=== block 1 ===
### Metal 1, block 1

Drawn at 4 px/µm. Supply wires on this layer in grey.
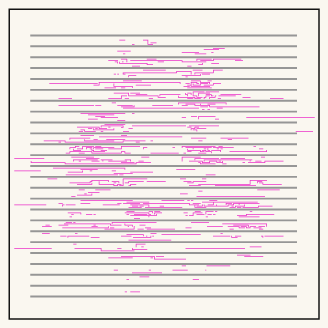
### Metal layers overlaid, block 1

Drawn at 4 px/µm. Two of the layers only.
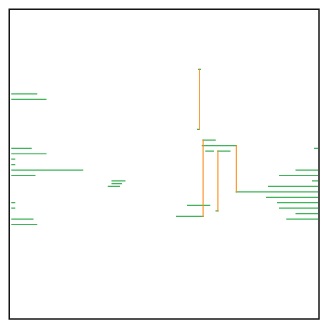
[src/rtl/arith_pkg.sv]
// Shared mode encodings and saturation-constant helpers for the arith accumulator.
package arith_pkg;

    typedef enum logic {
        OP_ADD = 1'b0,
        OP_SUB = 1'b1
    } op_e;

    typedef enum logic {
        MODE_WRAP = 1'b0,
        MODE_SAT  = 1'b1
    } sat_mode_e;

    // Constants are built 32 bits wide; callers keep the low w bits.
    function automatic logic [31:0] sat_max(input int w);
        return (32'h1 << (w - 1)) - 32'h1;
    endfunction

    function automatic logic [31:0] sat_min(input int w);
        return 32'h1 << (w - 1);
    endfunction

endpackage

[src/rtl/arith_core.sv]
// Combinational two's-complement add/subtract with signed overflow detection.
module arith_core #(
    parameter int WIDTH = 8
) (
    input  logic signed [WIDTH-1:0] A,
    input  logic signed [WIDTH-1:0] B,
    input  logic                    SUB,
    output logic signed [WIDTH-1:0] SUM,
    output logic                    OV
);

    logic [WIDTH-1:0] b_eff;
    logic [WIDTH-1:0] raw;

    // Subtraction is A + ~B + 1, so the carry-in is SUB itself.
    assign b_eff = SUB ? ~B : B;
    assign raw   = A + b_eff + {{(WIDTH-1){1'b0}}, SUB};
    assign SUM   = raw;
    assign OV    = (A[WIDTH-1] == b_eff[WIDTH-1]) && (raw[WIDTH-1] != A[WIDTH-1]);

endmodule

[src/rtl/arith_acc.sv]
// Registered add/sub/accumulate unit with optional saturation and overflow statistics.
module arith_acc
    import arith_pkg::*;
#(
    parameter int WIDTH = 8,
    parameter int CNT_W = 4
) (
    input  logic                    clk,
    input  logic                    rst,
    input  logic                    clr,
    input  logic                    in_vld,
    input  logic signed [WIDTH-1:0] A,
    input  logic signed [WIDTH-1:0] B,
    input  logic                    SUB,
    input  logic                    ACC,
    input  logic                    SAT,
    output logic signed [WIDTH-1:0] SUM,
    output logic                    OV,
    output logic                    out_vld,
    output logic                    OV_STICKY,
    output logic [CNT_W-1:0]        OV_CNT
);

    localparam logic [31:0] MAX32 = sat_max(WIDTH);
    localparam logic [31:0] MIN32 = sat_min(WIDTH);

    function automatic logic [WIDTH-1:0] saturate(input logic [WIDTH-1:0] raw,
                                                  input logic ov,
                                                  input logic a_neg,
                                                  input sat_mode_e mode);
        if (ov && mode == MODE_SAT)
            return a_neg ? MIN32[WIDTH-1:0] : MAX32[WIDTH-1:0];
        return raw;
    endfunction

    logic signed [WIDTH-1:0] sum_q, sum_d;
    logic                    ov_q, ov_d;
    logic                    vld_q, vld_d;
    logic                    sticky_q, sticky_d;
    logic [CNT_W-1:0]        cnt_q, cnt_d;

    logic signed [WIDTH-1:0] op_a;
    logic signed [WIDTH-1:0] core_sum;
    logic                    core_ov;
    op_e                     op;
    sat_mode_e               mode;

    assign op   = op_e'(SUB);
    assign mode = sat_mode_e'(SAT);
    // Accumulate mode feeds back the registered result of the previous op.
    assign op_a = ACC ? sum_q : A;

    arith_core #(.WIDTH(WIDTH)) u_core (
        .A  (op_a),
        .B  (B),
        .SUB(op == OP_SUB),
        .SUM(core_sum),
        .OV (core_ov)
    );

    always_comb begin
        sum_d    = sum_q;
        ov_d     = ov_q;
        vld_d    = 1'b0;
        sticky_d = sticky_q;
        cnt_d    = cnt_q;
        if (clr) begin
            sum_d    = '0;
            ov_d     = 1'b0;
            sticky_d = 1'b0;
            cnt_d    = '0;
        end else if (in_vld) begin
            sum_d    = saturate(core_sum, core_ov, op_a[WIDTH-1], mode);
            ov_d     = core_ov;
            vld_d    = 1'b1;
            sticky_d = sticky_q | core_ov;
            if (core_ov && cnt_q != {CNT_W{1'b1}})
                cnt_d = cnt_q + 1'b1;
        end
    end

    // Result stage: one clock from acceptance to SUM/OV/out_vld.
    always_ff @(posedge clk or posedge rst) begin
        if (rst) begin
            sum_q    <= '0;
            ov_q     <= 1'b0;
            vld_q    <= 1'b0;
            sticky_q <= 1'b0;
            cnt_q    <= '0;
        end else begin
            sum_q    <= sum_d;
            ov_q     <= ov_d;
            vld_q    <= vld_d;
            sticky_q <= sticky_d;
            cnt_q    <= cnt_d;
        end
    end

    assign SUM       = sum_q;
    assign OV        = ov_q;
    assign out_vld   = vld_q;
    assign OV_STICKY = sticky_q;
    assign OV_CNT    = cnt_q;

endmodule

[config.mk]
export PLATFORM = sky130hd
export DESIGN_NAME = arith_acc
export DESIGN_NICKNAME = d
export VERILOG_FILES = /design/src/rtl/arith_pkg.sv /design/src/rtl/arith_core.sv /design/src/rtl/arith_acc.sv
export SDC_FILE = /design/constraint.sdc
export NUM_CORES = 1
export LEC_CHECK = 0
export CELL_PAD_IN_SITES_DETAIL_PLACEMENT = 0
export CELL_PAD_IN_SITES_GLOBAL_PLACEMENT = 2
export CORE_MARGIN = 5
export CORE_UTILIZATION = 28
export CTS_CLUSTER_SIZE = 8
export DETAILED_ROUTE_END_ITERATION = 8
export PLACE_DENSITY = 0.84
export SLEW_MARGIN = 10
export SYNTH_ARGS = -nofsm -noshare
export SYNTH_HDL_FRONTEND = slang
export SYNTH_SLANG_ARGS = --single-unit
[constraint.sdc]
create_clock -name clk -period 3.4 [get_ports clk]
set_input_delay 0.85 -clock clk [delete_from_list [all_inputs] [get_ports clk]]
set_output_delay 0.85 -clock clk [all_outputs]
set_load 0.02 [all_outputs]
==> flow_summary.toml <==
# implementation run metrics
[logic_synthesis]
synth-simple-area-share_pct = 14.70
mux_share_pct = 14.00
netlist_area_um2 = 1260
synth_top_area_share_pct = 29.79
flop_cell = "dfrtp_1"
synth_top_cell_by_count = "dfrtp_1"
fp_nets = 161

[detailed_routing]
drt_iter0_drc = 97

[die]
die_w_um = 77.08
taps = 52
placement_rows = 24
pin_count = 38
dieArea_um2 = 5941

[cells_and_area]
clk_share_pct = 2.447
buffer_area_share_pct = 28.57
diodes = 0
layout.nets = 220
comb-cell-share_pct = 44.31
final_cells = 240

[power]
leakagePower_uw = 0.0008346
seqPwrFrac_pct = 28.9
p_switching_uw = 277.6
internal_power_uw = 496.8
power-top-group = "combinational logic"

[sta]
drv_slew = 0
period_needed_ns = 3.239
timing_hold_violations_final = 0

[clock_tree]
numCtsBuffers = 3
htree_levels = 1
cts_buffer_depth = 2
cts.sinks = 15
cts.clk_slew.worst_paths_ns = 0.06

[status]
status = "complete, no violations"

[worst_setup_path]
start_kind = "input pin"
crit_path_start = "ACC"
worstPathCellList = "clkdlybuf4s50_1 > buf_4 > mux2i_2 > inv_1 > ha_1 > and3b_1 > o21ai_2 > a21oi_2 > or2_1 > o21ai_2 > mux2_1"

[worst_hold_path]
hold_class = "register to register"

[global_routing]
gr-total-overflow = 0
antenna_found_initial = 0

[run]
maxCapViolations = 0
About 'Metal 1' of block 1:
share of all routed wire = 43%
nets with wire on the layer = 192
longest straight run = 20.7 µm

About 'Metal layers overlaid' of block 1:
metal 4 -> orange  # wire length 60.5 µm
metal 3 -> green  # wire length 197 µm
detailed-route wire length per cell: 14.35 µm
Tot GR Track Use: 12.36%
routed wire length: 3445 µm

per-stage QoR:
step / hold WS, ns / total power [µW] / instance area [µm²]
2_1_floorplan: 0.5976 / 450.7 / 1260
3_3_place_gp: 0.4903 / 615.0 / 1834
3_5_place_dp: 0.4923 / 624.8 / 1834
4_1_cts: 0.5068 / 778.1 / 1881
5_1_grt: 0.5451 / 830.0 / 1892
6_report: 0.5125 / 774.4 / 1892
flip-flops by register name (all words and copies together) (netlist names):
register,count
OV,1
OV_CNT,4
OV_STICKY,1
SUM,8
out_vld,1

=== block 2 ===
<file path="src/rtl/dvs_ravens_pkg.sv">
// Shared DVS/RAVENS constants: event bus width and event FIFO arbiter defaults.
// Also holds the helper that counts grants still waiting for their FIFO write.
package dvs_ravens_pkg;

    localparam int EVENT_BITS     = 16;
    localparam int ARB_NUM_REQ    = 4;
    localparam int ARB_FREE_BITS  = 5;
    localparam int ARB_COUNT_BITS = 16;

    // Grants issued but not yet written: one in the grant stage, one in the capture stage.
    function automatic logic [1:0] in_flight_count(input logic grant_v, input logic cap_v);
        return {1'b0, grant_v} + {1'b0, cap_v};
    endfunction

endpackage

</file>
<file path="src/rtl/dvs_fifo_bus_arbiter_if.sv">
// Event FIFO arbiter bus: requests/grants, shared event bus, FIFO write side and counter.
// The arbiter uses the slave modport; the interfaces/FIFO side uses master.
interface dvs_fifo_bus_arbiter_if
    import dvs_ravens_pkg::*;
#(
    parameter int NUM_REQ    = ARB_NUM_REQ,
    parameter int FREE_BITS  = ARB_FREE_BITS,
    parameter int COUNT_BITS = ARB_COUNT_BITS
) ();

    logic                  arb_enable;
    logic [NUM_REQ-1:0]    fifo_req;
    logic [NUM_REQ-1:0]    fifo_grant;
    logic [EVENT_BITS-1:0] fifo_bus_event;
    logic [FREE_BITS-1:0]  fifo_free;
    logic                  fifo_wr_en;
    logic [EVENT_BITS-1:0] fifo_wr_data;
    logic [COUNT_BITS-1:0] event_count;

    modport slave (
        input  arb_enable, fifo_req, fifo_bus_event, fifo_free,
        output fifo_grant, fifo_wr_en, fifo_wr_data, event_count
    );

    modport master (
        output arb_enable, fifo_req, fifo_bus_event, fifo_free,
        input  fifo_grant, fifo_wr_en, fifo_wr_data, event_count
    );

endinterface

</file>
<file path="src/rtl/dvs_rr_picker.sv">
// Combinational round-robin pick: first eligible requester at or above ptr, with wrap.
// Produces the one-hot pick, its index and a found flag.
module dvs_rr_picker #(
    parameter int NUM_REQ = 4,
    parameter int PTR_W   = 2
) (
    input  logic [NUM_REQ-1:0] eligible_i,
    input  logic [PTR_W-1:0]   ptr_i,
    output logic [NUM_REQ-1:0] pick_o,
    output logic [PTR_W-1:0]   pick_idx_o,
    output logic               found_o
);

    // Scan from ptr upward with wrap; the first hit wins.
    always_comb begin
        int idx;
        idx        = 0;
        pick_o     = {NUM_REQ{1'b0}};
        pick_idx_o = {PTR_W{1'b0}};
        found_o    = 1'b0;
        for (int k = 0; k < NUM_REQ; k++) begin
            idx = (int'(ptr_i) + k) % NUM_REQ;
            if (!found_o && eligible_i[PTR_W'(idx)]) begin
                pick_o[PTR_W'(idx)] = 1'b1;
                pick_idx_o          = PTR_W'(idx);
                found_o             = 1'b1;
            end else begin
                found_o = found_o;
            end
        end
    end

endmodule

</file>
<file path="src/rtl/dvs_fifo_bus_arbiter.sv">
// Round-robin arbiter sharing the event FIFO write port between DVS AER interfaces.
// Pipeline: grant (t) -> bus capture (t+1) -> FIFO write (t+2); grants gated by FIFO space.
module dvs_fifo_bus_arbiter
    import dvs_ravens_pkg::*;
#(
    parameter int NUM_REQ    = ARB_NUM_REQ,
    parameter int FREE_BITS  = ARB_FREE_BITS,
    parameter int COUNT_BITS = ARB_COUNT_BITS
) (
    input  logic                   clk,
    input  logic                   rst_n,
    dvs_fifo_bus_arbiter_if.slave  bus
);

    localparam int PTR_W = (NUM_REQ > 1) ? $clog2(NUM_REQ) : 1;

    logic [NUM_REQ-1:0]    grant_q, grant_d;
    logic [PTR_W-1:0]      ptr_q, ptr_d;
    logic                  cap_v_q;
    logic                  wr_v_q;
    logic [EVENT_BITS-1:0] wr_data_q;
    logic [COUNT_BITS-1:0] count_q, count_d;

    logic [NUM_REQ-1:0]    eligible_s;
    logic [NUM_REQ-1:0]    pick_s;
    logic [PTR_W-1:0]      pick_idx_s;
    logic                  found_s;
    logic                  grant_v_s;
    logic [1:0]            in_flight_s;
    logic                  space_ok_s;
    logic                  issue_s;

    // The requester granted this cycle still shows its request; mask it to avoid a double grant.
    assign eligible_s  = bus.fifo_req & ~grant_q;
    assign grant_v_s   = |grant_q;
    assign in_flight_s = in_flight_count(grant_v_s, cap_v_q);
    assign space_ok_s  = bus.arb_enable && (bus.fifo_free > FREE_BITS'(in_flight_s));
    assign issue_s     = space_ok_s && found_s;

    dvs_rr_picker #(
        .NUM_REQ (NUM_REQ),
        .PTR_W   (PTR_W)
    ) u_picker (
        .eligible_i (eligible_s),
        .ptr_i      (ptr_q),
        .pick_o     (pick_s),
        .pick_idx_o (pick_idx_s),
        .found_o    (found_s)
    );

    // Next grant and round-robin pointer; pointer moves past the winner only on a grant.
    always_comb begin
        grant_d = {NUM_REQ{1'b0}};
        ptr_d   = ptr_q;
        if (issue_s) begin
            grant_d = pick_s;
            if (pick_idx_s == PTR_W'(NUM_REQ - 1)) begin
                ptr_d = {PTR_W{1'b0}};
            end else begin
                ptr_d = pick_idx_s + PTR_W'(1);
            end
        end else begin
            grant_d = {NUM_REQ{1'b0}};
            ptr_d   = ptr_q;
        end
    end

    // Saturating write counter.
    always_comb begin
        count_d = count_q;
        if (wr_v_q && (count_q != {COUNT_BITS{1'b1}})) begin
            count_d = count_q + COUNT_BITS'(1);
        end else begin
            count_d = count_q;
        end
    end

    // Grant register, valid pipeline, bus capture and counter state.
    always_ff @(posedge clk or negedge rst_n) begin
        if (!rst_n) begin
            grant_q   <= {NUM_REQ{1'b0}};
            ptr_q     <= {PTR_W{1'b0}};
            cap_v_q   <= 1'b0;
            wr_v_q    <= 1'b0;
            wr_data_q <= {EVENT_BITS{1'b0}};
            count_q   <= {COUNT_BITS{1'b0}};
        end else begin
            grant_q <= grant_d;
            ptr_q   <= ptr_d;
            cap_v_q <= grant_v_s;
            wr_v_q  <= cap_v_q;
            // The bus is only meaningful while the capture stage is valid.
            if (cap_v_q) begin
                wr_data_q <= bus.fifo_bus_event;
            end
            count_q <= count_d;
        end
    end

    assign bus.fifo_grant   = grant_q;
    assign bus.fifo_wr_en   = wr_v_q;
    assign bus.fifo_wr_data = wr_data_q;
    assign bus.event_count  = count_q;

endmodule

</file>
<file path="src/flat_wrapper.sv">
// flat-port wrapper written by rule: the top's interface ports become plain ports
module dvs_fifo_bus_arbiter_flat import dvs_ravens_pkg::*;
#(
    parameter int NUM_REQ    = ARB_NUM_REQ,
    parameter int FREE_BITS  = ARB_FREE_BITS,
    parameter int COUNT_BITS = ARB_COUNT_BITS
)
  (clk, rst_n, bus_arb_enable, bus_fifo_req, bus_fifo_bus_event, bus_fifo_free, bus_fifo_grant, bus_fifo_wr_en, bus_fifo_wr_data, bus_event_count);
  dvs_fifo_bus_arbiter_if #(.NUM_REQ(NUM_REQ), .FREE_BITS(FREE_BITS), .COUNT_BITS(COUNT_BITS)) bus_i ();
  input  logic clk;
  input  logic rst_n;
  input wire logic [$bits(bus_i.arb_enable)-1:0] bus_arb_enable;
  input wire logic [$bits(bus_i.fifo_req)-1:0] bus_fifo_req;
  input wire logic [$bits(bus_i.fifo_bus_event)-1:0] bus_fifo_bus_event;
  input wire logic [$bits(bus_i.fifo_free)-1:0] bus_fifo_free;
  output wire logic [$bits(bus_i.fifo_grant)-1:0] bus_fifo_grant;
  output wire logic [$bits(bus_i.fifo_wr_en)-1:0] bus_fifo_wr_en;
  output wire logic [$bits(bus_i.fifo_wr_data)-1:0] bus_fifo_wr_data;
  output wire logic [$bits(bus_i.event_count)-1:0] bus_event_count;
  assign bus_i.arb_enable = bus_arb_enable;
  assign bus_i.fifo_req = bus_fifo_req;
  assign bus_i.fifo_bus_event = bus_fifo_bus_event;
  assign bus_i.fifo_free = bus_fifo_free;
  assign bus_fifo_grant = bus_i.fifo_grant;
  assign bus_fifo_wr_en = bus_i.fifo_wr_en;
  assign bus_fifo_wr_data = bus_i.fifo_wr_data;
  assign bus_event_count = bus_i.event_count;
  dvs_fifo_bus_arbiter #(.NUM_REQ(NUM_REQ), .FREE_BITS(FREE_BITS), .COUNT_BITS(COUNT_BITS)) u_core (.clk(clk), .rst_n(rst_n), .bus(bus_i));
endmodule
</file>
<file path="config.mk">
export PLATFORM = sky130hd
export DESIGN_NAME = dvs_fifo_bus_arbiter_flat
export DESIGN_NICKNAME = d
export VERILOG_FILES = /design/src/rtl/dvs_ravens_pkg.sv /design/src/rtl/dvs_fifo_bus_arbiter_if.sv /design/src/rtl/dvs_rr_picker.sv /design/src/rtl/dvs_fifo_bus_arbiter.sv /design/src/flat_wrapper.sv
export SDC_FILE = /design/constraint.sdc
export NUM_CORES = 1
export LEC_CHECK = 0
export ABC_AREA = 1
export CAP_MARGIN = 20
export CORE_MARGIN = 2
export CORE_UTILIZATION = 47
export DETAILED_ROUTE_END_ITERATION = 10
export MAX_ROUTING_LAYER = met4
export PLACE_DENSITY = 0.79
export REMOVE_ABC_BUFFERS = 1
export SLEW_MARGIN = 15
export SYNTH_ARGS = -nofsm -noshare
export SYNTH_HDL_FRONTEND = slang
export SYNTH_SLANG_ARGS = --single-unit
</file>
<file path="constraint.sdc">
create_clock -name clk -period 3.2 [get_ports clk]
set_clock_uncertainty 0.1 [all_clocks]
set_input_delay 0.8 -clock clk [delete_from_list [all_inputs] [get_ports clk]]
set_output_delay 0.8 -clock clk [all_outputs]
set_load 0.01 [all_outputs]
</file>
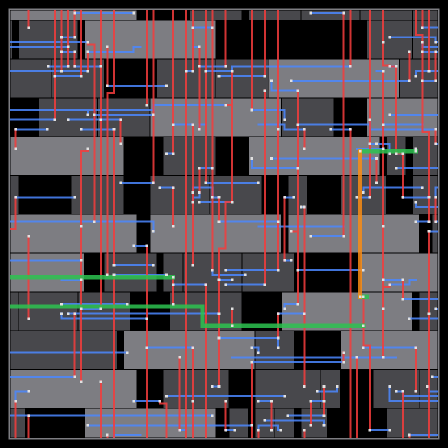
*Layout detail, block 2*
Region (21, 36) to (51, 66) µm. Cells in grey, sequential cells in the stronger grey; small squares are vias.
metal 2 -> red
metal 4 -> orange
metal 3 -> green
metal 1 -> blue
cells with their middle in the window = 54
most frequent = dfrtp_1 (16), clkdlybuf4s50_1 (11), mux2_2 (6)
netlist names of flops here include = u_core.bus.fifo_wr_data (7), u_core.bus.event_count (5)
sequential cells in the window = 16

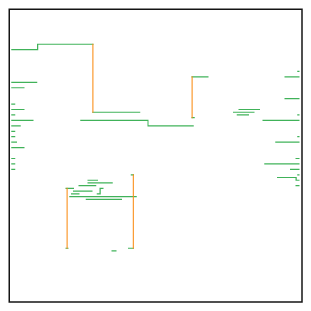
*Metal layers overlaid, block 2*
Drawn at 4 px/µm. Two of the layers only.
metal 3 -> green  # wire length 200 µm
metal 4 -> orange  # wire length 60.5 µm

==> flow_summary.toml <==
# implementation run metrics
[logic_synthesis]
yosys_warnings = 0
yosysTopAreaCell = "dfrtp_1"
syn_avg_cell_area_um2 = 9.352
synth_top_cell_by_count = "nand2_1"

[placed_design]
post_dp_cell_area_um2 = 2937
hpwlAfterDp_um = 3718
gp_congestion = 0.9243

[worst_setup_path]
crit_path_start = "u_core.ptr_q[0]"
slowest_stage = "dfrtp_1"
start_kind = "register"

[global_routing]
grt_use_met3_pct = 3.729
top_usage_layer = "met2"
grt_max_degree = 41
antenna_found_initial = 0

[sta]
period_needed_ns = 2.546
fin_hold_ws_ns = 0.3938

[detailed_routing]
wl_per_cell_um = 13.52
met3WireLength_um = 200
drt_first_pass_iters = 5
dr.max_layer_used = "met4"

[power]
power_uw = 2899

[cells_and_area]
diodes = 0
regArea_um2 = 1001
drive_above_1_share_pct = 15.86

[clock_tree]
hold_buffers = 0
numCtsBuffers = 5

[status]
status = "complete, no violations"

[die]
taps = 54
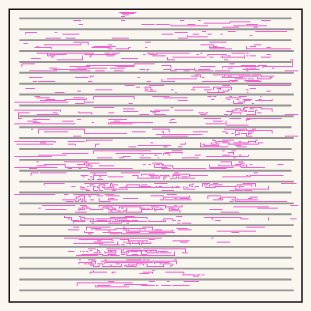
*Metal 1, block 2*
Drawn at 4 px/µm. Supply wires on this layer in grey.
wire length on this layer = 2170 µm
share of all routed wire = 44%
main direction = horizontal
routed wire length: 4909 µm
Vias: 1856
GR Util met1: 24.76%

## cell families (layout without fill, tap and decap cells)
kind of cell / count (synthesis) / in the layout / share of synthesized area, %
AOI/OAI and AO/OA: 16 / 16 / 4.553
muxes: 16 / 16 / 8.094
adders and majority gates: 12 / 12 / 6.745
buffers and inverters: 30 / 101 / 5.059
DFF: 40 / 40 / 44.97
xor gates and xnor gates: 14 / 14 / 5.509
and+or+nand+nor: 110 / 110 / 25.07
## where the power goes
group / total, µW / switching [µW] / internal (µW)
clock network: 474 / 167 / 307
registers: 825 / 140 / 685
logic: 1600 / 868 / 732
total: 2900 / 1170 / 1720

=== block 3 ===
### Congestion heat map, block 3

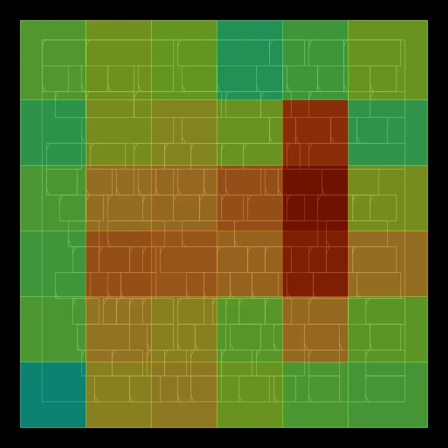
## src/rtl/mips_ctrl_pkg.sv

```systemverilog
// Shared encodings for the multicycle MIPS control path.
// Used by the main FSM, ALU control and datapath.
package mips_ctrl_pkg;

  typedef enum logic [3:0] {
    S_FETCH     = 4'd0,
    S_DECODE    = 4'd1,
    S_MEM_ADDR  = 4'd2,
    S_MEM_READ  = 4'd3,
    S_MEM_WB    = 4'd4,
    S_MEM_WRITE = 4'd5,
    S_EXECUTE   = 4'd6,
    S_ALU_WB    = 4'd7,
    S_BRANCH    = 4'd8,
    S_JUMP      = 4'd9,
    S_ADDI_EXEC = 4'd10,
    S_ADDI_WB   = 4'd11,
    S_ILLEGAL   = 4'd12
  } state_e;

  typedef enum logic [2:0] {
    CL_RTYPE,
    CL_LOAD,
    CL_STORE,
    CL_BRANCH,
    CL_JUMP,
    CL_ADDI,
    CL_BAD
  } iclass_e;

  localparam logic [5:0] OP_RTYPE = 6'h00;
  localparam logic [5:0] OP_LW    = 6'h23;
  localparam logic [5:0] OP_SW    = 6'h2B;
  localparam logic [5:0] OP_BEQ   = 6'h04;
  localparam logic [5:0] OP_J     = 6'h02;
  localparam logic [5:0] OP_ADDI  = 6'h08;

  localparam logic [1:0] ALU_ADD   = 2'b00;
  localparam logic [1:0] ALU_SUB   = 2'b01;
  localparam logic [1:0] ALU_FUNCT = 2'b10;

  localparam logic [1:0] SRCB_B      = 2'b00;
  localparam logic [1:0] SRCB_FOUR   = 2'b01;
  localparam logic [1:0] SRCB_IMM    = 2'b10;
  localparam logic [1:0] SRCB_IMM_SH = 2'b11;

  localparam logic [1:0] PC_ALU    = 2'b00;
  localparam logic [1:0] PC_ALUOUT = 2'b01;
  localparam logic [1:0] PC_JUMP   = 2'b10;

endpackage

```

## src/rtl/mips_opcode_class.sv

```systemverilog
// Opcode to instruction-class decoder.
// Purely combinational; steers DECODE and MEM_ADDR branching.
module mips_opcode_class
  import mips_ctrl_pkg::*;
(
  input  logic [5:0] opcode,
  output iclass_e    iclass
);

  always_comb begin
    iclass = CL_BAD;
    unique case (1'b1)
      (opcode == OP_RTYPE): iclass = CL_RTYPE;
      (opcode == OP_LW):    iclass = CL_LOAD;
      (opcode == OP_SW):    iclass = CL_STORE;
      (opcode == OP_BEQ):   iclass = CL_BRANCH;
      (opcode == OP_J):     iclass = CL_JUMP;
      (opcode == OP_ADDI):  iclass = CL_ADDI;
      default:              iclass = CL_BAD;
    endcase
  end

endmodule

```

## src/rtl/mips_multicycle_control.sv

```systemverilog
// Main control FSM for the multicycle MIPS datapath.
// Moore outputs, except FETCH ir_load/pc_write qualified by mem_ready.
module mips_multicycle_control
  import mips_ctrl_pkg::*;
(
  input  logic       clk,
  input  logic       reset,
  input  logic [5:0] opcode,
  input  logic       zero,
  input  logic       mem_ready,
  output logic       ir_load,
  output logic       pc_write,
  output logic       pc_write_cond,
  output logic       iord,
  output logic       mem_read,
  output logic       mem_write,
  output logic       mem_to_reg,
  output logic       reg_dst,
  output logic       reg_write,
  output logic       alu_src_a,
  output logic [1:0] alu_src_b,
  output logic [1:0] alu_op,
  output logic [1:0] pc_src,
  output logic       illegal_op,
  output logic [3:0] state
);

  state_e  r_state;
  state_e  w_next;
  iclass_e w_class;
  logic    r_illegal;
  logic    w_unused_zero;

  // zero gates the PC write in the datapath, not here
  assign w_unused_zero = zero;

  mips_opcode_class u_class (
    .opcode (opcode),
    .iclass (w_class)
  );

  always_ff @(posedge clk or negedge reset) begin
    if (!reset) r_state <= S_FETCH;
    else        r_state <= w_next;
  end

  always_ff @(posedge clk or negedge reset) begin
    if (!reset)                   r_illegal <= 1'b0;
    else if (w_next == S_ILLEGAL) r_illegal <= 1'b1;
  end

  always_comb begin
    w_next = r_state;
    unique case (r_state)
      S_FETCH:     if (mem_ready) w_next = S_DECODE;
      S_DECODE: begin
        unique case (w_class)
          CL_RTYPE:          w_next = S_EXECUTE;
          CL_LOAD, CL_STORE: w_next = S_MEM_ADDR;
          CL_BRANCH:         w_next = S_BRANCH;
          CL_JUMP:           w_next = S_JUMP;
          CL_ADDI:           w_next = S_ADDI_EXEC;
          default:           w_next = S_ILLEGAL;
        endcase
      end
      S_MEM_ADDR:
        w_next = (w_class == CL_STORE) ? S_MEM_WRITE : S_MEM_READ;
      S_MEM_READ:  if (mem_ready) w_next = S_MEM_WB;
      S_MEM_WRITE: if (mem_ready) w_next = S_FETCH;
      S_EXECUTE:   w_next = S_ALU_WB;
      S_ADDI_EXEC: w_next = S_ADDI_WB;
      S_ILLEGAL:   w_next = S_ILLEGAL;
      default:     w_next = S_FETCH;
    endcase
  end

  always_comb begin
    ir_load       = 1'b0;
    pc_write      = 1'b0;
    pc_write_cond = 1'b0;
    iord          = 1'b0;
    mem_read      = 1'b0;
    mem_write     = 1'b0;
    mem_to_reg    = 1'b0;
    reg_dst       = 1'b0;
    reg_write     = 1'b0;
    alu_src_a     = 1'b0;
    alu_src_b     = SRCB_B;
    alu_op        = ALU_ADD;
    pc_src        = PC_ALU;
    // held reset keeps every strobe low even though state reads FETCH
    if (reset) begin
      unique case (r_state)
        S_FETCH: begin
          mem_read  = 1'b1;
          alu_src_b = SRCB_FOUR;
          ir_load   = mem_ready;
          pc_write  = mem_ready;
        end
        S_DECODE:    alu_src_b = SRCB_IMM_SH;
        S_MEM_ADDR: begin
          alu_src_a = 1'b1;
          alu_src_b = SRCB_IMM;
        end
        S_MEM_READ: begin
          mem_read = 1'b1;
          iord     = 1'b1;
        end
        S_MEM_WB: begin
          reg_write  = 1'b1;
          mem_to_reg = 1'b1;
        end
        S_MEM_WRITE: begin
          mem_write = 1'b1;
          iord      = 1'b1;
        end
        S_EXECUTE: begin
          alu_src_a = 1'b1;
          alu_op    = ALU_FUNCT;
        end
        S_ALU_WB: begin
          reg_write = 1'b1;
          reg_dst   = 1'b1;
        end
        S_BRANCH: begin
          alu_src_a     = 1'b1;
          alu_op        = ALU_SUB;
          pc_write_cond = 1'b1;
          pc_src        = PC_ALUOUT;
        end
        S_JUMP: begin
          pc_write = 1'b1;
          pc_src   = PC_JUMP;
        end
        S_ADDI_EXEC: begin
          alu_src_a = 1'b1;
          alu_src_b = SRCB_IMM;
        end
        S_ADDI_WB:   reg_write = 1'b1;
        default: ;
      endcase
    end
  end

  assign illegal_op = r_illegal;
  assign state      = r_state;

endmodule

```

## config.mk

```make
export PLATFORM = sky130hd
export DESIGN_NAME = mips_multicycle_control
export DESIGN_NICKNAME = d
export VERILOG_FILES = /design/src/rtl/mips_ctrl_pkg.sv /design/src/rtl/mips_opcode_class.sv /design/src/rtl/mips_multicycle_control.sv
export SDC_FILE = /design/constraint.sdc
export NUM_CORES = 1
export LEC_CHECK = 0
export CAP_MARGIN = 20
export CORE_MARGIN = 2
export CORE_UTILIZATION = 43
export CTS_CLUSTER_SIZE = 30
export DETAILED_ROUTE_END_ITERATION = 8
export PLACE_DENSITY = 0.9
export SLEW_MARGIN = 15
export SYNTH_ARGS = -nofsm -noshare
export SYNTH_HDL_FRONTEND = slang
export SYNTH_HIERARCHICAL = 1
export SYNTH_SLANG_ARGS = --single-unit
```

## constraint.sdc

```tcl
create_clock -name clk -period 2.5 [get_ports clk]
set_input_delay 0.75 -clock clk [delete_from_list [all_inputs] [get_ports clk]]
set_output_delay 0.75 -clock clk [all_outputs]
set_load 0.005 [all_outputs]
```

==> flow_summary.toml <==
# implementation run metrics
[status]
status = "complete, no violations"

[global_routing]
grt_use_total_pct = 26.51
grt_util_met2_pct = 49.70
top_usage_layer = "met2"

[cells_and_area]
layout_top_cells = "18 x buf_4, 16 x dlygate4sd2_1, 8 x clkdlybuf4s50_1, 6 x nor2_1, 5 x buf_6"
postLayoutCoreUtil_pct = 83.30
areaGrowthSynthToFinish_pct = 86.51
clk_share_pct = 2.169
buffer_area_share_pct = 38.53

[clock_tree]
htree_levels = 1
hold_buffers = 0
cts.clk_slew.worst_paths_ns = 0.04
cts_setup_buffers = 4

[sta]
clock_skew_ns = 0.005987
min_period_over_period_pct = 99.27
worst_slack_ns = 0.01830

[run]
warnings = 29

[logic_synthesis]
ys_top_cells_by_area = "dfrtp_1 19%, o32a_1 4.6%, xnor2_1 4.0%, buf_2 3.9%, nor3_1 3.9%"

[worst_setup_path]
r2r_end = "illegal_op"
worstReg2RegStart = "state[0]"
worstPathCellList = "clkdlybuf4s50_1 > xnor2_2 > o32ai_4 > buf_6 > nor4b_1 > a21oi_1 > o32a_1 > o21ai_1"

[placed_design]
hpwlAfterDp_um = 1539
post-place-ws_ns = -0.5669
port_buffers = 29

[die]
taps = 16
About 'Congestion heat map' of block 3:
GR Util met1: 28.65%
met3 GRT Util: 5.532%

==> power breakdown <==
group,total (µW),switching [µW],internal (µW)
Sequential,166,56.9,109
Clock,104,43.0,61.0
Combinational,619,281,338
==> cell families (layout without fill, tap and decap cells) <==
kind of cell    count (synthesis)  after routing  synth area share [%]
compound gates                 23             23                 29.87
xor+xnor                        3              3                 4.047
buf+inv                        10             58                 9.055
flops                           5              5                 19.27
mux                             2              2                 3.275
simple gates                   35             35                 34.49
==> sequential cells by signal, summed over array words and instances, names as in the netlist <==
signal      cells
illegal_op      1
state           4

=== block 4 ===
### Metal 1, block 4

Drawn at 4 px/µm. Supply wires on this layer in grey.
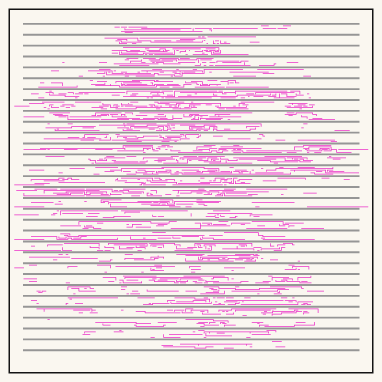
File: src/rtl/rotary_value_tracker.sv
// rtl/rotary_value_tracker.sv - bounded, velocity-accelerated setting value driven by rotary detents
//
// Turns single-cycle detent pulses from the rotary decoder into a setting that
// either saturates or wraps at its bounds. A detent in the same direction as
// the previous one, arriving within ACCEL_WINDOW cycles of it, moves the value
// by ACCEL_STEP instead of 1. Every change is published to the display path
// over a valid/ready channel. Changes that arrive while an offer is pending
// are coalesced, so only the newest value follows the pending one.
//
// Ports:
//   clk         system clock
//   rst         asynchronous active-high reset
//   inc_pulse   one-cycle clockwise detent
//   dec_pulse   one-cycle counter-clockwise detent
//   load        one-cycle strobe that overwrites the value
//   load_value  value applied on load, clamped to [MIN_VAL, MAX_VAL]
//   value       current setting, registered
//   upd_valid   an update is offered to the consumer
//   upd_data    value carried by the offered update, stable while offered
//   upd_ready   consumer accepts the offered update

module rotary_value_tracker #(
    parameter int WIDTH        = 8,
    parameter int MIN_VAL      = 0,
    parameter int MAX_VAL      = 100,
    parameter int INIT_VAL     = 50,
    parameter int WRAP         = 0,
    parameter int ACCEL_WINDOW = 2_000_000,
    parameter int ACCEL_STEP   = 5
) (
    input  logic             clk,
    input  logic             rst,
    input  logic             inc_pulse,
    input  logic             dec_pulse,
    input  logic             load,
    input  logic [WIDTH-1:0] load_value,
    output logic [WIDTH-1:0] value,
    output logic             upd_valid,
    output logic [WIDTH-1:0] upd_data,
    input  logic             upd_ready
);

    // Arithmetic is carried one bit wider than the value so that neither
    // value+step nor the bound comparisons can overflow.
    localparam logic [WIDTH:0]   MIN_X  = (WIDTH+1)'(MIN_VAL);
    localparam logic [WIDTH:0]   MAX_X  = (WIDTH+1)'(MAX_VAL);
    localparam logic [WIDTH:0]   FAST_X = (WIDTH+1)'(ACCEL_STEP);
    localparam logic [WIDTH:0]   ONE_X  = (WIDTH+1)'(1);
    localparam logic [WIDTH-1:0] MIN_V  = WIDTH'(MIN_VAL);
    localparam logic [WIDTH-1:0] MAX_V  = WIDTH'(MAX_VAL);
    localparam logic [WIDTH-1:0] INIT_V = WIDTH'(INIT_VAL);
    localparam logic [31:0]      WINDOW = 32'(ACCEL_WINDOW);
    localparam logic             WRAP_EN = (WRAP != 0);

    typedef enum logic [1:0] {
        DIR_NONE = 2'd0,
        DIR_UP   = 2'd1,
        DIR_DOWN = 2'd2
    } dir_t;

    typedef enum logic {
        ST_IDLE  = 1'b0,
        ST_OFFER = 1'b1
    } state_t;

    // Value and acceleration state
    logic [WIDTH-1:0] value_q;
    logic [WIDTH-1:0] value_d;
    logic [31:0]      timer_q;
    logic [31:0]      timer_d;
    dir_t             last_dir_q;
    dir_t             last_dir_d;

    // Update channel state
    state_t           state_q;
    state_t           state_d;
    logic [WIDTH-1:0] upd_data_q;
    logic [WIDTH-1:0] upd_data_d;
    logic             dirty_q;
    logic             dirty_d;
    logic             dirty_clr;

    // Detent decode and step arithmetic
    logic             detent;
    dir_t             dir_evt;
    logic             fast;
    logic [WIDTH:0]   step;
    logic [WIDTH:0]   val_x;
    logic [WIDTH:0]   sum_x;
    logic [WIDTH:0]   diff_x;
    logic             inc_over;
    logic             dec_under;
    logic [WIDTH-1:0] inc_res;
    logic [WIDTH-1:0] dec_res;
    logic [WIDTH:0]   load_x;
    logic [WIDTH-1:0] load_clamped;

    // Both pulses high in one cycle is treated as no detent at all.
    assign detent  = inc_pulse ^ dec_pulse;
    assign dir_evt = inc_pulse ? DIR_UP : DIR_DOWN;

    // The timer holds at WINDOW once it gets there, so "timer < WINDOW" means
    // the previous detent was recent enough. Load and reset park it at WINDOW.
    assign fast = (dir_evt == last_dir_q) && (timer_q < WINDOW);
    assign step = fast ? FAST_X : ONE_X;

    assign val_x  = {1'b0, value_q};
    assign sum_x  = val_x + step;
    assign diff_x = val_x - step;

    assign inc_over = (sum_x > MAX_X);
    // When step exceeds the value, diff_x has wrapped around, so the first
    // term catches a true underflow below zero.
    assign dec_under = (step > val_x) || (diff_x < MIN_X);

    // In wrap mode an overshoot lands exactly on the opposite bound,
    // independent of how far past the bound the step would have gone.
    assign inc_res = inc_over  ? (WRAP_EN ? MIN_V : MAX_V) : sum_x[WIDTH-1:0];
    assign dec_res = dec_under ? (WRAP_EN ? MAX_V : MIN_V) : diff_x[WIDTH-1:0];

    assign load_x       = {1'b0, load_value};
    assign load_clamped = (load_x < MIN_X) ? MIN_V :
                          (load_x > MAX_X) ? MAX_V : load_value;

    // Value / acceleration next state; load wins over any detent.
    always_comb begin
        value_d    = value_q;
        last_dir_d = last_dir_q;
        timer_d    = (timer_q < WINDOW) ? (timer_q + 32'd1) : WINDOW;

        if (load) begin
            value_d    = load_clamped;
            timer_d    = WINDOW;
            last_dir_d = DIR_NONE;
        end else if (detent) begin
            value_d    = inc_pulse ? inc_res : dec_res;
            timer_d    = 32'd0;
            last_dir_d = dir_evt;
        end
    end

    // Update channel FSM. Only the newest value is ever held: dirty is a
    // single flag, so intermediate values seen during an offer are dropped.
    always_comb begin
        state_d    = state_q;
        upd_data_d = upd_data_q;
        dirty_clr  = 1'b0;

        case (state_q)
            ST_IDLE: begin
                if (dirty_q) begin
                    upd_data_d = value_q;
                    dirty_clr  = 1'b1;
                    state_d    = ST_OFFER;
                end
            end
            ST_OFFER: begin
                if (upd_ready) begin
                    state_d = ST_IDLE;
                end
            end
            default: begin
                state_d = ST_IDLE;
            end
        endcase
    end

    // While dirty is clear the value always equals the last value handed to
    // the channel, so an actual change of value is exactly the condition for
    // a new update. A change landing on the same edge that the channel
    // captures the previous value must survive the clear, hence set wins.
    always_comb begin
        dirty_d = dirty_q & ~dirty_clr;
        if (value_d != value_q) begin
            dirty_d = 1'b1;
        end
    end

    always_ff @(posedge clk or posedge rst) begin
        if (rst) begin
            value_q    <= INIT_V;
            timer_q    <= WINDOW;
            last_dir_q <= DIR_NONE;
            state_q    <= ST_IDLE;
            upd_data_q <= INIT_V;
            dirty_q    <= 1'b0;
        end else begin
            value_q    <= value_d;
            timer_q    <= timer_d;
            last_dir_q <= last_dir_d;
            state_q    <= state_d;
            upd_data_q <= upd_data_d;
            dirty_q    <= dirty_d;
        end
    end

    assign value     = value_q;
    assign upd_data  = upd_data_q;
    assign upd_valid = (state_q == ST_OFFER);

endmodule

File: config.mk
export PLATFORM = sky130hd
export DESIGN_NAME = rotary_value_tracker
export DESIGN_NICKNAME = d
export VERILOG_FILES = /design/src/rtl/rotary_value_tracker.sv
export SDC_FILE = /design/constraint.sdc
export NUM_CORES = 1
export LEC_CHECK = 0
export CAP_MARGIN = 10
export CORE_MARGIN = 3
export CORE_UTILIZATION = 45
export DETAILED_ROUTE_END_ITERATION = 12
export PLACE_DENSITY = 0.68
export SLEW_MARGIN = 20
export SYNTH_ARGS = -nofsm -noshare
export SYNTH_HDL_FRONTEND = slang
export SYNTH_SLANG_ARGS = --single-unit
File: constraint.sdc
create_clock -name clk -period 3.9 [get_ports clk]
set_clock_uncertainty 0.2 [all_clocks]
set_input_delay 0.78 -clock clk [delete_from_list [all_inputs] [get_ports clk]]
set_output_delay 0.78 -clock clk [all_outputs]
set_load 0.02 [all_outputs]
==> flow_summary.toml <==
# implementation run metrics
[status]
status = "complete, no violations"

[die]
pin_count = 31

[cells_and_area]
final_cells = 502
areaGrowthSynthToFinish_pct = 19.35

[logic_synthesis]
ys_cells = 360
yosysTopAreaCell = "dfrtp_1"
synth_top_area_share_pct = 30.37
mux_share_pct = 2.220
synth_seq_share_pct = 41.00

[worst_setup_path]
start_kind = "register"
critPathCaptureType = "register"

[detailed_routing]
wl_um = 8082
met1Wirelength_um = 3847

[global_routing]
grt_pass1_vias = 2615

[worst_hold_path]
min_path_cells = 2
hold_class = "register to register"

[power]
p_seq_uw = 685
Notes on 'Metal 1' of block 4 above:
nets with wire on the layer = 388
share of all routed wire = 48%
wire length on this layer = 3850 µm
longest straight run = 28.1 µm

-- cells in the mapped netlist, drive strengths merged, types with 7 or more instances --
master and n:
nor3 7, o21ai 18, dfstp 13, nor2 38, a21oi 16, inv 13, xor2 13, nor2b 8
dfrtp 39, clkbuf 15, xnor2 15, nand3 19, nand2 40
-- final cells by class --
type	instances	area [µm²]	share of cell area (%)
clock buffers	5	68.82	1.794
well taps	96	120.1	3.132
inverters	13	48.80	1.272
repair buffers	47	427.9	11.16
clock inverters	3	22.52	0.5873
multi-input cells	286	1828	47.67
flip-flops and latches	52	1319	34.39

=== block 5 ===
## config.mk

```make
export PLATFORM = sky130hd
export DESIGN_NAME = sar_share_scheduler
export DESIGN_NICKNAME = d
export VERILOG_FILES = /design/src/rtl/sar_share_scheduler.sv
export SDC_FILE = /design/constraint.sdc
export NUM_CORES = 1
export LEC_CHECK = 0
export ABC_AREA = 1
export CORE_MARGIN = 2
export CORE_UTILIZATION = 45
export CTS_CLUSTER_SIZE = 12
export DETAILED_ROUTE_END_ITERATION = 7
export GPL_TIMING_DRIVEN = 1
export PLACE_DENSITY = 0.88
export SLEW_MARGIN = 5
export SYNTH_ARGS = -nofsm -noshare
export SYNTH_HDL_FRONTEND = slang
export SYNTH_SLANG_ARGS = --single-unit
```

## constraint.sdc

```tcl
create_clock -name clk -period 2.7 [get_ports clk]
set_input_delay 0.54 -clock clk [delete_from_list [all_inputs] [get_ports clk]]
set_output_delay 0.54 -clock clk [all_outputs]
set_load 0.01 [all_outputs]
```

## src/rtl/sar_share_scheduler.sv

```systemverilog
// Round-robin scheduler that time-shares one SAR engine among NREQ requesters.
// Targets are clamped into the engine's legal range, and a watchdog aborts stuck transactions.
module sar_share_scheduler #(
  parameter int NREQ    = 4,
  parameter int TW      = 10,
  parameter int XW      = 4,
  parameter int TMIN    = 550,
  parameter int TMAX    = 1000,
  parameter int TIMEOUT = 15
) (
  input  logic               clk,
  input  logic               rst,
  input  logic [NREQ-1:0]    req,
  input  logic [NREQ*TW-1:0] req_target,
  output logic               rsp_valid,
  output logic [2:0]         rsp_id,
  output logic [XW-1:0]      rsp_x,
  output logic [TW-1:0]      rsp_y,
  output logic               rsp_clipped,
  output logic               rsp_err,
  output logic               busy,
  output logic               sar_start,
  output logic [TW-1:0]      sar_target,
  input  logic               sar_done,
  input  logic [XW-1:0]      sar_x,
  input  logic [TW-1:0]      sar_y
);

  localparam int IW = (NREQ > 1) ? $clog2(NREQ) : 1;

  typedef enum logic [1:0] {IDLE, ISSUE, WAIT, RESP} state_t;

  state_t          state_q, state_d;
  logic [IW-1:0]   rr_ptr_q, rr_ptr_d;
  logic [IW-1:0]   cur_id_q, cur_id_d;
  logic [TW-1:0]   sar_target_q, sar_target_d;
  logic            clip_q, clip_d;
  logic [7:0]      wd_cnt_q, wd_cnt_d;
  logic [XW-1:0]   rsp_x_q, rsp_x_d;
  logic [TW-1:0]   rsp_y_q, rsp_y_d;
  logic            err_q, err_d;

  logic            grant_found;
  logic [IW-1:0]   grant_id;
  logic [IW:0]     cand;
  logic [TW-1:0]   raw_target;
  logic            timed_out;

  always_ff @(posedge clk) begin
    if (rst) begin
      state_q      <= IDLE;
      rr_ptr_q     <= '0;
      cur_id_q     <= '0;
      sar_target_q <= '0;
      clip_q       <= 1'b0;
      wd_cnt_q     <= '0;
      rsp_x_q      <= '0;
      rsp_y_q      <= '0;
      err_q        <= 1'b0;
    end else begin
      state_q      <= state_d;
      rr_ptr_q     <= rr_ptr_d;
      cur_id_q     <= cur_id_d;
      sar_target_q <= sar_target_d;
      clip_q       <= clip_d;
      wd_cnt_q     <= wd_cnt_d;
      rsp_x_q      <= rsp_x_d;
      rsp_y_q      <= rsp_y_d;
      err_q        <= err_d;
    end
  end

  // First pending requester at or above rr_ptr, wrapping past NREQ-1 back to 0.
  always_comb begin
    grant_found = 1'b0;
    grant_id    = '0;
    cand        = '0;
    for (int k = 0; k < NREQ; k++) begin
      cand = {1'b0, rr_ptr_q} + (IW+1)'(k);
      if (cand >= (IW+1)'(NREQ)) cand = cand - (IW+1)'(NREQ);
      if (!grant_found && req[cand[IW-1:0]]) begin
        grant_found = 1'b1;
        grant_id    = cand[IW-1:0];
      end
    end
  end

  assign raw_target = req_target[int'(grant_id)*TW +: TW];
  assign timed_out  = (wd_cnt_q == 8'(TIMEOUT));

  // sar_done is deliberately not looked at in ISSUE so a stale done cannot finish the new job.
  always_comb begin
    state_d = state_q;
    case (state_q)
      IDLE:    if (grant_found) state_d = ISSUE;
      ISSUE:   state_d = WAIT;
      WAIT:    if (sar_done || timed_out) state_d = RESP;
      RESP:    state_d = IDLE;
      default: state_d = IDLE;
    endcase
  end

  always_comb begin
    rr_ptr_d     = rr_ptr_q;
    cur_id_d     = cur_id_q;
    sar_target_d = sar_target_q;
    clip_d       = clip_q;
    wd_cnt_d     = wd_cnt_q;
    rsp_x_d      = rsp_x_q;
    rsp_y_d      = rsp_y_q;
    err_d        = err_q;
    case (state_q)
      IDLE: begin
        if (grant_found) begin
          cur_id_d = grant_id;
          if (raw_target < TW'(TMIN)) begin
            sar_target_d = TW'(TMIN);
            clip_d       = 1'b1;
          end else if (raw_target > TW'(TMAX)) begin
            sar_target_d = TW'(TMAX);
            clip_d       = 1'b1;
          end else begin
            sar_target_d = raw_target;
            clip_d       = 1'b0;
          end
        end
      end
      ISSUE: wd_cnt_d = '0;
      WAIT: begin
        wd_cnt_d = wd_cnt_q + 8'd1;
        if (sar_done) begin
          rsp_x_d = sar_x;
          rsp_y_d = sar_y;
          err_d   = 1'b0;
        end else if (timed_out) begin
          rsp_x_d = '0;
          rsp_y_d = '0;
          err_d   = 1'b1;
        end
      end
      RESP: rr_ptr_d = (cur_id_q == IW'(NREQ-1)) ? '0 : cur_id_q + IW'(1);
      default: ;
    endcase
  end

  always_comb begin
    rsp_valid = (state_q == RESP);
    sar_start = (state_q == ISSUE);
    busy      = (state_q != IDLE);
  end

  assign rsp_id      = 3'(cur_id_q);
  assign rsp_x       = rsp_x_q;
  assign rsp_y       = rsp_y_q;
  assign rsp_clipped = clip_q;
  assign rsp_err     = err_q;
  assign sar_target  = sar_target_q;

endmodule

```

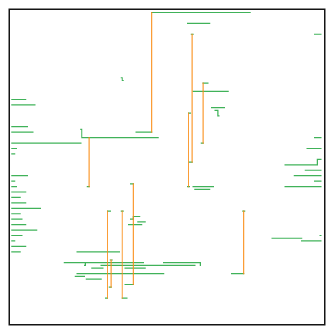
*Metal layers overlaid, block 5*
Drawn at 4 px/µm. Two of the layers only.
metal 4 -> orange  # wire length 199 µm
metal 3 -> green  # wire length 332 µm

==> flow_summary.toml <==
# implementation run metrics
[worst_setup_path]
start_kind = "input pin"
crit_path_start = "req[0]"
max_stage_delay_ns = 0.43
worstPathCellList = "clkdlybuf4s50_1 > inv_1 > nand2_2 > nand3_4 > nand2_4 > nor2_4 > nand3_4 > nand2_4 > nand2_8 > clkbuf_16 > nand2_1 > nand3_1 > nand2_1 > nand2_1 > nand2_1 > nand2_1 > nand2_2 > nand2_4 > o21ai_1 > inv_1"
critPathCaptureType = "register"
r2r_end = "sar_target[2]"

[die]
die_w_um = 78.48
dieArea_um2 = 6159
die_h_um = 78.48
initial_utilization_pct = 45.89

[placed_design]
gp_congestion = 0.9017
hpwlAfterDp_um = 5138

[detailed_routing]
antenna_left = 0
wl_per_cell_um = 12.67
wl_um = 7145
routed_via_density = 5.156

[clock_tree]
numCtsBuffers = 5
cts_setup_buffers = 0
cts_buffer_depth = 2
hold_buffers = 0

[logic_synthesis]
common_cells = "121 x nand2_1, 40 x dfxtp_1, 38 x inv_1, 35 x nand3_1"
ys_types = 35
ys_cells = 391
yosys_warnings = 0

[sta]
worst_slack_ns = 0.05218
finalSetupTns_ns = 0
clock.fmax_mhz = 377.7

[power]
p_comb_share_pct = 65.4
p_comb_uw = 2360
internal_power_uw = 2004
power_uw = 3608

[status]
status = "complete, no violations"

[worst_hold_path]
hold_class = "register to register"

[cells_and_area]
layout.nets = 558

[global_routing]
antenna_found_initial = 0
## cell type report
type                       count  area share, %
clock buffer                   6          2.174
multi-input combinational    290          40.18
sequential                    40          21.11
timing repair buffer         110          29.55
inverter                      44          4.348
tap                           72          2.372
clock inverter                 2         0.2635
## registers in the layout, summed over array words and instances, names as in the netlist
signal / flops
rsp_y: 10
sar_target: 10
wd_cnt_q: 8
rsp_x: 4
cur_id_q: 2
rr_ptr_q: 2
state_q: 2
rsp_clipped: 1
rsp_err: 1

=== block 6 ===
[src/rtl/ram_dp_fifo_out_stage.sv]
// fifo_out_stage: output register stage of the RAM-backed FIFO.
// Holds the valid flag for the head word and presents the head word either
// straight from the RAM read port (the cycle after a read was issued) or from
// a hold register that captured it.
//
// Ports:
//   clk    - clock, rising edge
//   rst    - synchronous active-high reset
//   issue  - a RAM read is being issued this cycle
//   pop    - consumer takes the current head word this cycle
//   rdata  - RAM read data, valid the cycle after issue
//   valid  - head word present
//   data   - head word
module fifo_out_stage #(
    parameter int DataWidth = 32
) (
    input  logic                 clk,
    input  logic                 rst,
    input  logic                 issue,
    input  logic                 pop,
    input  logic [DataWidth-1:0] rdata,
    output logic                 valid,
    output logic [DataWidth-1:0] data
);

    logic                 issue_p1;
    logic                 vld_p1;
    logic [DataWidth-1:0] hold_p1;

    // p0 -> p1: track the read in flight, the head-valid flag and the hold copy
    always_ff @(posedge clk) begin
        if (rst) begin
            issue_p1 <= 1'b0;
            vld_p1   <= 1'b0;
            hold_p1  <= '0;
        end else begin
            issue_p1 <= issue;
            // A fresh issue always refills the head; otherwise a pop empties it.
            if (issue) begin
                vld_p1 <= 1'b1;
            end else if (pop) begin
                vld_p1 <= 1'b0;
            end
            if (issue_p1) begin
                hold_p1 <= rdata;
            end
        end
    end

    // RAM data arrives one cycle after the issue; forward it directly that
    // cycle so there is no extra latency, and replay the hold copy afterwards.
    assign valid = vld_p1;
    assign data  = issue_p1 ? rdata : hold_p1;

endmodule

[src/rtl/ram_dp_fifo.sv]
// ram_dp_fifo: single-clock FIFO built around an external simple dual-port
// RAM with 1-cycle read latency, plus one output register stage. Capacity is
// DEPTH words in RAM plus one word in the output stage.
//
// Ports:
//   clk_i, rst_i               - clock and synchronous active-high reset
//   wr_valid_i/wr_ready_o      - write handshake, wr_data_i is the word
//   rd_valid_o/rd_ready_i      - read handshake, rd_data_o is the head word
//   count_o                    - words held (RAM + output stage)
//   ram_wr_en_o/ram_addr_w_o/ram_wdata_o - RAM write port
//   ram_rd_en_o/ram_addr_r_o/ram_rdata_i - RAM read port (1-cycle latency)
module ram_dp_fifo #(
    parameter int AddrWidth = 4,
    parameter int DataWidth = 32
) (
    input  logic                 clk_i,
    input  logic                 rst_i,
    input  logic                 wr_valid_i,
    output logic                 wr_ready_o,
    input  logic [DataWidth-1:0] wr_data_i,
    output logic                 rd_valid_o,
    input  logic                 rd_ready_i,
    output logic [DataWidth-1:0] rd_data_o,
    output logic [AddrWidth:0]   count_o,
    output logic                 ram_rd_en_o,
    output logic                 ram_wr_en_o,
    output logic [AddrWidth-1:0] ram_addr_r_o,
    output logic [AddrWidth-1:0] ram_addr_w_o,
    output logic [DataWidth-1:0] ram_wdata_o,
    input  logic [DataWidth-1:0] ram_rdata_i
);

    localparam int                 Depth    = 2 ** AddrWidth;
    localparam logic [AddrWidth:0] DepthCnt = (AddrWidth + 1)'(Depth);

    logic [AddrWidth-1:0] wr_ptr;
    logic [AddrWidth-1:0] rd_ptr;
    logic [AddrWidth:0]   mem_cnt;
    logic                 push;
    logic                 pop;
    logic                 issue;

    // mem_cnt counts only words committed to RAM on an earlier edge, so an
    // issue can never target the slot being written this cycle.
    assign wr_ready_o = !rst_i && (mem_cnt < DepthCnt);
    assign push       = wr_valid_i && wr_ready_o;
    assign pop        = rd_valid_o && rd_ready_i;
    assign issue      = !rst_i && (mem_cnt != '0) && (!rd_valid_o || pop);

    assign ram_wr_en_o  = push;
    assign ram_addr_w_o = wr_ptr;
    assign ram_wdata_o  = wr_data_i;
    assign ram_rd_en_o  = issue;
    assign ram_addr_r_o = rd_ptr;

    // p0: pointer and RAM occupancy bookkeeping (pointers wrap at Depth)
    always_ff @(posedge clk_i) begin
        if (rst_i) begin
            wr_ptr  <= '0;
            rd_ptr  <= '0;
            mem_cnt <= '0;
        end else begin
            if (push) begin
                wr_ptr <= wr_ptr + 1'b1;
            end
            if (issue) begin
                rd_ptr <= rd_ptr + 1'b1;
            end
            case ({push, issue})
                2'b10:   mem_cnt <= mem_cnt + 1'b1;
                2'b01:   mem_cnt <= mem_cnt - 1'b1;
                default: mem_cnt <= mem_cnt;
            endcase
        end
    end

    fifo_out_stage #(
        .DataWidth(DataWidth)
    ) u_out_stage (
        .clk  (clk_i),
        .rst  (rst_i),
        .issue(issue),
        .pop  (pop),
        .rdata(ram_rdata_i),
        .valid(rd_valid_o),
        .data (rd_data_o)
    );

    assign count_o = mem_cnt + {{AddrWidth{1'b0}}, rd_valid_o};

endmodule

[config.mk]
export PLATFORM = sky130hd
export DESIGN_NAME = ram_dp_fifo
export DESIGN_NICKNAME = d
export VERILOG_FILES = /design/src/rtl/ram_dp_fifo_out_stage.sv /design/src/rtl/ram_dp_fifo.sv
export SDC_FILE = /design/constraint.sdc
export NUM_CORES = 1
export LEC_CHECK = 0
export ABC_AREA = 0
export CAP_MARGIN = 15
export CORE_UTILIZATION = 36
export CTS_CLUSTER_SIZE = 25
export DETAILED_ROUTE_END_ITERATION = 7
export GPL_ROUTABILITY_DRIVEN = 0
export GPL_TIMING_DRIVEN = 0
export PLACE_DENSITY = 0.82
export SYNTH_ARGS = -nofsm -noshare
export SYNTH_HDL_FRONTEND = slang
export SYNTH_SLANG_ARGS = --single-unit
[constraint.sdc]
create_clock -name clk_i -period 3.2 [get_ports clk_i]
set_input_delay 0.64 -clock clk_i [delete_from_list [all_inputs] [get_ports clk_i]]
set_output_delay 0.64 -clock clk_i [all_outputs]
set_load 0.005 [all_outputs]
==> flow_summary.toml <==
# implementation run metrics
[status]
status = "complete, no violations"

[power]
p_seq_uw = 747
p_clk_uw = 500
seqPwrFrac_pct = 32.5
power_uw = 2299
internal_power_uw = 1648
p_clk_share_pct = 21.8
p_comb_share_pct = 45.8
pwr_density_cell_nw_per_um2 = 624.6

[global_routing]
met1_usage_pct = 16.59
grt_pass1_wl_um = 7976
grt_use_met3_pct = 4.889

[cells_and_area]
final_area_um2 = 3681
diodes = 0
comb-cell-share_pct = 28.55
nNonClkBuffers = 158
layout.nets = 426
seq-cell-share_pct = 25.56
postLayoutCoreUtil_pct = 61.09
largestClassByArea = "buffers"
comb_area_um2 = 1051
inverters = 4

[logic_synthesis]
ys_area_um2 = 2291
synth-simple-area-share_pct = 16.22
synth_top_area_share_pct = 41.07
fp_nets = 304
synthTopLogicFamily = "multiplexers"
ys_cells = 227
ys_top_cells_by_area = "dfxtp_1 41%, mux2_2 14%, buf_4 10%, nor2b_1 9.6%, ha_1 4.4%"
mux_share_pct = 17.09
synth_top_cell_by_count = "dfxtp_1"

[die]
dieArea_um2 = 6687
placement_rows = 28
fp.coreArea_um2 = 6026
initial_utilization_pct = 38.02

[worst_setup_path]
worstPathCellList = "clkdlybuf4s50_1 > clkbuf_4 > nor2_1 > ha_2 > inv_1 > fa_1 > nor2b_1 > o22ai_1 > mux2i_1 > mux2_2"
start_kind = "input pin"
slowest_stage = "clkdlybuf4s50_1"
cp_max_fo = 19

[placed_design]
port_buffers = 116
post_dp_cell_area_um2 = 3546

[run]
warnings = 26
maxCapViolations = 0

[clock_tree]
cts.sinks = 47
cts.clk_slew.worst_paths_ns = 0.08
clock_latency_ns = 0.29

[sta]
clock.fmax_mhz = 335.4
grt_setup_unrepaired = "false"
min_period_over_period_pct = 93.18

[detailed_routing]
routed_via_density = 4.496
dr.max_layer_used = "met4"
remaining_drc_errors = 0
drt_iter0_drc = 34
sequential cells by signal, summed over array words and instances (netlist names):
register and cells:
mem_cnt 5, u_out_stage.issue_p1 1, ram_addr_w_o 4, u_out_stage.valid 1, u_out_stage.hold_p1 32, ram_addr_r_o 4
final timing paths:
kind                   startpoint               to  slack [ns]  depth (start not counted)
setup / recovery            rst_i       mem_cnt[4]        0.22                         10
hold / removal    ram_addr_w_o[1]  ram_addr_w_o[1]        0.52                          2
setup reg to reg       mem_cnt[1]       mem_cnt[4]        0.33                          9
hold reg to reg   ram_addr_w_o[1]  ram_addr_w_o[1]        0.52                          2
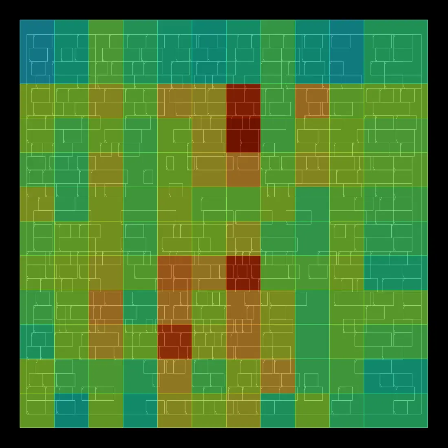
*Congestion heat map, block 6*
busiest layer in global routing: met2
detailed-route wire length per cell: 12.29 µm
GR Layer Usage met2: 28.35%

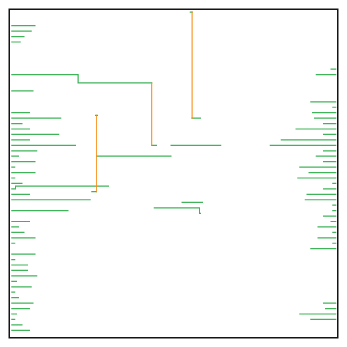
*Metal layers overlaid, block 6*
Drawn at 4 px/µm. Two of the layers only.
metal 4 -> orange  # wire length 61.2 µm
metal 3 -> green  # wire length 482 µm
Tot GR Track Use: 15.41%
routed wire length: 5224 µm
Vias: 1911


=== block 7 ===
### Gate-type map, block 7

Drawn at 4 px/µm.
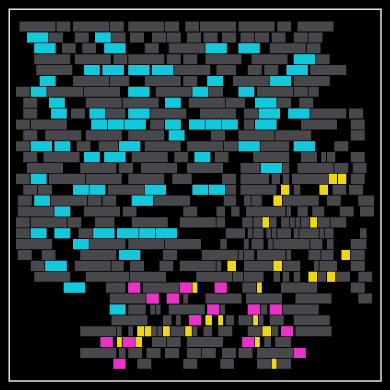
### Congestion heat map, block 7

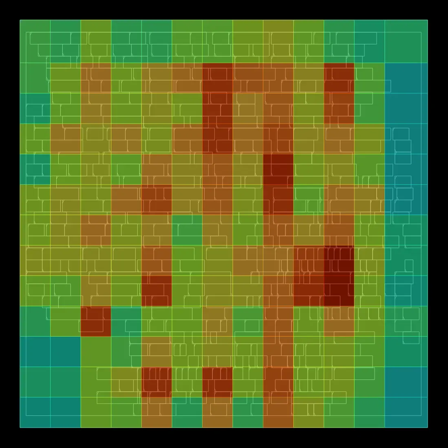
[src/rtl/stream_demux8_if.sv]
// Stream demultiplexer bus: one valid/ready input stream, eight registered
// output channels with independent valid/ready, and an accept counter.
interface stream_demux8_if #(
    parameter int DATA_W = 8
);
    logic [DATA_W-1:0]   in_data;
    logic [2:0]          in_sel;
    logic                in_bcast;
    logic                in_valid;
    logic                in_ready;
    logic [8*DATA_W-1:0] out_data;
    logic [7:0]          out_valid;
    logic [7:0]          out_ready;
    logic [15:0]         accept_cnt;

    // Producer / consumer side (drives the input stream, takes the channels)
    modport master (
        output in_data, in_sel, in_bcast, in_valid, out_ready,
        input  in_ready, out_data, out_valid, accept_cnt
    );

    // Demultiplexer side
    modport slave (
        input  in_data, in_sel, in_bcast, in_valid, out_ready,
        output in_ready, out_data, out_valid, accept_cnt
    );
endinterface

[src/rtl/stream_demux8.sv]
// 1-to-8 registered stream demultiplexer with broadcast. Each channel owns a
// one-entry output register, so a stalled channel only blocks words sent to it.
module stream_demux8 #(
    parameter int DATA_W = 8
) (
    input  logic          clk,
    input  logic          rst_n,
    stream_demux8_if.slave bus
);
    logic [DATA_W-1:0] data_q [8];
    logic [DATA_W-1:0] data_d [8];
    logic [7:0]        valid_q;
    logic [7:0]        valid_d;
    logic [15:0]       cnt_q;
    logic [15:0]       cnt_d;
    logic [7:0]        slot_free;
    logic              ready_run;
    logic              accept;

    // A slot can take a word when empty or being drained this same cycle
    always_comb begin
        slot_free = ~valid_q | bus.out_ready;
        ready_run = bus.in_bcast ? (&slot_free) : slot_free[bus.in_sel];
        // While reset is held nothing is accepted; ready only shows for an idle unicast request
        bus.in_ready = rst_n ? ready_run : (~bus.in_valid & ~bus.in_bcast);
        accept       = rst_n & bus.in_valid & ready_run;
    end

    // Next-state: drain consumed slots, then load the accepted word on top
    always_comb begin
        valid_d = valid_q & ~bus.out_ready;
        for (int k = 0; k < 8; k++) begin
            data_d[k] = data_q[k];
        end
        cnt_d = cnt_q;
        if (accept) begin
            cnt_d = cnt_q + 16'd1;
            if (bus.in_bcast) begin
                valid_d = 8'hFF;
                for (int k = 0; k < 8; k++) begin
                    data_d[k] = bus.in_data;
                end
            end else begin
                valid_d[bus.in_sel] = 1'b1;
                data_d[bus.in_sel]  = bus.in_data;
            end
        end
    end

    // Channel registers and accept counter, cleared asynchronously
    always_ff @(posedge clk or negedge rst_n) begin
        if (!rst_n) begin
            valid_q <= 8'h00;
            cnt_q   <= 16'd0;
            for (int k = 0; k < 8; k++) begin
                data_q[k] <= '0;
            end
        end else begin
            valid_q <= valid_d;
            cnt_q   <= cnt_d;
            for (int k = 0; k < 8; k++) begin
                data_q[k] <= data_d[k];
            end
        end
    end

    // Flatten the channel registers onto the output bus
    always_comb begin
        bus.out_data = '0;
        for (int k = 0; k < 8; k++) begin
            bus.out_data[k*DATA_W +: DATA_W] = data_q[k];
        end
        bus.out_valid  = valid_q;
        bus.accept_cnt = cnt_q;
    end
endmodule

[src/flat_wrapper.sv]
// flat-port wrapper written by rule: the top's interface ports become plain ports
module stream_demux8_flat 
#(
    parameter int DATA_W = 8
)
  (clk, rst_n, bus_in_data, bus_in_sel, bus_in_bcast, bus_in_valid, bus_out_ready, bus_in_ready, bus_out_data, bus_out_valid, bus_accept_cnt);
  stream_demux8_if #(.DATA_W(DATA_W)) bus_i ();
  input  logic clk;
  input  logic rst_n;
  input wire logic [$bits(bus_i.in_data)-1:0] bus_in_data;
  input wire logic [$bits(bus_i.in_sel)-1:0] bus_in_sel;
  input wire logic [$bits(bus_i.in_bcast)-1:0] bus_in_bcast;
  input wire logic [$bits(bus_i.in_valid)-1:0] bus_in_valid;
  input wire logic [$bits(bus_i.out_ready)-1:0] bus_out_ready;
  output wire logic [$bits(bus_i.in_ready)-1:0] bus_in_ready;
  output wire logic [$bits(bus_i.out_data)-1:0] bus_out_data;
  output wire logic [$bits(bus_i.out_valid)-1:0] bus_out_valid;
  output wire logic [$bits(bus_i.accept_cnt)-1:0] bus_accept_cnt;
  assign bus_i.in_data = bus_in_data;
  assign bus_i.in_sel = bus_in_sel;
  assign bus_i.in_bcast = bus_in_bcast;
  assign bus_i.in_valid = bus_in_valid;
  assign bus_i.out_ready = bus_out_ready;
  assign bus_in_ready = bus_i.in_ready;
  assign bus_out_data = bus_i.out_data;
  assign bus_out_valid = bus_i.out_valid;
  assign bus_accept_cnt = bus_i.accept_cnt;
  stream_demux8 #(.DATA_W(DATA_W)) u_core (.clk(clk), .rst_n(rst_n), .bus(bus_i));
endmodule
[config.mk]
export PLATFORM = sky130hd
export DESIGN_NAME = stream_demux8_flat
export DESIGN_NICKNAME = d
export VERILOG_FILES = /design/src/rtl/stream_demux8_if.sv /design/src/rtl/stream_demux8.sv /design/src/flat_wrapper.sv
export SDC_FILE = /design/constraint.sdc
export NUM_CORES = 1
export LEC_CHECK = 0
export CAP_MARGIN = 0
export CORE_UTILIZATION = 47
export CTS_CLUSTER_DIAMETER = 30
export DETAILED_ROUTE_END_ITERATION = 10
export HOLD_SLACK_MARGIN = 0.1
export PLACE_DENSITY = 0.8
export SLEW_MARGIN = 25
export SYNTH_ARGS = -nofsm -noshare
export SYNTH_HDL_FRONTEND = slang
export SYNTH_SLANG_ARGS = --single-unit
[constraint.sdc]
create_clock -name clk -period 2.9 [get_ports clk]
set_clock_uncertainty 0.15 [all_clocks]
set_input_delay 0.58 -clock clk [delete_from_list [all_inputs] [get_ports clk]]
set_output_delay 0.58 -clock clk [all_outputs]
set_load 0.05 [all_outputs]
==> flow_summary.toml <==
# implementation run metrics
[detailed_routing]
vias = 2604
remaining_drc_errors = 0
wl_met2_um = 4378
dr.max_layer_used = "met4"
wl_per_cell_um = 17.70
routed_via_density = 5.187
wl_um = 8885
met3WireLength_um = 458

[logic_synthesis]
yosysTopAreaCell = "dfrtp_1"
synth-simple-area-share_pct = 12.05
ys.flops = 88
common_cells = "88 x dfrtp_1, 32 x mux2_2, 32 x mux2_4, 19 x nor2_1, 14 x xor2_1"
flop_cell = "dfrtp_1"
syn_avg_cell_area_um2 = 14.22
netlist_area_um2 = 3852
netlist_instances = 271
ys_top_cells_by_area = "dfrtp_1 57%, mux2_4 12%, mux2_2 9.4%, xor2_1 3.2%, nor2_8 2.1%"
synth_top_cell_by_count = "dfrtp_1"
synth_top_area_share_pct = 57.16

[sta]
worstMarginPinSlew_ns = 0.7471
drv_slew = 0
max-slew-margin-rel_pct = 50.19
clock.fmax_mhz = 354.1

[run]
maxCapViolations = 0
warnings = 26

[clock_tree]
cts_setup_buffers = 0
clockRootBuffer = "clkbuf_8"
cts_tree = "yes"

[placed_design]
port_buffers = 111
post_dp_cell_area_um2 = 5081
post-place-ws_ns = -0.3794
gp_congestion = 0.8738

[die]
placement_rows = 32
dieArea_um2 = 8563
pin_count = 112
die_w_um = 92.54
fp.coreArea_um2 = 7807

[global_routing]
grt_pass1_wl_um = 14330
grt_util_met2_pct = 35.37
grt_max_degree = 86

[cells_and_area]
regArea_um2 = 2202
final_area_um2 = 5328
seq-cell-share_pct = 41.33
largestClassByArea = "flip-flops and latches"
drive_above_1_share_pct = 26.50
fill_cells = 561
areaGrowthSynthToFinish_pct = 38.29
flops = 88
buffer_area_share_pct = 21.89
layout_top_cells = "106 x clkdlybuf4s50_1, 88 x dfrtp_1, 32 x mux2_4, 32 x mux2_2, 19 x nor2_1"
clk_share_pct = 4.016
nNonClkBuffers = 118

[status]
status = "complete, no violations"

[power]
pwr_density_cell_nw_per_um2 = 1031
seqPwrFrac_pct = 33.6
max-vdd-ir-drop_mv = 0.6166
p_clk_uw = 893
p_switching_uw = 2433
p_comb_share_pct = 50.2

[worst_setup_path]
worstPathCellList = "clkdlybuf4s50_1 > inv_1 > a32oi_1 > and4b_4 > a211oi_2 > nor2_1 > buf_6"
rrSetupSlack_ns = 0.49
cp_max_fo = 2
crit_required_ns = 2.17
reg2regPathDepth = 6
slowest_stage = "clkdlybuf4s50_1"
About 'Gate-type map' of block 7:
NAND gates -> yellow  # cells 26
XOR/XNOR gates -> magenta  # cells 15, most used xor2_1, where south
multiplexers -> cyan  # cells 65
most frequent logic cell in the layout: clkdlybuf4s50_1
Cell Count, Final, Fillers Out: 502
Comb area share: 29.87%

About 'Congestion heat map' of block 7:
Tot GR Track Use: 22.12%
GR Util met1: 29.52%

==> sequential cells by signal (all words and copies together), names as in the netlist <==
| signal | flops |
|---|---|
| u_core.bus.accept_cnt | 16 |
| u_core.bus.out_data | 64 |
| u_core.bus.out_valid | 8 |
==> worst max-delay path, delay by kind of cell <==
family          cells  cell delay, ns
buf+inv             3            0.73
simple gates        2            0.48
compound gates      2            0.29
==> what timing repair did <==
| item | CTS | global route |
|---|---|---|
| endpoints found under the setup margin | 1 | 1 |
| hold buffers | 1 | 0 |
| hold endpoints to repair | 3 | 0 |
| resized | 9 | 5 |

=== block 8 ===
### Clock distribution, block 8

Drawn at 10 px/µm.
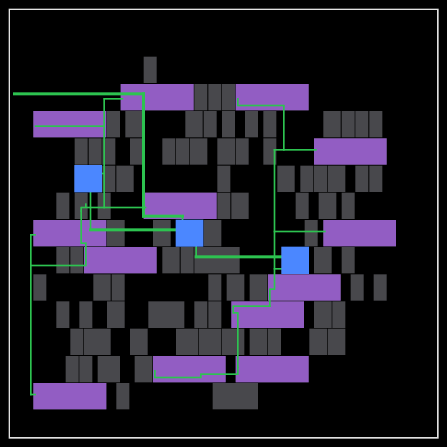
### Congestion heat map, block 8

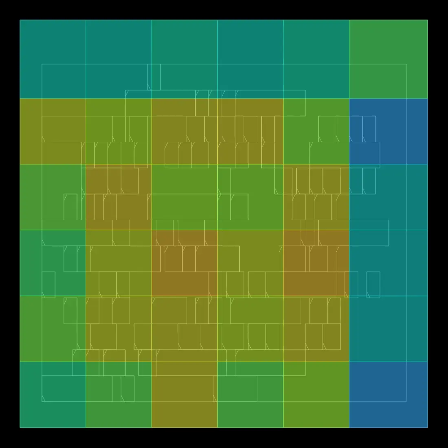
<file path="src/rtl/serial_write_buffer_if.sv">
// Handshake and data signals between a word producer and the serial write buffer.
interface serial_write_buffer_if #(
   parameter int unsigned BUF_SIZE = 8
);
   logic                start;
   logic                write_sig;
   logic [BUF_SIZE-1:0] data_in;
   logic                data_out;
   logic                done_sig;

   modport master (
      output start,
      output write_sig,
      output data_in,
      input  data_out,
      input  done_sig
   );

   modport slave (
      input  start,
      input  write_sig,
      input  data_in,
      output data_out,
      output done_sig
   );
endinterface

</file>
<file path="src/rtl/serial_write_buffer.sv">
// Parallel-to-serial transmit buffer: latches a word on start and presents it MSB first,
// advancing one bit per write_sig strobe.
module serial_write_buffer #(
   parameter int unsigned BUF_SIZE   = 8,
   parameter logic        IDLE_LEVEL = 1'b0
) (
   input logic                  sys_clk,
   input logic                  rst,
   serial_write_buffer_if.slave bus
);
   localparam int unsigned CntW = $clog2(BUF_SIZE);
   localparam logic [CntW-1:0] LastCnt = CntW'(BUF_SIZE - 1);

   typedef enum logic {StIdle, StShift} state_e;

   state_e              state_q, state_d;
   logic [BUF_SIZE-1:0] shreg_q, shreg_d;
   logic [CntW-1:0]     cnt_q, cnt_d;
   logic                data_out_q, data_out_d;
   logic                done_q, done_d;

   always_comb begin
      state_d    = state_q;
      shreg_d    = shreg_q;
      cnt_d      = cnt_q;
      data_out_d = data_out_q;
      done_d     = done_q;
      unique case (state_q)
         StIdle: begin
            // A strobe coinciding with start is dropped so the MSB is still presented.
            if (bus.start) begin
               state_d    = StShift;
               shreg_d    = bus.data_in;
               data_out_d = bus.data_in[BUF_SIZE-1];
               cnt_d      = '0;
               done_d     = 1'b0;
            end
         end
         StShift: begin
            if (bus.write_sig) begin
               if (cnt_q == LastCnt) begin
                  state_d    = StIdle;
                  data_out_d = IDLE_LEVEL;
                  done_d     = 1'b1;
               end else begin
                  cnt_d      = cnt_q + CntW'(1);
                  data_out_d = shreg_q[BUF_SIZE-2];
                  shreg_d    = {shreg_q[BUF_SIZE-2:0], 1'b0};
               end
            end
         end
         default: state_d = StIdle;
      endcase
   end

   always_ff @(posedge sys_clk) begin
      if (!rst) begin
         state_q    <= StIdle;
         shreg_q    <= '0;
         cnt_q      <= '0;
         data_out_q <= IDLE_LEVEL;
         done_q     <= 1'b1;
      end else begin
         state_q    <= state_d;
         shreg_q    <= shreg_d;
         cnt_q      <= cnt_d;
         data_out_q <= data_out_d;
         done_q     <= done_d;
      end
   end

   assign bus.data_out = data_out_q;
   assign bus.done_sig = done_q;
endmodule

</file>
<file path="src/flat_wrapper.sv">
// flat-port wrapper written by rule: the top's interface ports become plain ports
module serial_write_buffer_flat 
#(
   parameter int unsigned BUF_SIZE   = 8,
   parameter logic        IDLE_LEVEL = 1'b0
)
  (sys_clk, rst, bus_start, bus_write_sig, bus_data_in, bus_data_out, bus_done_sig);
  serial_write_buffer_if #(.BUF_SIZE(BUF_SIZE)) bus_i ();
  input logic sys_clk;
  input logic rst;
  input wire logic [$bits(bus_i.start)-1:0] bus_start;
  input wire logic [$bits(bus_i.write_sig)-1:0] bus_write_sig;
  input wire logic [$bits(bus_i.data_in)-1:0] bus_data_in;
  output wire logic [$bits(bus_i.data_out)-1:0] bus_data_out;
  output wire logic [$bits(bus_i.done_sig)-1:0] bus_done_sig;
  assign bus_i.start = bus_start;
  assign bus_i.write_sig = bus_write_sig;
  assign bus_i.data_in = bus_data_in;
  assign bus_data_out = bus_i.data_out;
  assign bus_done_sig = bus_i.done_sig;
  serial_write_buffer #(.BUF_SIZE(BUF_SIZE), .IDLE_LEVEL(IDLE_LEVEL)) u_core (.sys_clk(sys_clk), .rst(rst), .bus(bus_i));
endmodule
</file>
<file path="config.mk">
export PLATFORM = sky130hd
export DESIGN_NAME = serial_write_buffer_flat
export DESIGN_NICKNAME = d
export VERILOG_FILES = /design/src/rtl/serial_write_buffer_if.sv /design/src/rtl/serial_write_buffer.sv /design/src/flat_wrapper.sv
export SDC_FILE = /design/constraint.sdc
export NUM_CORES = 1
export LEC_CHECK = 0
export ABC_AREA = 1
export CAP_MARGIN = 40
export CORE_MARGIN = 2
export CORE_UTILIZATION = 45
export DETAILED_ROUTE_END_ITERATION = 10
export DONT_BUFFER_PORTS = 1
export MAX_ROUTING_LAYER = met4
export RECOVER_POWER = 50
export SLEW_MARGIN = 20
export SYNTH_ARGS = -nofsm -noshare
export SYNTH_HDL_FRONTEND = slang
export SYNTH_SLANG_ARGS = --single-unit
</file>
<file path="constraint.sdc">
create_clock -name sys_clk -period 2.8 [get_ports sys_clk]
set_input_delay 0.56 -clock sys_clk [delete_from_list [all_inputs] [get_ports sys_clk]]
set_output_delay 0.56 -clock sys_clk [all_outputs]
set_load 0.1 [all_outputs]
</file>
==> flow_summary.toml <==
# implementation run metrics
[logic_synthesis]
synth_seq_share_pct = 38.59
syn_avg_cell_area_um2 = 6.812
ys_cells = 99
edf_count = 0
ys_types = 19
common_cells = "29 x nand2_1, 13 x dfxtp_1, 11 x a21oi_1, 11 x nand3_1, 10 x nor2_1"
mux_share_pct = 0
ys_top_cells_by_area = "dfxtp_1 39%, nand2_1 16%, a21oi_1 8.2%, nand3_1 8.2%, nor2_1 5.6%"
synth_top_cell_by_count = "nand2_1"
yosys_warnings = 0
synthTopLogicFamily = "simple AND/OR/NAND/NOR gates"
netlist_area_um2 = 674.4

[sta]
clock.fmax_mhz = 492.3
worst_slack_ns = 0.7688
fin_hold_ws_ns = 0.3873
setup_viol = 0
clock_skew_ns = 0.002216

[worst_setup_path]
cp.depth = 1
r2r_end = "u_core.bus.data_out"
max_stage_delay_ns = 0.86
slowest_stage = "clkbuf_1"
start_kind = "register"
cp_max_fo = 2
worstReg2RegStart = "u_core.state_q"
path_class = "register to output pin"

[die]
die_w_um = 42.71
taps = 15

[detailed_routing]
drt_first_pass_iters = 4
vias = 577
met3WireLength_um = 74
wl_per_cell_um = 11.22

[placed_design]
gp_congestion = 0.7481
place_inst = 112

[run]
maxCapViolations = 0
warnings = 26

[clock_tree]
hold_buffers = 0
cts_setup_buffers = 0
cts.sinks = 13

[global_routing]
gr-total-overflow = 0
grt_util_met2_pct = 23.33

[worst_hold_path]
hold_class = "input pin to register"
min_path_cells = 1

[cells_and_area]
diodes = 0
comb-cell-share_pct = 49.73
regArea_um2 = 260.3
nNonClkBuffers = 2

[power]
pwr_density_cell_nw_per_um2 = 572.8
p_comb_share_pct = 18.3

[status]
status = "complete, no violations"
Notes on 'Clock distribution' of block 8 above:
clock drivers -> blue  # count 3
clock wires -> green  # length 173 µm
flip-flops -> purple  # count 13
routed clock nets = 4
flops lie = widely spread

Notes on 'Congestion heat map' of block 8 above:
busiest layer in global routing: met2
Finished Core Util: 51.07%
GR Util met1: 22.83%

## power groups by stage
| stage | combinational [µW] | sequential (µW) | clock (µW) |
|---|---|---|---|
| 4_1_cts | 79.8 | 209 | 119 |
| 5_1_grt | 82.0 | 210 | 127 |
| 3_3_place_gp | 53.5 | 231 | 0 |
| 3_5_place_dp | 79.3 | 214 | 0 |
| 6_report | 72.1 | 208 | 115 |
| 2_1_floorplan | 53.7 | 227 | 0 |
## state kept, by name, indices dropped and copies added, names as in the netlist
register,cells
u_core.shreg_q,7
u_core.cnt_q,3
u_core.bus.data_out,1
u_core.bus.done_sig,1
u_core.state_q,1

=== block 9 ===
`config.mk`:
```
export PLATFORM = sky130hd
export DESIGN_NAME = multicycle_ctrl
export DESIGN_NICKNAME = d
export VERILOG_FILES = /design/src/rtl/multicycle_ctrl.sv
export SDC_FILE = /design/constraint.sdc
export NUM_CORES = 1
export LEC_CHECK = 0
export ABC_AREA = 1
export CORE_AREA = 4 4 79 81
export CTS_BUF_LIST = sky130_fd_sc_hd__clkbuf_16
export CTS_CLUSTER_DIAMETER = 200
export DETAILED_ROUTE_END_ITERATION = 8
export DIE_AREA = 0 0 83 85
export PLACE_DENSITY_LB_ADDON = 0.3
export SYNTH_ARGS = -nofsm -noshare
export SYNTH_HDL_FRONTEND = slang
export SYNTH_SLANG_ARGS = --single-unit
```
`constraint.sdc`:
```
create_clock -name clk -period 3.4 [get_ports clk]
set_input_delay 0.68 -clock clk [delete_from_list [all_inputs] [get_ports clk]]
set_output_delay 0.68 -clock clk [all_outputs]
set_load 0.01 [all_outputs]
```
`src/rtl/multicycle_ctrl.sv`:
```
// Multicycle RV32I control FSM: sequences fetch/decode/execute/memory/writeback
// and counts retired instructions. Outputs are decoded from the state register.
module multicycle_ctrl (
  input  logic        clk,
  input  logic        rst,
  input  logic [31:0] inst,
  input  logic        mem_ready,
  input  logic        branch_taken,
  output logic        mem_req,
  output logic        mem_we,
  output logic        ir_write,
  output logic        pc_write,
  output logic [1:0]  pc_src,
  output logic        alu_src_b,
  output logic [1:0]  alu_op,
  output logic        reg_write,
  output logic [1:0]  wb_sel,
  output logic [2:0]  state,
  output logic        halted,
  output logic        retire,
  output logic [31:0] instret
);

  localparam logic [2:0] S_IDLE   = 3'd0;
  localparam logic [2:0] S_FETCH  = 3'd1;
  localparam logic [2:0] S_DECODE = 3'd2;
  localparam logic [2:0] S_EXEC   = 3'd3;
  localparam logic [2:0] S_MEM    = 3'd4;
  localparam logic [2:0] S_WB     = 3'd5;
  localparam logic [2:0] S_HALT   = 3'd7;

  localparam logic [6:0] OPC_OP     = 7'b0110011;
  localparam logic [6:0] OPC_OPIMM  = 7'b0010011;
  localparam logic [6:0] OPC_LOAD   = 7'b0000011;
  localparam logic [6:0] OPC_STORE  = 7'b0100011;
  localparam logic [6:0] OPC_BRANCH = 7'b1100011;
  localparam logic [6:0] OPC_LUI    = 7'b0110111;
  localparam logic [6:0] OPC_AUIPC  = 7'b0010111;
  localparam logic [6:0] OPC_JAL    = 7'b1101111;
  localparam logic [6:0] OPC_JALR   = 7'b1100111;

  logic [2:0]  state_q, state_d;
  logic        armed_q;
  logic [31:0] instret_q;
  logic [6:0]  opcode;
  logic        is_op, is_opimm, is_load, is_store, is_branch;
  logic        is_lui, is_auipc, is_jal, is_jalr, is_legal;
  logic        unused_inst;

  assign opcode      = inst[6:0];
  assign unused_inst = ^inst[31:12];

  assign is_op     = (opcode == OPC_OP);
  assign is_opimm  = (opcode == OPC_OPIMM);
  assign is_load   = (opcode == OPC_LOAD);
  assign is_store  = (opcode == OPC_STORE);
  assign is_branch = (opcode == OPC_BRANCH);
  assign is_lui    = (opcode == OPC_LUI);
  assign is_auipc  = (opcode == OPC_AUIPC);
  assign is_jal    = (opcode == OPC_JAL);
  assign is_jalr   = (opcode == OPC_JALR);
  assign is_legal  = is_op | is_opimm | is_load | is_store | is_branch |
                     is_lui | is_auipc | is_jal | is_jalr;

  always_comb begin
    state_d = state_q;
    case (state_q)
      // armed_q holds IDLE for one full cycle after reset release
      S_IDLE:   if (armed_q) state_d = S_FETCH;
      S_FETCH:  if (mem_ready) state_d = S_DECODE;
      S_DECODE: state_d = is_legal ? S_EXEC : S_HALT;
      S_EXEC: begin
        if (is_load || is_store) state_d = S_MEM;
        else if (is_branch)      state_d = S_FETCH;
        else if (is_legal)       state_d = S_WB;
        else                     state_d = S_HALT;
      end
      S_MEM:    if (mem_ready) state_d = is_store ? S_FETCH : S_WB;
      S_WB:     state_d = S_FETCH;
      S_HALT:   state_d = S_HALT;
      default:  state_d = S_HALT;
    endcase
  end

  always_comb begin
    mem_req   = 1'b0;
    mem_we    = 1'b0;
    ir_write  = 1'b0;
    pc_write  = 1'b0;
    pc_src    = 2'd0;
    alu_src_b = 1'b0;
    alu_op    = 2'b00;
    reg_write = 1'b0;
    wb_sel    = 2'd0;
    case (state_q)
      S_FETCH: begin
        mem_req  = 1'b1;
        ir_write = mem_ready;
        pc_write = mem_ready;
      end
      S_EXEC: begin
        if (is_op) begin
          alu_op = 2'b10;
        end else if (is_opimm) begin
          alu_src_b = 1'b1;
          alu_op    = 2'b10;
        end else if (is_load || is_store || is_lui || is_auipc) begin
          alu_src_b = 1'b1;
        end else if (is_branch) begin
          alu_op   = 2'b01;
          pc_src   = 2'd1;
          pc_write = branch_taken;
        end else if (is_jal) begin
          pc_src   = 2'd1;
          pc_write = 1'b1;
        end else if (is_jalr) begin
          alu_src_b = 1'b1;
          pc_src    = 2'd2;
          pc_write  = 1'b1;
        end
      end
      S_MEM: begin
        mem_req = 1'b1;
        mem_we  = is_store;
      end
      S_WB: begin
        reg_write = (inst[11:7] != 5'd0);
        if (is_load)                wb_sel = 2'd1;
        else if (is_jal || is_jalr) wb_sel = 2'd2;
        else if (is_lui)            wb_sel = 2'd3;
        else                        wb_sel = 2'd0;
      end
      default: ;
    endcase
  end

  assign retire = ((state_q == S_EXEC) || (state_q == S_MEM) || (state_q == S_WB)) &&
                  (state_d == S_FETCH);

  always_ff @(posedge clk or posedge rst) begin
    if (rst) begin
      state_q   <= S_IDLE;
      armed_q   <= 1'b0;
      instret_q <= 32'd0;
    end else begin
      state_q <= state_d;
      armed_q <= 1'b1;
      if (retire) instret_q <= instret_q + 32'd1;
    end
  end

  assign state   = state_q;
  assign halted  = (state_q == S_HALT);
  assign instret = instret_q;

endmodule

```
==> flow_summary.toml <==
# implementation run metrics
[status]
status = "complete, no violations"

[detailed_routing]
antenna_left = 0
drt_iter0_drc = 169
remaining_drc_errors = 0

[cells_and_area]
nNonClkBuffers = 69
areaGrowthSynthToFinish_pct = 30.12
layout.nets = 531
drive_above_1_share_pct = 5.253
clk_share_pct = 3.980
clock_buffers = 5
final_area_um2 = 3583
buffer_area_share_pct = 18.99
inverters = 28
flops = 36
seq-cell-share_pct = 25.14
final_common_cell = "nand2_1"
diodes = 0
largestClassByArea = "multi-input combinational cells"

[worst_setup_path]
worstReg2RegStart = "instret[0]"
path_class = "input pin to output pin"
cp_max_fo = 6
endpoint = "retire"
r2r_end = "instret[28]"
reg2regPathDepth = 9

[power]
leakagePower_uw = 0.001626
power_uw = 920.9
pwr_density_cell_nw_per_um2 = 257.0

[clock_tree]
htree_levels = 2
cts.clk_slew.worst_paths_ns = 0.05
cts.sinks = 36
hold_buffers = 0
numCtsBuffers = 5
cts_setup_buffers = 0
clock_latency_ns = 0.29

[global_routing]
grt_pass1_wl_um = 12940
gr-total-overflow = 0
antenna_found_initial = 0
met1_usage_pct = 28.20

[sta]
worstMarginPinSlew_ns = 0.6426
max-slew-margin-rel_pct = 57.11
setup_viol = 0
worst_slack_ns = 0.1366
fin_hold_ws_ns = 0.5230

[die]
die_h_um = 85
initial_utilization_pct = 50.32
taps = 72
die_w_um = 83
dieArea_um2 = 7055

[logic_synthesis]
ys.flops = 36
synthArstFlopShare_pct = 100.0
ys_cells = 430
netlist_instances = 430
mux_share_pct = 0
netlist_area_um2 = 2754
synth_seq_share_pct = 32.71

[worst_hold_path]
hold_class = "register to register"
min_path_cells = 2
min_from = "instret[31]"
hold_path_end = "instret[31]"

[run]
warnings = 46
maxCapViolations = 0

[placed_design]
place_inst = 559
post-place-ws_ns = 0.1038
power by group:
group / leakage (µW) / switching, µW / internal [µW] / total [µW]
clock: 0.0000716 / 182 / 270 / 451
combinational: 0.00107 / 21.0 / 19.1 / 40.0
sequential: 0.000485 / 0.148 / 429 / 429
total: 0.00163 / 203 / 718 / 921
state kept, by name, summed over array words and instances, names as in the netlist:
| signal | count |
|---|---|
| armed_q | 1 |
| instret | 32 |
| state | 3 |
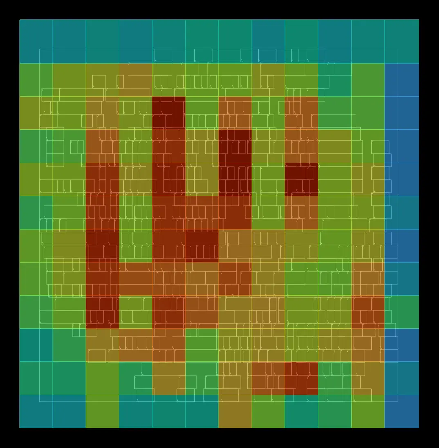
*Congestion heat map, block 9*
GR Layer Usage met2: 36.22%
Finished Core Util: 65.48%
met3 GRT Util: 4.272%
busiest layer in global routing: met2

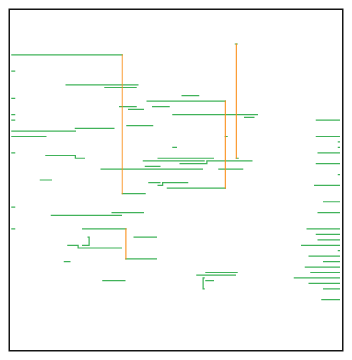
*Metal layers overlaid, block 9*
Drawn at 4 px/µm. Two of the layers only.
metal 4 -> orange  # wire length 92.5 µm
metal 3 -> green  # wire length 504 µm
Vias: 3014
detailed-route wire length per cell: 13.26 µm
Tot GR Track Use: 21.72%
routed wire length: 7520 µm

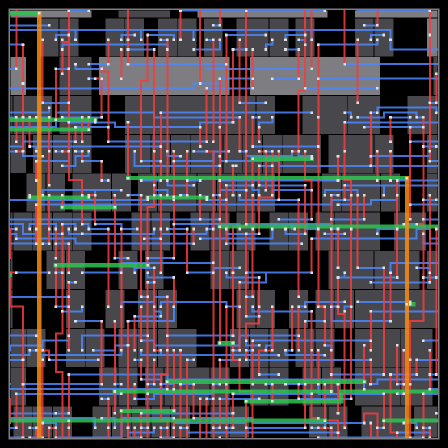
*Layout detail, block 9*
Region (26, 44) to (56, 74) µm. Cells in grey, sequential cells in the stronger grey; small squares are vias.
metal 4 -> orange
metal 2 -> red
metal 3 -> green
metal 1 -> blue
netlist names of flops here include = instret (2)
cells with their middle in the window = 120
sequential cells in the window = 2
most frequent = nand2_1 (55), nor2_1 (31), nand4_1 (10)


=== block 10 ===
### Metal 1, block 10

Drawn at 4 px/µm. Supply wires on this layer in grey.
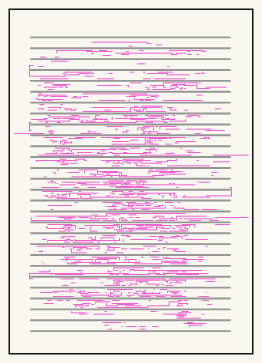
===== src/rtl/ordinator_pkg.sv =====
// ordinator_pkg
// Shared constants for the serial expression calculator:
//   - operator word codes (compared against the full input word)
//   - FSM state encoding
package ordinator_pkg;

  localparam int OP_W = 3;

  localparam logic [OP_W-1:0] OP_ADD = 3'd0;
  localparam logic [OP_W-1:0] OP_SUB = 3'd1;
  localparam logic [OP_W-1:0] OP_EQ  = 3'd2;
  localparam logic [OP_W-1:0] OP_AND = 3'd3;
  localparam logic [OP_W-1:0] OP_OR  = 3'd4;
  localparam logic [OP_W-1:0] OP_XOR = 3'd5;

  // One past the highest legal operator code.
  localparam logic [OP_W-1:0] OP_LIMIT = 3'd6;

  typedef enum logic [1:0] {
    S_INIT     = 2'd0,
    S_OPERAND  = 2'd1,
    S_OPERATOR = 2'd2
  } state_t;

endpackage


===== src/rtl/ordinator_alu.sv =====
// ordinator_alu
// Combinational ALU for the calculator accumulator.
// Ports:
//   a   [WIDTH] accumulator value (left operand)
//   b   [WIDTH] incoming operand (right operand)
//   op  [3]     pending operator code
//   y   [WIDTH] result, modulo 2^WIDTH
//   ovf [1]     signed two's-complement overflow (ADD/SUB only)
module ordinator_alu
  import ordinator_pkg::*;
#(
  parameter int WIDTH = 8
) (
  input  logic [WIDTH-1:0] a,
  input  logic [WIDTH-1:0] b,
  input  logic [OP_W-1:0]  op,
  output logic [WIDTH-1:0] y,
  output logic             ovf
);

  localparam int MSB = WIDTH - 1;

  always_comb begin
    y   = a;
    ovf = 1'b0;
    case (op)
      OP_ADD: begin
        y   = a + b;
        // Same-sign operands producing a result of the other sign.
        ovf = (a[MSB] == b[MSB]) && (y[MSB] != a[MSB]);
      end
      OP_SUB: begin
        y   = a - b;
        // Opposite-sign operands producing a result whose sign left a's.
        ovf = (a[MSB] != b[MSB]) && (y[MSB] != a[MSB]);
      end
      OP_AND: y = a & b;
      OP_OR:  y = a | b;
      OP_XOR: y = a ^ b;
      default: begin
        y   = a;
        ovf = 1'b0;
      end
    endcase
  end

endmodule


===== src/rtl/ordinator_param.sv =====
// ordinator_param
// Serial left-to-right expression calculator with a valid/ready input.
// Words arrive as operand, operator, operand, ..., EQ. After EQ the result
// is latched and the block restarts on its own through one S_INIT cycle.
// Ports:
//   clk      [1]     rising-edge clock
//   reset    [1]     asynchronous active-low reset
//   in       [WIDTH] operand or operator code
//   in_valid [1]     word on in is valid
//   ready    [1]     word accepted this cycle when in_valid is also high
//   result   [WIDTH] last completed expression value
//   done     [1]     one-cycle pulse when result updates
//   overflow [1]     signed overflow seen in the expression on result
//   err      [1]     one-cycle pulse after an invalid operator was consumed
module ordinator_param
  import ordinator_pkg::*;
#(
  parameter int WIDTH = 8
) (
  input  logic             clk,
  input  logic             reset,
  input  logic [WIDTH-1:0] in,
  input  logic             in_valid,
  output logic             ready,
  output logic [WIDTH-1:0] result,
  output logic             done,
  output logic             overflow,
  output logic             err
);

  state_t            r_state;
  state_t            w_state_next;
  logic [WIDTH-1:0]  r_acc;
  logic [OP_W-1:0]   r_pend;
  logic              r_ovf_acc;
  logic [WIDTH-1:0]  r_result;
  logic              r_done;
  logic              r_overflow;
  logic              r_err;

  logic              w_ready;
  logic              w_xfer;
  logic              w_is_eq;
  logic              w_op_valid;
  logic [WIDTH-1:0]  w_alu_y;
  logic              w_alu_ovf;

  // Operator decode looks at the whole word, so e.g. 258 is not EQ.
  assign w_is_eq    = (in == WIDTH'(OP_EQ));
  assign w_op_valid = (in < WIDTH'(OP_LIMIT));
  assign w_xfer     = in_valid && w_ready;

  ordinator_alu #(
    .WIDTH (WIDTH)
  ) u_alu (
    .a   (r_acc),
    .b   (in),
    .op  (r_pend),
    .y   (w_alu_y),
    .ovf (w_alu_ovf)
  );

  // State register
  always_ff @(posedge clk or negedge reset) begin
    if (!reset) begin
      r_state <= S_INIT;
    end else begin
      r_state <= w_state_next;
    end
  end

  // Next-state logic
  always_comb begin
    w_state_next = r_state;
    case (r_state)
      S_INIT:     w_state_next = S_OPERAND;
      S_OPERAND:  if (w_xfer) w_state_next = S_OPERATOR;
      S_OPERATOR: begin
        if (w_xfer) begin
          if (w_is_eq)         w_state_next = S_INIT;
          else if (w_op_valid) w_state_next = S_OPERAND;
          else                 w_state_next = S_OPERATOR;
        end
      end
      default:    w_state_next = S_INIT;
    endcase
  end

  // Output logic
  always_comb begin
    w_ready = 1'b0;
    case (r_state)
      S_OPERAND, S_OPERATOR: w_ready = 1'b1;
      default:               w_ready = 1'b0;
    endcase
  end

  // Datapath and registered outputs
  always_ff @(posedge clk or negedge reset) begin
    if (!reset) begin
      r_acc      <= '0;
      r_pend     <= OP_ADD;
      r_ovf_acc  <= 1'b0;
      r_result   <= '0;
      r_done     <= 1'b0;
      r_overflow <= 1'b0;
      r_err      <= 1'b0;
    end else begin
      r_done <= 1'b0;
      r_err  <= 1'b0;
      case (r_state)
        S_INIT: begin
          // First operand then loads as 0 ADD operand.
          r_acc     <= '0;
          r_pend    <= OP_ADD;
          r_ovf_acc <= 1'b0;
        end
        S_OPERAND: begin
          if (w_xfer) begin
            r_acc     <= w_alu_y;
            r_ovf_acc <= r_ovf_acc | w_alu_ovf;
          end
        end
        S_OPERATOR: begin
          if (w_xfer) begin
            if (w_is_eq) begin
              r_result   <= r_acc;
              r_overflow <= r_ovf_acc;
              r_done     <= 1'b1;
            end else if (w_op_valid) begin
              r_pend <= in[OP_W-1:0];
            end else begin
              r_err <= 1'b1;
            end
          end
        end
        default: ;
      endcase
    end
  end

  assign ready    = w_ready;
  assign result   = r_result;
  assign done     = r_done;
  assign overflow = r_overflow;
  assign err      = r_err;

endmodule


===== config.mk =====
export PLATFORM = sky130hd
export DESIGN_NAME = ordinator_param
export DESIGN_NICKNAME = d
export VERILOG_FILES = /design/src/rtl/ordinator_pkg.sv /design/src/rtl/ordinator_alu.sv /design/src/rtl/ordinator_param.sv
export SDC_FILE = /design/constraint.sdc
export NUM_CORES = 1
export LEC_CHECK = 0
export CAP_MARGIN = 20
export CORE_ASPECT_RATIO = 1.5
export CORE_MARGIN = 5
export CORE_UTILIZATION = 56
export CTS_CLUSTER_DIAMETER = 50
export DETAILED_ROUTE_END_ITERATION = 8
export GPL_TIMING_DRIVEN = 0
export PLACE_DENSITY = 0.79
export SLEW_MARGIN = 20
export SYNTH_ARGS = -nofsm -noshare
export SYNTH_HDL_FRONTEND = slang
export SYNTH_SLANG_ARGS = --single-unit
export TNS_END_PERCENT = 5

===== constraint.sdc =====
create_clock -name clk -period 2.7 [get_ports clk]
set_clock_uncertainty 0.1 [all_clocks]
set_input_delay 0.54 -clock clk [delete_from_list [all_inputs] [get_ports clk]]
set_output_delay 0.54 -clock clk [all_outputs]
set_load 0.05 [all_outputs]

==> flow_summary.toml <==
# implementation run metrics
[worst_setup_path]
start_kind = "input pin"
rrSetupSlack_ns = 0.12
path_class = "input pin to register"
reg2regPathDepth = 8
worstPathArrival_ns = 2.66
crit_path_start = "in[1]"
cp_max_fo = 5
slowest_stage = "ha_1"

[status]
status = "complete, no violations"

[sta]
fin_hold_ws_ns = 0.1391
max-slew-margin-rel_pct = 52.10
period_needed_ns = 2.601
grt_setup_unrepaired = "false"

[cells_and_area]
logic_gate_count = 194
buffer_area_share_pct = 10.02
layout.nets = 321
final_common_cell = "nand2_1"
drive_above_1_share_pct = 8.571
flops = 25
largestClassByArea = "multi-input combinational cells"
comb-cell-share_pct = 56.62

[detailed_routing]
drt_iter0_drc = 64
remaining_drc_errors = 0
drt_first_pass_iters = 4

[power]
power-top-group = "combinational logic"
seqPwrFrac_pct = 28.4
p_clk_uw = 234
power_uw = 1888
p_switching_uw = 909.3
leakagePower_uw = 0.001121
p_comb_share_pct = 59.2
pwr_density_cell_nw_per_um2 = 759.5
p_sw_share_pct = 48.16

[die]
fp.coreArea_um2 = 3682
taps = 43
die_w_um = 60.49
die_h_um = 85.73
placement_rows = 27
dieArea_um2 = 5185

[global_routing]
antenna_found_initial = 0
grt_use_total_pct = 21.39
gr-total-overflow = 0
grt_pass1_wl_um = 8576

[logic_synthesis]
fp_nets = 295
common_cells = "27 x ha_1, 27 x inv_1, 27 x nand2_1, 25 x dfrtp_1, 24 x o21ai_0"
synth-simple-area-share_pct = 15.20
aoi_share_pct = 22.50
netlist_area_um2 = 2141
yosys_warnings = 0
flop_cell = "dfrtp_1"
ys_top_cells_by_area = "dfrtp_1 29%, ha_1 16%, o21ai_0 5.6%, a21oi_1 5.1%, inv_1 4.7%"
edf_count = 0
ys_types = 43

[placed_design]
port_buffers = 22
gp_congestion = 0.8857

[run]
maxCapViolations = 0
warnings = 44

[clock_tree]
cts.clk_slew.worst_paths_ns = 0.09
cts_tree = "yes"
cts.repair.resized = 8
cts_setup_buffers = 0
cts_buffer_depth = 2
## Picture notes: 'Metal 1' of block 10
share of all routed wire = 40%
longest straight run = 21.2 µm

critical path: cells and delay by family:
kind	cells	cell delay (ns)
adders and majority gates	1	0.35
and+or+nand+nor	2	0.47
AOI/OAI and AO/OA	4	0.92
buffers and inverters	2	0.37
flip-flops by register name (all words and copies together) (netlist names):
name       count
r_acc          8
result         8
r_pend         3
r_state        2
done           1
err            1
overflow       1
r_ovf_acc      1
layer usage:
layer	global-route usage [%]	routed length, µm	vias up
met1	25.63	2040	923
met5	0	0	-
met2	38.19	2775	60
met3	1.958	230	10
li1	-	-	940
met4	8.087	112	0

=== block 11 ===
$ cat src/rtl/alu_op_sequencer_if.sv
// Command/result handshake bundle between the CPU control path and alu_op_sequencer.
// master = producer/consumer side, slave = sequencer side.
interface alu_op_sequencer_if #(
  parameter int W = 8
);
  logic         cmd_valid;
  logic         cmd_ready;
  logic         cmd_load;
  logic [2:0]   cmd_op;
  logic [1:0]   cmd_rd;
  logic [1:0]   cmd_ra;
  logic [1:0]   cmd_rb;
  logic [W-1:0] cmd_imm;
  logic         res_valid;
  logic         res_ready;
  logic [W-1:0] res_data;
  logic         res_zero;

  modport master (
    output cmd_valid, cmd_load, cmd_op, cmd_rd, cmd_ra, cmd_rb, cmd_imm, res_ready,
    input  cmd_ready, res_valid, res_data, res_zero
  );

  modport slave (
    input  cmd_valid, cmd_load, cmd_op, cmd_rd, cmd_ra, cmd_rb, cmd_imm, res_ready,
    output cmd_ready, res_valid, res_data, res_zero
  );
endinterface

$ cat src/rtl/alu_op_sequencer.sv
// IDLE/EXEC/DONE sequencer owning a small register file and driving an external combinational ALU.
// Optional macro ALU_ZERO_CHECK_EN enables a sticky ALU zero-flag consistency error (err).
module alu_op_sequencer #(
  parameter int NREGS = 4,
  parameter int W     = 8
) (
  input  logic                clk,
  input  logic                reset,
  alu_op_sequencer_if.slave   bus,
  output logic [W-1:0]        alu_a,
  output logic [W-1:0]        alu_b,
  output logic [2:0]          alu_op,
  input  logic [W-1:0]        alu_y,
  input  logic                alu_zero,
  output logic                z_flag,
  input  logic [1:0]          dbg_sel,
  output logic [W-1:0]        dbg_data,
  output logic                err
);

  typedef enum logic [1:0] {
    IDLE = 2'd0,
    EXEC = 2'd1,
    DONE = 2'd2
  } state_t;

  state_t       state_reg;
  logic [1:0]   rd_reg;
  logic [W-1:0] res_data_reg;
  logic         res_zero_reg;
  logic [W-1:0] regs [NREGS];

  logic         wr_en;
  logic [1:0]   wr_addr;
  logic [W-1:0] wr_data;

  assign bus.cmd_ready = (state_reg == IDLE);
  assign bus.res_valid = (state_reg == DONE);
  assign bus.res_data  = res_data_reg;
  assign bus.res_zero  = res_zero_reg;
  assign dbg_data      = regs[dbg_sel];

  // Loads write on the accept edge; ALU results write on the closing edge of EXEC.
  always_comb begin
    wr_en   = 1'b0;
    wr_addr = bus.cmd_rd;
    wr_data = bus.cmd_imm;
    if (state_reg == EXEC) begin
      wr_en   = 1'b1;
      wr_addr = rd_reg;
      wr_data = alu_y;
    end else if (state_reg == IDLE && bus.cmd_valid && bus.cmd_load) begin
      wr_en   = 1'b1;
    end
  end

  always_ff @(posedge clk or negedge reset) begin
    if (!reset) begin
      for (int i = 0; i < NREGS; i++) begin
        regs[i] <= '0;
      end
    end else if (wr_en) begin
      regs[wr_addr] <= wr_data;
    end
  end

  always_ff @(posedge clk or negedge reset) begin
    if (!reset) begin
      state_reg    <= IDLE;
      rd_reg       <= '0;
      res_data_reg <= '0;
      res_zero_reg <= 1'b0;
      z_flag       <= 1'b0;
      alu_a        <= '0;
      alu_b        <= '0;
      alu_op       <= '0;
    end else begin
      case (state_reg)
        IDLE: begin
          if (bus.cmd_valid) begin
            rd_reg <= bus.cmd_rd;
            if (bus.cmd_load) begin
              res_data_reg <= bus.cmd_imm;
              res_zero_reg <= (bus.cmd_imm == '0);
              z_flag       <= (bus.cmd_imm == '0);
              state_reg    <= DONE;
            end else begin
              // Operands are latched here, so a write to rd in EXEC cannot disturb them.
              alu_a     <= regs[bus.cmd_ra];
              alu_b     <= regs[bus.cmd_rb];
              alu_op    <= bus.cmd_op;
              state_reg <= EXEC;
            end
          end
        end
        EXEC: begin
          res_data_reg <= alu_y;
          res_zero_reg <= alu_zero;
          z_flag       <= alu_zero;
          alu_a        <= '0;
          alu_b        <= '0;
          alu_op       <= '0;
          state_reg    <= DONE;
        end
        DONE: begin
          if (bus.res_ready) begin
            state_reg <= IDLE;
          end
        end
        default: begin
          state_reg <= IDLE;
        end
      endcase
    end
  end

`ifdef ALU_ZERO_CHECK_EN
  logic err_reg;

  always_ff @(posedge clk or negedge reset) begin
    if (!reset) begin
      err_reg <= 1'b0;
    end else if (state_reg == EXEC && (alu_zero != (alu_y == '0))) begin
      err_reg <= 1'b1;
    end
  end

  assign err = err_reg;
`else
  assign err = 1'b0;
`endif

endmodule

$ cat src/flat_wrapper.sv
// flat-port wrapper written by rule: the top's interface ports become plain ports
module alu_op_sequencer_flat 
#(
  parameter int NREGS = 4,
  parameter int W     = 8
)
  (clk, reset, alu_a, alu_b, alu_op, alu_y, alu_zero, z_flag, dbg_sel, dbg_data, err, bus_cmd_valid, bus_cmd_load, bus_cmd_op, bus_cmd_rd, bus_cmd_ra, bus_cmd_rb, bus_cmd_imm, bus_res_ready, bus_cmd_ready, bus_res_valid, bus_res_data, bus_res_zero);
  alu_op_sequencer_if #(.W(W)) bus_i ();
  input  logic clk;
  input  logic reset;
  output logic [W-1:0] alu_a;
  output logic [W-1:0] alu_b;
  output logic [2:0] alu_op;
  input  logic [W-1:0] alu_y;
  input  logic alu_zero;
  output logic z_flag;
  input  logic [1:0] dbg_sel;
  output logic [W-1:0] dbg_data;
  output logic err;
  input wire logic [$bits(bus_i.cmd_valid)-1:0] bus_cmd_valid;
  input wire logic [$bits(bus_i.cmd_load)-1:0] bus_cmd_load;
  input wire logic [$bits(bus_i.cmd_op)-1:0] bus_cmd_op;
  input wire logic [$bits(bus_i.cmd_rd)-1:0] bus_cmd_rd;
  input wire logic [$bits(bus_i.cmd_ra)-1:0] bus_cmd_ra;
  input wire logic [$bits(bus_i.cmd_rb)-1:0] bus_cmd_rb;
  input wire logic [$bits(bus_i.cmd_imm)-1:0] bus_cmd_imm;
  input wire logic [$bits(bus_i.res_ready)-1:0] bus_res_ready;
  output wire logic [$bits(bus_i.cmd_ready)-1:0] bus_cmd_ready;
  output wire logic [$bits(bus_i.res_valid)-1:0] bus_res_valid;
  output wire logic [$bits(bus_i.res_data)-1:0] bus_res_data;
  output wire logic [$bits(bus_i.res_zero)-1:0] bus_res_zero;
  assign bus_i.cmd_valid = bus_cmd_valid;
  assign bus_i.cmd_load = bus_cmd_load;
  assign bus_i.cmd_op = bus_cmd_op;
  assign bus_i.cmd_rd = bus_cmd_rd;
  assign bus_i.cmd_ra = bus_cmd_ra;
  assign bus_i.cmd_rb = bus_cmd_rb;
  assign bus_i.cmd_imm = bus_cmd_imm;
  assign bus_i.res_ready = bus_res_ready;
  assign bus_cmd_ready = bus_i.cmd_ready;
  assign bus_res_valid = bus_i.res_valid;
  assign bus_res_data = bus_i.res_data;
  assign bus_res_zero = bus_i.res_zero;
  alu_op_sequencer #(.NREGS(NREGS), .W(W)) u_core (.clk(clk), .reset(reset), .bus(bus_i), .alu_a(alu_a), .alu_b(alu_b), .alu_op(alu_op), .alu_y(alu_y), .alu_zero(alu_zero), .z_flag(z_flag), .dbg_sel(dbg_sel), .dbg_data(dbg_data), .err(err));
endmodule
$ cat config.mk
export PLATFORM = sky130hd
export DESIGN_NAME = alu_op_sequencer_flat
export DESIGN_NICKNAME = d
export VERILOG_FILES = /design/src/rtl/alu_op_sequencer_if.sv /design/src/rtl/alu_op_sequencer.sv /design/src/flat_wrapper.sv
export SDC_FILE = /design/constraint.sdc
export NUM_CORES = 1
export LEC_CHECK = 0
export ABC_AREA = 1
export CAP_MARGIN = 20
export CORE_MARGIN = 2
export CORE_UTILIZATION = 40
export DETAILED_ROUTE_END_ITERATION = 10
export PLACE_DENSITY = 0.75
export SYNTH_ARGS = -nofsm -noshare
export SYNTH_HDL_FRONTEND = slang
export SYNTH_SLANG_ARGS = --single-unit
$ cat constraint.sdc
create_clock -name clk -period 1.95 [get_ports clk]
set_input_delay 0.195 -clock clk [delete_from_list [all_inputs] [get_ports clk]]
set_output_delay 0.195 -clock clk [all_outputs]
set_load 0.01 [all_outputs]
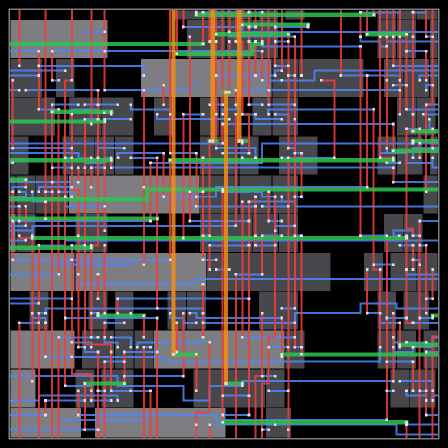
*Layout detail, block 11*
Region (35, 55) to (65, 85) µm. Cells in grey, sequential cells in the stronger grey; small squares are vias.
metal 3 -> green
metal 1 -> blue
metal 4 -> orange
metal 2 -> red
cells with their middle in the window = 75
most frequent = nand2_1 (27), nand4_1 (8)
netlist names of flops here include = u_core.regs (7)
sequential cells in the window = 7

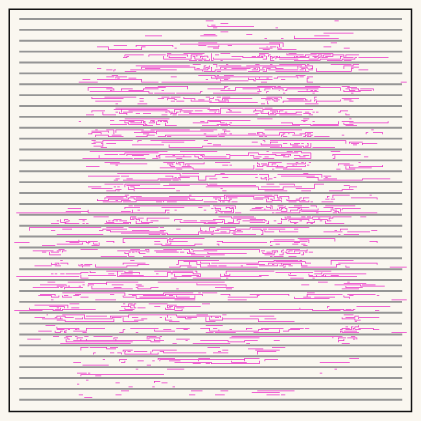
*Metal 1, block 11*
Drawn at 4 px/µm. Supply wires on this layer in grey.
longest straight run = 28.5 µm
share of all routed wire = 44%
main direction = horizontal
nets with wire on the layer = 512
wire length on this layer = 4600 µm

==> flow_summary.toml <==
# implementation run metrics
[clock_tree]
cts_buffer_depth = 2
cts_setup_buffers = 0
hold_buffers = 1

[cells_and_area]
drive_above_1_share_pct = 10.81
largest_register_ffs = 32
largestClassByArea = "multi-input combinational cells"
final_area_um2 = 4695
buffer_area_share_pct = 18.55
flops = 64
layout_top_cells = "162 x nand2_1, 64 x dfrtp_1, 62 x nand3_1, 61 x clkdlybuf4s50_1, 37 x o21ai_0"
clock_buffers = 12

[worst_setup_path]
rrSetupSlack_ns = 0.24
crit_family = "flip-flops"
critPathCaptureType = "output pin"

[placed_design]
post-place-ws_ns = -0.04497
port_buffers = 71

[power]
power_uw = 5816
leakagePower_uw = 0.002237

[detailed_routing]
remaining_drc_errors = 0
drt_first_pass_iters = 5

[sta]
clock_skew_ns = 0.009225
grt_setup_unrepaired = "false"

[die]
die_h_um = 100.2
fp.coreArea_um2 = 9109

[logic_synthesis]
flop_cell = "dfrtp_1"
netlist_area_um2 = 3699
synthArstFlopShare_pct = 100.0
fp_nets = 513
synth_seq_share_pct = 43.30

[status]
status = "complete, no violations"

[run]
warnings = 26
-- power by group --
group          total (µW)  switching, µW  internal [µW]
Sequential           2520            631           1890
Combinational        2170           1140           1030
Clock                1130            511            618
-- metal layers --
metal	part of all wire (%)	vias to the layer above
met5	0	-
met4	2.0	0
met3	7.9	24
met2	46	172
met1	44	1717
li1	-	1763
-- cells by family (layout without fill, tap and decap cells) --
family                 count (synthesis)  after routing
AOI/OAI and AO/OA                     55             55
other                                  1              1
DFF                                   64             64
buffers and inverters                 42            117
and+or+nand+nor                      318            318

=== block 12 ===
### Congestion heat map, block 12

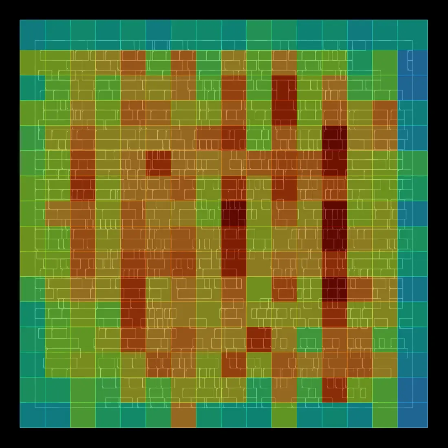
===== config.mk =====
export PLATFORM = sky130hd
export DESIGN_NAME = jump_sequencer
export DESIGN_NICKNAME = d
export VERILOG_FILES = /design/src/rtl/jump_sequencer_pkg.sv /design/src/rtl/jump_link_stack.sv /design/src/rtl/jump_sequencer.sv
export SDC_FILE = /design/constraint.sdc
export NUM_CORES = 1
export LEC_CHECK = 0
export ABC_AREA = 0
export CAP_MARGIN = 25
export CORE_MARGIN = 4
export CORE_UTILIZATION = 52
export DETAILED_ROUTE_END_ITERATION = 10
export PLACE_DENSITY = 0.81
export SETUP_SLACK_MARGIN = 0.2
export SLEW_MARGIN = 20
export SYNTH_ARGS = -nofsm -noshare
export SYNTH_HDL_FRONTEND = slang
export SYNTH_SLANG_ARGS = --single-unit

===== constraint.sdc =====
create_clock -name CLK -period 4.2 [get_ports CLK]
set_input_delay 0.84 -clock CLK [delete_from_list [all_inputs] [get_ports CLK]]
set_output_delay 0.84 -clock CLK [all_outputs]
set_load 0.05 [all_outputs]

===== src/rtl/jump_sequencer_pkg.sv =====
// -----------------------------------------------------------------------------
// jump_sequencer_pkg
// Shared constants for the jump sequencer and its link stack:
//   - JPF jump-mode codes
//   - SKIPF condition codes
//   - FSM state encoding
//   - instruction lengths in address units (short = 2, long = 4)
//   - branch_taken(): condition evaluation
// No ports (package).
// -----------------------------------------------------------------------------
package jump_sequencer_pkg;

    // Jump mode (JPF)
    localparam logic [1:0] JPF_JP_RB  = 2'b00;  // PC <- Rb
    localparam logic [1:0] JPF_JP_IND = 2'b01;  // PC <- mem[Rb]
    localparam logic [1:0] JPF_JP_S16 = 2'b10;  // PC <- mem[PC+2]
    localparam logic [1:0] JPF_JR_S16 = 2'b11;  // PC <- PC + signed mem[PC+2]

    // Condition select (SKIPF): bit 1 makes the jump conditional,
    // bit 0 selects the flag polarity that causes the jump.
    localparam logic [1:0] SKIPF_ALWAYS     = 2'b00;
    localparam logic [1:0] SKIPF_ALWAYS_ALT = 2'b01;
    localparam logic [1:0] SKIPF_IF_SET     = 2'b10;
    localparam logic [1:0] SKIPF_IF_CLR     = 2'b11;

    // Instruction lengths
    localparam int INSN_LEN_SHORT = 2;
    localparam int INSN_LEN_LONG  = 4;

    typedef enum logic [1:0] {
        ST_IDLE   = 2'd0,
        ST_EVAL   = 2'd1,
        ST_FETCH  = 2'd2,
        ST_COMMIT = 2'd3
    } state_t;

    function automatic logic branch_taken(input logic [1:0] skipf, input logic cc_bit);
        return ~skipf[1] | (cc_bit ^ skipf[0]);
    endfunction

endpackage


===== src/rtl/jump_link_stack.sv =====
// -----------------------------------------------------------------------------
// jump_link_stack
// LIFO of return addresses used by the jump sequencer when built with
// JUMP_LINK_STACK_EN. A push into a full stack and a pop from an empty stack
// are ignored here; the sequencer turns them into its sticky flags.
// Ports:
//   CLK, RESET  clock, asynchronous active-high reset (clears pointer only)
//   push        write data on top of the stack
//   pop         discard the top entry
//   data        value to push
//   top         current top entry (meaningless when empty)
//   full, empty occupancy status
// DEPTH must be a power of two, at least 2.
// -----------------------------------------------------------------------------
module jump_link_stack
    import jump_sequencer_pkg::*;
#(
    parameter int AW    = 16,
    parameter int DEPTH = 8,
    localparam int PW   = (DEPTH > 1) ? $clog2(DEPTH) : 1
) (
    input  logic          CLK,
    input  logic          RESET,
    input  logic          push,
    input  logic          pop,
    input  logic [AW-1:0] data,
    output logic [AW-1:0] top,
    output logic          full,
    output logic          empty
);

    localparam logic [PW:0] SP_ONE  = (PW+1)'(1);
    localparam logic [PW:0] SP_FULL = (PW+1)'(DEPTH);

    logic [AW-1:0] mem [DEPTH];
    logic [PW:0]   sp;      // number of valid entries
    logic [PW:0]   sp_dec;

    assign full   = (sp == SP_FULL);
    assign empty  = (sp == '0);
    assign sp_dec = sp - SP_ONE;
    assign top    = mem[sp_dec[PW-1:0]];

    always_ff @(posedge CLK or posedge RESET) begin
        if (RESET) begin
            sp <= '0;
        end else if (push && !full) begin
            sp <= sp + SP_ONE;
        end else if (pop && !empty) begin
            sp <= sp_dec;
        end
    end

    // Storage carries no reset; only the pointer defines what is valid.
    always_ff @(posedge CLK) begin
        if (push && !full) begin
            mem[sp[PW-1:0]] <= data;
        end
    end

endmodule


===== src/rtl/jump_sequencer.sv =====
// -----------------------------------------------------------------------------
// jump_sequencer
// Executes one jump/call/return instruction per START: evaluates the branch
// condition, optionally fetches the target (or offset) from memory, then
// commits the next PC with a one-cycle PC_LOAD/DONE pulse.
// Build option: define JUMP_LINK_STACK_EN to add a hardware link stack
// (taken JLF pushes the fall-through, taken RETF pops). Without it RETF acts
// as JP Rb and LS_OVF/LS_UNF are tied low.
// Ports:
//   CLK, RESET              clock, asynchronous active-high reset
//   START                   issue strobe (ignored while BUSY)
//   SKIPF, CCF, JPF         condition mode, condition select, jump mode
//   JLF, RETF               link (call) request, return request
//   CC                      condition flags
//   PC, REGB                current instruction address, register B
//   DIN, DIN_VALID          memory read data / acknowledge
//   RD_REQ, ADDR            memory read request / address
//   PC_NEXT, PC_LOAD        next PC and its load strobe
//   LINK_DATA, LINK_WEN     return address and its write strobe
//   BUSY, DONE              instruction in flight / completion pulse
//   LS_OVF, LS_UNF          sticky link-stack overflow / underflow
// -----------------------------------------------------------------------------
module jump_sequencer
    import jump_sequencer_pkg::*;
#(
    parameter int AW       = 16,
    parameter int NCC      = 4,
    parameter int LS_DEPTH = 8,
    localparam int CCW     = (NCC > 1) ? $clog2(NCC) : 1
) (
    input  logic           CLK,
    input  logic           RESET,
    input  logic           START,
    input  logic [1:0]     SKIPF,
    input  logic [CCW-1:0] CCF,
    input  logic [1:0]     JPF,
    input  logic           JLF,
    input  logic           RETF,
    input  logic [NCC-1:0] CC,
    input  logic [AW-1:0]  PC,
    input  logic [AW-1:0]  REGB,
    input  logic [AW-1:0]  DIN,
    input  logic           DIN_VALID,
    output logic           RD_REQ,
    output logic [AW-1:0]  ADDR,
    output logic [AW-1:0]  PC_NEXT,
    output logic           PC_LOAD,
    output logic [AW-1:0]  LINK_DATA,
    output logic           LINK_WEN,
    output logic           BUSY,
    output logic           DONE,
    output logic           LS_OVF,
    output logic           LS_UNF
);

    state_t state, state_nxt;

    // Latched instruction
    logic [1:0]     skipf_r;
    logic [CCW-1:0] ccf_r;
    logic [1:0]     jpf_r;
    logic           jlf_r;
    logic           retf_r;
    logic [AW-1:0]  pc_r;
    logic [AW-1:0]  regb_r;
    logic           taken_r;

    logic [AW-1:0]  addr_r;
    logic [AW-1:0]  pc_next_r;
    logic [AW-1:0]  link_data_r;

    logic                 taken_now;
    logic                 need_fetch;
    logic [AW-1:0]        insn_len;
    logic [AW-1:0]        fall_through;
    logic [AW-1:0]        ret_target;
    logic [AW-1:0]        eval_target;
    logic [AW-1:0]        fetch_target;
    logic signed [AW-1:0] rel_off;
    logic                 link_commit;
    logic                 ret_commit;

    assign taken_now    = branch_taken(skipf_r, CC[ccf_r]);
    // A return is always a short instruction, whatever JPF says.
    assign insn_len     = (!retf_r && jpf_r[1]) ? AW'(INSN_LEN_LONG) : AW'(INSN_LEN_SHORT);
    assign fall_through = pc_r + insn_len;
    assign need_fetch   = taken_now && !retf_r && (jpf_r != JPF_JP_RB);

    assign rel_off      = $signed(DIN);
    assign fetch_target = (jpf_r == JPF_JR_S16) ? AW'($signed(pc_r) + rel_off) : DIN;

    assign link_commit  = (state == ST_COMMIT) && taken_r && jlf_r && !retf_r;
    assign ret_commit   = (state == ST_COMMIT) && taken_r && retf_r;

`ifdef JUMP_LINK_STACK_EN
    logic [AW-1:0] stk_top;
    logic          stk_full;
    logic          stk_empty;
    logic          ls_ovf_r;
    logic          ls_unf_r;

    jump_link_stack #(
        .AW    (AW),
        .DEPTH (LS_DEPTH)
    ) u_link_stack (
        .CLK   (CLK),
        .RESET (RESET),
        .push  (link_commit),
        .pop   (ret_commit),
        .data  (link_data_r),
        .top   (stk_top),
        .full  (stk_full),
        .empty (stk_empty)
    );

    // Stack is read during EVAL; the pointer moves only in COMMIT.
    assign ret_target = stk_empty ? fall_through : stk_top;

    always_ff @(posedge CLK or posedge RESET) begin
        if (RESET) begin
            ls_ovf_r <= 1'b0;
            ls_unf_r <= 1'b0;
        end else begin
            if (link_commit && stk_full) ls_ovf_r <= 1'b1;
            if (ret_commit && stk_empty) ls_unf_r <= 1'b1;
        end
    end

    assign LS_OVF = ls_ovf_r;
    assign LS_UNF = ls_unf_r;
`else
    assign ret_target = regb_r;
    assign LS_OVF     = 1'b0;
    assign LS_UNF     = 1'b0;
`endif

    always_comb begin
        eval_target = regb_r;
        if (!taken_now) begin
            eval_target = fall_through;
        end else if (retf_r) begin
            eval_target = ret_target;
        end
    end

    always_ff @(posedge CLK or posedge RESET) begin
        if (RESET) begin
            state <= ST_IDLE;
        end else begin
            state <= state_nxt;
        end
    end

    always_comb begin
        state_nxt = state;
        RD_REQ    = 1'b0;
        PC_LOAD   = 1'b0;
        DONE      = 1'b0;
        BUSY      = 1'b1;
        LINK_WEN  = 1'b0;
        case (state)
            ST_IDLE: begin
                BUSY = 1'b0;
                if (START) state_nxt = ST_EVAL;
            end
            ST_EVAL: begin
                state_nxt = need_fetch ? ST_FETCH : ST_COMMIT;
            end
            ST_FETCH: begin
                RD_REQ = 1'b1;
                if (DIN_VALID) state_nxt = ST_COMMIT;
            end
            ST_COMMIT: begin
                PC_LOAD   = 1'b1;
                DONE      = 1'b1;
                LINK_WEN  = link_commit;
                state_nxt = ST_IDLE;
            end
            default: state_nxt = ST_IDLE;
        endcase
    end

    always_ff @(posedge CLK or posedge RESET) begin
        if (RESET) begin
            skipf_r     <= '0;
            ccf_r       <= '0;
            jpf_r       <= '0;
            jlf_r       <= 1'b0;
            retf_r      <= 1'b0;
            pc_r        <= '0;
            regb_r      <= '0;
            taken_r     <= 1'b0;
            addr_r      <= '0;
            pc_next_r   <= '0;
            link_data_r <= '0;
        end else begin
            case (state)
                ST_IDLE: begin
                    if (START) begin
                        skipf_r <= SKIPF;
                        ccf_r   <= CCF;
                        jpf_r   <= JPF;
                        jlf_r   <= JLF;
                        retf_r  <= RETF;
                        pc_r    <= PC;
                        regb_r  <= REGB;
                    end
                end
                ST_EVAL: begin
                    taken_r     <= taken_now;
                    link_data_r <= fall_through;
                    if (need_fetch) begin
                        // JP (Rb) reads through Rb; the S16 forms read the
                        // immediate word that follows the opcode.
                        addr_r <= (jpf_r == JPF_JP_IND) ? regb_r : pc_r + AW'(INSN_LEN_SHORT);
                    end else begin
                        pc_next_r <= eval_target;
                    end
                end
                ST_FETCH: begin
                    if (DIN_VALID) pc_next_r <= fetch_target;
                end
                default: ;
            endcase
        end
    end

    assign ADDR      = addr_r;
    assign PC_NEXT   = pc_next_r;
    assign LINK_DATA = link_data_r;

endmodule


==> flow_summary.toml <==
# implementation run metrics
[logic_synthesis]
ys_area_um2 = 5593
common_cells = "91 x dfrtp_1, 58 x nand2_1, 53 x nor2_1, 49 x mux2_2, 36 x a21oi_1"
mux_share_pct = 12.24
netlist_instances = 581
aoi_share_pct = 16.33
yosysTopAreaCell = "dfrtp_1"
ys_cells = 581
edf_count = 0
synth_seq_share_pct = 40.72
ys_types = 64

[cells_and_area]
fill_cells = 872
drive_above_1_share_pct = 12.83
flops = 91
layout.nets = 762

[worst_setup_path]
cp_max_fo = 5
worstPathArrival_ns = 3.64
rrSetupSlack_ns = 1.25
path_class = "input pin to register"
start_kind = "input pin"
crit_family = "AND-OR/OR-AND gates"
r2r_end = "PC_NEXT[14]"
reg2regPathDepth = 8

[die]
pin_count = 119
dieArea_um2 = 12480

[detailed_routing]
antenna_left = 0
wl_met2_um = 8179
vias = 4899
met1Wirelength_um = 6961

[placed_design]
place_inst = 798
post_dp_cell_area_um2 = 6758
port_buffers = 116

[power]
p_clk_share_pct = 9.1
p_seq_uw = 1880
leakagePower_uw = 0.002847
seqPwrFrac_pct = 27.9

[sta]
clock_skew_ns = 0.01155
setup_viol = 0
max-slew-margin-rel_pct = 38.76
finalSetupTns_ns = 0

[clock_tree]
clockRootBuffer = "clkbuf_8"
cts.clk_slew.worst_paths_ns = 0.09
htree_levels = 3

[worst_hold_path]
min_from = "PC_NEXT[1]"
hold_class = "register to register"

[global_routing]
gr-total-overflow = 0

[status]
status = "complete, no violations"
Notes on 'Congestion heat map' of block 12 above:
GR Util met1: 36.16%
met3 GRT Util: 5.489%
Finished Core Util: 66.81%
busiest layer in global routing: met2

[cell families (layout without fill, tap and decap cells)]
kind of cell    count (synthesis)  count (layout)
simple gates                  175             175
compound gates                139             139
flops                          91              91
mux                            61              61
buf+inv                        57             153
xor+xnor                       32              32
fa+ha+maj                      25              25
other cells                     1               2
[sequential cells by signal, indices dropped and copies added (netlist names)]
name	count
ADDR	16
LINK_DATA	16
PC_NEXT	16
pc_r	16
regb_r	16
ccf_r	2
jpf_r	2
skipf_r	2
state	2
jlf_r	1
retf_r	1
taken_r	1

=== block 13 ===
### Layout detail, block 13

Region (60, 69) to (90, 99) µm. Cells in grey, sequential cells in the stronger grey; small squares are vias.
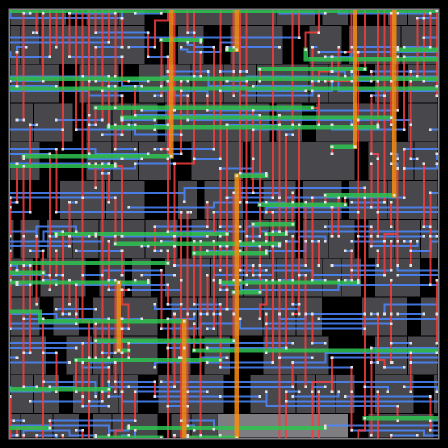
### Metal 1, block 13

Drawn at 2 px/µm. Supply wires on this layer in grey.
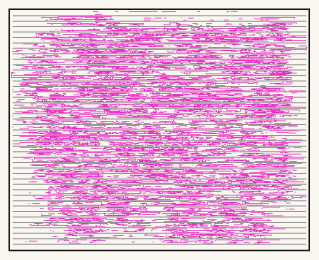
`config.mk`:
```
export PLATFORM = sky130hd
export DESIGN_NAME = rd_circ_buf_ctrl_flat
export DESIGN_NICKNAME = d
export VERILOG_FILES = /design/src/rtl/rd_circ_buf_ctrl_if.sv /design/src/rtl/rd_circ_buf_ctrl.sv /design/src/flat_wrapper.sv
export SDC_FILE = /design/constraint.sdc
export NUM_CORES = 1
export LEC_CHECK = 0
export ABC_AREA = 0
export CAP_MARGIN = 20
export CORE_ASPECT_RATIO = 0.8
export CORE_MARGIN = 1
export CORE_UTILIZATION = 58
export DETAILED_ROUTE_END_ITERATION = 10
export PLACE_DENSITY = 0.89
export SYNTH_ARGS = -nofsm -noshare
export SYNTH_HDL_FRONTEND = slang
export SYNTH_SLANG_ARGS = --single-unit
```
`constraint.sdc`:
```
create_clock -name clk -period 5.4 [get_ports clk]
set_input_delay 1.08 -clock clk [delete_from_list [all_inputs] [get_ports clk]]
set_output_delay 1.08 -clock clk [all_outputs]
set_load 0.1 [all_outputs]
```
`src/rtl/rd_circ_buf_ctrl_if.sv`:
```
// Bus bundle between the circular-buffer read controller, its requesting source and the memory datapath.
`default_nettype none
`ifndef MAC_INTERFACE_BYTES
`define MAC_INTERFACE_BYTES 32
`endif
`ifndef MAC_INTERFACE_BYTES_W
`define MAC_INTERFACE_BYTES_W 5
`endif
`ifndef MAC_PADBYTES_W
`define MAC_PADBYTES_W 5
`endif

interface rd_circ_buf_ctrl_if #(
  parameter int BUF_PTR_W = 16,
  parameter int ADDR_W    = 64,
  parameter int LEN_W     = 16
);
  logic [ADDR_W-1:0]                  buf_base_addr;
  logic                               src_rd_buf_req_val;
  logic                               rd_buf_src_req_rdy;
  logic [BUF_PTR_W-1:0]               src_rd_buf_req_ptr;
  logic [LEN_W-1:0]                   src_rd_buf_req_len;
  logic                               ctrl_datapath_rd_req_val;
  logic                               datapath_ctrl_rd_req_rdy;
  logic [ADDR_W-1:0]                  ctrl_datapath_rd_req_addr;
  logic [LEN_W:0]                     ctrl_datapath_rd_req_size;
  logic                               datapath_ctrl_resp_data_val;
  logic                               ctrl_datapath_resp_data_rdy;
  logic                               datapath_ctrl_resp_data_last;
  logic                               write_upper;
  logic                               shift_upper;
  logic                               shift_lower;
  logic                               shift_lower_zeros;
  logic [`MAC_INTERFACE_BYTES_W-1:0]  mem_data_shift_bytes;
  logic                               rd_buf_src_resp_val;
  logic                               src_rd_buf_resp_rdy;
  logic                               rd_buf_src_resp_last;
  logic [`MAC_PADBYTES_W-1:0]         rd_buf_src_resp_padbytes;

  modport master (
    input  buf_base_addr, src_rd_buf_req_val, src_rd_buf_req_ptr, src_rd_buf_req_len,
           datapath_ctrl_rd_req_rdy, datapath_ctrl_resp_data_val, datapath_ctrl_resp_data_last,
           src_rd_buf_resp_rdy,
    output rd_buf_src_req_rdy, ctrl_datapath_rd_req_val, ctrl_datapath_rd_req_addr,
           ctrl_datapath_rd_req_size, ctrl_datapath_resp_data_rdy, write_upper, shift_upper,
           shift_lower, shift_lower_zeros, mem_data_shift_bytes, rd_buf_src_resp_val,
           rd_buf_src_resp_last, rd_buf_src_resp_padbytes
  );

  modport slave (
    output buf_base_addr, src_rd_buf_req_val, src_rd_buf_req_ptr, src_rd_buf_req_len,
           datapath_ctrl_rd_req_rdy, datapath_ctrl_resp_data_val, datapath_ctrl_resp_data_last,
           src_rd_buf_resp_rdy,
    input  rd_buf_src_req_rdy, ctrl_datapath_rd_req_val, ctrl_datapath_rd_req_addr,
           ctrl_datapath_rd_req_size, ctrl_datapath_resp_data_rdy, write_upper, shift_upper,
           shift_lower, shift_lower_zeros, mem_data_shift_bytes, rd_buf_src_resp_val,
           rd_buf_src_resp_last, rd_buf_src_resp_padbytes
  );
endinterface

`default_nettype wire

```
`src/rtl/rd_circ_buf_ctrl.sv`:
```
// Circular-buffer read controller: splits a (ptr,len) read into one or two line-aligned memory
// requests and sequences the datapath shift register to emit realigned output lines.
`default_nettype none
`ifndef MAC_INTERFACE_BYTES
`define MAC_INTERFACE_BYTES 32
`endif
`ifndef MAC_INTERFACE_BYTES_W
`define MAC_INTERFACE_BYTES_W 5
`endif
`ifndef MAC_PADBYTES_W
`define MAC_PADBYTES_W 5
`endif

module rd_circ_buf_ctrl #(
  parameter int BUF_PTR_W = 16,
  parameter int ADDR_W    = 64,
  parameter int LEN_W     = 16
) (
  input  logic                clk,
  input  logic                rst,
  rd_circ_buf_ctrl_if.master  bus
);
  localparam int B  = `MAC_INTERFACE_BYTES;
  localparam int LB = `MAC_INTERFACE_BYTES_W;
  localparam int PW = `MAC_PADBYTES_W;
  // Wide enough for ptr+len and s+len+B-1 without truncation.
  localparam int EW = ((LEN_W > BUF_PTR_W + 1) ? LEN_W : BUF_PTR_W + 1) + 1;
  localparam logic [EW-1:0] BUF_SIZE = EW'(1) << BUF_PTR_W;

  typedef enum logic [2:0] {
    IDLE  = 3'd0,
    REQ0  = 3'd1,
    REQ1  = 3'd2,
    PRIME = 3'd3,
    LOAD  = 3'd4,
    ZFILL = 3'd5,
    OUT   = 3'd6
  } state_t;

  state_t               state, state_nxt;
  logic [BUF_PTR_W-1:0] r_ptr;
  logic [EW-1:0]        r_len;
  logic [LB-1:0]        r_s;
  logic [EW-1:0]        r_in_lines;
  logic [EW-1:0]        r_out_lines;
  logic                 r_wrap;
  logic [EW-1:0]        r_in_cnt;
  logic [EW-1:0]        r_out_cnt;

  logic [EW-1:0]        w_ptr_e;
  logic [EW-1:0]        w_len_e;
  logic [LB-1:0]        w_s;
  logic [EW-1:0]        w_in_lines;
  logic [EW-1:0]        w_out_lines;
  logic                 w_wrap;
  logic                 w_req_hs;
  logic [BUF_PTR_W-1:0] w_ptr_al;
  logic [EW-1:0]        w_size0;
  logic [EW-1:0]        w_size1;
  logic                 w_last;
  logic [LB-1:0]        w_pad_raw;
  logic                 unused_resp_last;

  assign w_ptr_e     = EW'(bus.src_rd_buf_req_ptr);
  assign w_len_e     = EW'(bus.src_rd_buf_req_len);
  assign w_s         = bus.src_rd_buf_req_ptr[LB-1:0];
  assign w_in_lines  = (EW'(w_s) + w_len_e + EW'(B - 1)) >> LB;
  assign w_out_lines = (w_len_e + EW'(B - 1)) >> LB;
  assign w_wrap      = (w_ptr_e + w_len_e) > BUF_SIZE;
  assign w_req_hs    = (state == IDLE) && bus.src_rd_buf_req_val && (w_len_e != '0);

  assign w_ptr_al  = {r_ptr[BUF_PTR_W-1:LB], {LB{1'b0}}};
  assign w_size0   = r_wrap ? (BUF_SIZE - EW'(w_ptr_al)) : (EW'(r_s) + r_len);
  assign w_size1   = EW'(r_ptr) + r_len - BUF_SIZE;
  assign w_last    = (state == OUT) && (r_out_cnt == r_out_lines - EW'(1));
  assign w_pad_raw = ~r_len[LB-1:0] + 1'b1;

  // Line framing comes from the counters; the datapath's own last flag is redundant here.
  assign unused_resp_last = bus.datapath_ctrl_resp_data_last;

  assign bus.write_upper          = 1'b0;
  assign bus.mem_data_shift_bytes = r_s;

  always_ff @(posedge clk or negedge rst) begin
    if (!rst) begin
      state <= IDLE;
    end else begin
      state <= state_nxt;
    end
  end

  always_ff @(posedge clk or negedge rst) begin
    if (!rst) begin
      r_ptr       <= '0;
      r_len       <= '0;
      r_s         <= '0;
      r_in_lines  <= '0;
      r_out_lines <= '0;
      r_wrap      <= 1'b0;
      r_in_cnt    <= '0;
      r_out_cnt   <= '0;
    end else begin
      case (state)
        IDLE: begin
          if (w_req_hs) begin
            r_ptr       <= bus.src_rd_buf_req_ptr;
            r_len       <= w_len_e;
            r_s         <= w_s;
            r_in_lines  <= w_in_lines;
            r_out_lines <= w_out_lines;
            r_wrap      <= w_wrap;
            r_in_cnt    <= '0;
            r_out_cnt   <= '0;
          end
        end
        PRIME: begin
          if (bus.datapath_ctrl_resp_data_val) r_in_cnt <= EW'(1);
        end
        LOAD: begin
          if (bus.datapath_ctrl_resp_data_val) r_in_cnt <= r_in_cnt + EW'(1);
        end
        OUT: begin
          if (bus.src_rd_buf_resp_rdy) r_out_cnt <= r_out_cnt + EW'(1);
        end
        default: ;
      endcase
    end
  end

  always_comb begin
    state_nxt                       = state;
    bus.rd_buf_src_req_rdy          = 1'b0;
    bus.ctrl_datapath_rd_req_val    = 1'b0;
    bus.ctrl_datapath_rd_req_addr   = '0;
    bus.ctrl_datapath_rd_req_size   = '0;
    bus.ctrl_datapath_resp_data_rdy = 1'b0;
    bus.shift_upper                 = 1'b0;
    bus.shift_lower                 = 1'b0;
    bus.shift_lower_zeros           = 1'b0;
    bus.rd_buf_src_resp_val         = 1'b0;
    bus.rd_buf_src_resp_last        = w_last;
    bus.rd_buf_src_resp_padbytes    = w_last ? PW'(w_pad_raw) : '0;
    case (state)
      IDLE: begin
        bus.rd_buf_src_req_rdy = 1'b1;
        if (w_req_hs) state_nxt = REQ0;
      end
      REQ0: begin
        bus.ctrl_datapath_rd_req_val  = 1'b1;
        bus.ctrl_datapath_rd_req_addr = bus.buf_base_addr + ADDR_W'(w_ptr_al);
        bus.ctrl_datapath_rd_req_size = w_size0[LEN_W:0];
        if (bus.datapath_ctrl_rd_req_rdy) state_nxt = r_wrap ? REQ1 : PRIME;
      end
      REQ1: begin
        bus.ctrl_datapath_rd_req_val  = 1'b1;
        bus.ctrl_datapath_rd_req_addr = bus.buf_base_addr;
        bus.ctrl_datapath_rd_req_size = w_size1[LEN_W:0];
        if (bus.datapath_ctrl_rd_req_rdy) state_nxt = PRIME;
      end
      PRIME: begin
        bus.ctrl_datapath_resp_data_rdy = 1'b1;
        if (bus.datapath_ctrl_resp_data_val) begin
          bus.shift_upper = 1'b1;
          bus.shift_lower = 1'b1;
          state_nxt       = (r_in_lines > EW'(1)) ? LOAD : ZFILL;
        end
      end
      LOAD: begin
        bus.ctrl_datapath_resp_data_rdy = 1'b1;
        if (bus.datapath_ctrl_resp_data_val) begin
          bus.shift_upper = 1'b1;
          bus.shift_lower = 1'b1;
          state_nxt       = OUT;
        end
      end
      ZFILL: begin
        bus.shift_upper       = 1'b1;
        bus.shift_lower_zeros = 1'b1;
        state_nxt             = OUT;
      end
      OUT: begin
        bus.rd_buf_src_resp_val = 1'b1;
        if (bus.src_rd_buf_resp_rdy) begin
          if (w_last) state_nxt = IDLE;
          else        state_nxt = (r_in_cnt < r_in_lines) ? LOAD : ZFILL;
        end
      end
      default: state_nxt = IDLE;
    endcase
  end
endmodule

`default_nettype wire

```
`src/flat_wrapper.sv`:
```
// flat-port wrapper written by rule: the top's interface ports become plain ports
module rd_circ_buf_ctrl_flat 
#(
  parameter int BUF_PTR_W = 16,
  parameter int ADDR_W    = 64,
  parameter int LEN_W     = 16
)
  (clk, rst, bus_buf_base_addr, bus_src_rd_buf_req_val, bus_src_rd_buf_req_ptr, bus_src_rd_buf_req_len, bus_datapath_ctrl_rd_req_rdy, bus_datapath_ctrl_resp_data_val, bus_datapath_ctrl_resp_data_last, bus_src_rd_buf_resp_rdy, bus_rd_buf_src_req_rdy, bus_ctrl_datapath_rd_req_val, bus_ctrl_datapath_rd_req_addr, bus_ctrl_datapath_rd_req_size, bus_ctrl_datapath_resp_data_rdy, bus_write_upper, bus_shift_upper, bus_shift_lower, bus_shift_lower_zeros, bus_mem_data_shift_bytes, bus_rd_buf_src_resp_val, bus_rd_buf_src_resp_last, bus_rd_buf_src_resp_padbytes);
  rd_circ_buf_ctrl_if #(.BUF_PTR_W(BUF_PTR_W), .ADDR_W(ADDR_W), .LEN_W(LEN_W)) bus_i ();
  input  logic clk;
  input  logic rst;
  input wire logic [$bits(bus_i.buf_base_addr)-1:0] bus_buf_base_addr;
  input wire logic [$bits(bus_i.src_rd_buf_req_val)-1:0] bus_src_rd_buf_req_val;
  input wire logic [$bits(bus_i.src_rd_buf_req_ptr)-1:0] bus_src_rd_buf_req_ptr;
  input wire logic [$bits(bus_i.src_rd_buf_req_len)-1:0] bus_src_rd_buf_req_len;
  input wire logic [$bits(bus_i.datapath_ctrl_rd_req_rdy)-1:0] bus_datapath_ctrl_rd_req_rdy;
  input wire logic [$bits(bus_i.datapath_ctrl_resp_data_val)-1:0] bus_datapath_ctrl_resp_data_val;
  input wire logic [$bits(bus_i.datapath_ctrl_resp_data_last)-1:0] bus_datapath_ctrl_resp_data_last;
  input wire logic [$bits(bus_i.src_rd_buf_resp_rdy)-1:0] bus_src_rd_buf_resp_rdy;
  output wire logic [$bits(bus_i.rd_buf_src_req_rdy)-1:0] bus_rd_buf_src_req_rdy;
  output wire logic [$bits(bus_i.ctrl_datapath_rd_req_val)-1:0] bus_ctrl_datapath_rd_req_val;
  output wire logic [$bits(bus_i.ctrl_datapath_rd_req_addr)-1:0] bus_ctrl_datapath_rd_req_addr;
  output wire logic [$bits(bus_i.ctrl_datapath_rd_req_size)-1:0] bus_ctrl_datapath_rd_req_size;
  output wire logic [$bits(bus_i.ctrl_datapath_resp_data_rdy)-1:0] bus_ctrl_datapath_resp_data_rdy;
  output wire logic [$bits(bus_i.write_upper)-1:0] bus_write_upper;
  output wire logic [$bits(bus_i.shift_upper)-1:0] bus_shift_upper;
  output wire logic [$bits(bus_i.shift_lower)-1:0] bus_shift_lower;
  output wire logic [$bits(bus_i.shift_lower_zeros)-1:0] bus_shift_lower_zeros;
  output wire logic [$bits(bus_i.mem_data_shift_bytes)-1:0] bus_mem_data_shift_bytes;
  output wire logic [$bits(bus_i.rd_buf_src_resp_val)-1:0] bus_rd_buf_src_resp_val;
  output wire logic [$bits(bus_i.rd_buf_src_resp_last)-1:0] bus_rd_buf_src_resp_last;
  output wire logic [$bits(bus_i.rd_buf_src_resp_padbytes)-1:0] bus_rd_buf_src_resp_padbytes;
  assign bus_i.buf_base_addr = bus_buf_base_addr;
  assign bus_i.src_rd_buf_req_val = bus_src_rd_buf_req_val;
  assign bus_i.src_rd_buf_req_ptr = bus_src_rd_buf_req_ptr;
  assign bus_i.src_rd_buf_req_len = bus_src_rd_buf_req_len;
  assign bus_i.datapath_ctrl_rd_req_rdy = bus_datapath_ctrl_rd_req_rdy;
  assign bus_i.datapath_ctrl_resp_data_val = bus_datapath_ctrl_resp_data_val;
  assign bus_i.datapath_ctrl_resp_data_last = bus_datapath_ctrl_resp_data_last;
  assign bus_i.src_rd_buf_resp_rdy = bus_src_rd_buf_resp_rdy;
  assign bus_rd_buf_src_req_rdy = bus_i.rd_buf_src_req_rdy;
  assign bus_ctrl_datapath_rd_req_val = bus_i.ctrl_datapath_rd_req_val;
  assign bus_ctrl_datapath_rd_req_addr = bus_i.ctrl_datapath_rd_req_addr;
  assign bus_ctrl_datapath_rd_req_size = bus_i.ctrl_datapath_rd_req_size;
  assign bus_ctrl_datapath_resp_data_rdy = bus_i.ctrl_datapath_resp_data_rdy;
  assign bus_write_upper = bus_i.write_upper;
  assign bus_shift_upper = bus_i.shift_upper;
  assign bus_shift_lower = bus_i.shift_lower;
  assign bus_shift_lower_zeros = bus_i.shift_lower_zeros;
  assign bus_mem_data_shift_bytes = bus_i.mem_data_shift_bytes;
  assign bus_rd_buf_src_resp_val = bus_i.rd_buf_src_resp_val;
  assign bus_rd_buf_src_resp_last = bus_i.rd_buf_src_resp_last;
  assign bus_rd_buf_src_resp_padbytes = bus_i.rd_buf_src_resp_padbytes;
  rd_circ_buf_ctrl #(.BUF_PTR_W(BUF_PTR_W), .ADDR_W(ADDR_W), .LEN_W(LEN_W)) u_core (.clk(clk), .rst(rst), .bus(bus_i));
endmodule
```
==> flow_summary.toml <==
# implementation run metrics
[logic_synthesis]
synth_top_area_share_pct = 24.12
synthArstFlopShare_pct = 100.0
synth_seq_share_pct = 24.12
syn_avg_cell_area_um2 = 7.271
synth-simple-area-share_pct = 27.63
mux_share_pct = 1.144
yosysTopAreaCell = "dfrtp_1"
netlist_area_um2 = 10060

[detailed_routing]
drt_first_pass_iters = 7
vias = 11390

[power]
internal_power_uw = 3266
p_seq_uw = 1310
power-top-group = "combinational logic"
p_comb_share_pct = 77.1
p_switching_uw = 5221

[worst_setup_path]
slowest_stage = "or4b_4"
endpoint = "bus_ctrl_datapath_rd_req_addr[59]"
worstPathArrival_ns = 4.15
r2r_end = "u_core.state[0]"
worstReg2RegStart = "u_core.r_out_lines[0]"
reg2regPathDepth = 10

[clock_tree]
cts.sinks = 97
htree_levels = 3
cts_setup_buffers = 0
cts.repair.resized = 0
hold_buffers = 0
numCtsBuffers = 9

[sta]
clock_skew_ns = 0.005715
min_period_over_period_pct = 96.86
timing_hold_violations_final = 0
worst_slack_ns = 0.1694

[cells_and_area]
layout.nets = 1708
diodes = 0

[global_routing]
grt_pass1_vias = 10020
antenna_found_initial = 0

[placed_design]
gp_congestion = 0.9352

[status]
status = "complete, no violations"

[die]
initial_utilization_pct = 60.03
## Picture notes: 'Layout detail' of block 13
metal 3 -> green
metal 4 -> orange
metal 2 -> red
metal 1 -> blue
sequential cells in the window = 1
most frequent = nand2_1 (14), o21ai_0 (14), buf_4 (8)
cells with their middle in the window = 104
netlist names of flops here include = u_core.r_ptr (1)

## Picture notes: 'Metal 1' of block 13
longest straight run = 45.1 µm
nets with wire on the layer = 1535
main direction = horizontal
wire length on this layer = 14000 µm
share of all routed wire = 44%

[layer usage]
layer  vias up  part of all wire, %  track usage, %
li1       5345                    -               -
met1      5365                   44           51.80
met2       610                   44           53.28
met3        69                  9.7           6.464
met4         0                  1.7           6.760
met5         -                    0               0
[layout make-up]
cell class | count | area, µm²
Clock buffer | 9 | 225.2
Clock inverter | 7 | 60.06
Fill cell | 1226 | 3717
Inverter | 45 | 168.9
Multi-Input combinational cell | 1159 | 7234
Sequential cell | 97 | 2427
Tap cell | 220 | 275.3
Timing Repair Buffer | 230 | 2655

=== block 14 ===
### Placed cells, one colour a class, block 14

Drawn at 12 px/µm. Fill, decap, tap and diode cells in grey.
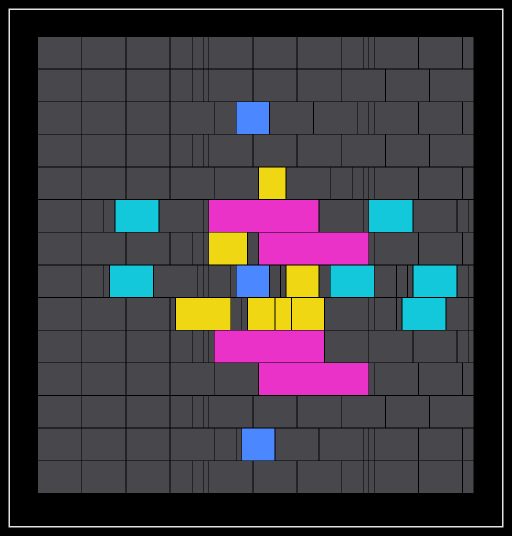
==> src/rtl/counter_4bit_if.sv <==
// counter_4bit_if: carries the count and terminal-count flag; master drives, slave observes.
//   WIDTH : count width in bits (must match the attached counter_4bit)
//   out   : current count
//   tc    : high while out equals the counter's terminal value
interface counter_4bit_if #(parameter int WIDTH = 4);
  logic [WIDTH-1:0] out;
  logic             tc;
  modport master(output out, tc);
  modport slave(input out, tc);
endinterface

==> src/rtl/counter_4bit.sv <==
// counter_4bit: free-running up-counter, terminal value MAX_COUNT, async active-low reset.
//   clk    : sole clock, rising edge
//   rst    : asynchronous reset, active low (0 clears the count)
//   cnt_if : master modport, out = count register, tc = (out == MAX_COUNT)
// Define COUNTER_SATURATE_EN to hold at MAX_COUNT instead of wrapping to 0.
module counter_4bit #(
  parameter int WIDTH     = 4,
  parameter int MAX_COUNT = 2**WIDTH-1
) (
  input  logic           clk,
  input  logic           rst,
  counter_4bit_if.master cnt_if
);
  if (WIDTH < 2 || WIDTH > 16 || MAX_COUNT < 1 || MAX_COUNT > 2**WIDTH-1) begin : g_bad_param
    $error("counter_4bit: illegal WIDTH or MAX_COUNT");
  end
  localparam logic [WIDTH-1:0] MAX = WIDTH'(MAX_COUNT);
  logic [WIDTH-1:0] cnt_q, cnt_d;
  logic at_max;
  assign at_max = cnt_q == MAX;
`ifdef COUNTER_SATURATE_EN
  assign cnt_d = at_max ? MAX : cnt_q + WIDTH'(1);
`else
  assign cnt_d = at_max ? '0 : cnt_q + WIDTH'(1);
`endif
  always_ff @(posedge clk or negedge rst)
    if (!rst) cnt_q <= '0;
    else      cnt_q <= cnt_d;
  assign cnt_if.out = cnt_q;
  assign cnt_if.tc  = at_max;
endmodule

==> src/flat_wrapper.sv <==
// flat-port wrapper written by rule: the top's interface ports become plain ports
module counter_4bit_flat 
#(
  parameter int WIDTH     = 4,
  parameter int MAX_COUNT = 2**WIDTH-1
)
  (clk, rst, cnt_if_out, cnt_if_tc);
  counter_4bit_if #(.WIDTH(WIDTH)) cnt_if_i ();
  input  logic clk;
  input  logic rst;
  output wire logic [$bits(cnt_if_i.out)-1:0] cnt_if_out;
  output wire logic [$bits(cnt_if_i.tc)-1:0] cnt_if_tc;
  assign cnt_if_out = cnt_if_i.out;
  assign cnt_if_tc = cnt_if_i.tc;
  counter_4bit #(.WIDTH(WIDTH), .MAX_COUNT(MAX_COUNT)) u_core (.clk(clk), .rst(rst), .cnt_if(cnt_if_i));
endmodule
==> config.mk <==
export PLATFORM = sky130hd
export DESIGN_NAME = counter_4bit_flat
export DESIGN_NICKNAME = d
export VERILOG_FILES = /design/src/rtl/counter_4bit_if.sv /design/src/rtl/counter_4bit.sv /design/src/flat_wrapper.sv
export SDC_FILE = /design/constraint.sdc
export NUM_CORES = 1
export LEC_CHECK = 0
export CAP_MARGIN = 40
export CORE_AREA = 2 2 39 41
export DETAILED_ROUTE_END_ITERATION = 7
export DIE_AREA = 0 0 41 43
export PLACE_DENSITY = 0.3
export SLEW_MARGIN = 20
export SYNTH_ARGS = -nofsm -noshare
export SYNTH_HDL_FRONTEND = slang
export SYNTH_SLANG_ARGS = --single-unit
==> constraint.sdc <==
create_clock -name clk -period 2 [get_ports clk]
set_input_delay 0.2 -clock clk [delete_from_list [all_inputs] [get_ports clk]]
set_output_delay 0.2 -clock clk [all_outputs]
set_load 0.01 [all_outputs]
==> flow_summary.toml <==
# implementation run metrics
[logic_synthesis]
syn_avg_cell_area_um2 = 13.88
synthArstFlopShare_pct = 100.0
ys_area_um2 = 152.6
ys_types = 7
yosys_warnings = 0
aoi_share_pct = 13.11
synth.cellmix.xorXnorShare_pct = 5.738
fp_nets = 14

[power]
internal_power_uw = 150.1
p_comb_uw = 3.10
p_comb_share_pct = 1.7

[detailed_routing]
drt_iter0_drc = 6
met1Wirelength_um = 140
wl_met2_um = 156
vias = 139
antenna_left = 0

[placed_design]
port_buffers = 6
place_inst = 33

[die]
dieArea_um2 = 1763
die_w_um = 41
initial_utilization_pct = 11.03

[clock_tree]
cts.repair.resized = 0
cts_tree = "yes"
cts_setup_buffers = 0
cts_buffer_depth = 2
numCtsBuffers = 3

[worst_setup_path]
endpoint = "cnt_if_tc"
start_kind = "register"
crit_required_ns = 1.80

[worst_hold_path]
hold_class = "input pin to async pin"

[sta]
setup_viol = 0
period_needed_ns = 1.807
worstMarginPinSlew_ns = 0.1739
clock.fmax_mhz = 553.5
fin_hold_ws_ns = 0.1672

[cells_and_area]
comb_area_um2 = 52.55
areaGrowthSynthToFinish_pct = 67.21
layout.nets = 25
final_cells = 36

[global_routing]
grt_pass1_wl_um = 565
gr-total-overflow = 0

[status]
status = "complete, no violations"
About 'Placed cells, one colour a class' of block 14:
other buffers and delay cells -> cyan  # cells 6
flops -> magenta  # cells 4
clock drivers -> blue  # cells 3
combinational and other logic -> yellow  # cells 7
Finished Core Util: 18.44%
sequential cell area share: 39.22%

==> layout make-up <==
cell class / count / area share (%)
Clock buffer: 3 / 8.824
Multi-Input combinational cell: 7 / 20.59
Sequential cell: 4 / 39.22
Tap cell: 16 / 7.843
Timing Repair Buffer: 6 / 23.53
==> layer usage <==
layer,up-vias,track usage [%]
li1,59,-
met1,67,5.195
met2,13,6.563
met3,0,3.141
met4,0,8.000
met5,-,0
==> critical path: stages, from the launching register on <==
cell	delay, ns
dfrtp_1	0.42
ha_1	0.26
and3_2	0.23
clkdlybuf4s50_1	0.48

=== block 15 ===
### Layout detail, block 15

Region (35, 55) to (65, 85) µm. Cells in grey, sequential cells in the stronger grey; small squares are vias.
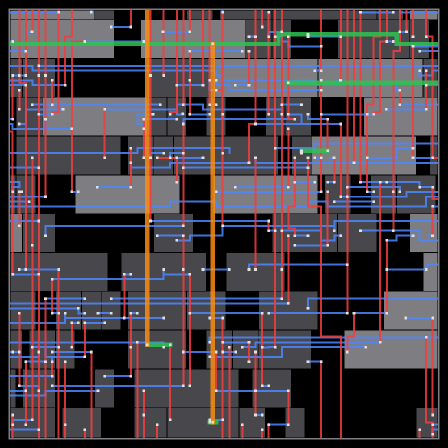
File: src/rtl/sys_ctrl_rx_cmd.sv
// -----------------------------------------------------------------------------
// sys_ctrl_rx_cmd
//
// Command-frame parser and controller living in the system clock domain. It
// takes bytes from the receive-path synchronizer (one-cycle RX_D_VLD pulses),
// decodes register-write, register-read and ALU frames, drives the register
// file and ALU strobes, and pushes response bytes toward the transmit FIFO.
//
// Frames (first byte selects the frame type):
//   AA addr data        register write
//   BB addr             register read, read byte is returned on TX
//   CC opa opb fun      write operands to regs 0/1, start ALU, return result
//   DD fun              start ALU on current operands, return result
// ALU results are returned low byte first, then high byte.
//
// Ports:
//   CLK           system clock
//   RST           synchronous, active-high reset
//   RX_P_DATA     synchronized receive byte
//   RX_D_VLD      one-cycle valid pulse for RX_P_DATA
//   WrEn / RdEn   register-file write / read strobes (one cycle)
//   Address       register-file address (holds between strobes)
//   WrData        register-file write data (holds between strobes)
//   RdData        register-file read data, qualified by RdData_Valid
//   ALU_EN        ALU start strobe (one cycle)
//   ALU_FUN       ALU function select (holds between strobes)
//   CLK_EN        ALU clock-gate enable, high while an ALU op is in flight
//   ALU_OUT       ALU result, qualified by OUT_VALID
//   TX_P_DATA     response byte
//   TX_D_VLD      push strobe toward the TX FIFO
//   FIFO_FULL     TX FIFO full; pushes are held off while set
//   FRAME_ERR     one-cycle error pulse (bad command, stray byte, timeout)
//
// Every output is registered: a strobe caused by a byte accepted at a clock
// edge is high for exactly the following cycle.
// -----------------------------------------------------------------------------
module sys_ctrl_rx_cmd #(
    parameter int ADDR_WIDTH = 4,
    parameter int TIMEOUT    = 255
) (
    input  logic                  CLK,
    input  logic                  RST,
    input  logic [7:0]            RX_P_DATA,
    input  logic                  RX_D_VLD,
    output logic                  WrEn,
    output logic                  RdEn,
    output logic [ADDR_WIDTH-1:0] Address,
    output logic [7:0]            WrData,
    input  logic [7:0]            RdData,
    input  logic                  RdData_Valid,
    output logic                  ALU_EN,
    output logic [3:0]            ALU_FUN,
    output logic                  CLK_EN,
    input  logic [15:0]           ALU_OUT,
    input  logic                  OUT_VALID,
    output logic [7:0]            TX_P_DATA,
    output logic                  TX_D_VLD,
    input  logic                  FIFO_FULL,
    output logic                  FRAME_ERR
);

    // Frame command bytes.
    localparam logic [7:0] CMD_WR      = 8'hAA;
    localparam logic [7:0] CMD_RD      = 8'hBB;
    localparam logic [7:0] CMD_ALU_OPS = 8'hCC;
    localparam logic [7:0] CMD_ALU     = 8'hDD;

    // Fixed register-file locations of the ALU operands.
    localparam logic [ADDR_WIDTH-1:0] OPA_ADDR = ADDR_WIDTH'(0);
    localparam logic [ADDR_WIDTH-1:0] OPB_ADDR = ADDR_WIDTH'(1);

    // The wait counter starts at 0 on entry and times out on the edge where
    // it would reach TIMEOUT, i.e. after exactly TIMEOUT cycles of waiting.
    localparam logic [15:0] WAIT_LAST = 16'(TIMEOUT - 1);

    typedef enum logic [3:0] {
        ST_IDLE,
        ST_WR_ADDR,
        ST_WR_DATA,
        ST_RD_ADDR,
        ST_RD_WAIT,
        ST_TX_RD,
        ST_OPA,
        ST_OPB,
        ST_ALU_FN,
        ST_ALU_WAIT,
        ST_TX_LO,
        ST_TX_HI
    } state_e;

    state_e state_q, state_d;

    // Internal holding registers.
    logic [7:0]  rd_buf_q,   rd_buf_d;
    logic [15:0] alu_buf_q,  alu_buf_d;
    logic [15:0] wait_cnt_q, wait_cnt_d;

    // Next values of the registered outputs.
    logic                  wr_en_d;
    logic                  rd_en_d;
    logic [ADDR_WIDTH-1:0] addr_d;
    logic [7:0]            wr_data_d;
    logic                  alu_en_d;
    logic [3:0]            alu_fun_d;
    logic                  clk_en_d;
    logic [7:0]            tx_data_d;
    logic                  tx_vld_d;
    logic                  frame_err_d;

    // ------------------------------------------------------------------------
    // Next-state and next-output logic
    // ------------------------------------------------------------------------
    always_comb begin
        // NOTE: every signal assigned below gets a default first so that no
        // path through the case statement leaves it unassigned (no latches).
        state_d     = state_q;
        rd_buf_d    = rd_buf_q;
        alu_buf_d   = alu_buf_q;
        wait_cnt_d  = wait_cnt_q;
        wr_en_d     = 1'b0;
        rd_en_d     = 1'b0;
        alu_en_d    = 1'b0;
        tx_vld_d    = 1'b0;
        frame_err_d = 1'b0;
        addr_d      = Address;
        wr_data_d   = WrData;
        alu_fun_d   = ALU_FUN;
        tx_data_d   = TX_P_DATA;

        unique case (state_q)
            ST_IDLE: begin
                if (RX_D_VLD) begin
                    unique case (RX_P_DATA)
                        CMD_WR:      state_d = ST_WR_ADDR;
                        CMD_RD:      state_d = ST_RD_ADDR;
                        CMD_ALU_OPS: state_d = ST_OPA;
                        CMD_ALU:     state_d = ST_ALU_FN;
                        default:     frame_err_d = 1'b1;
                    endcase
                end
            end

            ST_WR_ADDR: begin
                if (RX_D_VLD) begin
                    addr_d  = ADDR_WIDTH'(RX_P_DATA);
                    state_d = ST_WR_DATA;
                end
            end

            ST_WR_DATA: begin
                if (RX_D_VLD) begin
                    wr_data_d = RX_P_DATA;
                    wr_en_d   = 1'b1;
                    state_d   = ST_IDLE;
                end
            end

            ST_RD_ADDR: begin
                if (RX_D_VLD) begin
                    addr_d     = ADDR_WIDTH'(RX_P_DATA);
                    rd_en_d    = 1'b1;
                    wait_cnt_d = '0;
                    state_d    = ST_RD_WAIT;
                end
            end

            ST_RD_WAIT: begin
                // A stray byte is dropped and flagged; the read carries on.
                frame_err_d = RX_D_VLD;
                if (RdData_Valid) begin
                    // The qualifier wins even on the cycle the count expires.
                    rd_buf_d = RdData;
                    state_d  = ST_TX_RD;
                end else if (wait_cnt_q == WAIT_LAST) begin
                    frame_err_d = 1'b1;
                    state_d     = ST_IDLE;
                end else begin
                    wait_cnt_d = wait_cnt_q + 16'd1;
                end
            end

            ST_TX_RD: begin
                // No timeout here: a full FIFO may stall the response forever.
                frame_err_d = RX_D_VLD;
                if (!FIFO_FULL) begin
                    tx_data_d = rd_buf_q;
                    tx_vld_d  = 1'b1;
                    state_d   = ST_IDLE;
                end
            end

            ST_OPA: begin
                if (RX_D_VLD) begin
                    addr_d    = OPA_ADDR;
                    wr_data_d = RX_P_DATA;
                    wr_en_d   = 1'b1;
                    state_d   = ST_OPB;
                end
            end

            ST_OPB: begin
                if (RX_D_VLD) begin
                    addr_d    = OPB_ADDR;
                    wr_data_d = RX_P_DATA;
                    wr_en_d   = 1'b1;
                    state_d   = ST_ALU_FN;
                end
            end

            ST_ALU_FN: begin
                if (RX_D_VLD) begin
                    alu_fun_d  = RX_P_DATA[3:0];
                    alu_en_d   = 1'b1;
                    wait_cnt_d = '0;
                    state_d    = ST_ALU_WAIT;
                end
            end

            ST_ALU_WAIT: begin
                frame_err_d = RX_D_VLD;
                if (OUT_VALID) begin
                    alu_buf_d = ALU_OUT;
                    state_d   = ST_TX_LO;
                end else if (wait_cnt_q == WAIT_LAST) begin
                    frame_err_d = 1'b1;
                    state_d     = ST_IDLE;
                end else begin
                    wait_cnt_d = wait_cnt_q + 16'd1;
                end
            end

            ST_TX_LO: begin
                frame_err_d = RX_D_VLD;
                if (!FIFO_FULL) begin
                    tx_data_d = alu_buf_q[7:0];
                    tx_vld_d  = 1'b1;
                    state_d   = ST_TX_HI;
                end
            end

            ST_TX_HI: begin
                frame_err_d = RX_D_VLD;
                if (!FIFO_FULL) begin
                    tx_data_d = alu_buf_q[15:8];
                    tx_vld_d  = 1'b1;
                    state_d   = ST_IDLE;
                end
            end

            default: state_d = ST_IDLE;
        endcase

        // The ALU clock runs while an operation is being set up or awaited;
        // deriving it from the next state makes it a plain registered level.
        clk_en_d = (state_d == ST_ALU_FN) || (state_d == ST_ALU_WAIT);
    end

    // ------------------------------------------------------------------------
    // State, holding and output registers
    // ------------------------------------------------------------------------
    always_ff @(posedge CLK) begin
        // NOTE: non-blocking assignments throughout, so every register samples
        // the values from before this edge regardless of statement order.
        if (RST) begin
            // NOTE: the holding buffers are reset too, so a frame abandoned by
            // reset can never leak stale data into a later response.
            state_q    <= ST_IDLE;
            rd_buf_q   <= '0;
            alu_buf_q  <= '0;
            wait_cnt_q <= '0;
            WrEn       <= 1'b0;
            RdEn       <= 1'b0;
            Address    <= '0;
            WrData     <= '0;
            ALU_EN     <= 1'b0;
            ALU_FUN    <= '0;
            CLK_EN     <= 1'b0;
            TX_P_DATA  <= '0;
            TX_D_VLD   <= 1'b0;
            FRAME_ERR  <= 1'b0;
        end else begin
            state_q    <= state_d;
            rd_buf_q   <= rd_buf_d;
            alu_buf_q  <= alu_buf_d;
            wait_cnt_q <= wait_cnt_d;
            WrEn       <= wr_en_d;
            RdEn       <= rd_en_d;
            Address    <= addr_d;
            WrData     <= wr_data_d;
            ALU_EN     <= alu_en_d;
            ALU_FUN    <= alu_fun_d;
            CLK_EN     <= clk_en_d;
            TX_P_DATA  <= tx_data_d;
            TX_D_VLD   <= tx_vld_d;
            FRAME_ERR  <= frame_err_d;
        end
    end

endmodule

File: config.mk
export PLATFORM = sky130hd
export DESIGN_NAME = sys_ctrl_rx_cmd
export DESIGN_NICKNAME = d
export VERILOG_FILES = /design/src/rtl/sys_ctrl_rx_cmd.sv
export SDC_FILE = /design/constraint.sdc
export NUM_CORES = 1
export LEC_CHECK = 0
export ABC_AREA = 1
export CORE_UTILIZATION = 37
export DETAILED_ROUTE_END_ITERATION = 10
export PLACE_DENSITY_LB_ADDON = 0.12
export SYNTH_ARGS = -nofsm -noshare
export SYNTH_HDL_FRONTEND = slang
export SYNTH_SLANG_ARGS = --single-unit
File: constraint.sdc
create_clock -name CLK -period 1.6 [get_ports CLK]
set_clock_uncertainty 0.15 [all_clocks]
set_input_delay 0.16 -clock CLK [delete_from_list [all_inputs] [get_ports CLK]]
set_output_delay 0.16 -clock CLK [all_outputs]
set_load 0.03 [all_outputs]
==> flow_summary.toml <==
# implementation run metrics
[status]
status = "finished with violations"
violations = "negative setup slack"

[cells_and_area]
nNonClkBuffers = 159
fill_cells = 880
logic_gate_count = 375
layout.nets = 710
areaGrowthSynthToFinish_pct = 60.72
largestClassByArea = "multi-input combinational cells"

[logic_synthesis]
netlist_area_um2 = 3571
synth_adder_area_share_pct = 0.7008
ys_top_cells_by_area = "dfxtp_1 41%, nand2_1 12%, a21oi_1 8.1%, nor2_1 6.8%, o21ai_0 5.0%"
yosysTopAreaCell = "dfxtp_1"
ys.flops = 74
synth_seq_share_pct = 41.49

[run]
warnings = 30

[placed_design]
port_buffers = 67

[clock_tree]
cts_setup_buffers = 7
htree_levels = 3

[power]
pwr_density_cell_nw_per_um2 = 707.1

[worst_hold_path]
min_from = "RdData[4]"

[sta]
period_needed_ns = 1.724
worst_slack_ns = -0.1239
worstMarginPinSlew_ns = 0.9299
setup_viol = 22

[detailed_routing]
vias = 3901

[worst_setup_path]
worstPathArrival_ns = 1.79
rrSetupSlack_ns = -0.12
Notes on 'Layout detail' of block 15 above:
metal 3 -> green
metal 2 -> red
metal 4 -> orange
metal 1 -> blue
most frequent = dfxtp_1 (10), nand2_1 (8), a21oi_1 (7)
sequential cells in the window = 10
netlist names of flops here include = rd_buf_q (5), TX_P_DATA (2), alu_buf_q (2)
cells with their middle in the window = 62

-- through the flow --
step                hold slack [ns]  instances  instance area [µm²]    TNS, ns
detailed placement           0.2974        771                 5012     -6.741
finish                       0.2045        804                 5739     -1.561
global route                 0.2033        804                 5739     -4.249
CTS                          0.1924        796                 5430     -1.001
global placement             0.2901        771                 5012     -5.883
floorplan                    0.1527        511                 3610  -0.007000
-- power by group --
part           switching (µW)  total, µW  internal (µW)
registers                27.5       1900           1870
clock network             745       1470            723
logic                     374        694            321
total                    1150       4060           2910

=== block 16 ===
### Congestion heat map, block 16

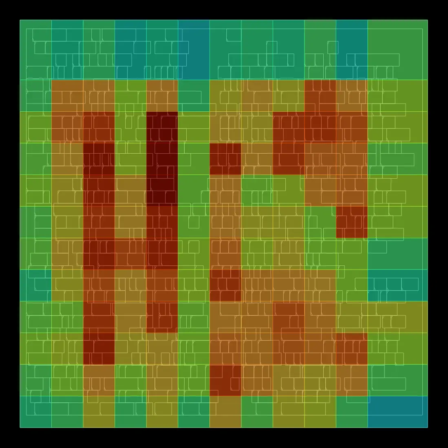
### Layout detail, block 16

Region (29, 47) to (59, 77) µm. Cells in grey, sequential cells in the stronger grey; small squares are vias.
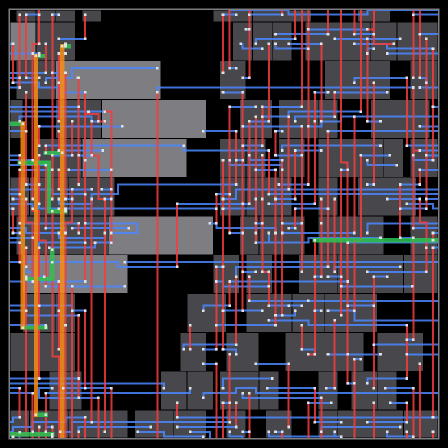
## src/rtl/pic_irq_resolver_pkg.sv

```systemverilog
// rtl/pic_irq_resolver_pkg.sv - shared types, constants and rank helper for the interrupt resolver
package pic_pkg;

  typedef logic [1:0] state_t;

  localparam state_t IDLE = 2'd0;
  localparam state_t ACK1 = 2'd1;
  localparam state_t ACK2 = 2'd2;

  localparam logic [2:0] SPURIOUS_CODE = 3'd7;

  // Rank 0 is the highest priority; the IR just above rot_base gets rank 0.
  function automatic logic [2:0] rank(input logic [2:0] i, input logic [2:0] rot_base);
    return i - rot_base - 3'd1;
  endfunction

endpackage

```

## src/rtl/pic_irq_resolver_prio_enc.sv

```systemverilog
// rtl/pic_irq_resolver_prio_enc.sv - rotating priority encoder over eight request lines
module pic_prio_enc
  import pic_pkg::*;
(
  input  logic [7:0] vec,
  input  logic [2:0] rot_base,
  output logic       valid,
  output logic [2:0] index,
  output logic [2:0] rank
);

  // Keep the set bit with the smallest rank under the current rotation.
  always_comb begin
    valid = 1'b0;
    index = 3'd0;
    rank  = 3'd0;
    for (int i = 0; i < 8; i++) begin
      if (vec[i] && (!valid || (pic_pkg::rank(3'(i), rot_base) < rank))) begin
        valid = 1'b1;
        index = 3'(i);
        rank  = pic_pkg::rank(3'(i), rot_base);
      end
    end
  end

endmodule

```

## src/rtl/pic_irq_resolver.sv

```systemverilog
// rtl/pic_irq_resolver.sv - request, mask, in-service and priority stage of the interrupt controller
module pic_irq_resolver
  import pic_pkg::*;
(
  input  logic       clk,
  input  logic       reset,
  input  logic [7:0] ir,
  input  logic       ltim,
  input  logic       inta,
  input  logic       aeoi,
  input  logic       wr_imr,
  input  logic       clr_imr,
  input  logic [7:0] imr_data,
  input  logic [7:0] eoi_clr,
  input  logic [2:0] rot_base,
  input  logic       rd_irr,
  input  logic       rd_isr,
  input  logic       rd_imr,
  output logic       int_req,
  output logic [2:0] code,
  output logic [7:0] rd_data
);

  logic [7:0] ir_q, irr, isr, imr;
  logic       inta_q;
  logic       inta_armed;
  state_t     state;

  logic [7:0] cand, ack_mask, aeoi_mask, irr_n, isr_n;
  logic       inta_fall, inta_rise, ack_first, ack_valid;
  logic       win_valid, isr_valid;
  logic [2:0] win, win_rank, isr_rank, isr_top_unused;

  assign cand = irr & ~imr;

  pic_prio_enc u_cand_enc (
    .vec      (cand),
    .rot_base (rot_base),
    .valid    (win_valid),
    .index    (win),
    .rank     (win_rank)
  );

  pic_prio_enc u_isr_enc (
    .vec      (isr),
    .rot_base (rot_base),
    .valid    (isr_valid),
    .index    (isr_top_unused),
    .rank     (isr_rank)
  );

  // Edge detection, nesting decision and next-state values for IRR/ISR.
  always_comb begin
    inta_fall = inta_armed & inta_q & ~inta;
    inta_rise = ~inta_q & inta;
    int_req   = win_valid && (!isr_valid || (win_rank < isr_rank));
    ack_first = (state == IDLE) && inta_fall;
    ack_valid = ack_first && int_req;
    ack_mask  = ack_valid ? (8'h01 << win) : 8'h00;
    aeoi_mask = ((state == ACK2) && inta_rise && aeoi) ? (8'h01 << code) : 8'h00;
    if (ltim) begin
      irr_n = ir_q & ~ack_mask;
    end else begin
      irr_n = (irr | (~ir_q & ir)) & ir & ~ack_mask;
    end
    isr_n = (isr & ~eoi_clr & ~aeoi_mask) | ack_mask;
  end

  // Register state; inta must be seen high after reset before a fall counts.
  always_ff @(posedge clk) begin
    if (reset) begin
      ir_q       <= 8'h00;
      inta_q     <= 1'b1;
      inta_armed <= 1'b0;
      irr        <= 8'h00;
      isr        <= 8'h00;
      imr        <= 8'h00;
      code       <= 3'd0;
      state      <= IDLE;
    end else begin
      ir_q   <= ir;
      inta_q <= inta;
      if (inta) inta_armed <= 1'b1;
      irr <= irr_n;
      isr <= isr_n;
      if (clr_imr)     imr <= 8'h00;
      else if (wr_imr) imr <= imr_data;
      if (ack_first) code <= ack_valid ? win : SPURIOUS_CODE;
      case (state)
        IDLE:    if (inta_fall) state <= ACK1;
        ACK1:    if (inta_fall) state <= ACK2;
        ACK2:    if (inta_rise) state <= IDLE;
        default: state <= IDLE;
      endcase
    end
  end

  assign rd_data = rd_imr ? imr : rd_isr ? isr : rd_irr ? irr : 8'h00;

endmodule

```

## config.mk

```make
export PLATFORM = sky130hd
export DESIGN_NAME = pic_irq_resolver
export DESIGN_NICKNAME = d
export VERILOG_FILES = /design/src/rtl/pic_irq_resolver_pkg.sv /design/src/rtl/pic_irq_resolver_prio_enc.sv /design/src/rtl/pic_irq_resolver.sv
export SDC_FILE = /design/constraint.sdc
export NUM_CORES = 1
export LEC_CHECK = 0
export CORE_UTILIZATION = 55
export CTS_CLUSTER_SIZE = 12
export DETAILED_ROUTE_END_ITERATION = 8
export GPL_TIMING_DRIVEN = 0
export PLACE_DENSITY = 0.77
export SYNTH_ARGS = -nofsm -noshare
export SYNTH_HDL_FRONTEND = slang
export SYNTH_HIERARCHICAL = 1
export SYNTH_SLANG_ARGS = --single-unit
```

## constraint.sdc

```tcl
create_clock -name clk -period 17.6 [get_ports clk]
set_clock_uncertainty 0.15 [all_clocks]
set_input_delay 1.76 -clock clk [delete_from_list [all_inputs] [get_ports clk]]
set_output_delay 1.76 -clock clk [all_outputs]
set_load 0.05 [all_outputs]
```

==> flow_summary.toml <==
# implementation run metrics
[run]
maxCapViolations = 0
warnings = 28

[cells_and_area]
nNonClkBuffers = 71
inverters = 26
regArea_um2 = 780.7
seq-cell-share_pct = 16.17
drive_above_1_share_pct = 14.49
clock_buffers = 6
final_common_cell = "clkdlybuf4s50_1"
final_cells = 658
buffer_area_share_pct = 13.01
final_area_um2 = 4827

[die]
fp.coreArea_um2 = 7292
die_w_um = 88.97
dieArea_um2 = 7916

[worst_setup_path]
crit_required_ns = 15.69
worstPathArrival_ns = 14.91
worstReg2RegStart = "irr[0]"
path_class = "input pin to output pin"
slowest_stage = "clkdlybuf4s50_1"

[sta]
grt_setup_unrepaired = "false"
period_needed_ns = 16.82
clock.fmax_mhz = 59.45
worstMarginPinSlew_ns = 0.6346
min_period_over_period_pct = 95.58
setup_viol = 0

[power]
p_sw_share_pct = 39.58
p_switching_uw = 118.9
leakagePower_uw = 0.001898
internal_power_uw = 181.5
p_clk_uw = 60.1

[logic_synthesis]
netlist_instances = 505
yosys_warnings = 6
syn_avg_cell_area_um2 = 8.238

[global_routing]
grt_util_met2_pct = 49.79
grt_max_degree = 21
grt_pass1_vias = 3818
antenna_found_initial = 0

[clock_tree]
cts.clk_slew.worst_paths_ns = 0.08
cts_tree = "yes"

[detailed_routing]
drt_first_pass_iters = 5
antenna_left = 0
routed_via_density = 6.190
remaining_drc_errors = 0
wl_um = 11040
vias = 4073

[worst_hold_path]
min_from = "state[1]"
hold_path_end = "state[0]"

[placed_design]
hpwlAfterDp_um = 8795
post_dp_cell_area_um2 = 4745

[status]
status = "complete, no violations"
## Picture notes: 'Congestion heat map' of block 16
detailed-route wire length per cell: 16.77 µm
busiest layer in global routing: met2
GR Util met1: 36.06%
Finished Core Util: 66.20%

## Picture notes: 'Layout detail' of block 16
metal 4 -> orange
metal 2 -> red
metal 1 -> blue
metal 3 -> green
sequential cells in the window = 5
most frequent = ha_1 (7), nand2_1 (6)
cells with their middle in the window = 74
netlist names of flops here include = isr (5)

==> routing by layer <==
layer,vias up,share of wire (%),wire length [µm]
met1,1947,45,4918
met5,-,0,0
met3,25,4.5,495
met4,0,2.8,314
met2,130,48,5308
li1,1971,-,-
==> worst max path at each step <==
stage                      from  depth (start not counted)  endpoint  slack, ns
detailed placement  rot_base[1]                         58   int_req       0.42
finish              rot_base[0]                         59   int_req       0.78
floorplan           rot_base[0]                         57   int_req       3.42
global route        rot_base[0]                         59   int_req       0.07
global placement    rot_base[1]                         58   int_req       0.67
CTS                 rot_base[1]                         58   int_req       0.37

=== block 17 ===
--- src/rtl/ctrl_seq.sv ---
// ctrl_seq: two-cycle fetch/execute sequencer for the 4-bit accumulator datapath.
// Ports: clock_in/reset_n_in, run_in level enable, instr_in program word at pc_out,
//   acc_zero_in flag; pc_out, ir/acc/out set strobes, acc_src_out, operand_out,
//   state_out (IDLE/FETCH/EXEC/HALT) and halted_out.
module ctrl_seq #(
    parameter int DATA_WIDTH = 4,
    parameter int PC_WIDTH   = 4
) (
    input  logic                  clock_in,
    input  logic                  reset_n_in,
    input  logic                  run_in,
    input  logic [7:0]            instr_in,
    input  logic                  acc_zero_in,
    output logic [PC_WIDTH-1:0]   pc_out,
    output logic                  ir_set_out,
    output logic                  acc_set_out,
    output logic [1:0]            acc_src_out,
    output logic                  out_set_out,
    output logic [DATA_WIDTH-1:0] operand_out,
    output logic [1:0]            state_out,
    output logic                  halted_out
);

    typedef enum logic [1:0] {
        ST_IDLE  = 2'b00,
        ST_FETCH = 2'b01,
        ST_EXEC  = 2'b10,
        ST_HALT  = 2'b11
    } state_e;

    localparam logic [3:0] OP_LDI = 4'h1;
    localparam logic [3:0] OP_ADD = 4'h2;
    localparam logic [3:0] OP_SUB = 4'h3;
    localparam logic [3:0] OP_IN  = 4'h4;
    localparam logic [3:0] OP_OUT = 4'h5;
    localparam logic [3:0] OP_JMP = 4'h6;
    localparam logic [3:0] OP_JZ  = 4'h7;
    localparam logic [3:0] OP_HLT = 4'hF;

    state_e              state_q, state_d;
    logic [PC_WIDTH-1:0] pc_q, pc_d;
    logic [7:0]          ir_q, ir_d;

    logic [3:0]          opcode;
    logic [PC_WIDTH-1:0] jump_pc;
    logic [PC_WIDTH-1:0] pc_inc;

    logic                ir_set;
    logic                acc_set;
    logic [1:0]          acc_src;
    logic                out_set;

    assign opcode  = ir_q[7:4];
    // Operand field is zero-extended or truncated to the target width.
    assign jump_pc = PC_WIDTH'(ir_q[3:0]);
    assign pc_inc  = pc_q + PC_WIDTH'(1);

    // Strobes are decoded combinationally from the state register so an
    // asynchronous reset removes them in the same cycle.
    always_comb begin
        state_d = state_q;
        pc_d    = pc_q;
        ir_d    = ir_q;
        ir_set  = 1'b0;
        acc_set = 1'b0;
        acc_src = 2'b00;
        out_set = 1'b0;
        case (state_q)
            ST_IDLE: begin
                if (run_in) begin
                    state_d = ST_FETCH;
                end
            end
            ST_FETCH: begin
                ir_set  = 1'b1;
                ir_d    = instr_in;
                state_d = ST_EXEC;
            end
            ST_EXEC: begin
                pc_d    = pc_inc;
                state_d = run_in ? ST_FETCH : ST_IDLE;
                case (opcode)
                    OP_LDI: begin
                        acc_set = 1'b1;
                        acc_src = 2'b00;
                    end
                    OP_ADD: begin
                        acc_set = 1'b1;
                        acc_src = 2'b01;
                    end
                    OP_SUB: begin
                        acc_set = 1'b1;
                        acc_src = 2'b10;
                    end
                    OP_IN: begin
                        acc_set = 1'b1;
                        acc_src = 2'b11;
                    end
                    OP_OUT: begin
                        out_set = 1'b1;
                    end
                    OP_JMP: begin
                        pc_d = jump_pc;
                    end
                    OP_JZ: begin
                        if (acc_zero_in) begin
                            pc_d = jump_pc;
                        end
                    end
                    OP_HLT: begin
                        pc_d    = pc_q;
                        state_d = ST_HALT;
                    end
                    default: begin
                    end
                endcase
            end
            ST_HALT: begin
                // Sticky until reset; pc stays frozen.
            end
            default: begin
                state_d = ST_IDLE;
            end
        endcase
    end

    always_ff @(posedge clock_in or negedge reset_n_in) begin
        if (!reset_n_in) begin
            state_q <= ST_IDLE;
            pc_q    <= '0;
            ir_q    <= '0;
        end else begin
            state_q <= state_d;
            pc_q    <= pc_d;
            ir_q    <= ir_d;
        end
    end

    assign pc_out      = pc_q;
    assign ir_set_out  = ir_set;
    assign acc_set_out = acc_set;
    assign acc_src_out = acc_src;
    assign out_set_out = out_set;
    assign operand_out = DATA_WIDTH'(ir_q[3:0]);
    assign state_out   = state_q;
    assign halted_out  = (state_q == ST_HALT);

endmodule

--- config.mk ---
export PLATFORM = sky130hd
export DESIGN_NAME = ctrl_seq
export DESIGN_NICKNAME = d
export VERILOG_FILES = /design/src/rtl/ctrl_seq.sv
export SDC_FILE = /design/constraint.sdc
export NUM_CORES = 1
export LEC_CHECK = 0
export ABC_AREA = 1
export CAP_MARGIN = 20
export CORE_ASPECT_RATIO = 1.25
export CORE_UTILIZATION = 35
export DETAILED_ROUTE_END_ITERATION = 12
export GPL_ROUTABILITY_DRIVEN = 0
export PLACE_DENSITY_LB_ADDON = 0.1
export SYNTH_ARGS = -nofsm -noshare
export SYNTH_HDL_FRONTEND = slang
export SYNTH_SLANG_ARGS = --single-unit
--- constraint.sdc ---
create_clock -name clock_in -period 1.2 [get_ports clock_in]
set_input_delay 0.18 -clock clock_in [delete_from_list [all_inputs] [get_ports clock_in]]
set_output_delay 0.18 -clock clock_in [all_outputs]
set_load 0.005 [all_outputs]
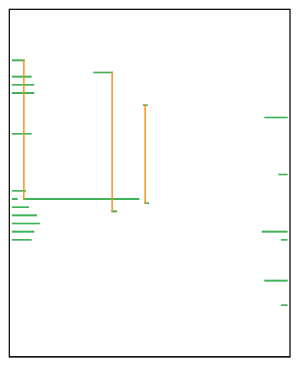
*Metal layers overlaid, block 17*
Drawn at 6 px/µm. Two of the layers only.
metal 4 -> orange  # wire length 62.6 µm
metal 3 -> green  # wire length 72.2 µm

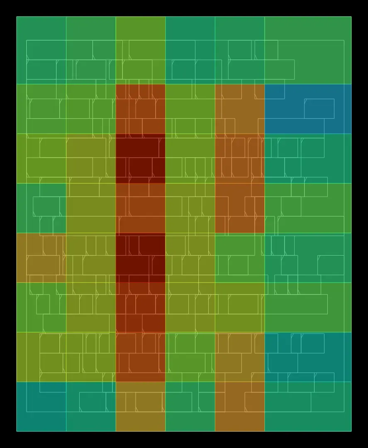
*Congestion heat map, block 17*
detailed-route wire length per cell: 12.64 µm
busiest layer in global routing: met2
GR Layer Usage met2: 37.50%

==> flow_summary.toml <==
# implementation run metrics
[die]
die_w_um = 46.55
pin_count = 28
placement_rows = 19
initial_utilization_pct = 38.05

[clock_tree]
cts.repair.resized = 95
clock_latency_ns = 0.29
cts_buffer_depth = 2
hold_buffers = 0

[logic_synthesis]
synth_adder_area_share_pct = 8.646
synth_top_area_share_pct = 40.35
synth_seq_share_pct = 40.35
ys_types = 22

[worst_setup_path]
worstPathCellList = "buf_4 > nand2_1 > nor4_2 > buf_2"
start_kind = "register"
crit_buf_inv = 2
slowest_stage = "dfrtp_2"
cp_max_fo = 3

[power]
max-vdd-ir-drop_mv = 1.914
p_sw_share_pct = 41.10

[global_routing]
grt_use_total_pct = 21.92
grt_use_met3_pct = 1.869

[worst_hold_path]
hold_class = "input pin to async pin"

[status]
status = "finished with violations"
violations = "negative setup slack"

[placed_design]
post-place-ws_ns = -0.3488
post_dp_cell_area_um2 = 1319

[detailed_routing]
drt_first_pass_iters = 2

[run]
warnings = 33

[cells_and_area]
final_area_um2 = 1699
nNonClkBuffers = 63
clk_share_pct = 2.135

[sta]
setup_viol = 22
worst_slack_ns = -0.2668
-- routing by layer --
metal / part of all wire (%) / up-vias / wire [µm]
li1: - / 472 / -
met1: 39 / 443 / 1013
met4: 2.4 / 0 / 62
met5: 0 / - / 0
met3: 2.8 / 6 / 72
met2: 55 / 22 / 1417
-- registers in the layout, summed over array words and instances (netlist names) --
| register | cells |
|---|---|
| pc_out | 4 |
| ir_q | 8 |
| state_out | 2 |
-- worst register-to-register path: cells and delay by family, from the launching register on --
kind,cells,cell delay [ns]
fa+ha+maj,1,0.16
buf+inv,3,0.40
flops,1,0.41
mux,1,0.29

=== block 18 ===
$ cat src/rtl/fifo_axis_pkg.sv
// Shared types and constants for the FIFO-to-AXI-Stream read adapter.
package fifo_axis_pkg;

  localparam int unsigned AXIS_CNT_W = 32;

  typedef enum logic [1:0] {OCC_EMPTY, OCC_ONE, OCC_TWO} occ_t;

  // Number of words held in the output buffer for a given occupancy state.
  function automatic logic [1:0] occ_level(input occ_t occ);
    case (occ)
      OCC_ONE: return 2'd1;
      OCC_TWO: return 2'd2;
      default: return 2'd0;
    endcase
  endfunction

endpackage

$ cat src/rtl/axis_skid_2e.sv
// Two-entry output buffer: capture writes the tail, pop retires the head.
module axis_skid_2e
  import fifo_axis_pkg::*;
#(
  parameter int unsigned DWIDTH = 8
) (
  input  logic              clk,
  input  logic              rst,
  input  logic              capture,
  input  logic [DWIDTH-1:0] wr_data,
  input  logic              pop,
  output occ_t              occ,
  output logic [DWIDTH-1:0] head_data
);

  occ_t              occ_q, occ_d;
  logic              head_q, head_d;
  logic              tail_q, tail_d;
  logic [DWIDTH-1:0] mem_q [2];
  logic [DWIDTH-1:0] mem_d [2];

  always_ff @(posedge clk) begin
    if (rst) begin
      occ_q    <= OCC_EMPTY;
      head_q   <= 1'b0;
      tail_q   <= 1'b0;
      mem_q[0] <= '0;
      mem_q[1] <= '0;
    end else begin
      occ_q  <= occ_d;
      head_q <= head_d;
      tail_q <= tail_d;
      mem_q  <= mem_d;
    end
  end

  always_comb begin
    occ_d  = occ_q;
    head_d = head_q;
    tail_d = tail_q;
    mem_d  = mem_q;

    case (occ_q)
      OCC_EMPTY: if (capture) occ_d = OCC_ONE;
      OCC_ONE: begin
        if (capture && !pop)      occ_d = OCC_TWO;
        else if (!capture && pop) occ_d = OCC_EMPTY;
      end
      OCC_TWO:   if (pop && !capture) occ_d = OCC_ONE;
      default:   occ_d = OCC_EMPTY;
    endcase

    if (pop) head_d = !head_q;
    if (capture) begin
      mem_d[tail_q] = wr_data;
      tail_d        = !tail_q;
    end
  end

  assign occ       = occ_q;
  assign head_data = mem_q[head_q];

endmodule

$ cat src/rtl/fifo_rd_axis_master.sv
// Turns a one-cycle-latency FIFO read port into an AXI-Stream master with
// a 2-entry output buffer, fixed-length tlast generation and a beat counter.
module fifo_rd_axis_master
  import fifo_axis_pkg::*;
#(
  parameter int unsigned DWIDTH  = 8,
  parameter int unsigned PKT_LEN = 16
) (
  input  logic                  m_axis_aclk,
  input  logic                  rst_i,
  output logic                  fifo_rd_en_o,
  input  logic [DWIDTH-1:0]     fifo_rd_data_i,
  input  logic                  fifo_empty_i,
  output logic [DWIDTH-1:0]     m_axis_tdata,
  output logic                  m_axis_tvalid,
  input  logic                  m_axis_tready,
  output logic                  m_axis_tlast,
  output logic [AXIS_CNT_W-1:0] axis_rd_data_count
);

  localparam int unsigned BEAT_W    = (PKT_LEN > 1) ? $clog2(PKT_LEN) : 1;
  localparam int unsigned LAST_BEAT = (PKT_LEN > 0) ? PKT_LEN - 1 : 0;
  localparam logic [BEAT_W-1:0] LAST_BEAT_V = BEAT_W'(LAST_BEAT);

  occ_t                  occ;
  logic                  pop;
  logic [2:0]            level;
  logic                  inflight_q, inflight_d;
  logic [BEAT_W-1:0]     beat_q, beat_d;
  logic [AXIS_CNT_W-1:0] cnt_q, cnt_d;

  axis_skid_2e #(.DWIDTH(DWIDTH)) u_skid (
    .clk       (m_axis_aclk),
    .rst       (rst_i),
    .capture   (inflight_q),
    .wr_data   (fifo_rd_data_i),
    .pop       (pop),
    .occ       (occ),
    .head_data (m_axis_tdata)
  );

  assign m_axis_tvalid = (occ != OCC_EMPTY);
  assign pop           = m_axis_tvalid && m_axis_tready;

  always_ff @(posedge m_axis_aclk) begin
    if (rst_i) begin
      inflight_q <= 1'b0;
      beat_q     <= '0;
      cnt_q      <= '0;
    end else begin
      inflight_q <= inflight_d;
      beat_q     <= beat_d;
      cnt_q      <= cnt_d;
    end
  end

  // Issue a read only if buffered plus in-flight words, after this cycle's pop, leave room.
  always_comb begin
    level        = 3'(occ_level(occ)) + 3'(inflight_q);
    fifo_rd_en_o = !rst_i && !fifo_empty_i && (level < (3'd2 + 3'(pop)));
    inflight_d   = fifo_rd_en_o;
    beat_d       = beat_q;
    cnt_d        = cnt_q + AXIS_CNT_W'(pop);
    if (pop) beat_d = (beat_q == LAST_BEAT_V) ? '0 : beat_q + BEAT_W'(1);
  end

  assign m_axis_tlast       = (PKT_LEN != 0) && m_axis_tvalid && (beat_q == LAST_BEAT_V);
  assign axis_rd_data_count = cnt_q;

endmodule

$ cat config.mk
export PLATFORM = sky130hd
export DESIGN_NAME = fifo_rd_axis_master
export DESIGN_NICKNAME = d
export VERILOG_FILES = /design/src/rtl/fifo_axis_pkg.sv /design/src/rtl/axis_skid_2e.sv /design/src/rtl/fifo_rd_axis_master.sv
export SDC_FILE = /design/constraint.sdc
export NUM_CORES = 1
export LEC_CHECK = 0
export CAP_MARGIN = 20
export CORE_ASPECT_RATIO = 0.5
export CORE_MARGIN = 2
export CORE_UTILIZATION = 50
export CTS_CLUSTER_SIZE = 10
export DETAILED_ROUTE_END_ITERATION = 16
export GPL_ROUTABILITY_DRIVEN = 1
export HOLD_SLACK_MARGIN = 0.06
export PLACE_DENSITY = 0.79
export SYNTH_ARGS = -nofsm -noshare
export SYNTH_HDL_FRONTEND = slang
export SYNTH_SLANG_ARGS = --single-unit
$ cat constraint.sdc
create_clock -name m_axis_aclk -period 3.17 [get_ports m_axis_aclk]
set_clock_uncertainty 0.05 [all_clocks]
set_input_delay 0.4755 -clock m_axis_aclk [delete_from_list [all_inputs] [get_ports m_axis_aclk]]
set_output_delay 0.4755 -clock m_axis_aclk [all_outputs]
set_load 0.01 [all_outputs]
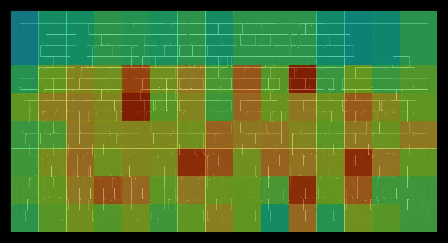
*Congestion heat map, block 18*
detailed-route wire length per cell: 13.97 µm
GR Util met1: 24.82%

==> flow_summary.toml <==
# implementation run metrics
[clock_tree]
cts_buffer_depth = 2
cts.repair.resized = 0
clockRootBuffer = "clkbuf_8"
numCtsBuffers = 9
cts.clk_slew.worst_paths_ns = 0.06

[global_routing]
grt_pass1_wl_um = 9708
gr-total-overflow = 0
grt_use_met3_pct = 8.095
grt_util_met2_pct = 39.46

[cells_and_area]
nNonClkBuffers = 61
final_area_um2 = 3385
final_cells = 438
comb-cell-share_pct = 39.85
buffer_area_share_pct = 17.38
clk_share_pct = 5.582
seq-cell-share_pct = 33.72
inverters = 8
layout_top_cells = "57 x dfxtp_1, 53 x clkdlybuf4s50_1, 44 x nand2_1, 44 x a21oi_1"

[sta]
drv_slew = 0
clock.fmax_mhz = 352.4
grt_setup_unrepaired = "false"
worstMarginPinSlew_ns = 0.5800

[power]
seqPwrFrac_pct = 49.8
p_comb_uw = 97.0
pwr_density_cell_nw_per_um2 = 440.6
p_sw_share_pct = 22.07
p_clk_uw = 651

[worst_setup_path]
rrSetupSlack_ns = 0.65
worstPathArrival_ns = 2.31
r2r_end = "axis_rd_data_count[30]"
slowest_stage = "clkdlybuf4s50_1"
start_kind = "input pin"
critPathCaptureType = "output pin"
worstReg2RegStart = "u_skid.occ[1]"

[placed_design]
gp_congestion = 0.7675
hpwlAfterDp_um = 4063
port_buffers = 54

[logic_synthesis]
syn_avg_cell_area_um2 = 8.397
mux_share_pct = 3.919
synth_top_cell_by_count = "dfxtp_1"
flop_cell = "dfxtp_1"
yosys_warnings = 0
synth_adder_area_share_pct = 2.419
ys_cells = 308
netlist_instances = 308
yosysTopAreaCell = "dfxtp_1"
edf_count = 0
common_cells = "57 x dfxtp_1, 44 x a21oi_1, 44 x nand2_1, 16 x nand3_1, 16 x or4_1"

[die]
pin_count = 55
dieArea_um2 = 5799

[worst_hold_path]
hold_path_end = "u_skid.mem_q[1]"
min_from = "u_skid.mem_q[1]"

[status]
status = "complete, no violations"
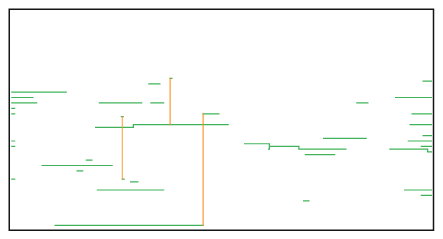
*Metal layers overlaid, block 18*
Drawn at 4 px/µm. Two of the layers only.
metal 3 -> green  # wire length 261 µm
metal 4 -> orange  # wire length 55.1 µm
Vias: 2430
routed wire length: 6117 µm
Tot GR Track Use: 21.89%

==> how the worst max path moves through the flow <==
stage | startpoint | slack, ns | cells after the start | end
after floorplan | m_axis_tready | 0.79 | 8 | axis_rd_data_count[28]
after global placement | m_axis_tready | 0.22 | 8 | axis_rd_data_count[29]
after detailed placement | m_axis_tready | 0.14 | 8 | axis_rd_data_count[30]
after CTS | m_axis_tready | 0.30 | 5 | fifo_rd_en_o
after global routing | u_skid.occ[0] | 0.14 | 5 | fifo_rd_en_o
final | m_axis_tready | 0.33 | 5 | fifo_rd_en_o

=== block 19 ===
**src/rtl/moddiv_seq_ctrl_if.sv**
```systemverilog
// Handshake and status bundle between the modular-division sequencer and its
// surroundings (requester, u/v/x1/x2 datapath, b-location flag register).
// master: the side that requests runs and supplies datapath status/ack.
// slave : the sequencer itself.
interface moddiv_seq_ctrl_if #(
    parameter int CNT_W = 10
);
    logic             start;
    logic             busy;
    logic             done;
    logic             err;
    logic             u_even;
    logic             v_even;
    logic             u_gt_v;
    logic             u_is_one;
    logic             v_is_one;
    logic [2:0]       op;
    logic             op_vld;
    logic             dp_ack;
    logic             mmul_en;
    logic [1:0]       b_flag_in;
    logic             b_flag_we;
    logic [CNT_W-1:0] iter_cnt;

    modport master (
        output start, u_even, v_even, u_gt_v, u_is_one, v_is_one, dp_ack,
        input  busy, done, err, op, op_vld, mmul_en, b_flag_in, b_flag_we, iter_cnt
    );

    modport slave (
        input  start, u_even, v_even, u_gt_v, u_is_one, v_is_one, dp_ack,
        output busy, done, err, op, op_vld, mmul_en, b_flag_in, b_flag_we, iter_cnt
    );
endinterface

```
**src/rtl/moddiv_seq_ctrl.sv**
```systemverilog
// Iteration sequencer for binary modular division b/a mod p.
// Steps the extended binary-Euclid loop on the u/v/x1/x2 datapath and keeps the
// b-location flag pointing at the register that holds the live result:
// mmul_en forces the flag to "regb" at the start of a run, and a single
// b_flag_we strobe retargets it to regc (x1) or regd (x2) on success.
// An aborted run never writes the flag, so it keeps pointing at regb.
module moddiv_seq_ctrl #(
    parameter int N        = 256,
    parameter int CNT_W    = 10,
    parameter int MAX_ITER = 2 * N
) (
    input  logic              clk,
    input  logic              rst_n,
    moddiv_seq_ctrl_if.slave  bus
);
    localparam logic [2:0] ST_IDLE  = 3'd0;
    localparam logic [2:0] ST_INIT  = 3'd1;
    localparam logic [2:0] ST_EVAL  = 3'd2;
    localparam logic [2:0] ST_ISSUE = 3'd3;
    localparam logic [2:0] ST_WAIT  = 3'd4;
    localparam logic [2:0] ST_FLAG  = 3'd5;
    localparam logic [2:0] ST_FIN   = 3'd6;

    localparam logic [2:0] OP_NOP    = 3'd0;
    localparam logic [2:0] OP_INIT   = 3'd1;
    localparam logic [2:0] OP_HALF_U = 3'd2;
    localparam logic [2:0] OP_HALF_V = 3'd3;
    localparam logic [2:0] OP_SUB_UV = 3'd4;
    localparam logic [2:0] OP_SUB_VU = 3'd5;

    localparam logic [1:0] FLAG_REGC = 2'b00;
    localparam logic [1:0] FLAG_REGD = 2'b01;

    localparam logic [CNT_W-1:0] CNT_MAX  = CNT_W'(MAX_ITER);
    localparam logic [CNT_W-1:0] CNT_ONE  = CNT_W'(1);
    localparam logic [CNT_W-1:0] CNT_ZERO = CNT_W'(0);

    // Loop step choice once neither u nor v has reached one; u==v falls to SUB_VU.
    function automatic logic [2:0] pick_op(input logic u_ev, input logic v_ev, input logic u_gt);
        logic [2:0] sel;
        if (u_ev) begin
            sel = OP_HALF_U;
        end else if (v_ev) begin
            sel = OP_HALF_V;
        end else if (u_gt) begin
            sel = OP_SUB_UV;
        end else begin
            sel = OP_SUB_VU;
        end
        return sel;
    endfunction

    logic [2:0]       state_r,     state_s;
    logic             busy_r,      busy_s;
    logic             done_r,      done_s;
    logic             err_r,       err_s;
    logic [2:0]       op_r,        op_s;
    logic             op_vld_r,    op_vld_s;
    logic             mmul_en_r,   mmul_en_s;
    logic [1:0]       b_flag_in_r, b_flag_in_s;
    logic             b_flag_we_r, b_flag_we_s;
    logic [CNT_W-1:0] iter_cnt_r,  iter_cnt_s;

    logic             ack_s;

    // A datapath ack only counts while a command is actually outstanding.
    always_comb begin
        ack_s = bus.dp_ack & op_vld_r;
    end

    // Next-state and next-output computation; every output is registered below.
    always_comb begin
        state_s     = state_r;
        busy_s      = busy_r;
        done_s      = 1'b0;
        err_s       = err_r;
        op_s        = op_r;
        op_vld_s    = op_vld_r;
        mmul_en_s   = 1'b0;
        b_flag_in_s = 2'b00;
        b_flag_we_s = 1'b0;
        iter_cnt_s  = iter_cnt_r;
        case (state_r)
            ST_IDLE: begin
                if (bus.start) begin
                    state_s    = ST_INIT;
                    busy_s     = 1'b1;
                    mmul_en_s  = 1'b1;
                    err_s      = 1'b0;
                    iter_cnt_s = CNT_ZERO;
                    op_s       = OP_INIT;
                    op_vld_s   = 1'b1;
                end else begin
                    state_s = ST_IDLE;
                    busy_s  = 1'b0;
                end
            end
            ST_INIT, ST_ISSUE, ST_WAIT: begin
                if (ack_s) begin
                    state_s  = ST_EVAL;
                    op_s     = OP_NOP;
                    op_vld_s = 1'b0;
                end else begin
                    state_s = (state_r == ST_INIT) ? ST_INIT : ST_WAIT;
                end
            end
            ST_EVAL: begin
                if (bus.u_is_one) begin
                    state_s     = ST_FLAG;
                    b_flag_in_s = FLAG_REGC;
                    b_flag_we_s = 1'b1;
                end else if (bus.v_is_one) begin
                    state_s     = ST_FLAG;
                    b_flag_in_s = FLAG_REGD;
                    b_flag_we_s = 1'b1;
                end else if (iter_cnt_r == CNT_MAX) begin
                    state_s = ST_FIN;
                    done_s  = 1'b1;
                    err_s   = 1'b1;
                end else begin
                    state_s    = ST_ISSUE;
                    op_s       = pick_op(bus.u_even, bus.v_even, bus.u_gt_v);
                    op_vld_s   = 1'b1;
                    iter_cnt_s = (iter_cnt_r == CNT_MAX) ? iter_cnt_r : (iter_cnt_r + CNT_ONE);
                end
            end
            ST_FLAG: begin
                state_s = ST_FIN;
                done_s  = 1'b1;
            end
            ST_FIN: begin
                state_s = ST_IDLE;
                busy_s  = 1'b0;
            end
            default: begin
                state_s  = ST_IDLE;
                busy_s   = 1'b0;
                op_s     = OP_NOP;
                op_vld_s = 1'b0;
            end
        endcase
    end

    // State and output registers; reset parks everything at zero in IDLE.
    always_ff @(posedge clk or negedge rst_n) begin
        if (!rst_n) begin
            state_r     <= ST_IDLE;
            busy_r      <= 1'b0;
            done_r      <= 1'b0;
            err_r       <= 1'b0;
            op_r        <= OP_NOP;
            op_vld_r    <= 1'b0;
            mmul_en_r   <= 1'b0;
            b_flag_in_r <= 2'b00;
            b_flag_we_r <= 1'b0;
            iter_cnt_r  <= CNT_ZERO;
        end else begin
            state_r     <= state_s;
            busy_r      <= busy_s;
            done_r      <= done_s;
            err_r       <= err_s;
            op_r        <= op_s;
            op_vld_r    <= op_vld_s;
            mmul_en_r   <= mmul_en_s;
            b_flag_in_r <= b_flag_in_s;
            b_flag_we_r <= b_flag_we_s;
            iter_cnt_r  <= iter_cnt_s;
        end
    end

    assign bus.busy      = busy_r;
    assign bus.done      = done_r;
    assign bus.err       = err_r;
    assign bus.op        = op_r;
    assign bus.op_vld    = op_vld_r;
    assign bus.mmul_en   = mmul_en_r;
    assign bus.b_flag_in = b_flag_in_r;
    assign bus.b_flag_we = b_flag_we_r;
    assign bus.iter_cnt  = iter_cnt_r;
endmodule

```
**src/flat_wrapper.sv**
```systemverilog
// flat-port wrapper written by rule: the top's interface ports become plain ports
module moddiv_seq_ctrl_flat 
#(
    parameter int N        = 256,
    parameter int CNT_W    = 10,
    parameter int MAX_ITER = 2 * N
)
  (clk, rst_n, bus_start, bus_u_even, bus_v_even, bus_u_gt_v, bus_u_is_one, bus_v_is_one, bus_dp_ack, bus_busy, bus_done, bus_err, bus_op, bus_op_vld, bus_mmul_en, bus_b_flag_in, bus_b_flag_we, bus_iter_cnt);
  moddiv_seq_ctrl_if #(.CNT_W(CNT_W)) bus_i ();
  input  logic clk;
  input  logic rst_n;
  input wire logic [$bits(bus_i.start)-1:0] bus_start;
  input wire logic [$bits(bus_i.u_even)-1:0] bus_u_even;
  input wire logic [$bits(bus_i.v_even)-1:0] bus_v_even;
  input wire logic [$bits(bus_i.u_gt_v)-1:0] bus_u_gt_v;
  input wire logic [$bits(bus_i.u_is_one)-1:0] bus_u_is_one;
  input wire logic [$bits(bus_i.v_is_one)-1:0] bus_v_is_one;
  input wire logic [$bits(bus_i.dp_ack)-1:0] bus_dp_ack;
  output wire logic [$bits(bus_i.busy)-1:0] bus_busy;
  output wire logic [$bits(bus_i.done)-1:0] bus_done;
  output wire logic [$bits(bus_i.err)-1:0] bus_err;
  output wire logic [$bits(bus_i.op)-1:0] bus_op;
  output wire logic [$bits(bus_i.op_vld)-1:0] bus_op_vld;
  output wire logic [$bits(bus_i.mmul_en)-1:0] bus_mmul_en;
  output wire logic [$bits(bus_i.b_flag_in)-1:0] bus_b_flag_in;
  output wire logic [$bits(bus_i.b_flag_we)-1:0] bus_b_flag_we;
  output wire logic [$bits(bus_i.iter_cnt)-1:0] bus_iter_cnt;
  assign bus_i.start = bus_start;
  assign bus_i.u_even = bus_u_even;
  assign bus_i.v_even = bus_v_even;
  assign bus_i.u_gt_v = bus_u_gt_v;
  assign bus_i.u_is_one = bus_u_is_one;
  assign bus_i.v_is_one = bus_v_is_one;
  assign bus_i.dp_ack = bus_dp_ack;
  assign bus_busy = bus_i.busy;
  assign bus_done = bus_i.done;
  assign bus_err = bus_i.err;
  assign bus_op = bus_i.op;
  assign bus_op_vld = bus_i.op_vld;
  assign bus_mmul_en = bus_i.mmul_en;
  assign bus_b_flag_in = bus_i.b_flag_in;
  assign bus_b_flag_we = bus_i.b_flag_we;
  assign bus_iter_cnt = bus_i.iter_cnt;
  moddiv_seq_ctrl #(.N(N), .CNT_W(CNT_W), .MAX_ITER(MAX_ITER)) u_core (.clk(clk), .rst_n(rst_n), .bus(bus_i));
endmodule
```
**config.mk**
```make
export PLATFORM = sky130hd
export DESIGN_NAME = moddiv_seq_ctrl_flat
export DESIGN_NICKNAME = d
export VERILOG_FILES = /design/src/rtl/moddiv_seq_ctrl_if.sv /design/src/rtl/moddiv_seq_ctrl.sv /design/src/flat_wrapper.sv
export SDC_FILE = /design/constraint.sdc
export NUM_CORES = 1
export LEC_CHECK = 0
export CORE_MARGIN = 5
export CORE_UTILIZATION = 48
export DETAILED_ROUTE_END_ITERATION = 12
export HOLD_SLACK_MARGIN = 0.03
export MAX_ROUTING_LAYER = met4
export PLACE_DENSITY = 0.74
export SYNTH_ARGS = -nofsm -noshare
export SYNTH_HDL_FRONTEND = slang
export SYNTH_SLANG_ARGS = --single-unit
```
**constraint.sdc**
```tcl
create_clock -name clk -period 2.25 [get_ports clk]
set_clock_uncertainty 0.1 [all_clocks]
set_input_delay 0.225 -clock clk [delete_from_list [all_inputs] [get_ports clk]]
set_output_delay 0.225 -clock clk [all_outputs]
set_load 0.02 [all_outputs]
```
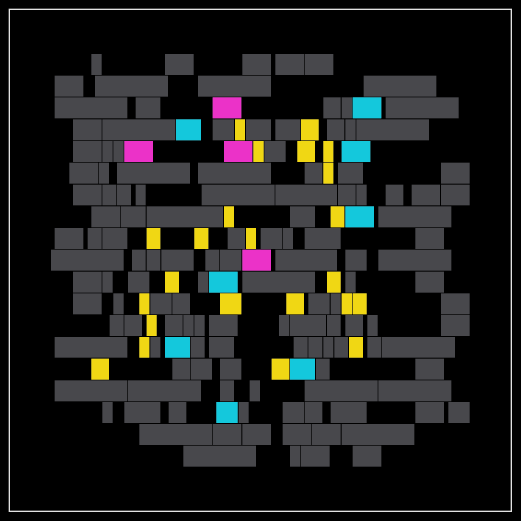
*Gate-type map, block 19*
Drawn at 8 px/µm.
NAND gates -> yellow  # cells 23, most used nand2_1
multiplexers -> magenta  # cells 4, most used mux2i_1, where north
AND-OR and OR-AND gates -> cyan  # cells 8, most used a221o_1

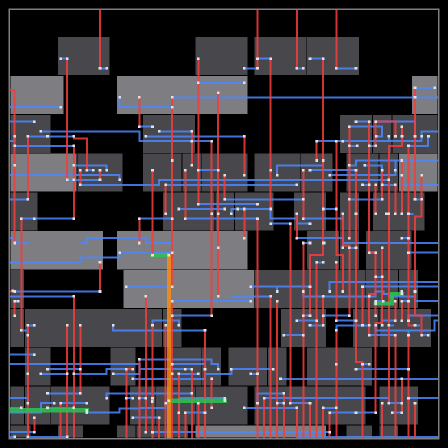
*Layout detail, block 19*
Region (16, 29) to (46, 59) µm. Cells in grey, sequential cells in the stronger grey; small squares are vias.
metal 1 -> blue
metal 2 -> red
metal 4 -> orange
metal 3 -> green
sequential cells in the window = 5
cells with their middle in the window = 56
netlist names of flops here include = u_core.bus.iter_cnt (3)
most frequent = nand2_1 (6), dfrtp_1 (5)

==> flow_summary.toml <==
# implementation run metrics
[worst_setup_path]
start_kind = "register"
worstPathArrival_ns = 2.14
worstReg2RegStart = "u_core.state_r[1]"
crit_required_ns = 2.37
cp_max_fo = 13

[cells_and_area]
nNonClkBuffers = 31
clk_share_pct = 1.652
layout.nets = 179
largestClassByArea = "multi-input combinational cells"
fill_cells = 232
buffer_area_share_pct = 18.17
inverters = 10
final_common_cell = "clkdlybuf4s50_1"
drive_above_1_share_pct = 10.78

[die]
taps = 31

[logic_synthesis]
synth_top_cell_by_count = "dfrtp_1"
edf_count = 0
ys_top_cells_by_area = "dfrtp_1 43%, nor2_1 3.7%, mux2i_1 3.0%, and3_1 2.8%, inv_1 2.8%"
netlist_area_um2 = 1326
ys_cells = 137

[detailed_routing]
wl_per_cell_um = 15.19
drt_iter0_drc = 56
remaining_drc_errors = 0

[power]
pwr_density_cell_nw_per_um2 = 1036
internal_power_uw = 978.4

[sta]
worstMarginPinSlew_ns = 0.5194
timing_hold_violations_final = 0

[placed_design]
post-place-ws_ns = 0.1909
hpwlAfterDp_um = 2261
place_inst = 194

[status]
status = "complete, no violations"

[clock_tree]
clock_latency_ns = 0.32

[global_routing]
grt_use_total_pct = 16.41
grt_pass1_wl_um = 5209
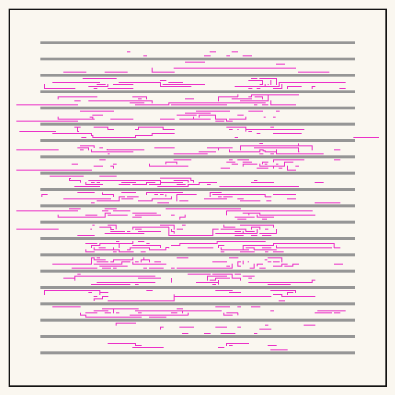
*Metal 1, block 19*
Drawn at 6 px/µm. Supply wires on this layer in grey.
longest straight run = 20.2 µm
nets with wire on the layer = 159
wire length on this layer = 1280 µm

-- layer usage --
| layer | vias to the layer above | global-route usage [%] | part of all wire (%) |
|---|---|---|---|
| met5 | - | - | 0 |
| met2 | 37 | 28.63 | 52 |
| met3 | 5 | 2.518 | 4.3 |
| met1 | 550 | 19.32 | 43 |
| li1 | 557 | - | - |
| met4 | 0 | 5.040 | 1.3 |
-- power groups by stage --
stage               logic [µW]  clock network [µW]  registers, µW
floorplan                  528                   0            710
global placement           845                   0            666
detailed placement         867                   0            673
CTS                        873                 201            664
global route               949                 217            689
finish                     868                 195            663

=== block 20 ===
### Gate-type map, block 20

Drawn at 3 px/µm.
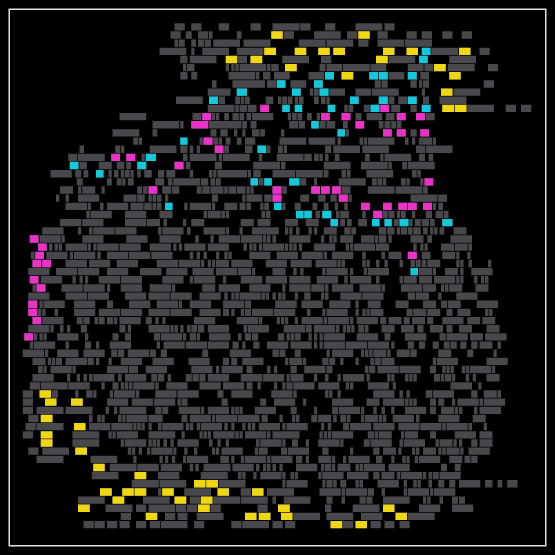
### Metal layers overlaid, block 20

Drawn at 2 px/µm. Two of the layers only.
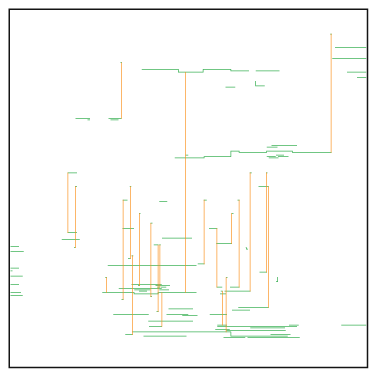
### Metal 1, block 20

Drawn at 2 px/µm. Supply wires on this layer in grey.
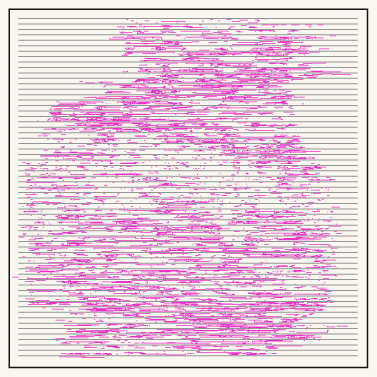
**config.mk**
```make
export PLATFORM = sky130hd
export DESIGN_NAME = fxp_mult_pipe
export DESIGN_NICKNAME = d
export VERILOG_FILES = /design/src/rtl/fxp_pkg.sv /design/src/rtl/fxp_round_sat.sv /design/src/rtl/fxp_mult_pipe.sv
export SDC_FILE = /design/constraint.sdc
export NUM_CORES = 1
export LEC_CHECK = 0
export CORE_MARGIN = 4
export CORE_UTILIZATION = 48
export CTS_CLUSTER_DIAMETER = 30
export DETAILED_ROUTE_END_ITERATION = 7
export HOLD_SLACK_MARGIN = 0.03
export PLACE_DENSITY = 0.66
export SYNTH_ARGS = -nofsm -noshare
export SYNTH_HDL_FRONTEND = slang
export SYNTH_HIERARCHICAL = 1
export SYNTH_SLANG_ARGS = --single-unit
```
**constraint.sdc**
```tcl
create_clock -name clk -period 14.9 [get_ports clk]
set_clock_uncertainty 0.05 [all_clocks]
set_input_delay 2.98 -clock clk [delete_from_list [all_inputs] [get_ports clk]]
set_output_delay 2.98 -clock clk [all_outputs]
set_load 0.03 [all_outputs]
```
**src/rtl/fxp_pkg.sv**
```systemverilog
// rtl/fxp_pkg.sv - shared types and helpers for the fixed-point multiplier datapath
package fxp_pkg;

    // Default operand width and the matching full-product width
    localparam int DEF_DATA_W = 16;
    localparam int PROD_W     = 2 * DEF_DATA_W;

    // Per-beat arithmetic modes, captured at acceptance and carried down the pipe
    typedef struct packed {
        logic rnd;
        logic sat;
    } fxp_mode_t;

    // Largest signed value representable in data_w bits, zero-extended to 32 bits
    function automatic logic [31:0] fxp_max(input int data_w);
        logic [32:0] v;
        v = (33'd1 << (data_w - 1)) - 33'd1;
        return v[31:0];
    endfunction

    // Most negative signed value in data_w bits, as a data_w-bit pattern in 32 bits
    function automatic logic [31:0] fxp_min(input int data_w);
        logic [32:0] v;
        v = 33'd1 << (data_w - 1);
        return v[31:0];
    endfunction

endpackage

```
**src/rtl/fxp_round_sat.sv**
```systemverilog
// rtl/fxp_round_sat.sv - round, shift, range-check and saturate a full-width product
module fxp_round_sat
    import fxp_pkg::*;
#(
    parameter int DATA_W = 16,
    parameter int FRAC_W = 8
) (
    input  logic [2*DATA_W-1:0] prod,
    input  fxp_mode_t           mode,
    output logic [DATA_W-1:0]   data,
    output logic                ovf
);

    localparam int PW = 2 * DATA_W;
    localparam int RW = PW + 1;
    // Half an output LSB; zero when there are no fraction bits to round away
    localparam logic [RW-1:0] RND_ADD =
        (FRAC_W > 0) ? (RW'(1) << ((FRAC_W > 0) ? FRAC_W - 1 : 0)) : '0;
    localparam logic [31:0] MAX_V = fxp_max(DATA_W);
    localparam logic [31:0] MIN_V = fxp_min(DATA_W);

    logic signed [RW-1:0]     r;
    logic signed [RW-1:0]     q;
    logic        [RW-DATA_W:0] top;

    // Quantise the product: optional half-up rounding, floor shift, then clip or wrap
    always_comb begin
        r    = {prod[PW-1], prod} + (mode.rnd ? RND_ADD : '0);
        q    = r >>> FRAC_W;
        // In range exactly when every bit above the result sign bit matches it
        top  = q[RW-1:DATA_W-1];
        ovf  = !((&top) || !(|top));
        data = q[DATA_W-1:0];
        if (mode.sat && ovf) begin
            data = q[RW-1] ? MIN_V[DATA_W-1:0] : MAX_V[DATA_W-1:0];
        end
    end

endmodule

```
**src/rtl/fxp_mult_pipe.sv**
```systemverilog
// rtl/fxp_mult_pipe.sv - three-stage signed fixed-point multiplier with valid/ready flow control
module fxp_mult_pipe
    import fxp_pkg::*;
#(
    parameter int DATA_W = 16,
    parameter int FRAC_W = 8
) (
    input  logic              clk,
    input  logic              rst,
    input  logic              in_valid,
    output logic              in_ready,
    input  logic [DATA_W-1:0] in_a,
    input  logic [DATA_W-1:0] in_b,
    input  logic              in_rnd,
    input  logic              in_sat,
    output logic              out_valid,
    input  logic              out_ready,
    output logic [DATA_W-1:0] out_data,
    output logic              out_ovf
);

    localparam int PW = 2 * DATA_W;

    logic              v1, v2, v3;
    logic              adv1, adv2, adv3;
    logic [DATA_W-1:0] a1, b1;
    fxp_mode_t         m1, m2;
    logic [PW-1:0]     p2;
    logic [DATA_W-1:0] rs_data;
    logic              rs_ovf;

    // A stage moves when it is empty or its successor moves, so bubbles collapse
    always_comb begin
        adv3     = !v3 || out_ready;
        adv2     = !v2 || adv3;
        adv1     = !v1 || adv2;
        in_ready = adv1;
    end

    // Stage 1: capture operands and this beat's modes
    always_ff @(posedge clk or posedge rst) begin
        if (rst) begin
            v1 <= 1'b0;
            a1 <= '0;
            b1 <= '0;
            m1 <= '0;
        end else if (adv1) begin
            v1 <= in_valid;
            if (in_valid) begin
                a1 <= in_a;
                b1 <= in_b;
                m1 <= '{rnd: in_rnd, sat: in_sat};
            end
        end
    end

    // Stage 2: full-width signed product, modes follow the operands
    always_ff @(posedge clk or posedge rst) begin
        if (rst) begin
            v2 <= 1'b0;
            p2 <= '0;
            m2 <= '0;
        end else if (adv2) begin
            v2 <= v1;
            if (v1) begin
                p2 <= PW'($signed(a1)) * PW'($signed(b1));
                m2 <= m1;
            end
        end
    end

    fxp_round_sat #(
        .DATA_W (DATA_W),
        .FRAC_W (FRAC_W)
    ) u_round_sat (
        .prod (p2),
        .mode (m2),
        .data (rs_data),
        .ovf  (rs_ovf)
    );

    // Stage 3: registered quantised result and overflow flag
    always_ff @(posedge clk or posedge rst) begin
        if (rst) begin
            v3       <= 1'b0;
            out_data <= '0;
            out_ovf  <= 1'b0;
        end else if (adv3) begin
            v3 <= v2;
            if (v2) begin
                out_data <= rs_data;
                out_ovf  <= rs_ovf;
            end
        end
    end

    assign out_valid = v3;

endmodule

```
==> flow_summary.toml <==
# implementation run metrics
[status]
status = "complete, no violations"

[clock_tree]
cts.repair.resized = 0
cts_setup_buffers = 0
clockRootBuffer = "clkbuf_16"
htree_levels = 3
hold_buffers = 0

[worst_hold_path]
min_from = "m1[0]"
min_path_cells = 2
hold_path_end = "m2[0]"
hold_class = "register to register"

[placed_design]
post-place-ws_ns = 7.559
hpwlAfterDp_um = 23600
port_buffers = 56

[cells_and_area]
diodes = 0
seq-cell-share_pct = 13.44
final_area_um2 = 15080
regMostFlops = "p2"
comb_area_um2 = 10540
layout.nets = 1841
inverters = 297
regArea_um2 = 2027
postLayoutCoreUtil_pct = 52.69
flops = 81
clk_share_pct = 2.157
fill_cells = 2594
largestClassByArea = "multi-input combinational cells"

[detailed_routing]
drt_iter0_drc = 440
remaining_drc_errors = 0
dr.max_layer_used = "met4"
wl_met2_um = 16100
routed_via_density = 5.324

[logic_synthesis]
yosys_warnings = 6
netlist_instances = 1444
fp_nets = 1827

[global_routing]
grt_use_total_pct = 20.86
grt_use_met3_pct = 2.480
grt_max_degree = 82
grt_pass1_wl_um = 52540
top_usage_layer = "met2"
grt_pass1_vias = 10840

[die]
initial_utilization_pct = 48.65
die_w_um = 178.3
placement_rows = 62
fp.coreArea_um2 = 28630
dieArea_um2 = 31800

[sta]
grt_setup_unrepaired = "false"
finalSetupTns_ns = 0
max-slew-margin-rel_pct = 25.64
clock.fmax_mhz = 136.5

[worst_setup_path]
reg2regPathDepth = 20
r2r_end = "p2[28]"
crit_path_start = "out_ready"
path_class = "input pin to output pin"
cp_max_fo = 3
rrSetupSlack_ns = 8.31
critPathCaptureType = "output pin"
Notes on 'Gate-type map' of block 20 above:
multiplexers -> yellow  # cells 51, most used mux2_2, where widely spread
AND-OR and OR-AND gates -> cyan  # cells 42, most used a31o_2
XOR/XNOR gates -> magenta  # cells 43, most used xnor2_1
Comb area share: 69.90%
most frequent logic cell in the layout: inv_1
Cell Count, Final, Fillers Out: 1846

Notes on 'Metal layers overlaid' of block 20 above:
metal 4 -> orange  # wire length 868 µm
metal 3 -> green  # wire length 931 µm

Notes on 'Metal 1' of block 20 above:
wire length on this layer = 12500 µm
longest straight run = 40.0 µm
routed wire length: 30410 µm
Vias: 9829
GR Util met1: 25.72%

cells in the final DEF (no fill, tap or decap), types with 10 or more instances in the layout:
cell             instances
and2_1                 122
a31o_2                  18
nand3_1                 19
xor2_1                  18
nand2_1                181
o21ai_0                 24
xnor2_1                 24
a311oi_2                10
clkdlybuf4s50_1         56
nor2_1                  26
dfrtp_1                 81
ha_1                    83
mux2_2                  51
nor3_1                  15
nor2b_1                 10
inv_1                  296
fa_1                   262
a21oi_1                 23
critical path, stage by stage:
cell	delay, ns
clkdlybuf4s50_1	0.47
nor2b_1	0.05
nand3_1	0.11
clkdlybuf4s50_1	0.68

=== block 21 ===
<file path="src/rtl/lui_hazard_unit_pkg.sv">
// Shared types and constants for the LUI hazard tracker and its matchers.
package lui_hazard_unit_pkg;

    localparam int unsigned TRACK_DEPTH = 3;
    localparam logic [4:0]  REG_X0      = 5'd0;
    localparam int unsigned UIMM_SHIFT  = 12;

    typedef struct packed {
        logic        v;
        logic        lui;
        logic [4:0]  rd;
        logic [31:0] val;
    } track_entry_t;

    function automatic logic [31:0] u_value(input logic [19:0] imm);
        return {12'b0, imm} << UIMM_SHIFT;
    endfunction

endpackage

</file>
<file path="src/rtl/lui_hazard_unit_track_match.sv">
// Youngest-first priority matcher: the first valid entry writing i_rs decides,
// so non-LUI writers shadow older LUIs to the same register.
module lui_track_match
    import lui_hazard_unit_pkg::*;
#(
    parameter int unsigned DEPTH = TRACK_DEPTH
) (
    input  track_entry_t i_entries [DEPTH],
    input  logic [4:0]   i_rs,
    output logic         o_hit,
    output logic [31:0]  o_val
);

    logic w_found;

    always_comb begin
        w_found = 1'b0;
        o_hit   = 1'b0;
        o_val   = '0;
        for (int unsigned i = 0; i < DEPTH; i++) begin
            if (!w_found && i_entries[i].v && (i_entries[i].rd == i_rs) && (i_rs != REG_X0)) begin
                w_found = 1'b1;
                o_hit   = i_entries[i].lui;
                o_val   = i_entries[i].val;
            end
        end
    end

endmodule

</file>
<file path="src/rtl/lui_hazard_unit.sv">
// Tracks in-flight register writers (EX..WB) and flags decode operands that
// must take a forwarded LUI value; also counts hazard cycles.
module lui_hazard_unit
    import lui_hazard_unit_pkg::*;
#(
    parameter int unsigned DEPTH = TRACK_DEPTH,
    parameter int unsigned CNT_W = 16
) (
    input  logic             clk,
    input  logic             rst_n,
    input  logic             id_valid,
    input  logic [4:0]       id_rs1,
    input  logic [4:0]       id_rs2,
    input  logic             id_use_rs1,
    input  logic             id_use_rs2,
    input  logic [4:0]       id_rd,
    input  logic             id_wr_rd,
    input  logic             id_is_lui,
    input  logic [19:0]      id_imm_u,
    input  logic             stall,
    input  logic             flush,
    output logic             luiHaz_rs1,
    output logic             luiHaz_rs2,
    output logic [31:0]      lui_fwd_rs1,
    output logic [31:0]      lui_fwd_rs2,
    output logic [CNT_W-1:0] haz_count
);

    track_entry_t     r_entries [DEPTH];
    track_entry_t     w_new;
    logic [CNT_W-1:0] r_cnt;
    logic             w_hit1;
    logic             w_hit2;
    logic [31:0]      w_val1;
    logic [31:0]      w_val2;
    logic             w_any;

    // A flushed decode slot enters EX as a bubble, but older entries still shift.
    always_comb begin
        w_new     = '0;
        w_new.v   = id_valid & id_wr_rd & ~flush;
        w_new.lui = id_is_lui;
        w_new.rd  = id_rd;
        w_new.val = u_value(id_imm_u);
    end

    lui_track_match #(.DEPTH(DEPTH)) u_match_rs1 (
        .i_entries (r_entries),
        .i_rs      (id_rs1),
        .o_hit     (w_hit1),
        .o_val     (w_val1)
    );

    lui_track_match #(.DEPTH(DEPTH)) u_match_rs2 (
        .i_entries (r_entries),
        .i_rs      (id_rs2),
        .o_hit     (w_hit2),
        .o_val     (w_val2)
    );

    always_comb begin
        luiHaz_rs1  = id_valid & id_use_rs1 & w_hit1;
        luiHaz_rs2  = id_valid & id_use_rs2 & w_hit2;
        lui_fwd_rs1 = luiHaz_rs1 ? w_val1 : '0;
        lui_fwd_rs2 = luiHaz_rs2 ? w_val2 : '0;
        w_any       = luiHaz_rs1 | luiHaz_rs2;
    end

    // Stall freezes both tracker and counter and overrides flush.
    always_ff @(posedge clk) begin
        if (!rst_n) begin
            for (int unsigned i = 0; i < DEPTH; i++) begin
                r_entries[i] <= '0;
            end
            r_cnt <= '0;
        end else if (!stall) begin
            r_entries[0] <= w_new;
            for (int unsigned i = 1; i < DEPTH; i++) begin
                r_entries[i] <= r_entries[i-1];
            end
            if (w_any && (r_cnt != '1)) begin
                r_cnt <= r_cnt + CNT_W'(1);
            end
        end
    end

    assign haz_count = r_cnt;

endmodule
</file>
<file path="config.mk">
export PLATFORM = sky130hd
export DESIGN_NAME = lui_hazard_unit
export DESIGN_NICKNAME = d
export VERILOG_FILES = /design/src/rtl/lui_hazard_unit_pkg.sv /design/src/rtl/lui_hazard_unit_track_match.sv /design/src/rtl/lui_hazard_unit.sv
export SDC_FILE = /design/constraint.sdc
export NUM_CORES = 1
export LEC_CHECK = 0
export ABC_CLOCK_PERIOD_IN_PS = 5050
export CAP_MARGIN = 25
export CORE_MARGIN = 8
export CORE_UTILIZATION = 54
export CTS_CLUSTER_DIAMETER = 80
export DETAILED_ROUTE_END_ITERATION = 6
export PLACE_DENSITY = 0.92
export SLEW_MARGIN = 10
export SYNTH_ARGS = -nofsm -noshare
export SYNTH_HDL_FRONTEND = slang
export SYNTH_SLANG_ARGS = --single-unit
</file>
<file path="constraint.sdc">
create_clock -name clk -period 5.05 [get_ports clk]
set_input_delay 0.505 -clock clk [delete_from_list [all_inputs] [get_ports clk]]
set_output_delay 0.505 -clock clk [all_outputs]
set_load 0.005 [all_outputs]
</file>
==> flow_summary.toml <==
# implementation run metrics
[die]
fp.coreArea_um2 = 9240
initial_utilization_pct = 55.79
pin_count = 126
dieArea_um2 = 12930

[sta]
drv_slew = 0
timing_hold_violations_final = 0
clock_skew_ns = 0.01818
worstMarginPinSlew_ns = 0.8702
min_period_over_period_pct = 82.42
max-slew-margin-rel_pct = 41.99

[worst_hold_path]
hold_path_end = "haz_count[3]"

[logic_synthesis]
mux_share_pct = 15.92
common_cells = "128 x nor2_1, 97 x dfxtp_1, 82 x mux2i_1, 40 x a211oi_1, 40 x a22oi_1"
synth.cellmix.xorXnorShare_pct = 5.097
netlist_area_um2 = 5155
ys_top_cells_by_area = "dfxtp_1 38%, mux2i_1 16%, nor2_1 9.3%, a211oi_1 5.8%, a22oi_1 5.8%"
ys_area_um2 = 5155
synth_adder_area_share_pct = 0.2427
ys.flops = 97
netlist_instances = 596

[power]
p_clk_uw = 513
leakagePower_uw = 0.002419
max-vdd-ir-drop_mv = 0.1229
p_seq_uw = 815
power_uw = 1470

[worst_setup_path]
rrSetupSlack_ns = 2.19
worstReg2RegStart = "r_entries[32]"
reg2regPathDepth = 7
crit_path_start = "id_rs1[2]"

[detailed_routing]
wl_met2_um = 6630
wl_um = 13960
vias = 4634
met1Wirelength_um = 6031
routed_via_density = 5.771
wl_per_cell_um = 17.38

[global_routing]
grt_util_met2_pct = 34.32

[clock_tree]
numCtsBuffers = 9
cts_setup_buffers = 0
cts.sinks = 97
clock_latency_ns = 0.37

[cells_and_area]
comb_area_um2 = 2930
layout_top_cells = "128 x nor2_1, 100 x clkdlybuf4s50_1, 97 x dfxtp_1, 82 x mux2i_1"
diodes = 0
regArea_um2 = 1942

[status]
status = "complete, no violations"

[placed_design]
post-place-ws_ns = 0.9529
==> area by class of cell <==
type / instances / area share, %
well taps: 129 / 2.550
clock inverters: 7 / 1.344
clock buffers: 9 / 1.957
flip-flops and latches: 97 / 30.68
multi-input cells: 447 / 46.29
inverters: 5 / 0.2965
repair buffers: 109 / 16.88
==> sequential cells by signal, indices dropped and copies added (netlist names) <==
| name | count |
|---|---|
| haz_count | 16 |
| r_entries | 81 |
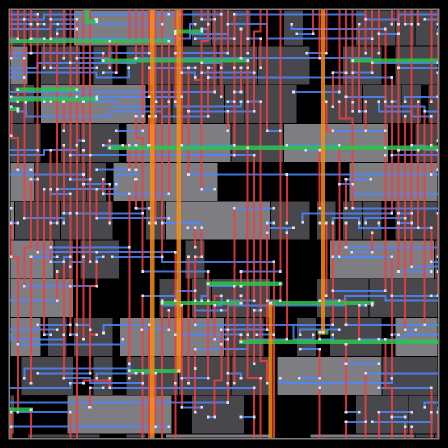
*Layout detail, block 21*
Region (42, 65) to (72, 95) µm. Cells in grey, sequential cells in the stronger grey; small squares are vias.
metal 2 -> red
metal 3 -> green
metal 4 -> orange
metal 1 -> blue
netlist names of flops here include = r_entries (12)
cells with their middle in the window = 73
most frequent = nor2_1 (20), mux2i_1 (12), dfxtp_1 (12)
sequential cells in the window = 12

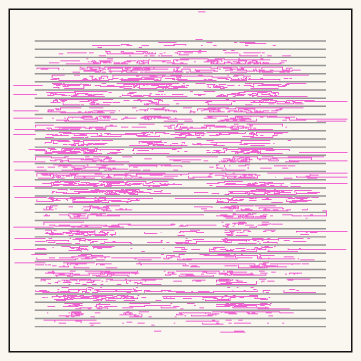
*Metal 1, block 21*
Drawn at 3 px/µm. Supply wires on this layer in grey.
share of all routed wire = 43%
main direction = horizontal
wire length on this layer = 6030 µm


=== block 22 ===
===== src/rtl/alu_muldiv_seq.sv =====
// -----------------------------------------------------------------------------
// alu_muldiv_seq
//
// Iterative 32x32 unsigned multiply / divide sequencer sitting in front of an
// external combinational 74S181-style ALU. Each STEP cycle this block drives
// the ALU function select and operands, then folds the 33-bit ALU result back
// into its HI/LO working registers. A multiply is a shift-add loop; a divide
// is a restoring shift-subtract loop. Both take 32 steps, followed by a single
// FINISH cycle that pulses done.
//
// Ports
//   clk        in   1      system clock, rising edge
//   reset      in   1      asynchronous active-high reset, returns to IDLE
//   start      in   1      begin an operation (only honoured in IDLE)
//   op         in   1      0 = multiply, 1 = divide (sampled with start)
//   opa        in   WIDTH  multiplicand / dividend
//   opb        in   WIDTH  multiplier / divisor
//   alu_m      out  WIDTH  ALU A-port (m)
//   alu_a      out  WIDTH  ALU B-port (a)
//   aluf       out  4      ALU S select
//   alumode    out  1      ALU M select, tied to arithmetic (0)
//   cin0       out  1      ALU carry in, active-high
//   alu        in   WIDTH+1 ALU result, top bit is the signed extension slice
//   busy       out  1      high while in STEP or FINISH
//   done       out  1      one-cycle pulse, results valid
//   div_zero   out  1      divide-by-zero flag, valid with done
//   result_hi  out  WIDTH  product[63:32] / remainder
//   result_lo  out  WIDTH  product[31:0]  / quotient
// -----------------------------------------------------------------------------
module alu_muldiv_seq #(
  parameter int WIDTH = 32,
  parameter int CNT_W = 5
) (
  input  logic             clk,
  input  logic             reset,
  input  logic             start,
  input  logic             op,
  input  logic [WIDTH-1:0] opa,
  input  logic [WIDTH-1:0] opb,
  output logic [WIDTH-1:0] alu_m,
  output logic [WIDTH-1:0] alu_a,
  output logic [3:0]       aluf,
  output logic             alumode,
  output logic             cin0,
  input  logic [WIDTH:0]   alu,
  output logic             busy,
  output logic             done,
  output logic             div_zero,
  output logic [WIDTH-1:0] result_hi,
  output logic [WIDTH-1:0] result_lo
);

  typedef enum logic [1:0] {
    S_IDLE   = 2'd0,
    S_STEP   = 2'd1,
    S_FINISH = 2'd2
  } state_t;

  localparam logic [3:0]       ALUF_ADD = 4'b1001;
  localparam logic [3:0]       ALUF_SUB = 4'b0110;
  localparam logic [CNT_W-1:0] CNT_LAST = CNT_W'(WIDTH - 1);
  localparam logic [CNT_W-1:0] CNT_ONE  = CNT_W'(1);

  state_t           state, state_next;
  logic [WIDTH-1:0] hi_q, hi_d;
  logic [WIDTH-1:0] lo_q, lo_d;
  logic [WIDTH-1:0] opnd_q, opnd_d;
  logic [CNT_W-1:0] cnt_q, cnt_d;
  logic             op_q, op_d;
  logic             dz_q, dz_d;

  logic             carry_out;
  logic             div_ge;

  // ALU drive. Outside STEP the ALU is parked on ADD with zero operands so
  // it produces a quiet, predictable result. In STEP a multiply adds the
  // multiplicand into HI when the current multiplier bit (LO[0]) is set; a
  // divide subtracts the divisor from HI shifted left by one with the next
  // dividend bit (LO[31]) brought in at the bottom.
  always_comb begin
    alu_m = '0;
    alu_a = '0;
    aluf  = ALUF_ADD;
    cin0  = 1'b0;
    if (state == S_STEP) begin
      if (op_q) begin
        alu_m = {hi_q[WIDTH-2:0], lo_q[WIDTH-1]};
        alu_a = opnd_q;
        aluf  = ALUF_SUB;
        cin0  = 1'b1;
      end else begin
        alu_m = hi_q;
        alu_a = lo_q[0] ? opnd_q : '0;
      end
    end
  end

  assign alumode = 1'b0;

  // The ALU's top bit is a sign extension, not a carry. Undoing the sign
  // extension of both operands recovers the true unsigned carry out of bit
  // WIDTH-1. For subtract the B operand is effectively inverted, and a
  // carry of 1 means the subtraction did not borrow.
  always_comb begin
    if (op_q) begin
      carry_out = alu[WIDTH] ^ alu_m[WIDTH-1] ^ ~alu_a[WIDTH-1];
    end else begin
      carry_out = alu[WIDTH] ^ alu_m[WIDTH-1] ^ alu_a[WIDTH-1];
    end
  end

  // The partial remainder shifted into alu_m is really WIDTH+1 bits wide;
  // HI[31] is the bit that fell off the top. If it was set the shifted value
  // is certainly >= the divisor even though the WIDTH-bit compare says no.
  assign div_ge = hi_q[WIDTH-1] | carry_out;

  // Next-state and register update logic for the sequencer.
  always_comb begin
    state_next = state;
    hi_d       = hi_q;
    lo_d       = lo_q;
    opnd_d     = opnd_q;
    cnt_d      = cnt_q;
    op_d       = op_q;
    dz_d       = dz_q;

    unique case (state)
      S_IDLE: begin
        if (start) begin
          op_d  = op;
          dz_d  = 1'b0;
          cnt_d = '0;
          if (!op) begin
            hi_d       = '0;
            lo_d       = opb;
            opnd_d     = opa;
            state_next = S_STEP;
          end else if (opb != '0) begin
            hi_d       = '0;
            lo_d       = opa;
            opnd_d     = opb;
            state_next = S_STEP;
          end else begin
            // Divide by zero skips the iteration entirely and reports the
            // dividend as remainder with an all-ones quotient.
            hi_d       = opa;
            lo_d       = '1;
            opnd_d     = '0;
            dz_d       = 1'b1;
            state_next = S_FINISH;
          end
        end
      end

      S_STEP: begin
        if (op_q) begin
          hi_d = div_ge ? alu[WIDTH-1:0] : alu_m;
          lo_d = {lo_q[WIDTH-2:0], div_ge};
        end else begin
          // The sum is WIDTH+1 bits with the carry on top; shifting the whole
          // thing right by one moves the sum's low bit into the product's
          // low half while the multiplier bits drain out of LO.
          hi_d = {carry_out, alu[WIDTH-1:1]};
          lo_d = {alu[0], lo_q[WIDTH-1:1]};
        end
        cnt_d = cnt_q + CNT_ONE;
        if (cnt_q == CNT_LAST) begin
          state_next = S_FINISH;
        end
      end

      S_FINISH: begin
        state_next = S_IDLE;
      end

      default: begin
        state_next = S_IDLE;
      end
    endcase
  end

  // State and working registers. An asynchronous reset aborts any
  // operation in flight and clears every register, so the results read
  // back as zero afterwards.
  always_ff @(posedge clk or posedge reset) begin
    if (reset) begin
      state  <= S_IDLE;
      hi_q   <= '0;
      lo_q   <= '0;
      opnd_q <= '0;
      cnt_q  <= '0;
      op_q   <= 1'b0;
      dz_q   <= 1'b0;
    end else begin
      state  <= state_next;
      hi_q   <= hi_d;
      lo_q   <= lo_d;
      opnd_q <= opnd_d;
      cnt_q  <= cnt_d;
      op_q   <= op_d;
      dz_q   <= dz_d;
    end
  end

  // HI/LO are not touched in IDLE or FINISH, so they double as the result
  // registers and hold their values until the next accepted start.
  assign busy      = (state != S_IDLE);
  assign done      = (state == S_FINISH);
  assign div_zero  = dz_q;
  assign result_hi = hi_q;
  assign result_lo = lo_q;

endmodule


===== config.mk =====
export PLATFORM = sky130hd
export DESIGN_NAME = alu_muldiv_seq
export DESIGN_NICKNAME = d
export VERILOG_FILES = /design/src/rtl/alu_muldiv_seq.sv
export SDC_FILE = /design/constraint.sdc
export NUM_CORES = 1
export LEC_CHECK = 0
export CAP_MARGIN = 20
export CORE_MARGIN = 4
export CORE_UTILIZATION = 50
export CTS_BUF_LIST = sky130_fd_sc_hd__clkbuf_8
export DETAILED_ROUTE_END_ITERATION = 16
export PLACE_DENSITY = 0.88
export SYNTH_ARGS = -nofsm -noshare
export SYNTH_HDL_FRONTEND = slang
export SYNTH_SLANG_ARGS = --single-unit

===== constraint.sdc =====
create_clock -name clk -period 5.1 [get_ports clk]
set_clock_uncertainty 0.15 [all_clocks]
set_input_delay 0.51 -clock clk [delete_from_list [all_inputs] [get_ports clk]]
set_output_delay 0.51 -clock clk [all_outputs]
set_load 0.02 [all_outputs]

==> flow_summary.toml <==
# implementation run metrics
[cells_and_area]
drive_above_1_share_pct = 11.52
clock_buffers = 11
seq-cell-share_pct = 28.44

[logic_synthesis]
fp_nets = 784
synth-simple-area-share_pct = 11.67

[detailed_routing]
remaining_drc_errors = 0
drt_iter0_drc = 633

[clock_tree]
cts_tree = "yes"
clock_latency_ns = 0.38
cts_setup_buffers = 0

[power]
p_sw_share_pct = 45.90
p_clk_share_pct = 7.8

[worst_setup_path]
worstPathArrival_ns = 3.36

[global_routing]
gr-total-overflow = 0
top_usage_layer = "met2"

[sta]
worstMarginPinSlew_ns = 1.035

[die]
initial_utilization_pct = 51.81

[status]
status = "complete, no violations"
## per-stage QoR
step | instance area [µm²] | cells | total power [µW] | util [%] | hold WS (ns)
floorplan | 6645 | 681 | 4367 | - | 0.2918
global placement | 9022 | 1032 | 6150 | 70.35 | 0.3037
detailed placement | 9022 | 1032 | 6314 | 70.35 | 0.3118
CTS | 9218 | 1047 | 6857 | 71.87 | 0.3337
global route | 9253 | 1049 | 7318 | 72.15 | 0.3676
finish | 9253 | 1049 | 6889 | 72.15 | 0.3299
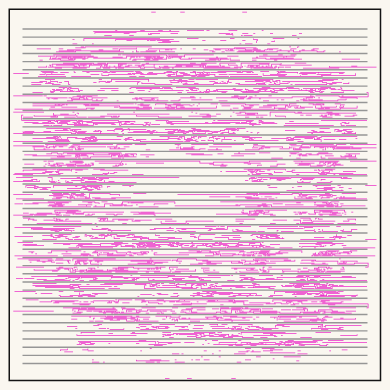
*Metal 1, block 22*
Drawn at 3 px/µm. Supply wires on this layer in grey.
share of all routed wire = 40%
main direction = horizontal
wire length on this layer = 8970 µm
longest straight run = 38.2 µm
GR Util met1: 38.95%
Vias: 6565
routed wire length: 22540 µm

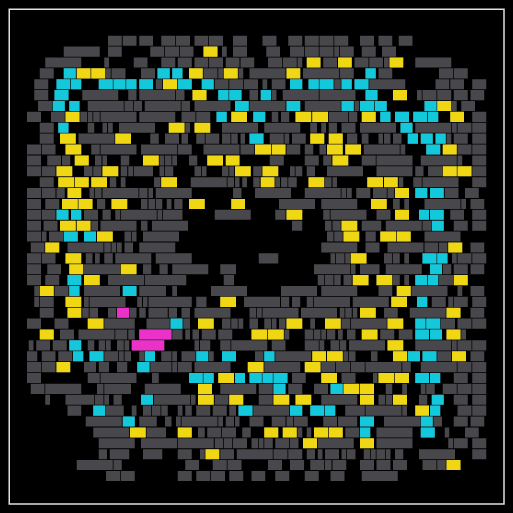
*Gate-type map, block 22*
Drawn at 4 px/µm.
XOR/XNOR gates -> magenta  # cells 3, most used xnor3_1
AND-OR and OR-AND gates -> cyan  # cells 99, most used a22o_1, where widely spread
multiplexers -> yellow  # cells 127, most used mux2i_1
Cell Count, Final, Fillers Out: 1049
Comb area share: 40.32%


=== block 23 ===
### src/rtl/ppu_bus_arbiter.sv
// ppu_bus_arbiter: shared video-memory bus arbiter with OAM DMA engine.
// Grants the bus each cycle in this order: DMA, then PPU fetch, then CPU.
// It applies CPU lockouts, owns the DMA trigger register and copies
// DMA_LEN bytes into OAM.
// Build option: define PPU_ACCESS_LOCK_EN to block CPU access to OAM and
// VRAM according to the PPU mode. Without it (bring-up builds) only
// arbitration loss and the DMA HRAM-only rule restrict the CPU.
//
// DMA states:
//   state    | meaning
//   ---------+-------------------------------------------------
//   ST_IDLE  | no copy in progress
//   ST_START | one dead cycle after trigger, dma_active already high
//   ST_READ  | fetch source byte {src_hi, idx} into dbuf
//   ST_WRITE | store dbuf to OAM_BASE + idx, advance or finish

module ppu_bus_arbiter #(
  parameter int          DMA_LEN      = 160,
  parameter logic [15:0] OAM_BASE     = 16'hFE00,
  parameter logic [15:0] DMA_REG_ADDR = 16'hFF46
) (
  input  logic        clk,
  input  logic        rst,
  input  logic [15:0] cpu_addr,
  input  logic        cpu_rd,
  input  logic        cpu_wr,
  input  logic [7:0]  cpu_wdata,
  output logic [7:0]  cpu_rdata,
  output logic        cpu_wait,
  input  logic [1:0]  ppu_mode,
  input  logic        ppu_rd,
  input  logic [15:0] ppu_addr,
  output logic [7:0]  ppu_rdata,
  output logic [15:0] mem_addr,
  output logic        mem_rd,
  output logic        mem_wr,
  output logic [7:0]  mem_wdata,
  input  logic [7:0]  mem_rdata,
  output logic        dma_active
);

`ifdef PPU_ACCESS_LOCK_EN
  localparam bit LOCK_EN = 1'b1;
`else
  localparam bit LOCK_EN = 1'b0;
`endif

  localparam logic [7:0] LAST_IDX = 8'(DMA_LEN - 1);

  typedef enum logic [1:0] {
    ST_IDLE  = 2'd0,
    ST_START = 2'd1,
    ST_READ  = 2'd2,
    ST_WRITE = 2'd3
  } dma_state_t;

  dma_state_t state;
  logic [7:0] idx;
  logic [7:0] dma_reg;
  logic [7:0] src_hi;
  logic [7:0] dbuf;

  logic cpu_req;
  logic cpu_io;
  logic cpu_hram;
  logic cpu_is_dma_reg;
  logic cpu_oam;
  logic cpu_vram;
  logic mode_block;
  logic dma_block;
  logic cpu_mem;
  logic dma_bus;
  logic cpu_grant;
  logic dma_trigger;

  // Decode the CPU address and work out whether it may use the shared bus.
  always_comb begin
    cpu_req        = cpu_rd | cpu_wr;
    cpu_io         = (cpu_addr[15:8] == 8'hFF);
    cpu_hram       = (cpu_addr >= 16'hFF80) && (cpu_addr != 16'hFFFF);
    cpu_is_dma_reg = (cpu_addr == DMA_REG_ADDR);
    cpu_oam        = (cpu_addr >= 16'hFE00) && (cpu_addr <= 16'hFE9F);
    cpu_vram       = (cpu_addr >= 16'h8000) && (cpu_addr <= 16'h9FFF);
    mode_block     = LOCK_EN && ((cpu_oam && ppu_mode[1]) ||
                                 (cpu_vram && (ppu_mode == 2'd3)));
    // The trigger register stays reachable during a copy so a restart works.
    dma_block      = dma_active && !cpu_hram && !cpu_is_dma_reg;
    cpu_mem        = cpu_req && !cpu_io && !mode_block && !dma_block;
    dma_bus        = (state == ST_READ) || (state == ST_WRITE);
    cpu_grant      = cpu_mem && !dma_bus && !ppu_rd;
    dma_trigger    = cpu_wr && cpu_is_dma_reg;
  end

  // Drive the shared bus from the winning requester and route read data back.
  always_comb begin
    mem_addr  = 16'h0000;
    mem_rd    = 1'b0;
    mem_wr    = 1'b0;
    mem_wdata = 8'h00;
    ppu_rdata = 8'hFF;
    cpu_rdata = 8'hFF;
    cpu_wait  = cpu_mem && (dma_bus || ppu_rd);

    if (dma_bus) begin
      if (state == ST_READ) begin
        mem_addr = {src_hi, idx};
        mem_rd   = 1'b1;
      end else begin
        mem_addr  = OAM_BASE + {8'h00, idx};
        mem_wr    = 1'b1;
        mem_wdata = dbuf;
      end
    end else if (ppu_rd) begin
      mem_addr  = ppu_addr;
      mem_rd    = 1'b1;
      ppu_rdata = mem_rdata;
    end else if (cpu_grant) begin
      mem_addr  = cpu_addr;
      mem_rd    = cpu_rd;
      mem_wr    = cpu_wr;
      mem_wdata = cpu_wdata;
    end

    if (cpu_rd) begin
      if (cpu_io) begin
        cpu_rdata = cpu_is_dma_reg ? dma_reg : 8'hFF;
      end else if (cpu_grant) begin
        cpu_rdata = mem_rdata;
      end
    end
  end

  // DMA sequencer; a trigger write overrides whatever step is in progress.
  always_ff @(posedge clk) begin
    if (rst) begin
      state      <= ST_IDLE;
      idx        <= 8'h00;
      dma_reg    <= 8'h00;
      src_hi     <= 8'h00;
      dbuf       <= 8'h00;
      dma_active <= 1'b0;
    end else begin
      case (state)
        ST_START: state <= ST_READ;
        ST_READ: begin
          dbuf  <= mem_rdata;
          state <= ST_WRITE;
        end
        ST_WRITE: begin
          if (idx == LAST_IDX) begin
            state      <= ST_IDLE;
            dma_active <= 1'b0;
          end else begin
            idx   <= idx + 8'd1;
            state <= ST_READ;
          end
        end
        default: state <= ST_IDLE;
      endcase

      if (dma_trigger) begin
        dma_reg    <= cpu_wdata;
        // Sources above DFxx fall in echo RAM; fold them back onto work RAM.
        src_hi     <= (cpu_wdata > 8'hDF) ? (cpu_wdata - 8'h20) : cpu_wdata;
        idx        <= 8'h00;
        state      <= ST_START;
        dma_active <= 1'b1;
      end
    end
  end

endmodule
### config.mk
export PLATFORM = sky130hd
export DESIGN_NAME = ppu_bus_arbiter
export DESIGN_NICKNAME = d
export VERILOG_FILES = /design/src/rtl/ppu_bus_arbiter.sv
export SDC_FILE = /design/constraint.sdc
export NUM_CORES = 1
export LEC_CHECK = 0
export ABC_AREA = 0
export CAP_MARGIN = 30
export CORE_UTILIZATION = 35
export CTS_CLUSTER_DIAMETER = 80
export DETAILED_ROUTE_END_ITERATION = 16
export GPL_TIMING_DRIVEN = 0
export PLACE_DENSITY = 0.72
export SYNTH_ARGS = -nofsm -noshare
export SYNTH_HDL_FRONTEND = slang
export SYNTH_SLANG_ARGS = --single-unit
export TNS_END_PERCENT = 1
### constraint.sdc
create_clock -name clk -period 2.46 [get_ports clk]
set_clock_uncertainty 0.05 [all_clocks]
set_input_delay 0.492 -clock clk [delete_from_list [all_inputs] [get_ports clk]]
set_output_delay 0.492 -clock clk [all_outputs]
set_load 0.005 [all_outputs]
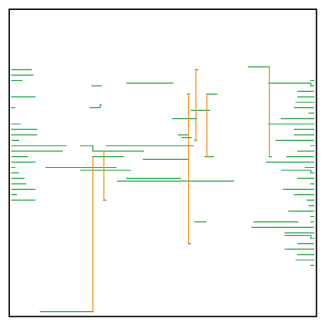
*Metal layers overlaid, block 23*
Drawn at 4 px/µm. Two of the layers only.
metal 3 -> green  # wire length 473 µm
metal 4 -> orange  # wire length 144 µm
routed wire length: 7470 µm
Tot GR Track Use: 26.17%
Vias: 2427
detailed-route wire length per cell: 17.02 µm

==> flow_summary.toml <==
# implementation run metrics
[logic_synthesis]
fp_nets = 308
ys_types = 41
edf_count = 0
ys.flops = 30
mux_share_pct = 1.032

[global_routing]
grt_pass1_wl_um = 12190
antenna_found_initial = 0
grt_pass1_vias = 2376
grt_max_degree = 11

[power]
p_comb_uw = 323
p_clk_uw = 417

[clock_tree]
hold_buffers = 0
cts.repair.resized = 168
cts.sinks = 30
cts_setup_buffers = 12
cts_buffer_depth = 2

[worst_setup_path]
crit_required_ns = 1.92
worstReg2RegStart = "idx[0]"
worstPathCellList = "clkdlybuf4s15_2 > nor2_2 > a211o_4 > clkbuf_8 > o41ai_1 > dlygate4sd2_1"
slowest_stage = "a211o_4"

[die]
die_w_um = 76.44

[detailed_routing]
drt_first_pass_iters = 4

[cells_and_area]
final_cells = 439
final_area_um2 = 3264
fill_cells = 461

[sta]
min_period_over_period_pct = 98.90
worst_slack_ns = 0.02709

[worst_hold_path]
hold_path_end = "dbuf[5]"

[status]
status = "complete, no violations"
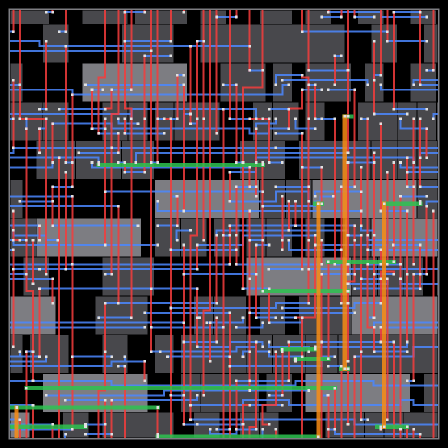
*Layout detail, block 23*
Region (23, 39) to (53, 69) µm. Cells in grey, sequential cells in the stronger grey; small squares are vias.
metal 3 -> green
metal 2 -> red
metal 1 -> blue
metal 4 -> orange
most frequent = dfxtp_1 (9), nor2_1 (8), o21ai_0 (8)
sequential cells in the window = 9
netlist names of flops here include = dma_reg (4), src_hi (3), dbuf (2)
cells with their middle in the window = 80

worst register-to-register path: stages, from the launching register on:
cell       delay (ns)
dfxtp_1          0.36
ha_1             0.24
and3_1           0.19
buf_6            0.13
a2111oi_4        0.42
mux2i_1          0.26
nor4_2           0.06
area by class of cell:
cell class	count	share of cell area, %
multi-input combinational	189	41.55
timing repair buffer	110	29.82
sequential	30	18.40
buffer	21	3.488
tap	70	2.683
clock buffer	7	2.645
inverter	11	1.265
clock inverter	1	0.1533
per-layer routing:
layer  part of all wire [%]  GRT usage (%)
met1                     45          33.65
met3                    6.3          5.030
met2                     47          42.43
met5                      0              0
met4                    1.9          11.15

=== block 24 ===
### Metal layers overlaid, block 24

Drawn at 2 px/µm. Two of the layers only.
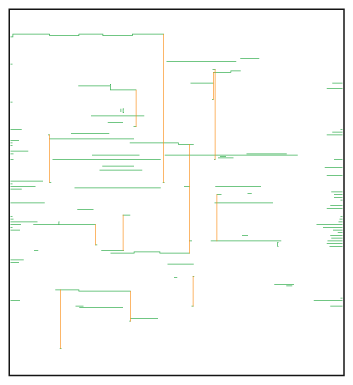
`src/rtl/branch_resolver_pkg.sv`:
```
// Shared types and constants for the branch resolver and its return-address stack.
package branch_resolver_pkg;

  localparam int unsigned ADDR_W               = 32;
  localparam int unsigned RAS_DEPTH_DEFAULT    = 8;
  localparam int unsigned FLUSH_CYCLES_DEFAULT = 2;

  typedef enum logic [1:0] {
    IDLE,
    REDIRECT,
    FLUSH
  } state_t;

endpackage

```
`src/rtl/branch_resolver_if.sv`:
```
// Resolved-branch input bundle and redirect/flush/status outputs of the branch resolver.
interface branch_resolver_if;
  import branch_resolver_pkg::*;

  logic              br_valid;
  logic              br_taken;
  logic              br_call;
  logic              br_ret;
  logic [ADDR_W-1:0] br_target;
  logic [ADDR_W-1:0] br_link_pc;
  logic              redirect_valid;
  logic [ADDR_W-1:0] redirect_pc;
  logic              flush;
  logic              busy;
  logic              ras_overflow;
  logic              ras_underflow;

  modport master (
    output br_valid, br_taken, br_call, br_ret, br_target, br_link_pc,
    input  redirect_valid, redirect_pc, flush, busy, ras_overflow, ras_underflow
  );

  modport slave (
    input  br_valid, br_taken, br_call, br_ret, br_target, br_link_pc,
    output redirect_valid, redirect_pc, flush, busy, ras_overflow, ras_underflow
  );

endinterface

```
`src/rtl/branch_resolver_ras_stack.sv`:
```
// Circular return-address stack: a push on a full stack overwrites the oldest entry.
module ras_stack
  import branch_resolver_pkg::*;
#(
  parameter int unsigned RAS_DEPTH = RAS_DEPTH_DEFAULT
) (
  input  logic              clk,
  input  logic              reset,
  input  logic              push,
  input  logic              pop,
  input  logic [ADDR_W-1:0] pushData,
  output logic [ADDR_W-1:0] topData,
  output logic              full,
  output logic              empty
);

  localparam int unsigned PTR_W = $clog2(RAS_DEPTH);
  localparam int unsigned CNT_W = PTR_W + 1;

  logic [ADDR_W-1:0] mem [RAS_DEPTH];
  logic [PTR_W-1:0]  ptr;
  logic [CNT_W-1:0]  count;

  assign full    = (count == CNT_W'(RAS_DEPTH));
  assign empty   = (count == '0);
  // ptr is the next write slot, so the top of stack sits one below it.
  assign topData = mem[ptr - 1'b1];

  always_ff @(posedge clk or posedge reset) begin
    if (reset) begin
      ptr   <= '0;
      count <= '0;
    end else if (push) begin
      ptr <= ptr + 1'b1;
      if (!full) count <= count + 1'b1;
    end else if (pop && !empty) begin
      ptr   <= ptr - 1'b1;
      count <= count - 1'b1;
    end
  end

  always_ff @(posedge clk) begin
    if (push) mem[ptr] <= pushData;
  end

endmodule

```
`src/rtl/branch_resolver.sv`:
```
// Turns a resolved taken branch into a one-cycle PC redirect followed by a pipeline flush.
module branch_resolver
  import branch_resolver_pkg::*;
#(
  parameter int unsigned RAS_DEPTH    = RAS_DEPTH_DEFAULT,
  parameter int unsigned FLUSH_CYCLES = FLUSH_CYCLES_DEFAULT
) (
  input logic               clk,
  input logic               reset,
  branch_resolver_if.slave  bus
);

  state_t            state;
  logic [3:0]        flushCnt;
  logic              redirectValidQ;
  logic [ADDR_W-1:0] redirectPcQ;
  logic              flushQ;
  logic              busyQ;
  logic              overflowQ;
  logic              underflowQ;

  logic              accept;
  logic              isRet;
  logic              rasPush;
  logic              rasPop;
  logic [ADDR_W-1:0] rasTop;
  logic              rasFull;
  logic              rasEmpty;

  // A call flag wins over a simultaneous return flag.
  assign accept  = (state == IDLE) && bus.br_valid && bus.br_taken;
  assign isRet   = bus.br_ret && !bus.br_call;
  assign rasPush = accept && bus.br_call;
  assign rasPop  = accept && isRet && !rasEmpty;

  ras_stack #(.RAS_DEPTH(RAS_DEPTH)) uRas (
    .clk      (clk),
    .reset    (reset),
    .push     (rasPush),
    .pop      (rasPop),
    .pushData (bus.br_link_pc),
    .topData  (rasTop),
    .full     (rasFull),
    .empty    (rasEmpty)
  );

  always_ff @(posedge clk or posedge reset) begin
    if (reset) begin
      state          <= IDLE;
      flushCnt       <= '0;
      redirectValidQ <= 1'b0;
      redirectPcQ    <= '0;
      flushQ         <= 1'b0;
      busyQ          <= 1'b0;
      overflowQ      <= 1'b0;
      underflowQ     <= 1'b0;
    end else begin
      case (state)
        IDLE: begin
          if (accept) begin
            state          <= REDIRECT;
            redirectValidQ <= 1'b1;
            flushQ         <= 1'b1;
            busyQ          <= 1'b1;
            redirectPcQ    <= rasPop ? rasTop : bus.br_target;
            overflowQ      <= rasPush && rasFull;
            underflowQ     <= accept && isRet && rasEmpty;
          end
        end
        REDIRECT: begin
          state          <= FLUSH;
          redirectValidQ <= 1'b0;
          overflowQ      <= 1'b0;
          underflowQ     <= 1'b0;
          flushCnt       <= 4'(FLUSH_CYCLES);
        end
        FLUSH: begin
          flushCnt <= flushCnt - 1'b1;
          if (flushCnt == 4'd1) begin
            state  <= IDLE;
            flushQ <= 1'b0;
            busyQ  <= 1'b0;
          end
        end
        default: state <= IDLE;
      endcase
    end
  end

  assign bus.redirect_valid = redirectValidQ;
  assign bus.redirect_pc    = redirectPcQ;
  assign bus.flush          = flushQ;
  assign bus.busy           = busyQ;
  assign bus.ras_overflow   = overflowQ;
  assign bus.ras_underflow  = underflowQ;

endmodule

```
`src/flat_wrapper.sv`:
```
// flat-port wrapper written by rule: the top's interface ports become plain ports
module branch_resolver_flat import branch_resolver_pkg::*;
#(
  parameter int unsigned RAS_DEPTH    = RAS_DEPTH_DEFAULT,
  parameter int unsigned FLUSH_CYCLES = FLUSH_CYCLES_DEFAULT
)
  (clk, reset, bus_br_valid, bus_br_taken, bus_br_call, bus_br_ret, bus_br_target, bus_br_link_pc, bus_redirect_valid, bus_redirect_pc, bus_flush, bus_busy, bus_ras_overflow, bus_ras_underflow);
  branch_resolver_if bus_i ();
  input logic clk;
  input logic reset;
  input wire logic [$bits(bus_i.br_valid)-1:0] bus_br_valid;
  input wire logic [$bits(bus_i.br_taken)-1:0] bus_br_taken;
  input wire logic [$bits(bus_i.br_call)-1:0] bus_br_call;
  input wire logic [$bits(bus_i.br_ret)-1:0] bus_br_ret;
  input wire logic [$bits(bus_i.br_target)-1:0] bus_br_target;
  input wire logic [$bits(bus_i.br_link_pc)-1:0] bus_br_link_pc;
  output wire logic [$bits(bus_i.redirect_valid)-1:0] bus_redirect_valid;
  output wire logic [$bits(bus_i.redirect_pc)-1:0] bus_redirect_pc;
  output wire logic [$bits(bus_i.flush)-1:0] bus_flush;
  output wire logic [$bits(bus_i.busy)-1:0] bus_busy;
  output wire logic [$bits(bus_i.ras_overflow)-1:0] bus_ras_overflow;
  output wire logic [$bits(bus_i.ras_underflow)-1:0] bus_ras_underflow;
  assign bus_i.br_valid = bus_br_valid;
  assign bus_i.br_taken = bus_br_taken;
  assign bus_i.br_call = bus_br_call;
  assign bus_i.br_ret = bus_br_ret;
  assign bus_i.br_target = bus_br_target;
  assign bus_i.br_link_pc = bus_br_link_pc;
  assign bus_redirect_valid = bus_i.redirect_valid;
  assign bus_redirect_pc = bus_i.redirect_pc;
  assign bus_flush = bus_i.flush;
  assign bus_busy = bus_i.busy;
  assign bus_ras_overflow = bus_i.ras_overflow;
  assign bus_ras_underflow = bus_i.ras_underflow;
  branch_resolver #(.RAS_DEPTH(RAS_DEPTH), .FLUSH_CYCLES(FLUSH_CYCLES)) u_core (.clk(clk), .reset(reset), .bus(bus_i));
endmodule
```
`config.mk`:
```
export PLATFORM = sky130hd
export DESIGN_NAME = branch_resolver_flat
export DESIGN_NICKNAME = d
export VERILOG_FILES = /design/src/rtl/branch_resolver_pkg.sv /design/src/rtl/branch_resolver_if.sv /design/src/rtl/branch_resolver_ras_stack.sv /design/src/rtl/branch_resolver.sv /design/src/flat_wrapper.sv
export SDC_FILE = /design/constraint.sdc
export NUM_CORES = 1
export LEC_CHECK = 0
export CORE_ASPECT_RATIO = 1.1
export CORE_MARGIN = 4
export CORE_UTILIZATION = 45
export CTS_CLUSTER_SIZE = 10
export DETAILED_ROUTE_END_ITERATION = 12
export GPL_ROUTABILITY_DRIVEN = 0
export PLACE_DENSITY_LB_ADDON = 0.2
export REMOVE_ABC_BUFFERS = 1
export SYNTH_ARGS = -nofsm -noshare
export SYNTH_HDL_FRONTEND = slang
export SYNTH_HIERARCHICAL = 1
export SYNTH_SLANG_ARGS = --single-unit
```
`constraint.sdc`:
```
create_clock -name clk -period 3.94 [get_ports clk]
set_input_delay 1.182 -clock clk [delete_from_list [all_inputs] [get_ports clk]]
set_output_delay 1.182 -clock clk [all_outputs]
set_load 0.02 [all_outputs]
```
==> flow_summary.toml <==
# implementation run metrics
[worst_hold_path]
hold_class = "register to register"
min_path_cells = 2
min_from = "u_core/bus.redirect_pc[10]"

[cells_and_area]
regMostFlops = "u_core/uRas/mem"
drive_above_1_share_pct = 14.85
layout.nets = 842
flops = 305
final_area_um2 = 15090
clk_share_pct = 7.130

[clock_tree]
cts_buffer_depth = 3
cts.sinks = 305
numCtsBuffers = 36
hold_buffers = 0

[logic_synthesis]
syn_avg_cell_area_um2 = 19.88
netlist_instances = 626
synthArstFlopShare_pct = 16.07
mux_share_pct = 19.34
synth_top_cell_by_count = "edfxtp_1"
synth-simple-area-share_pct = 2.795
yosys_warnings = 6
synth_top_area_share_pct = 61.76

[worst_setup_path]
worstReg2RegStart = "u_core/state[0]"
start_kind = "input pin"
cp_max_fo = 13
r2r_end = "u_core/uRas/count[3]"

[detailed_routing]
antenna_left = 0
wl_per_cell_um = 21.84

[power]
p_clk_share_pct = 28.6
p_switching_uw = 3106
p_sw_share_pct = 29.61
p_comb_share_pct = 33.7

[placed_design]
post-place-ws_ns = 0.3301
place_inst = 1080

[sta]
worstMarginPinSlew_ns = 1.174
grt_setup_unrepaired = "false"
clock_skew_ns = 0.01908

[status]
status = "complete, no violations"

[die]
die_w_um = 166.6

[global_routing]
gr-total-overflow = 0
Notes on 'Metal layers overlaid' of block 24 above:
metal 4 -> orange  # wire length 339 µm
metal 3 -> green  # wire length 1140 µm

==> routing by layer <==
metal	wire, µm	track usage (%)	part of all wire, %	vias up
met5	0	0	0	-
met4	339	3.601	1.4	0
met3	1141	2.968	4.6	29
met2	12960	29.37	52	152
met1	10570	21.77	42	3158
li1	-	-	-	2823
==> power by group through the flow <==
stage	clock network, µW	registers [µW]	logic, µW
3_5_place_dp	0	4020	3600
6_report	3000	3950	3540
2_1_floorplan	0	4280	2080
4_1_cts	3070	3960	3610
3_3_place_gp	0	4000	3530
5_1_grt	3240	3990	3830


==> layout pictures side by side <==
Metal 1.
Plate I
Drawn at 4 px/µm. Supply wires on this layer in grey.
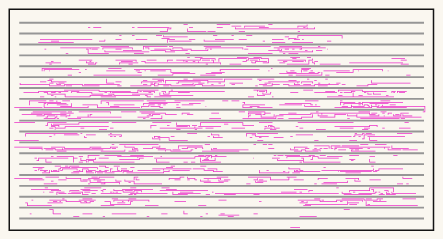
Plate II
Drawn at 4 px/µm. Supply wires on this layer in grey.
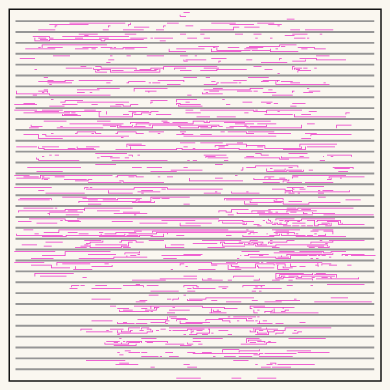
Plate III
Drawn at 10 px/µm. Supply wires on this layer in grey.
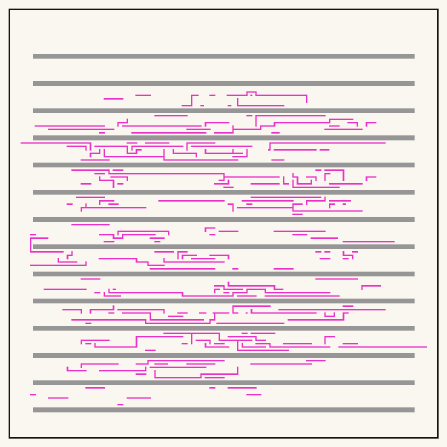
Plate IV
Drawn at 8 px/µm. Supply wires on this layer in grey.
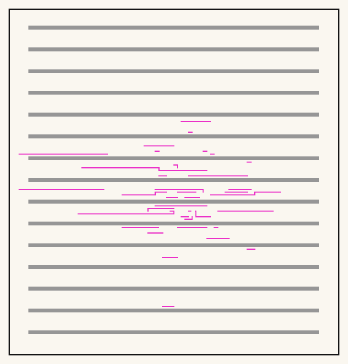
Plate V
Drawn at 4 px/µm. Supply wires on this layer in grey.
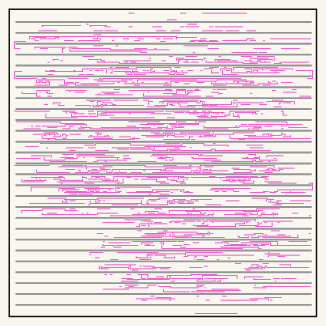
Plate VI
Drawn at 4 px/µm. Supply wires on this layer in grey.
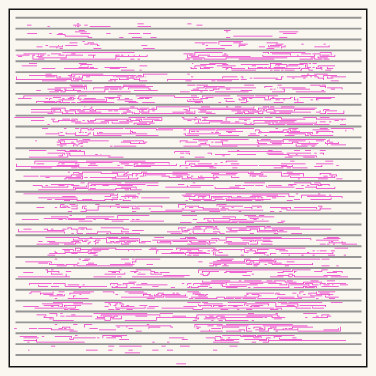
Plate IV is block 14.
Plate III is block 8.
Plate I is block 18.
Plate II is block 7.
Plate VI is block 16.
Plate V is block 23.


==> layout pictures side by side <==
Gate-type map.
(a)
Drawn at 6 px/µm.
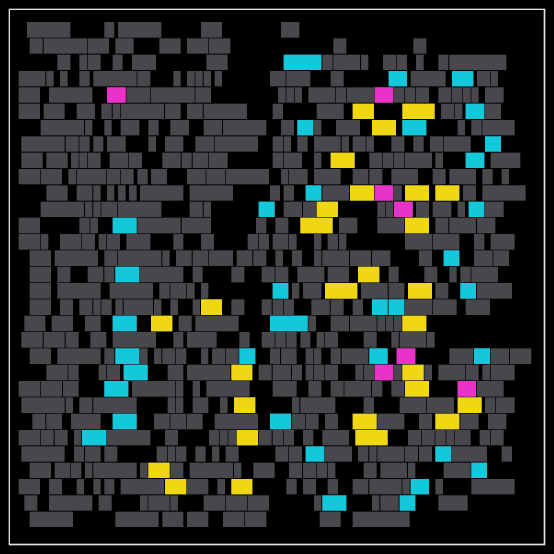
(b)
Drawn at 4 px/µm.
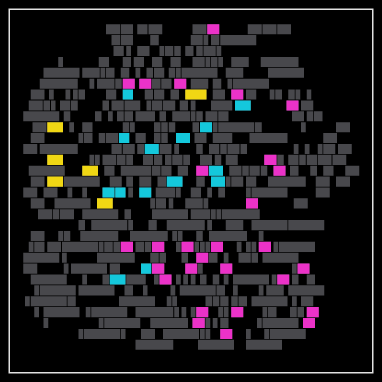
(c)
Drawn at 4 px/µm.
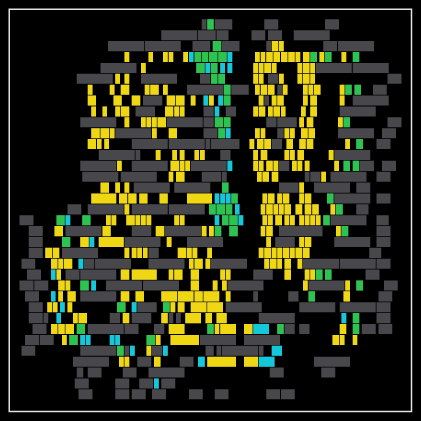
(d)
Drawn at 4 px/µm.
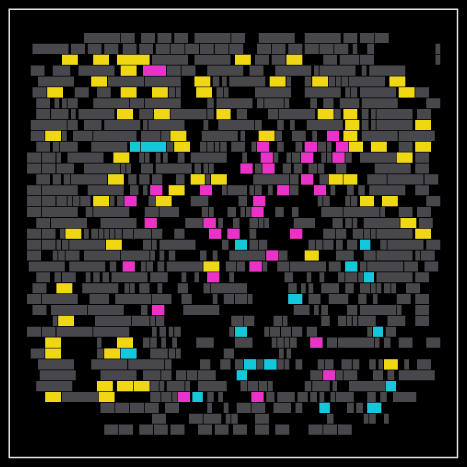
(e)
Drawn at 4 px/µm.
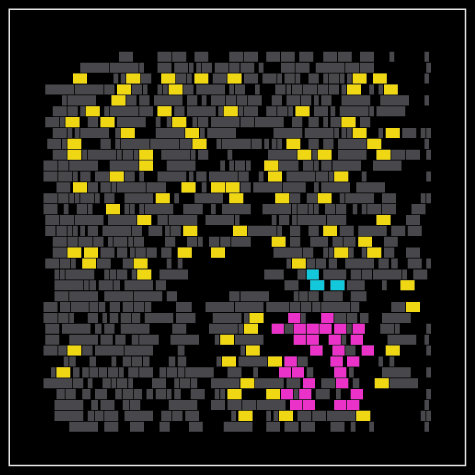
(f)
Drawn at 8 px/µm.
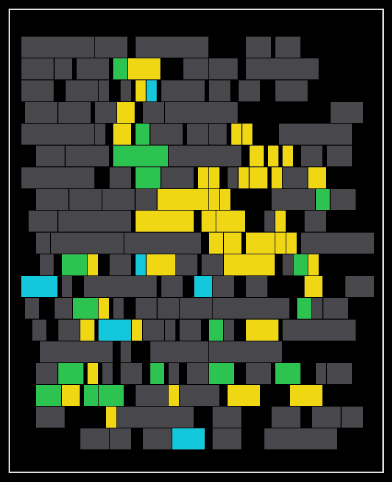
- (d) = block 12
- (e) = block 21
- (c) = block 11
- (f) = block 17
- (b) = block 4
- (a) = block 16

No activity file was given, so power comes from the tool's default toggle rates.
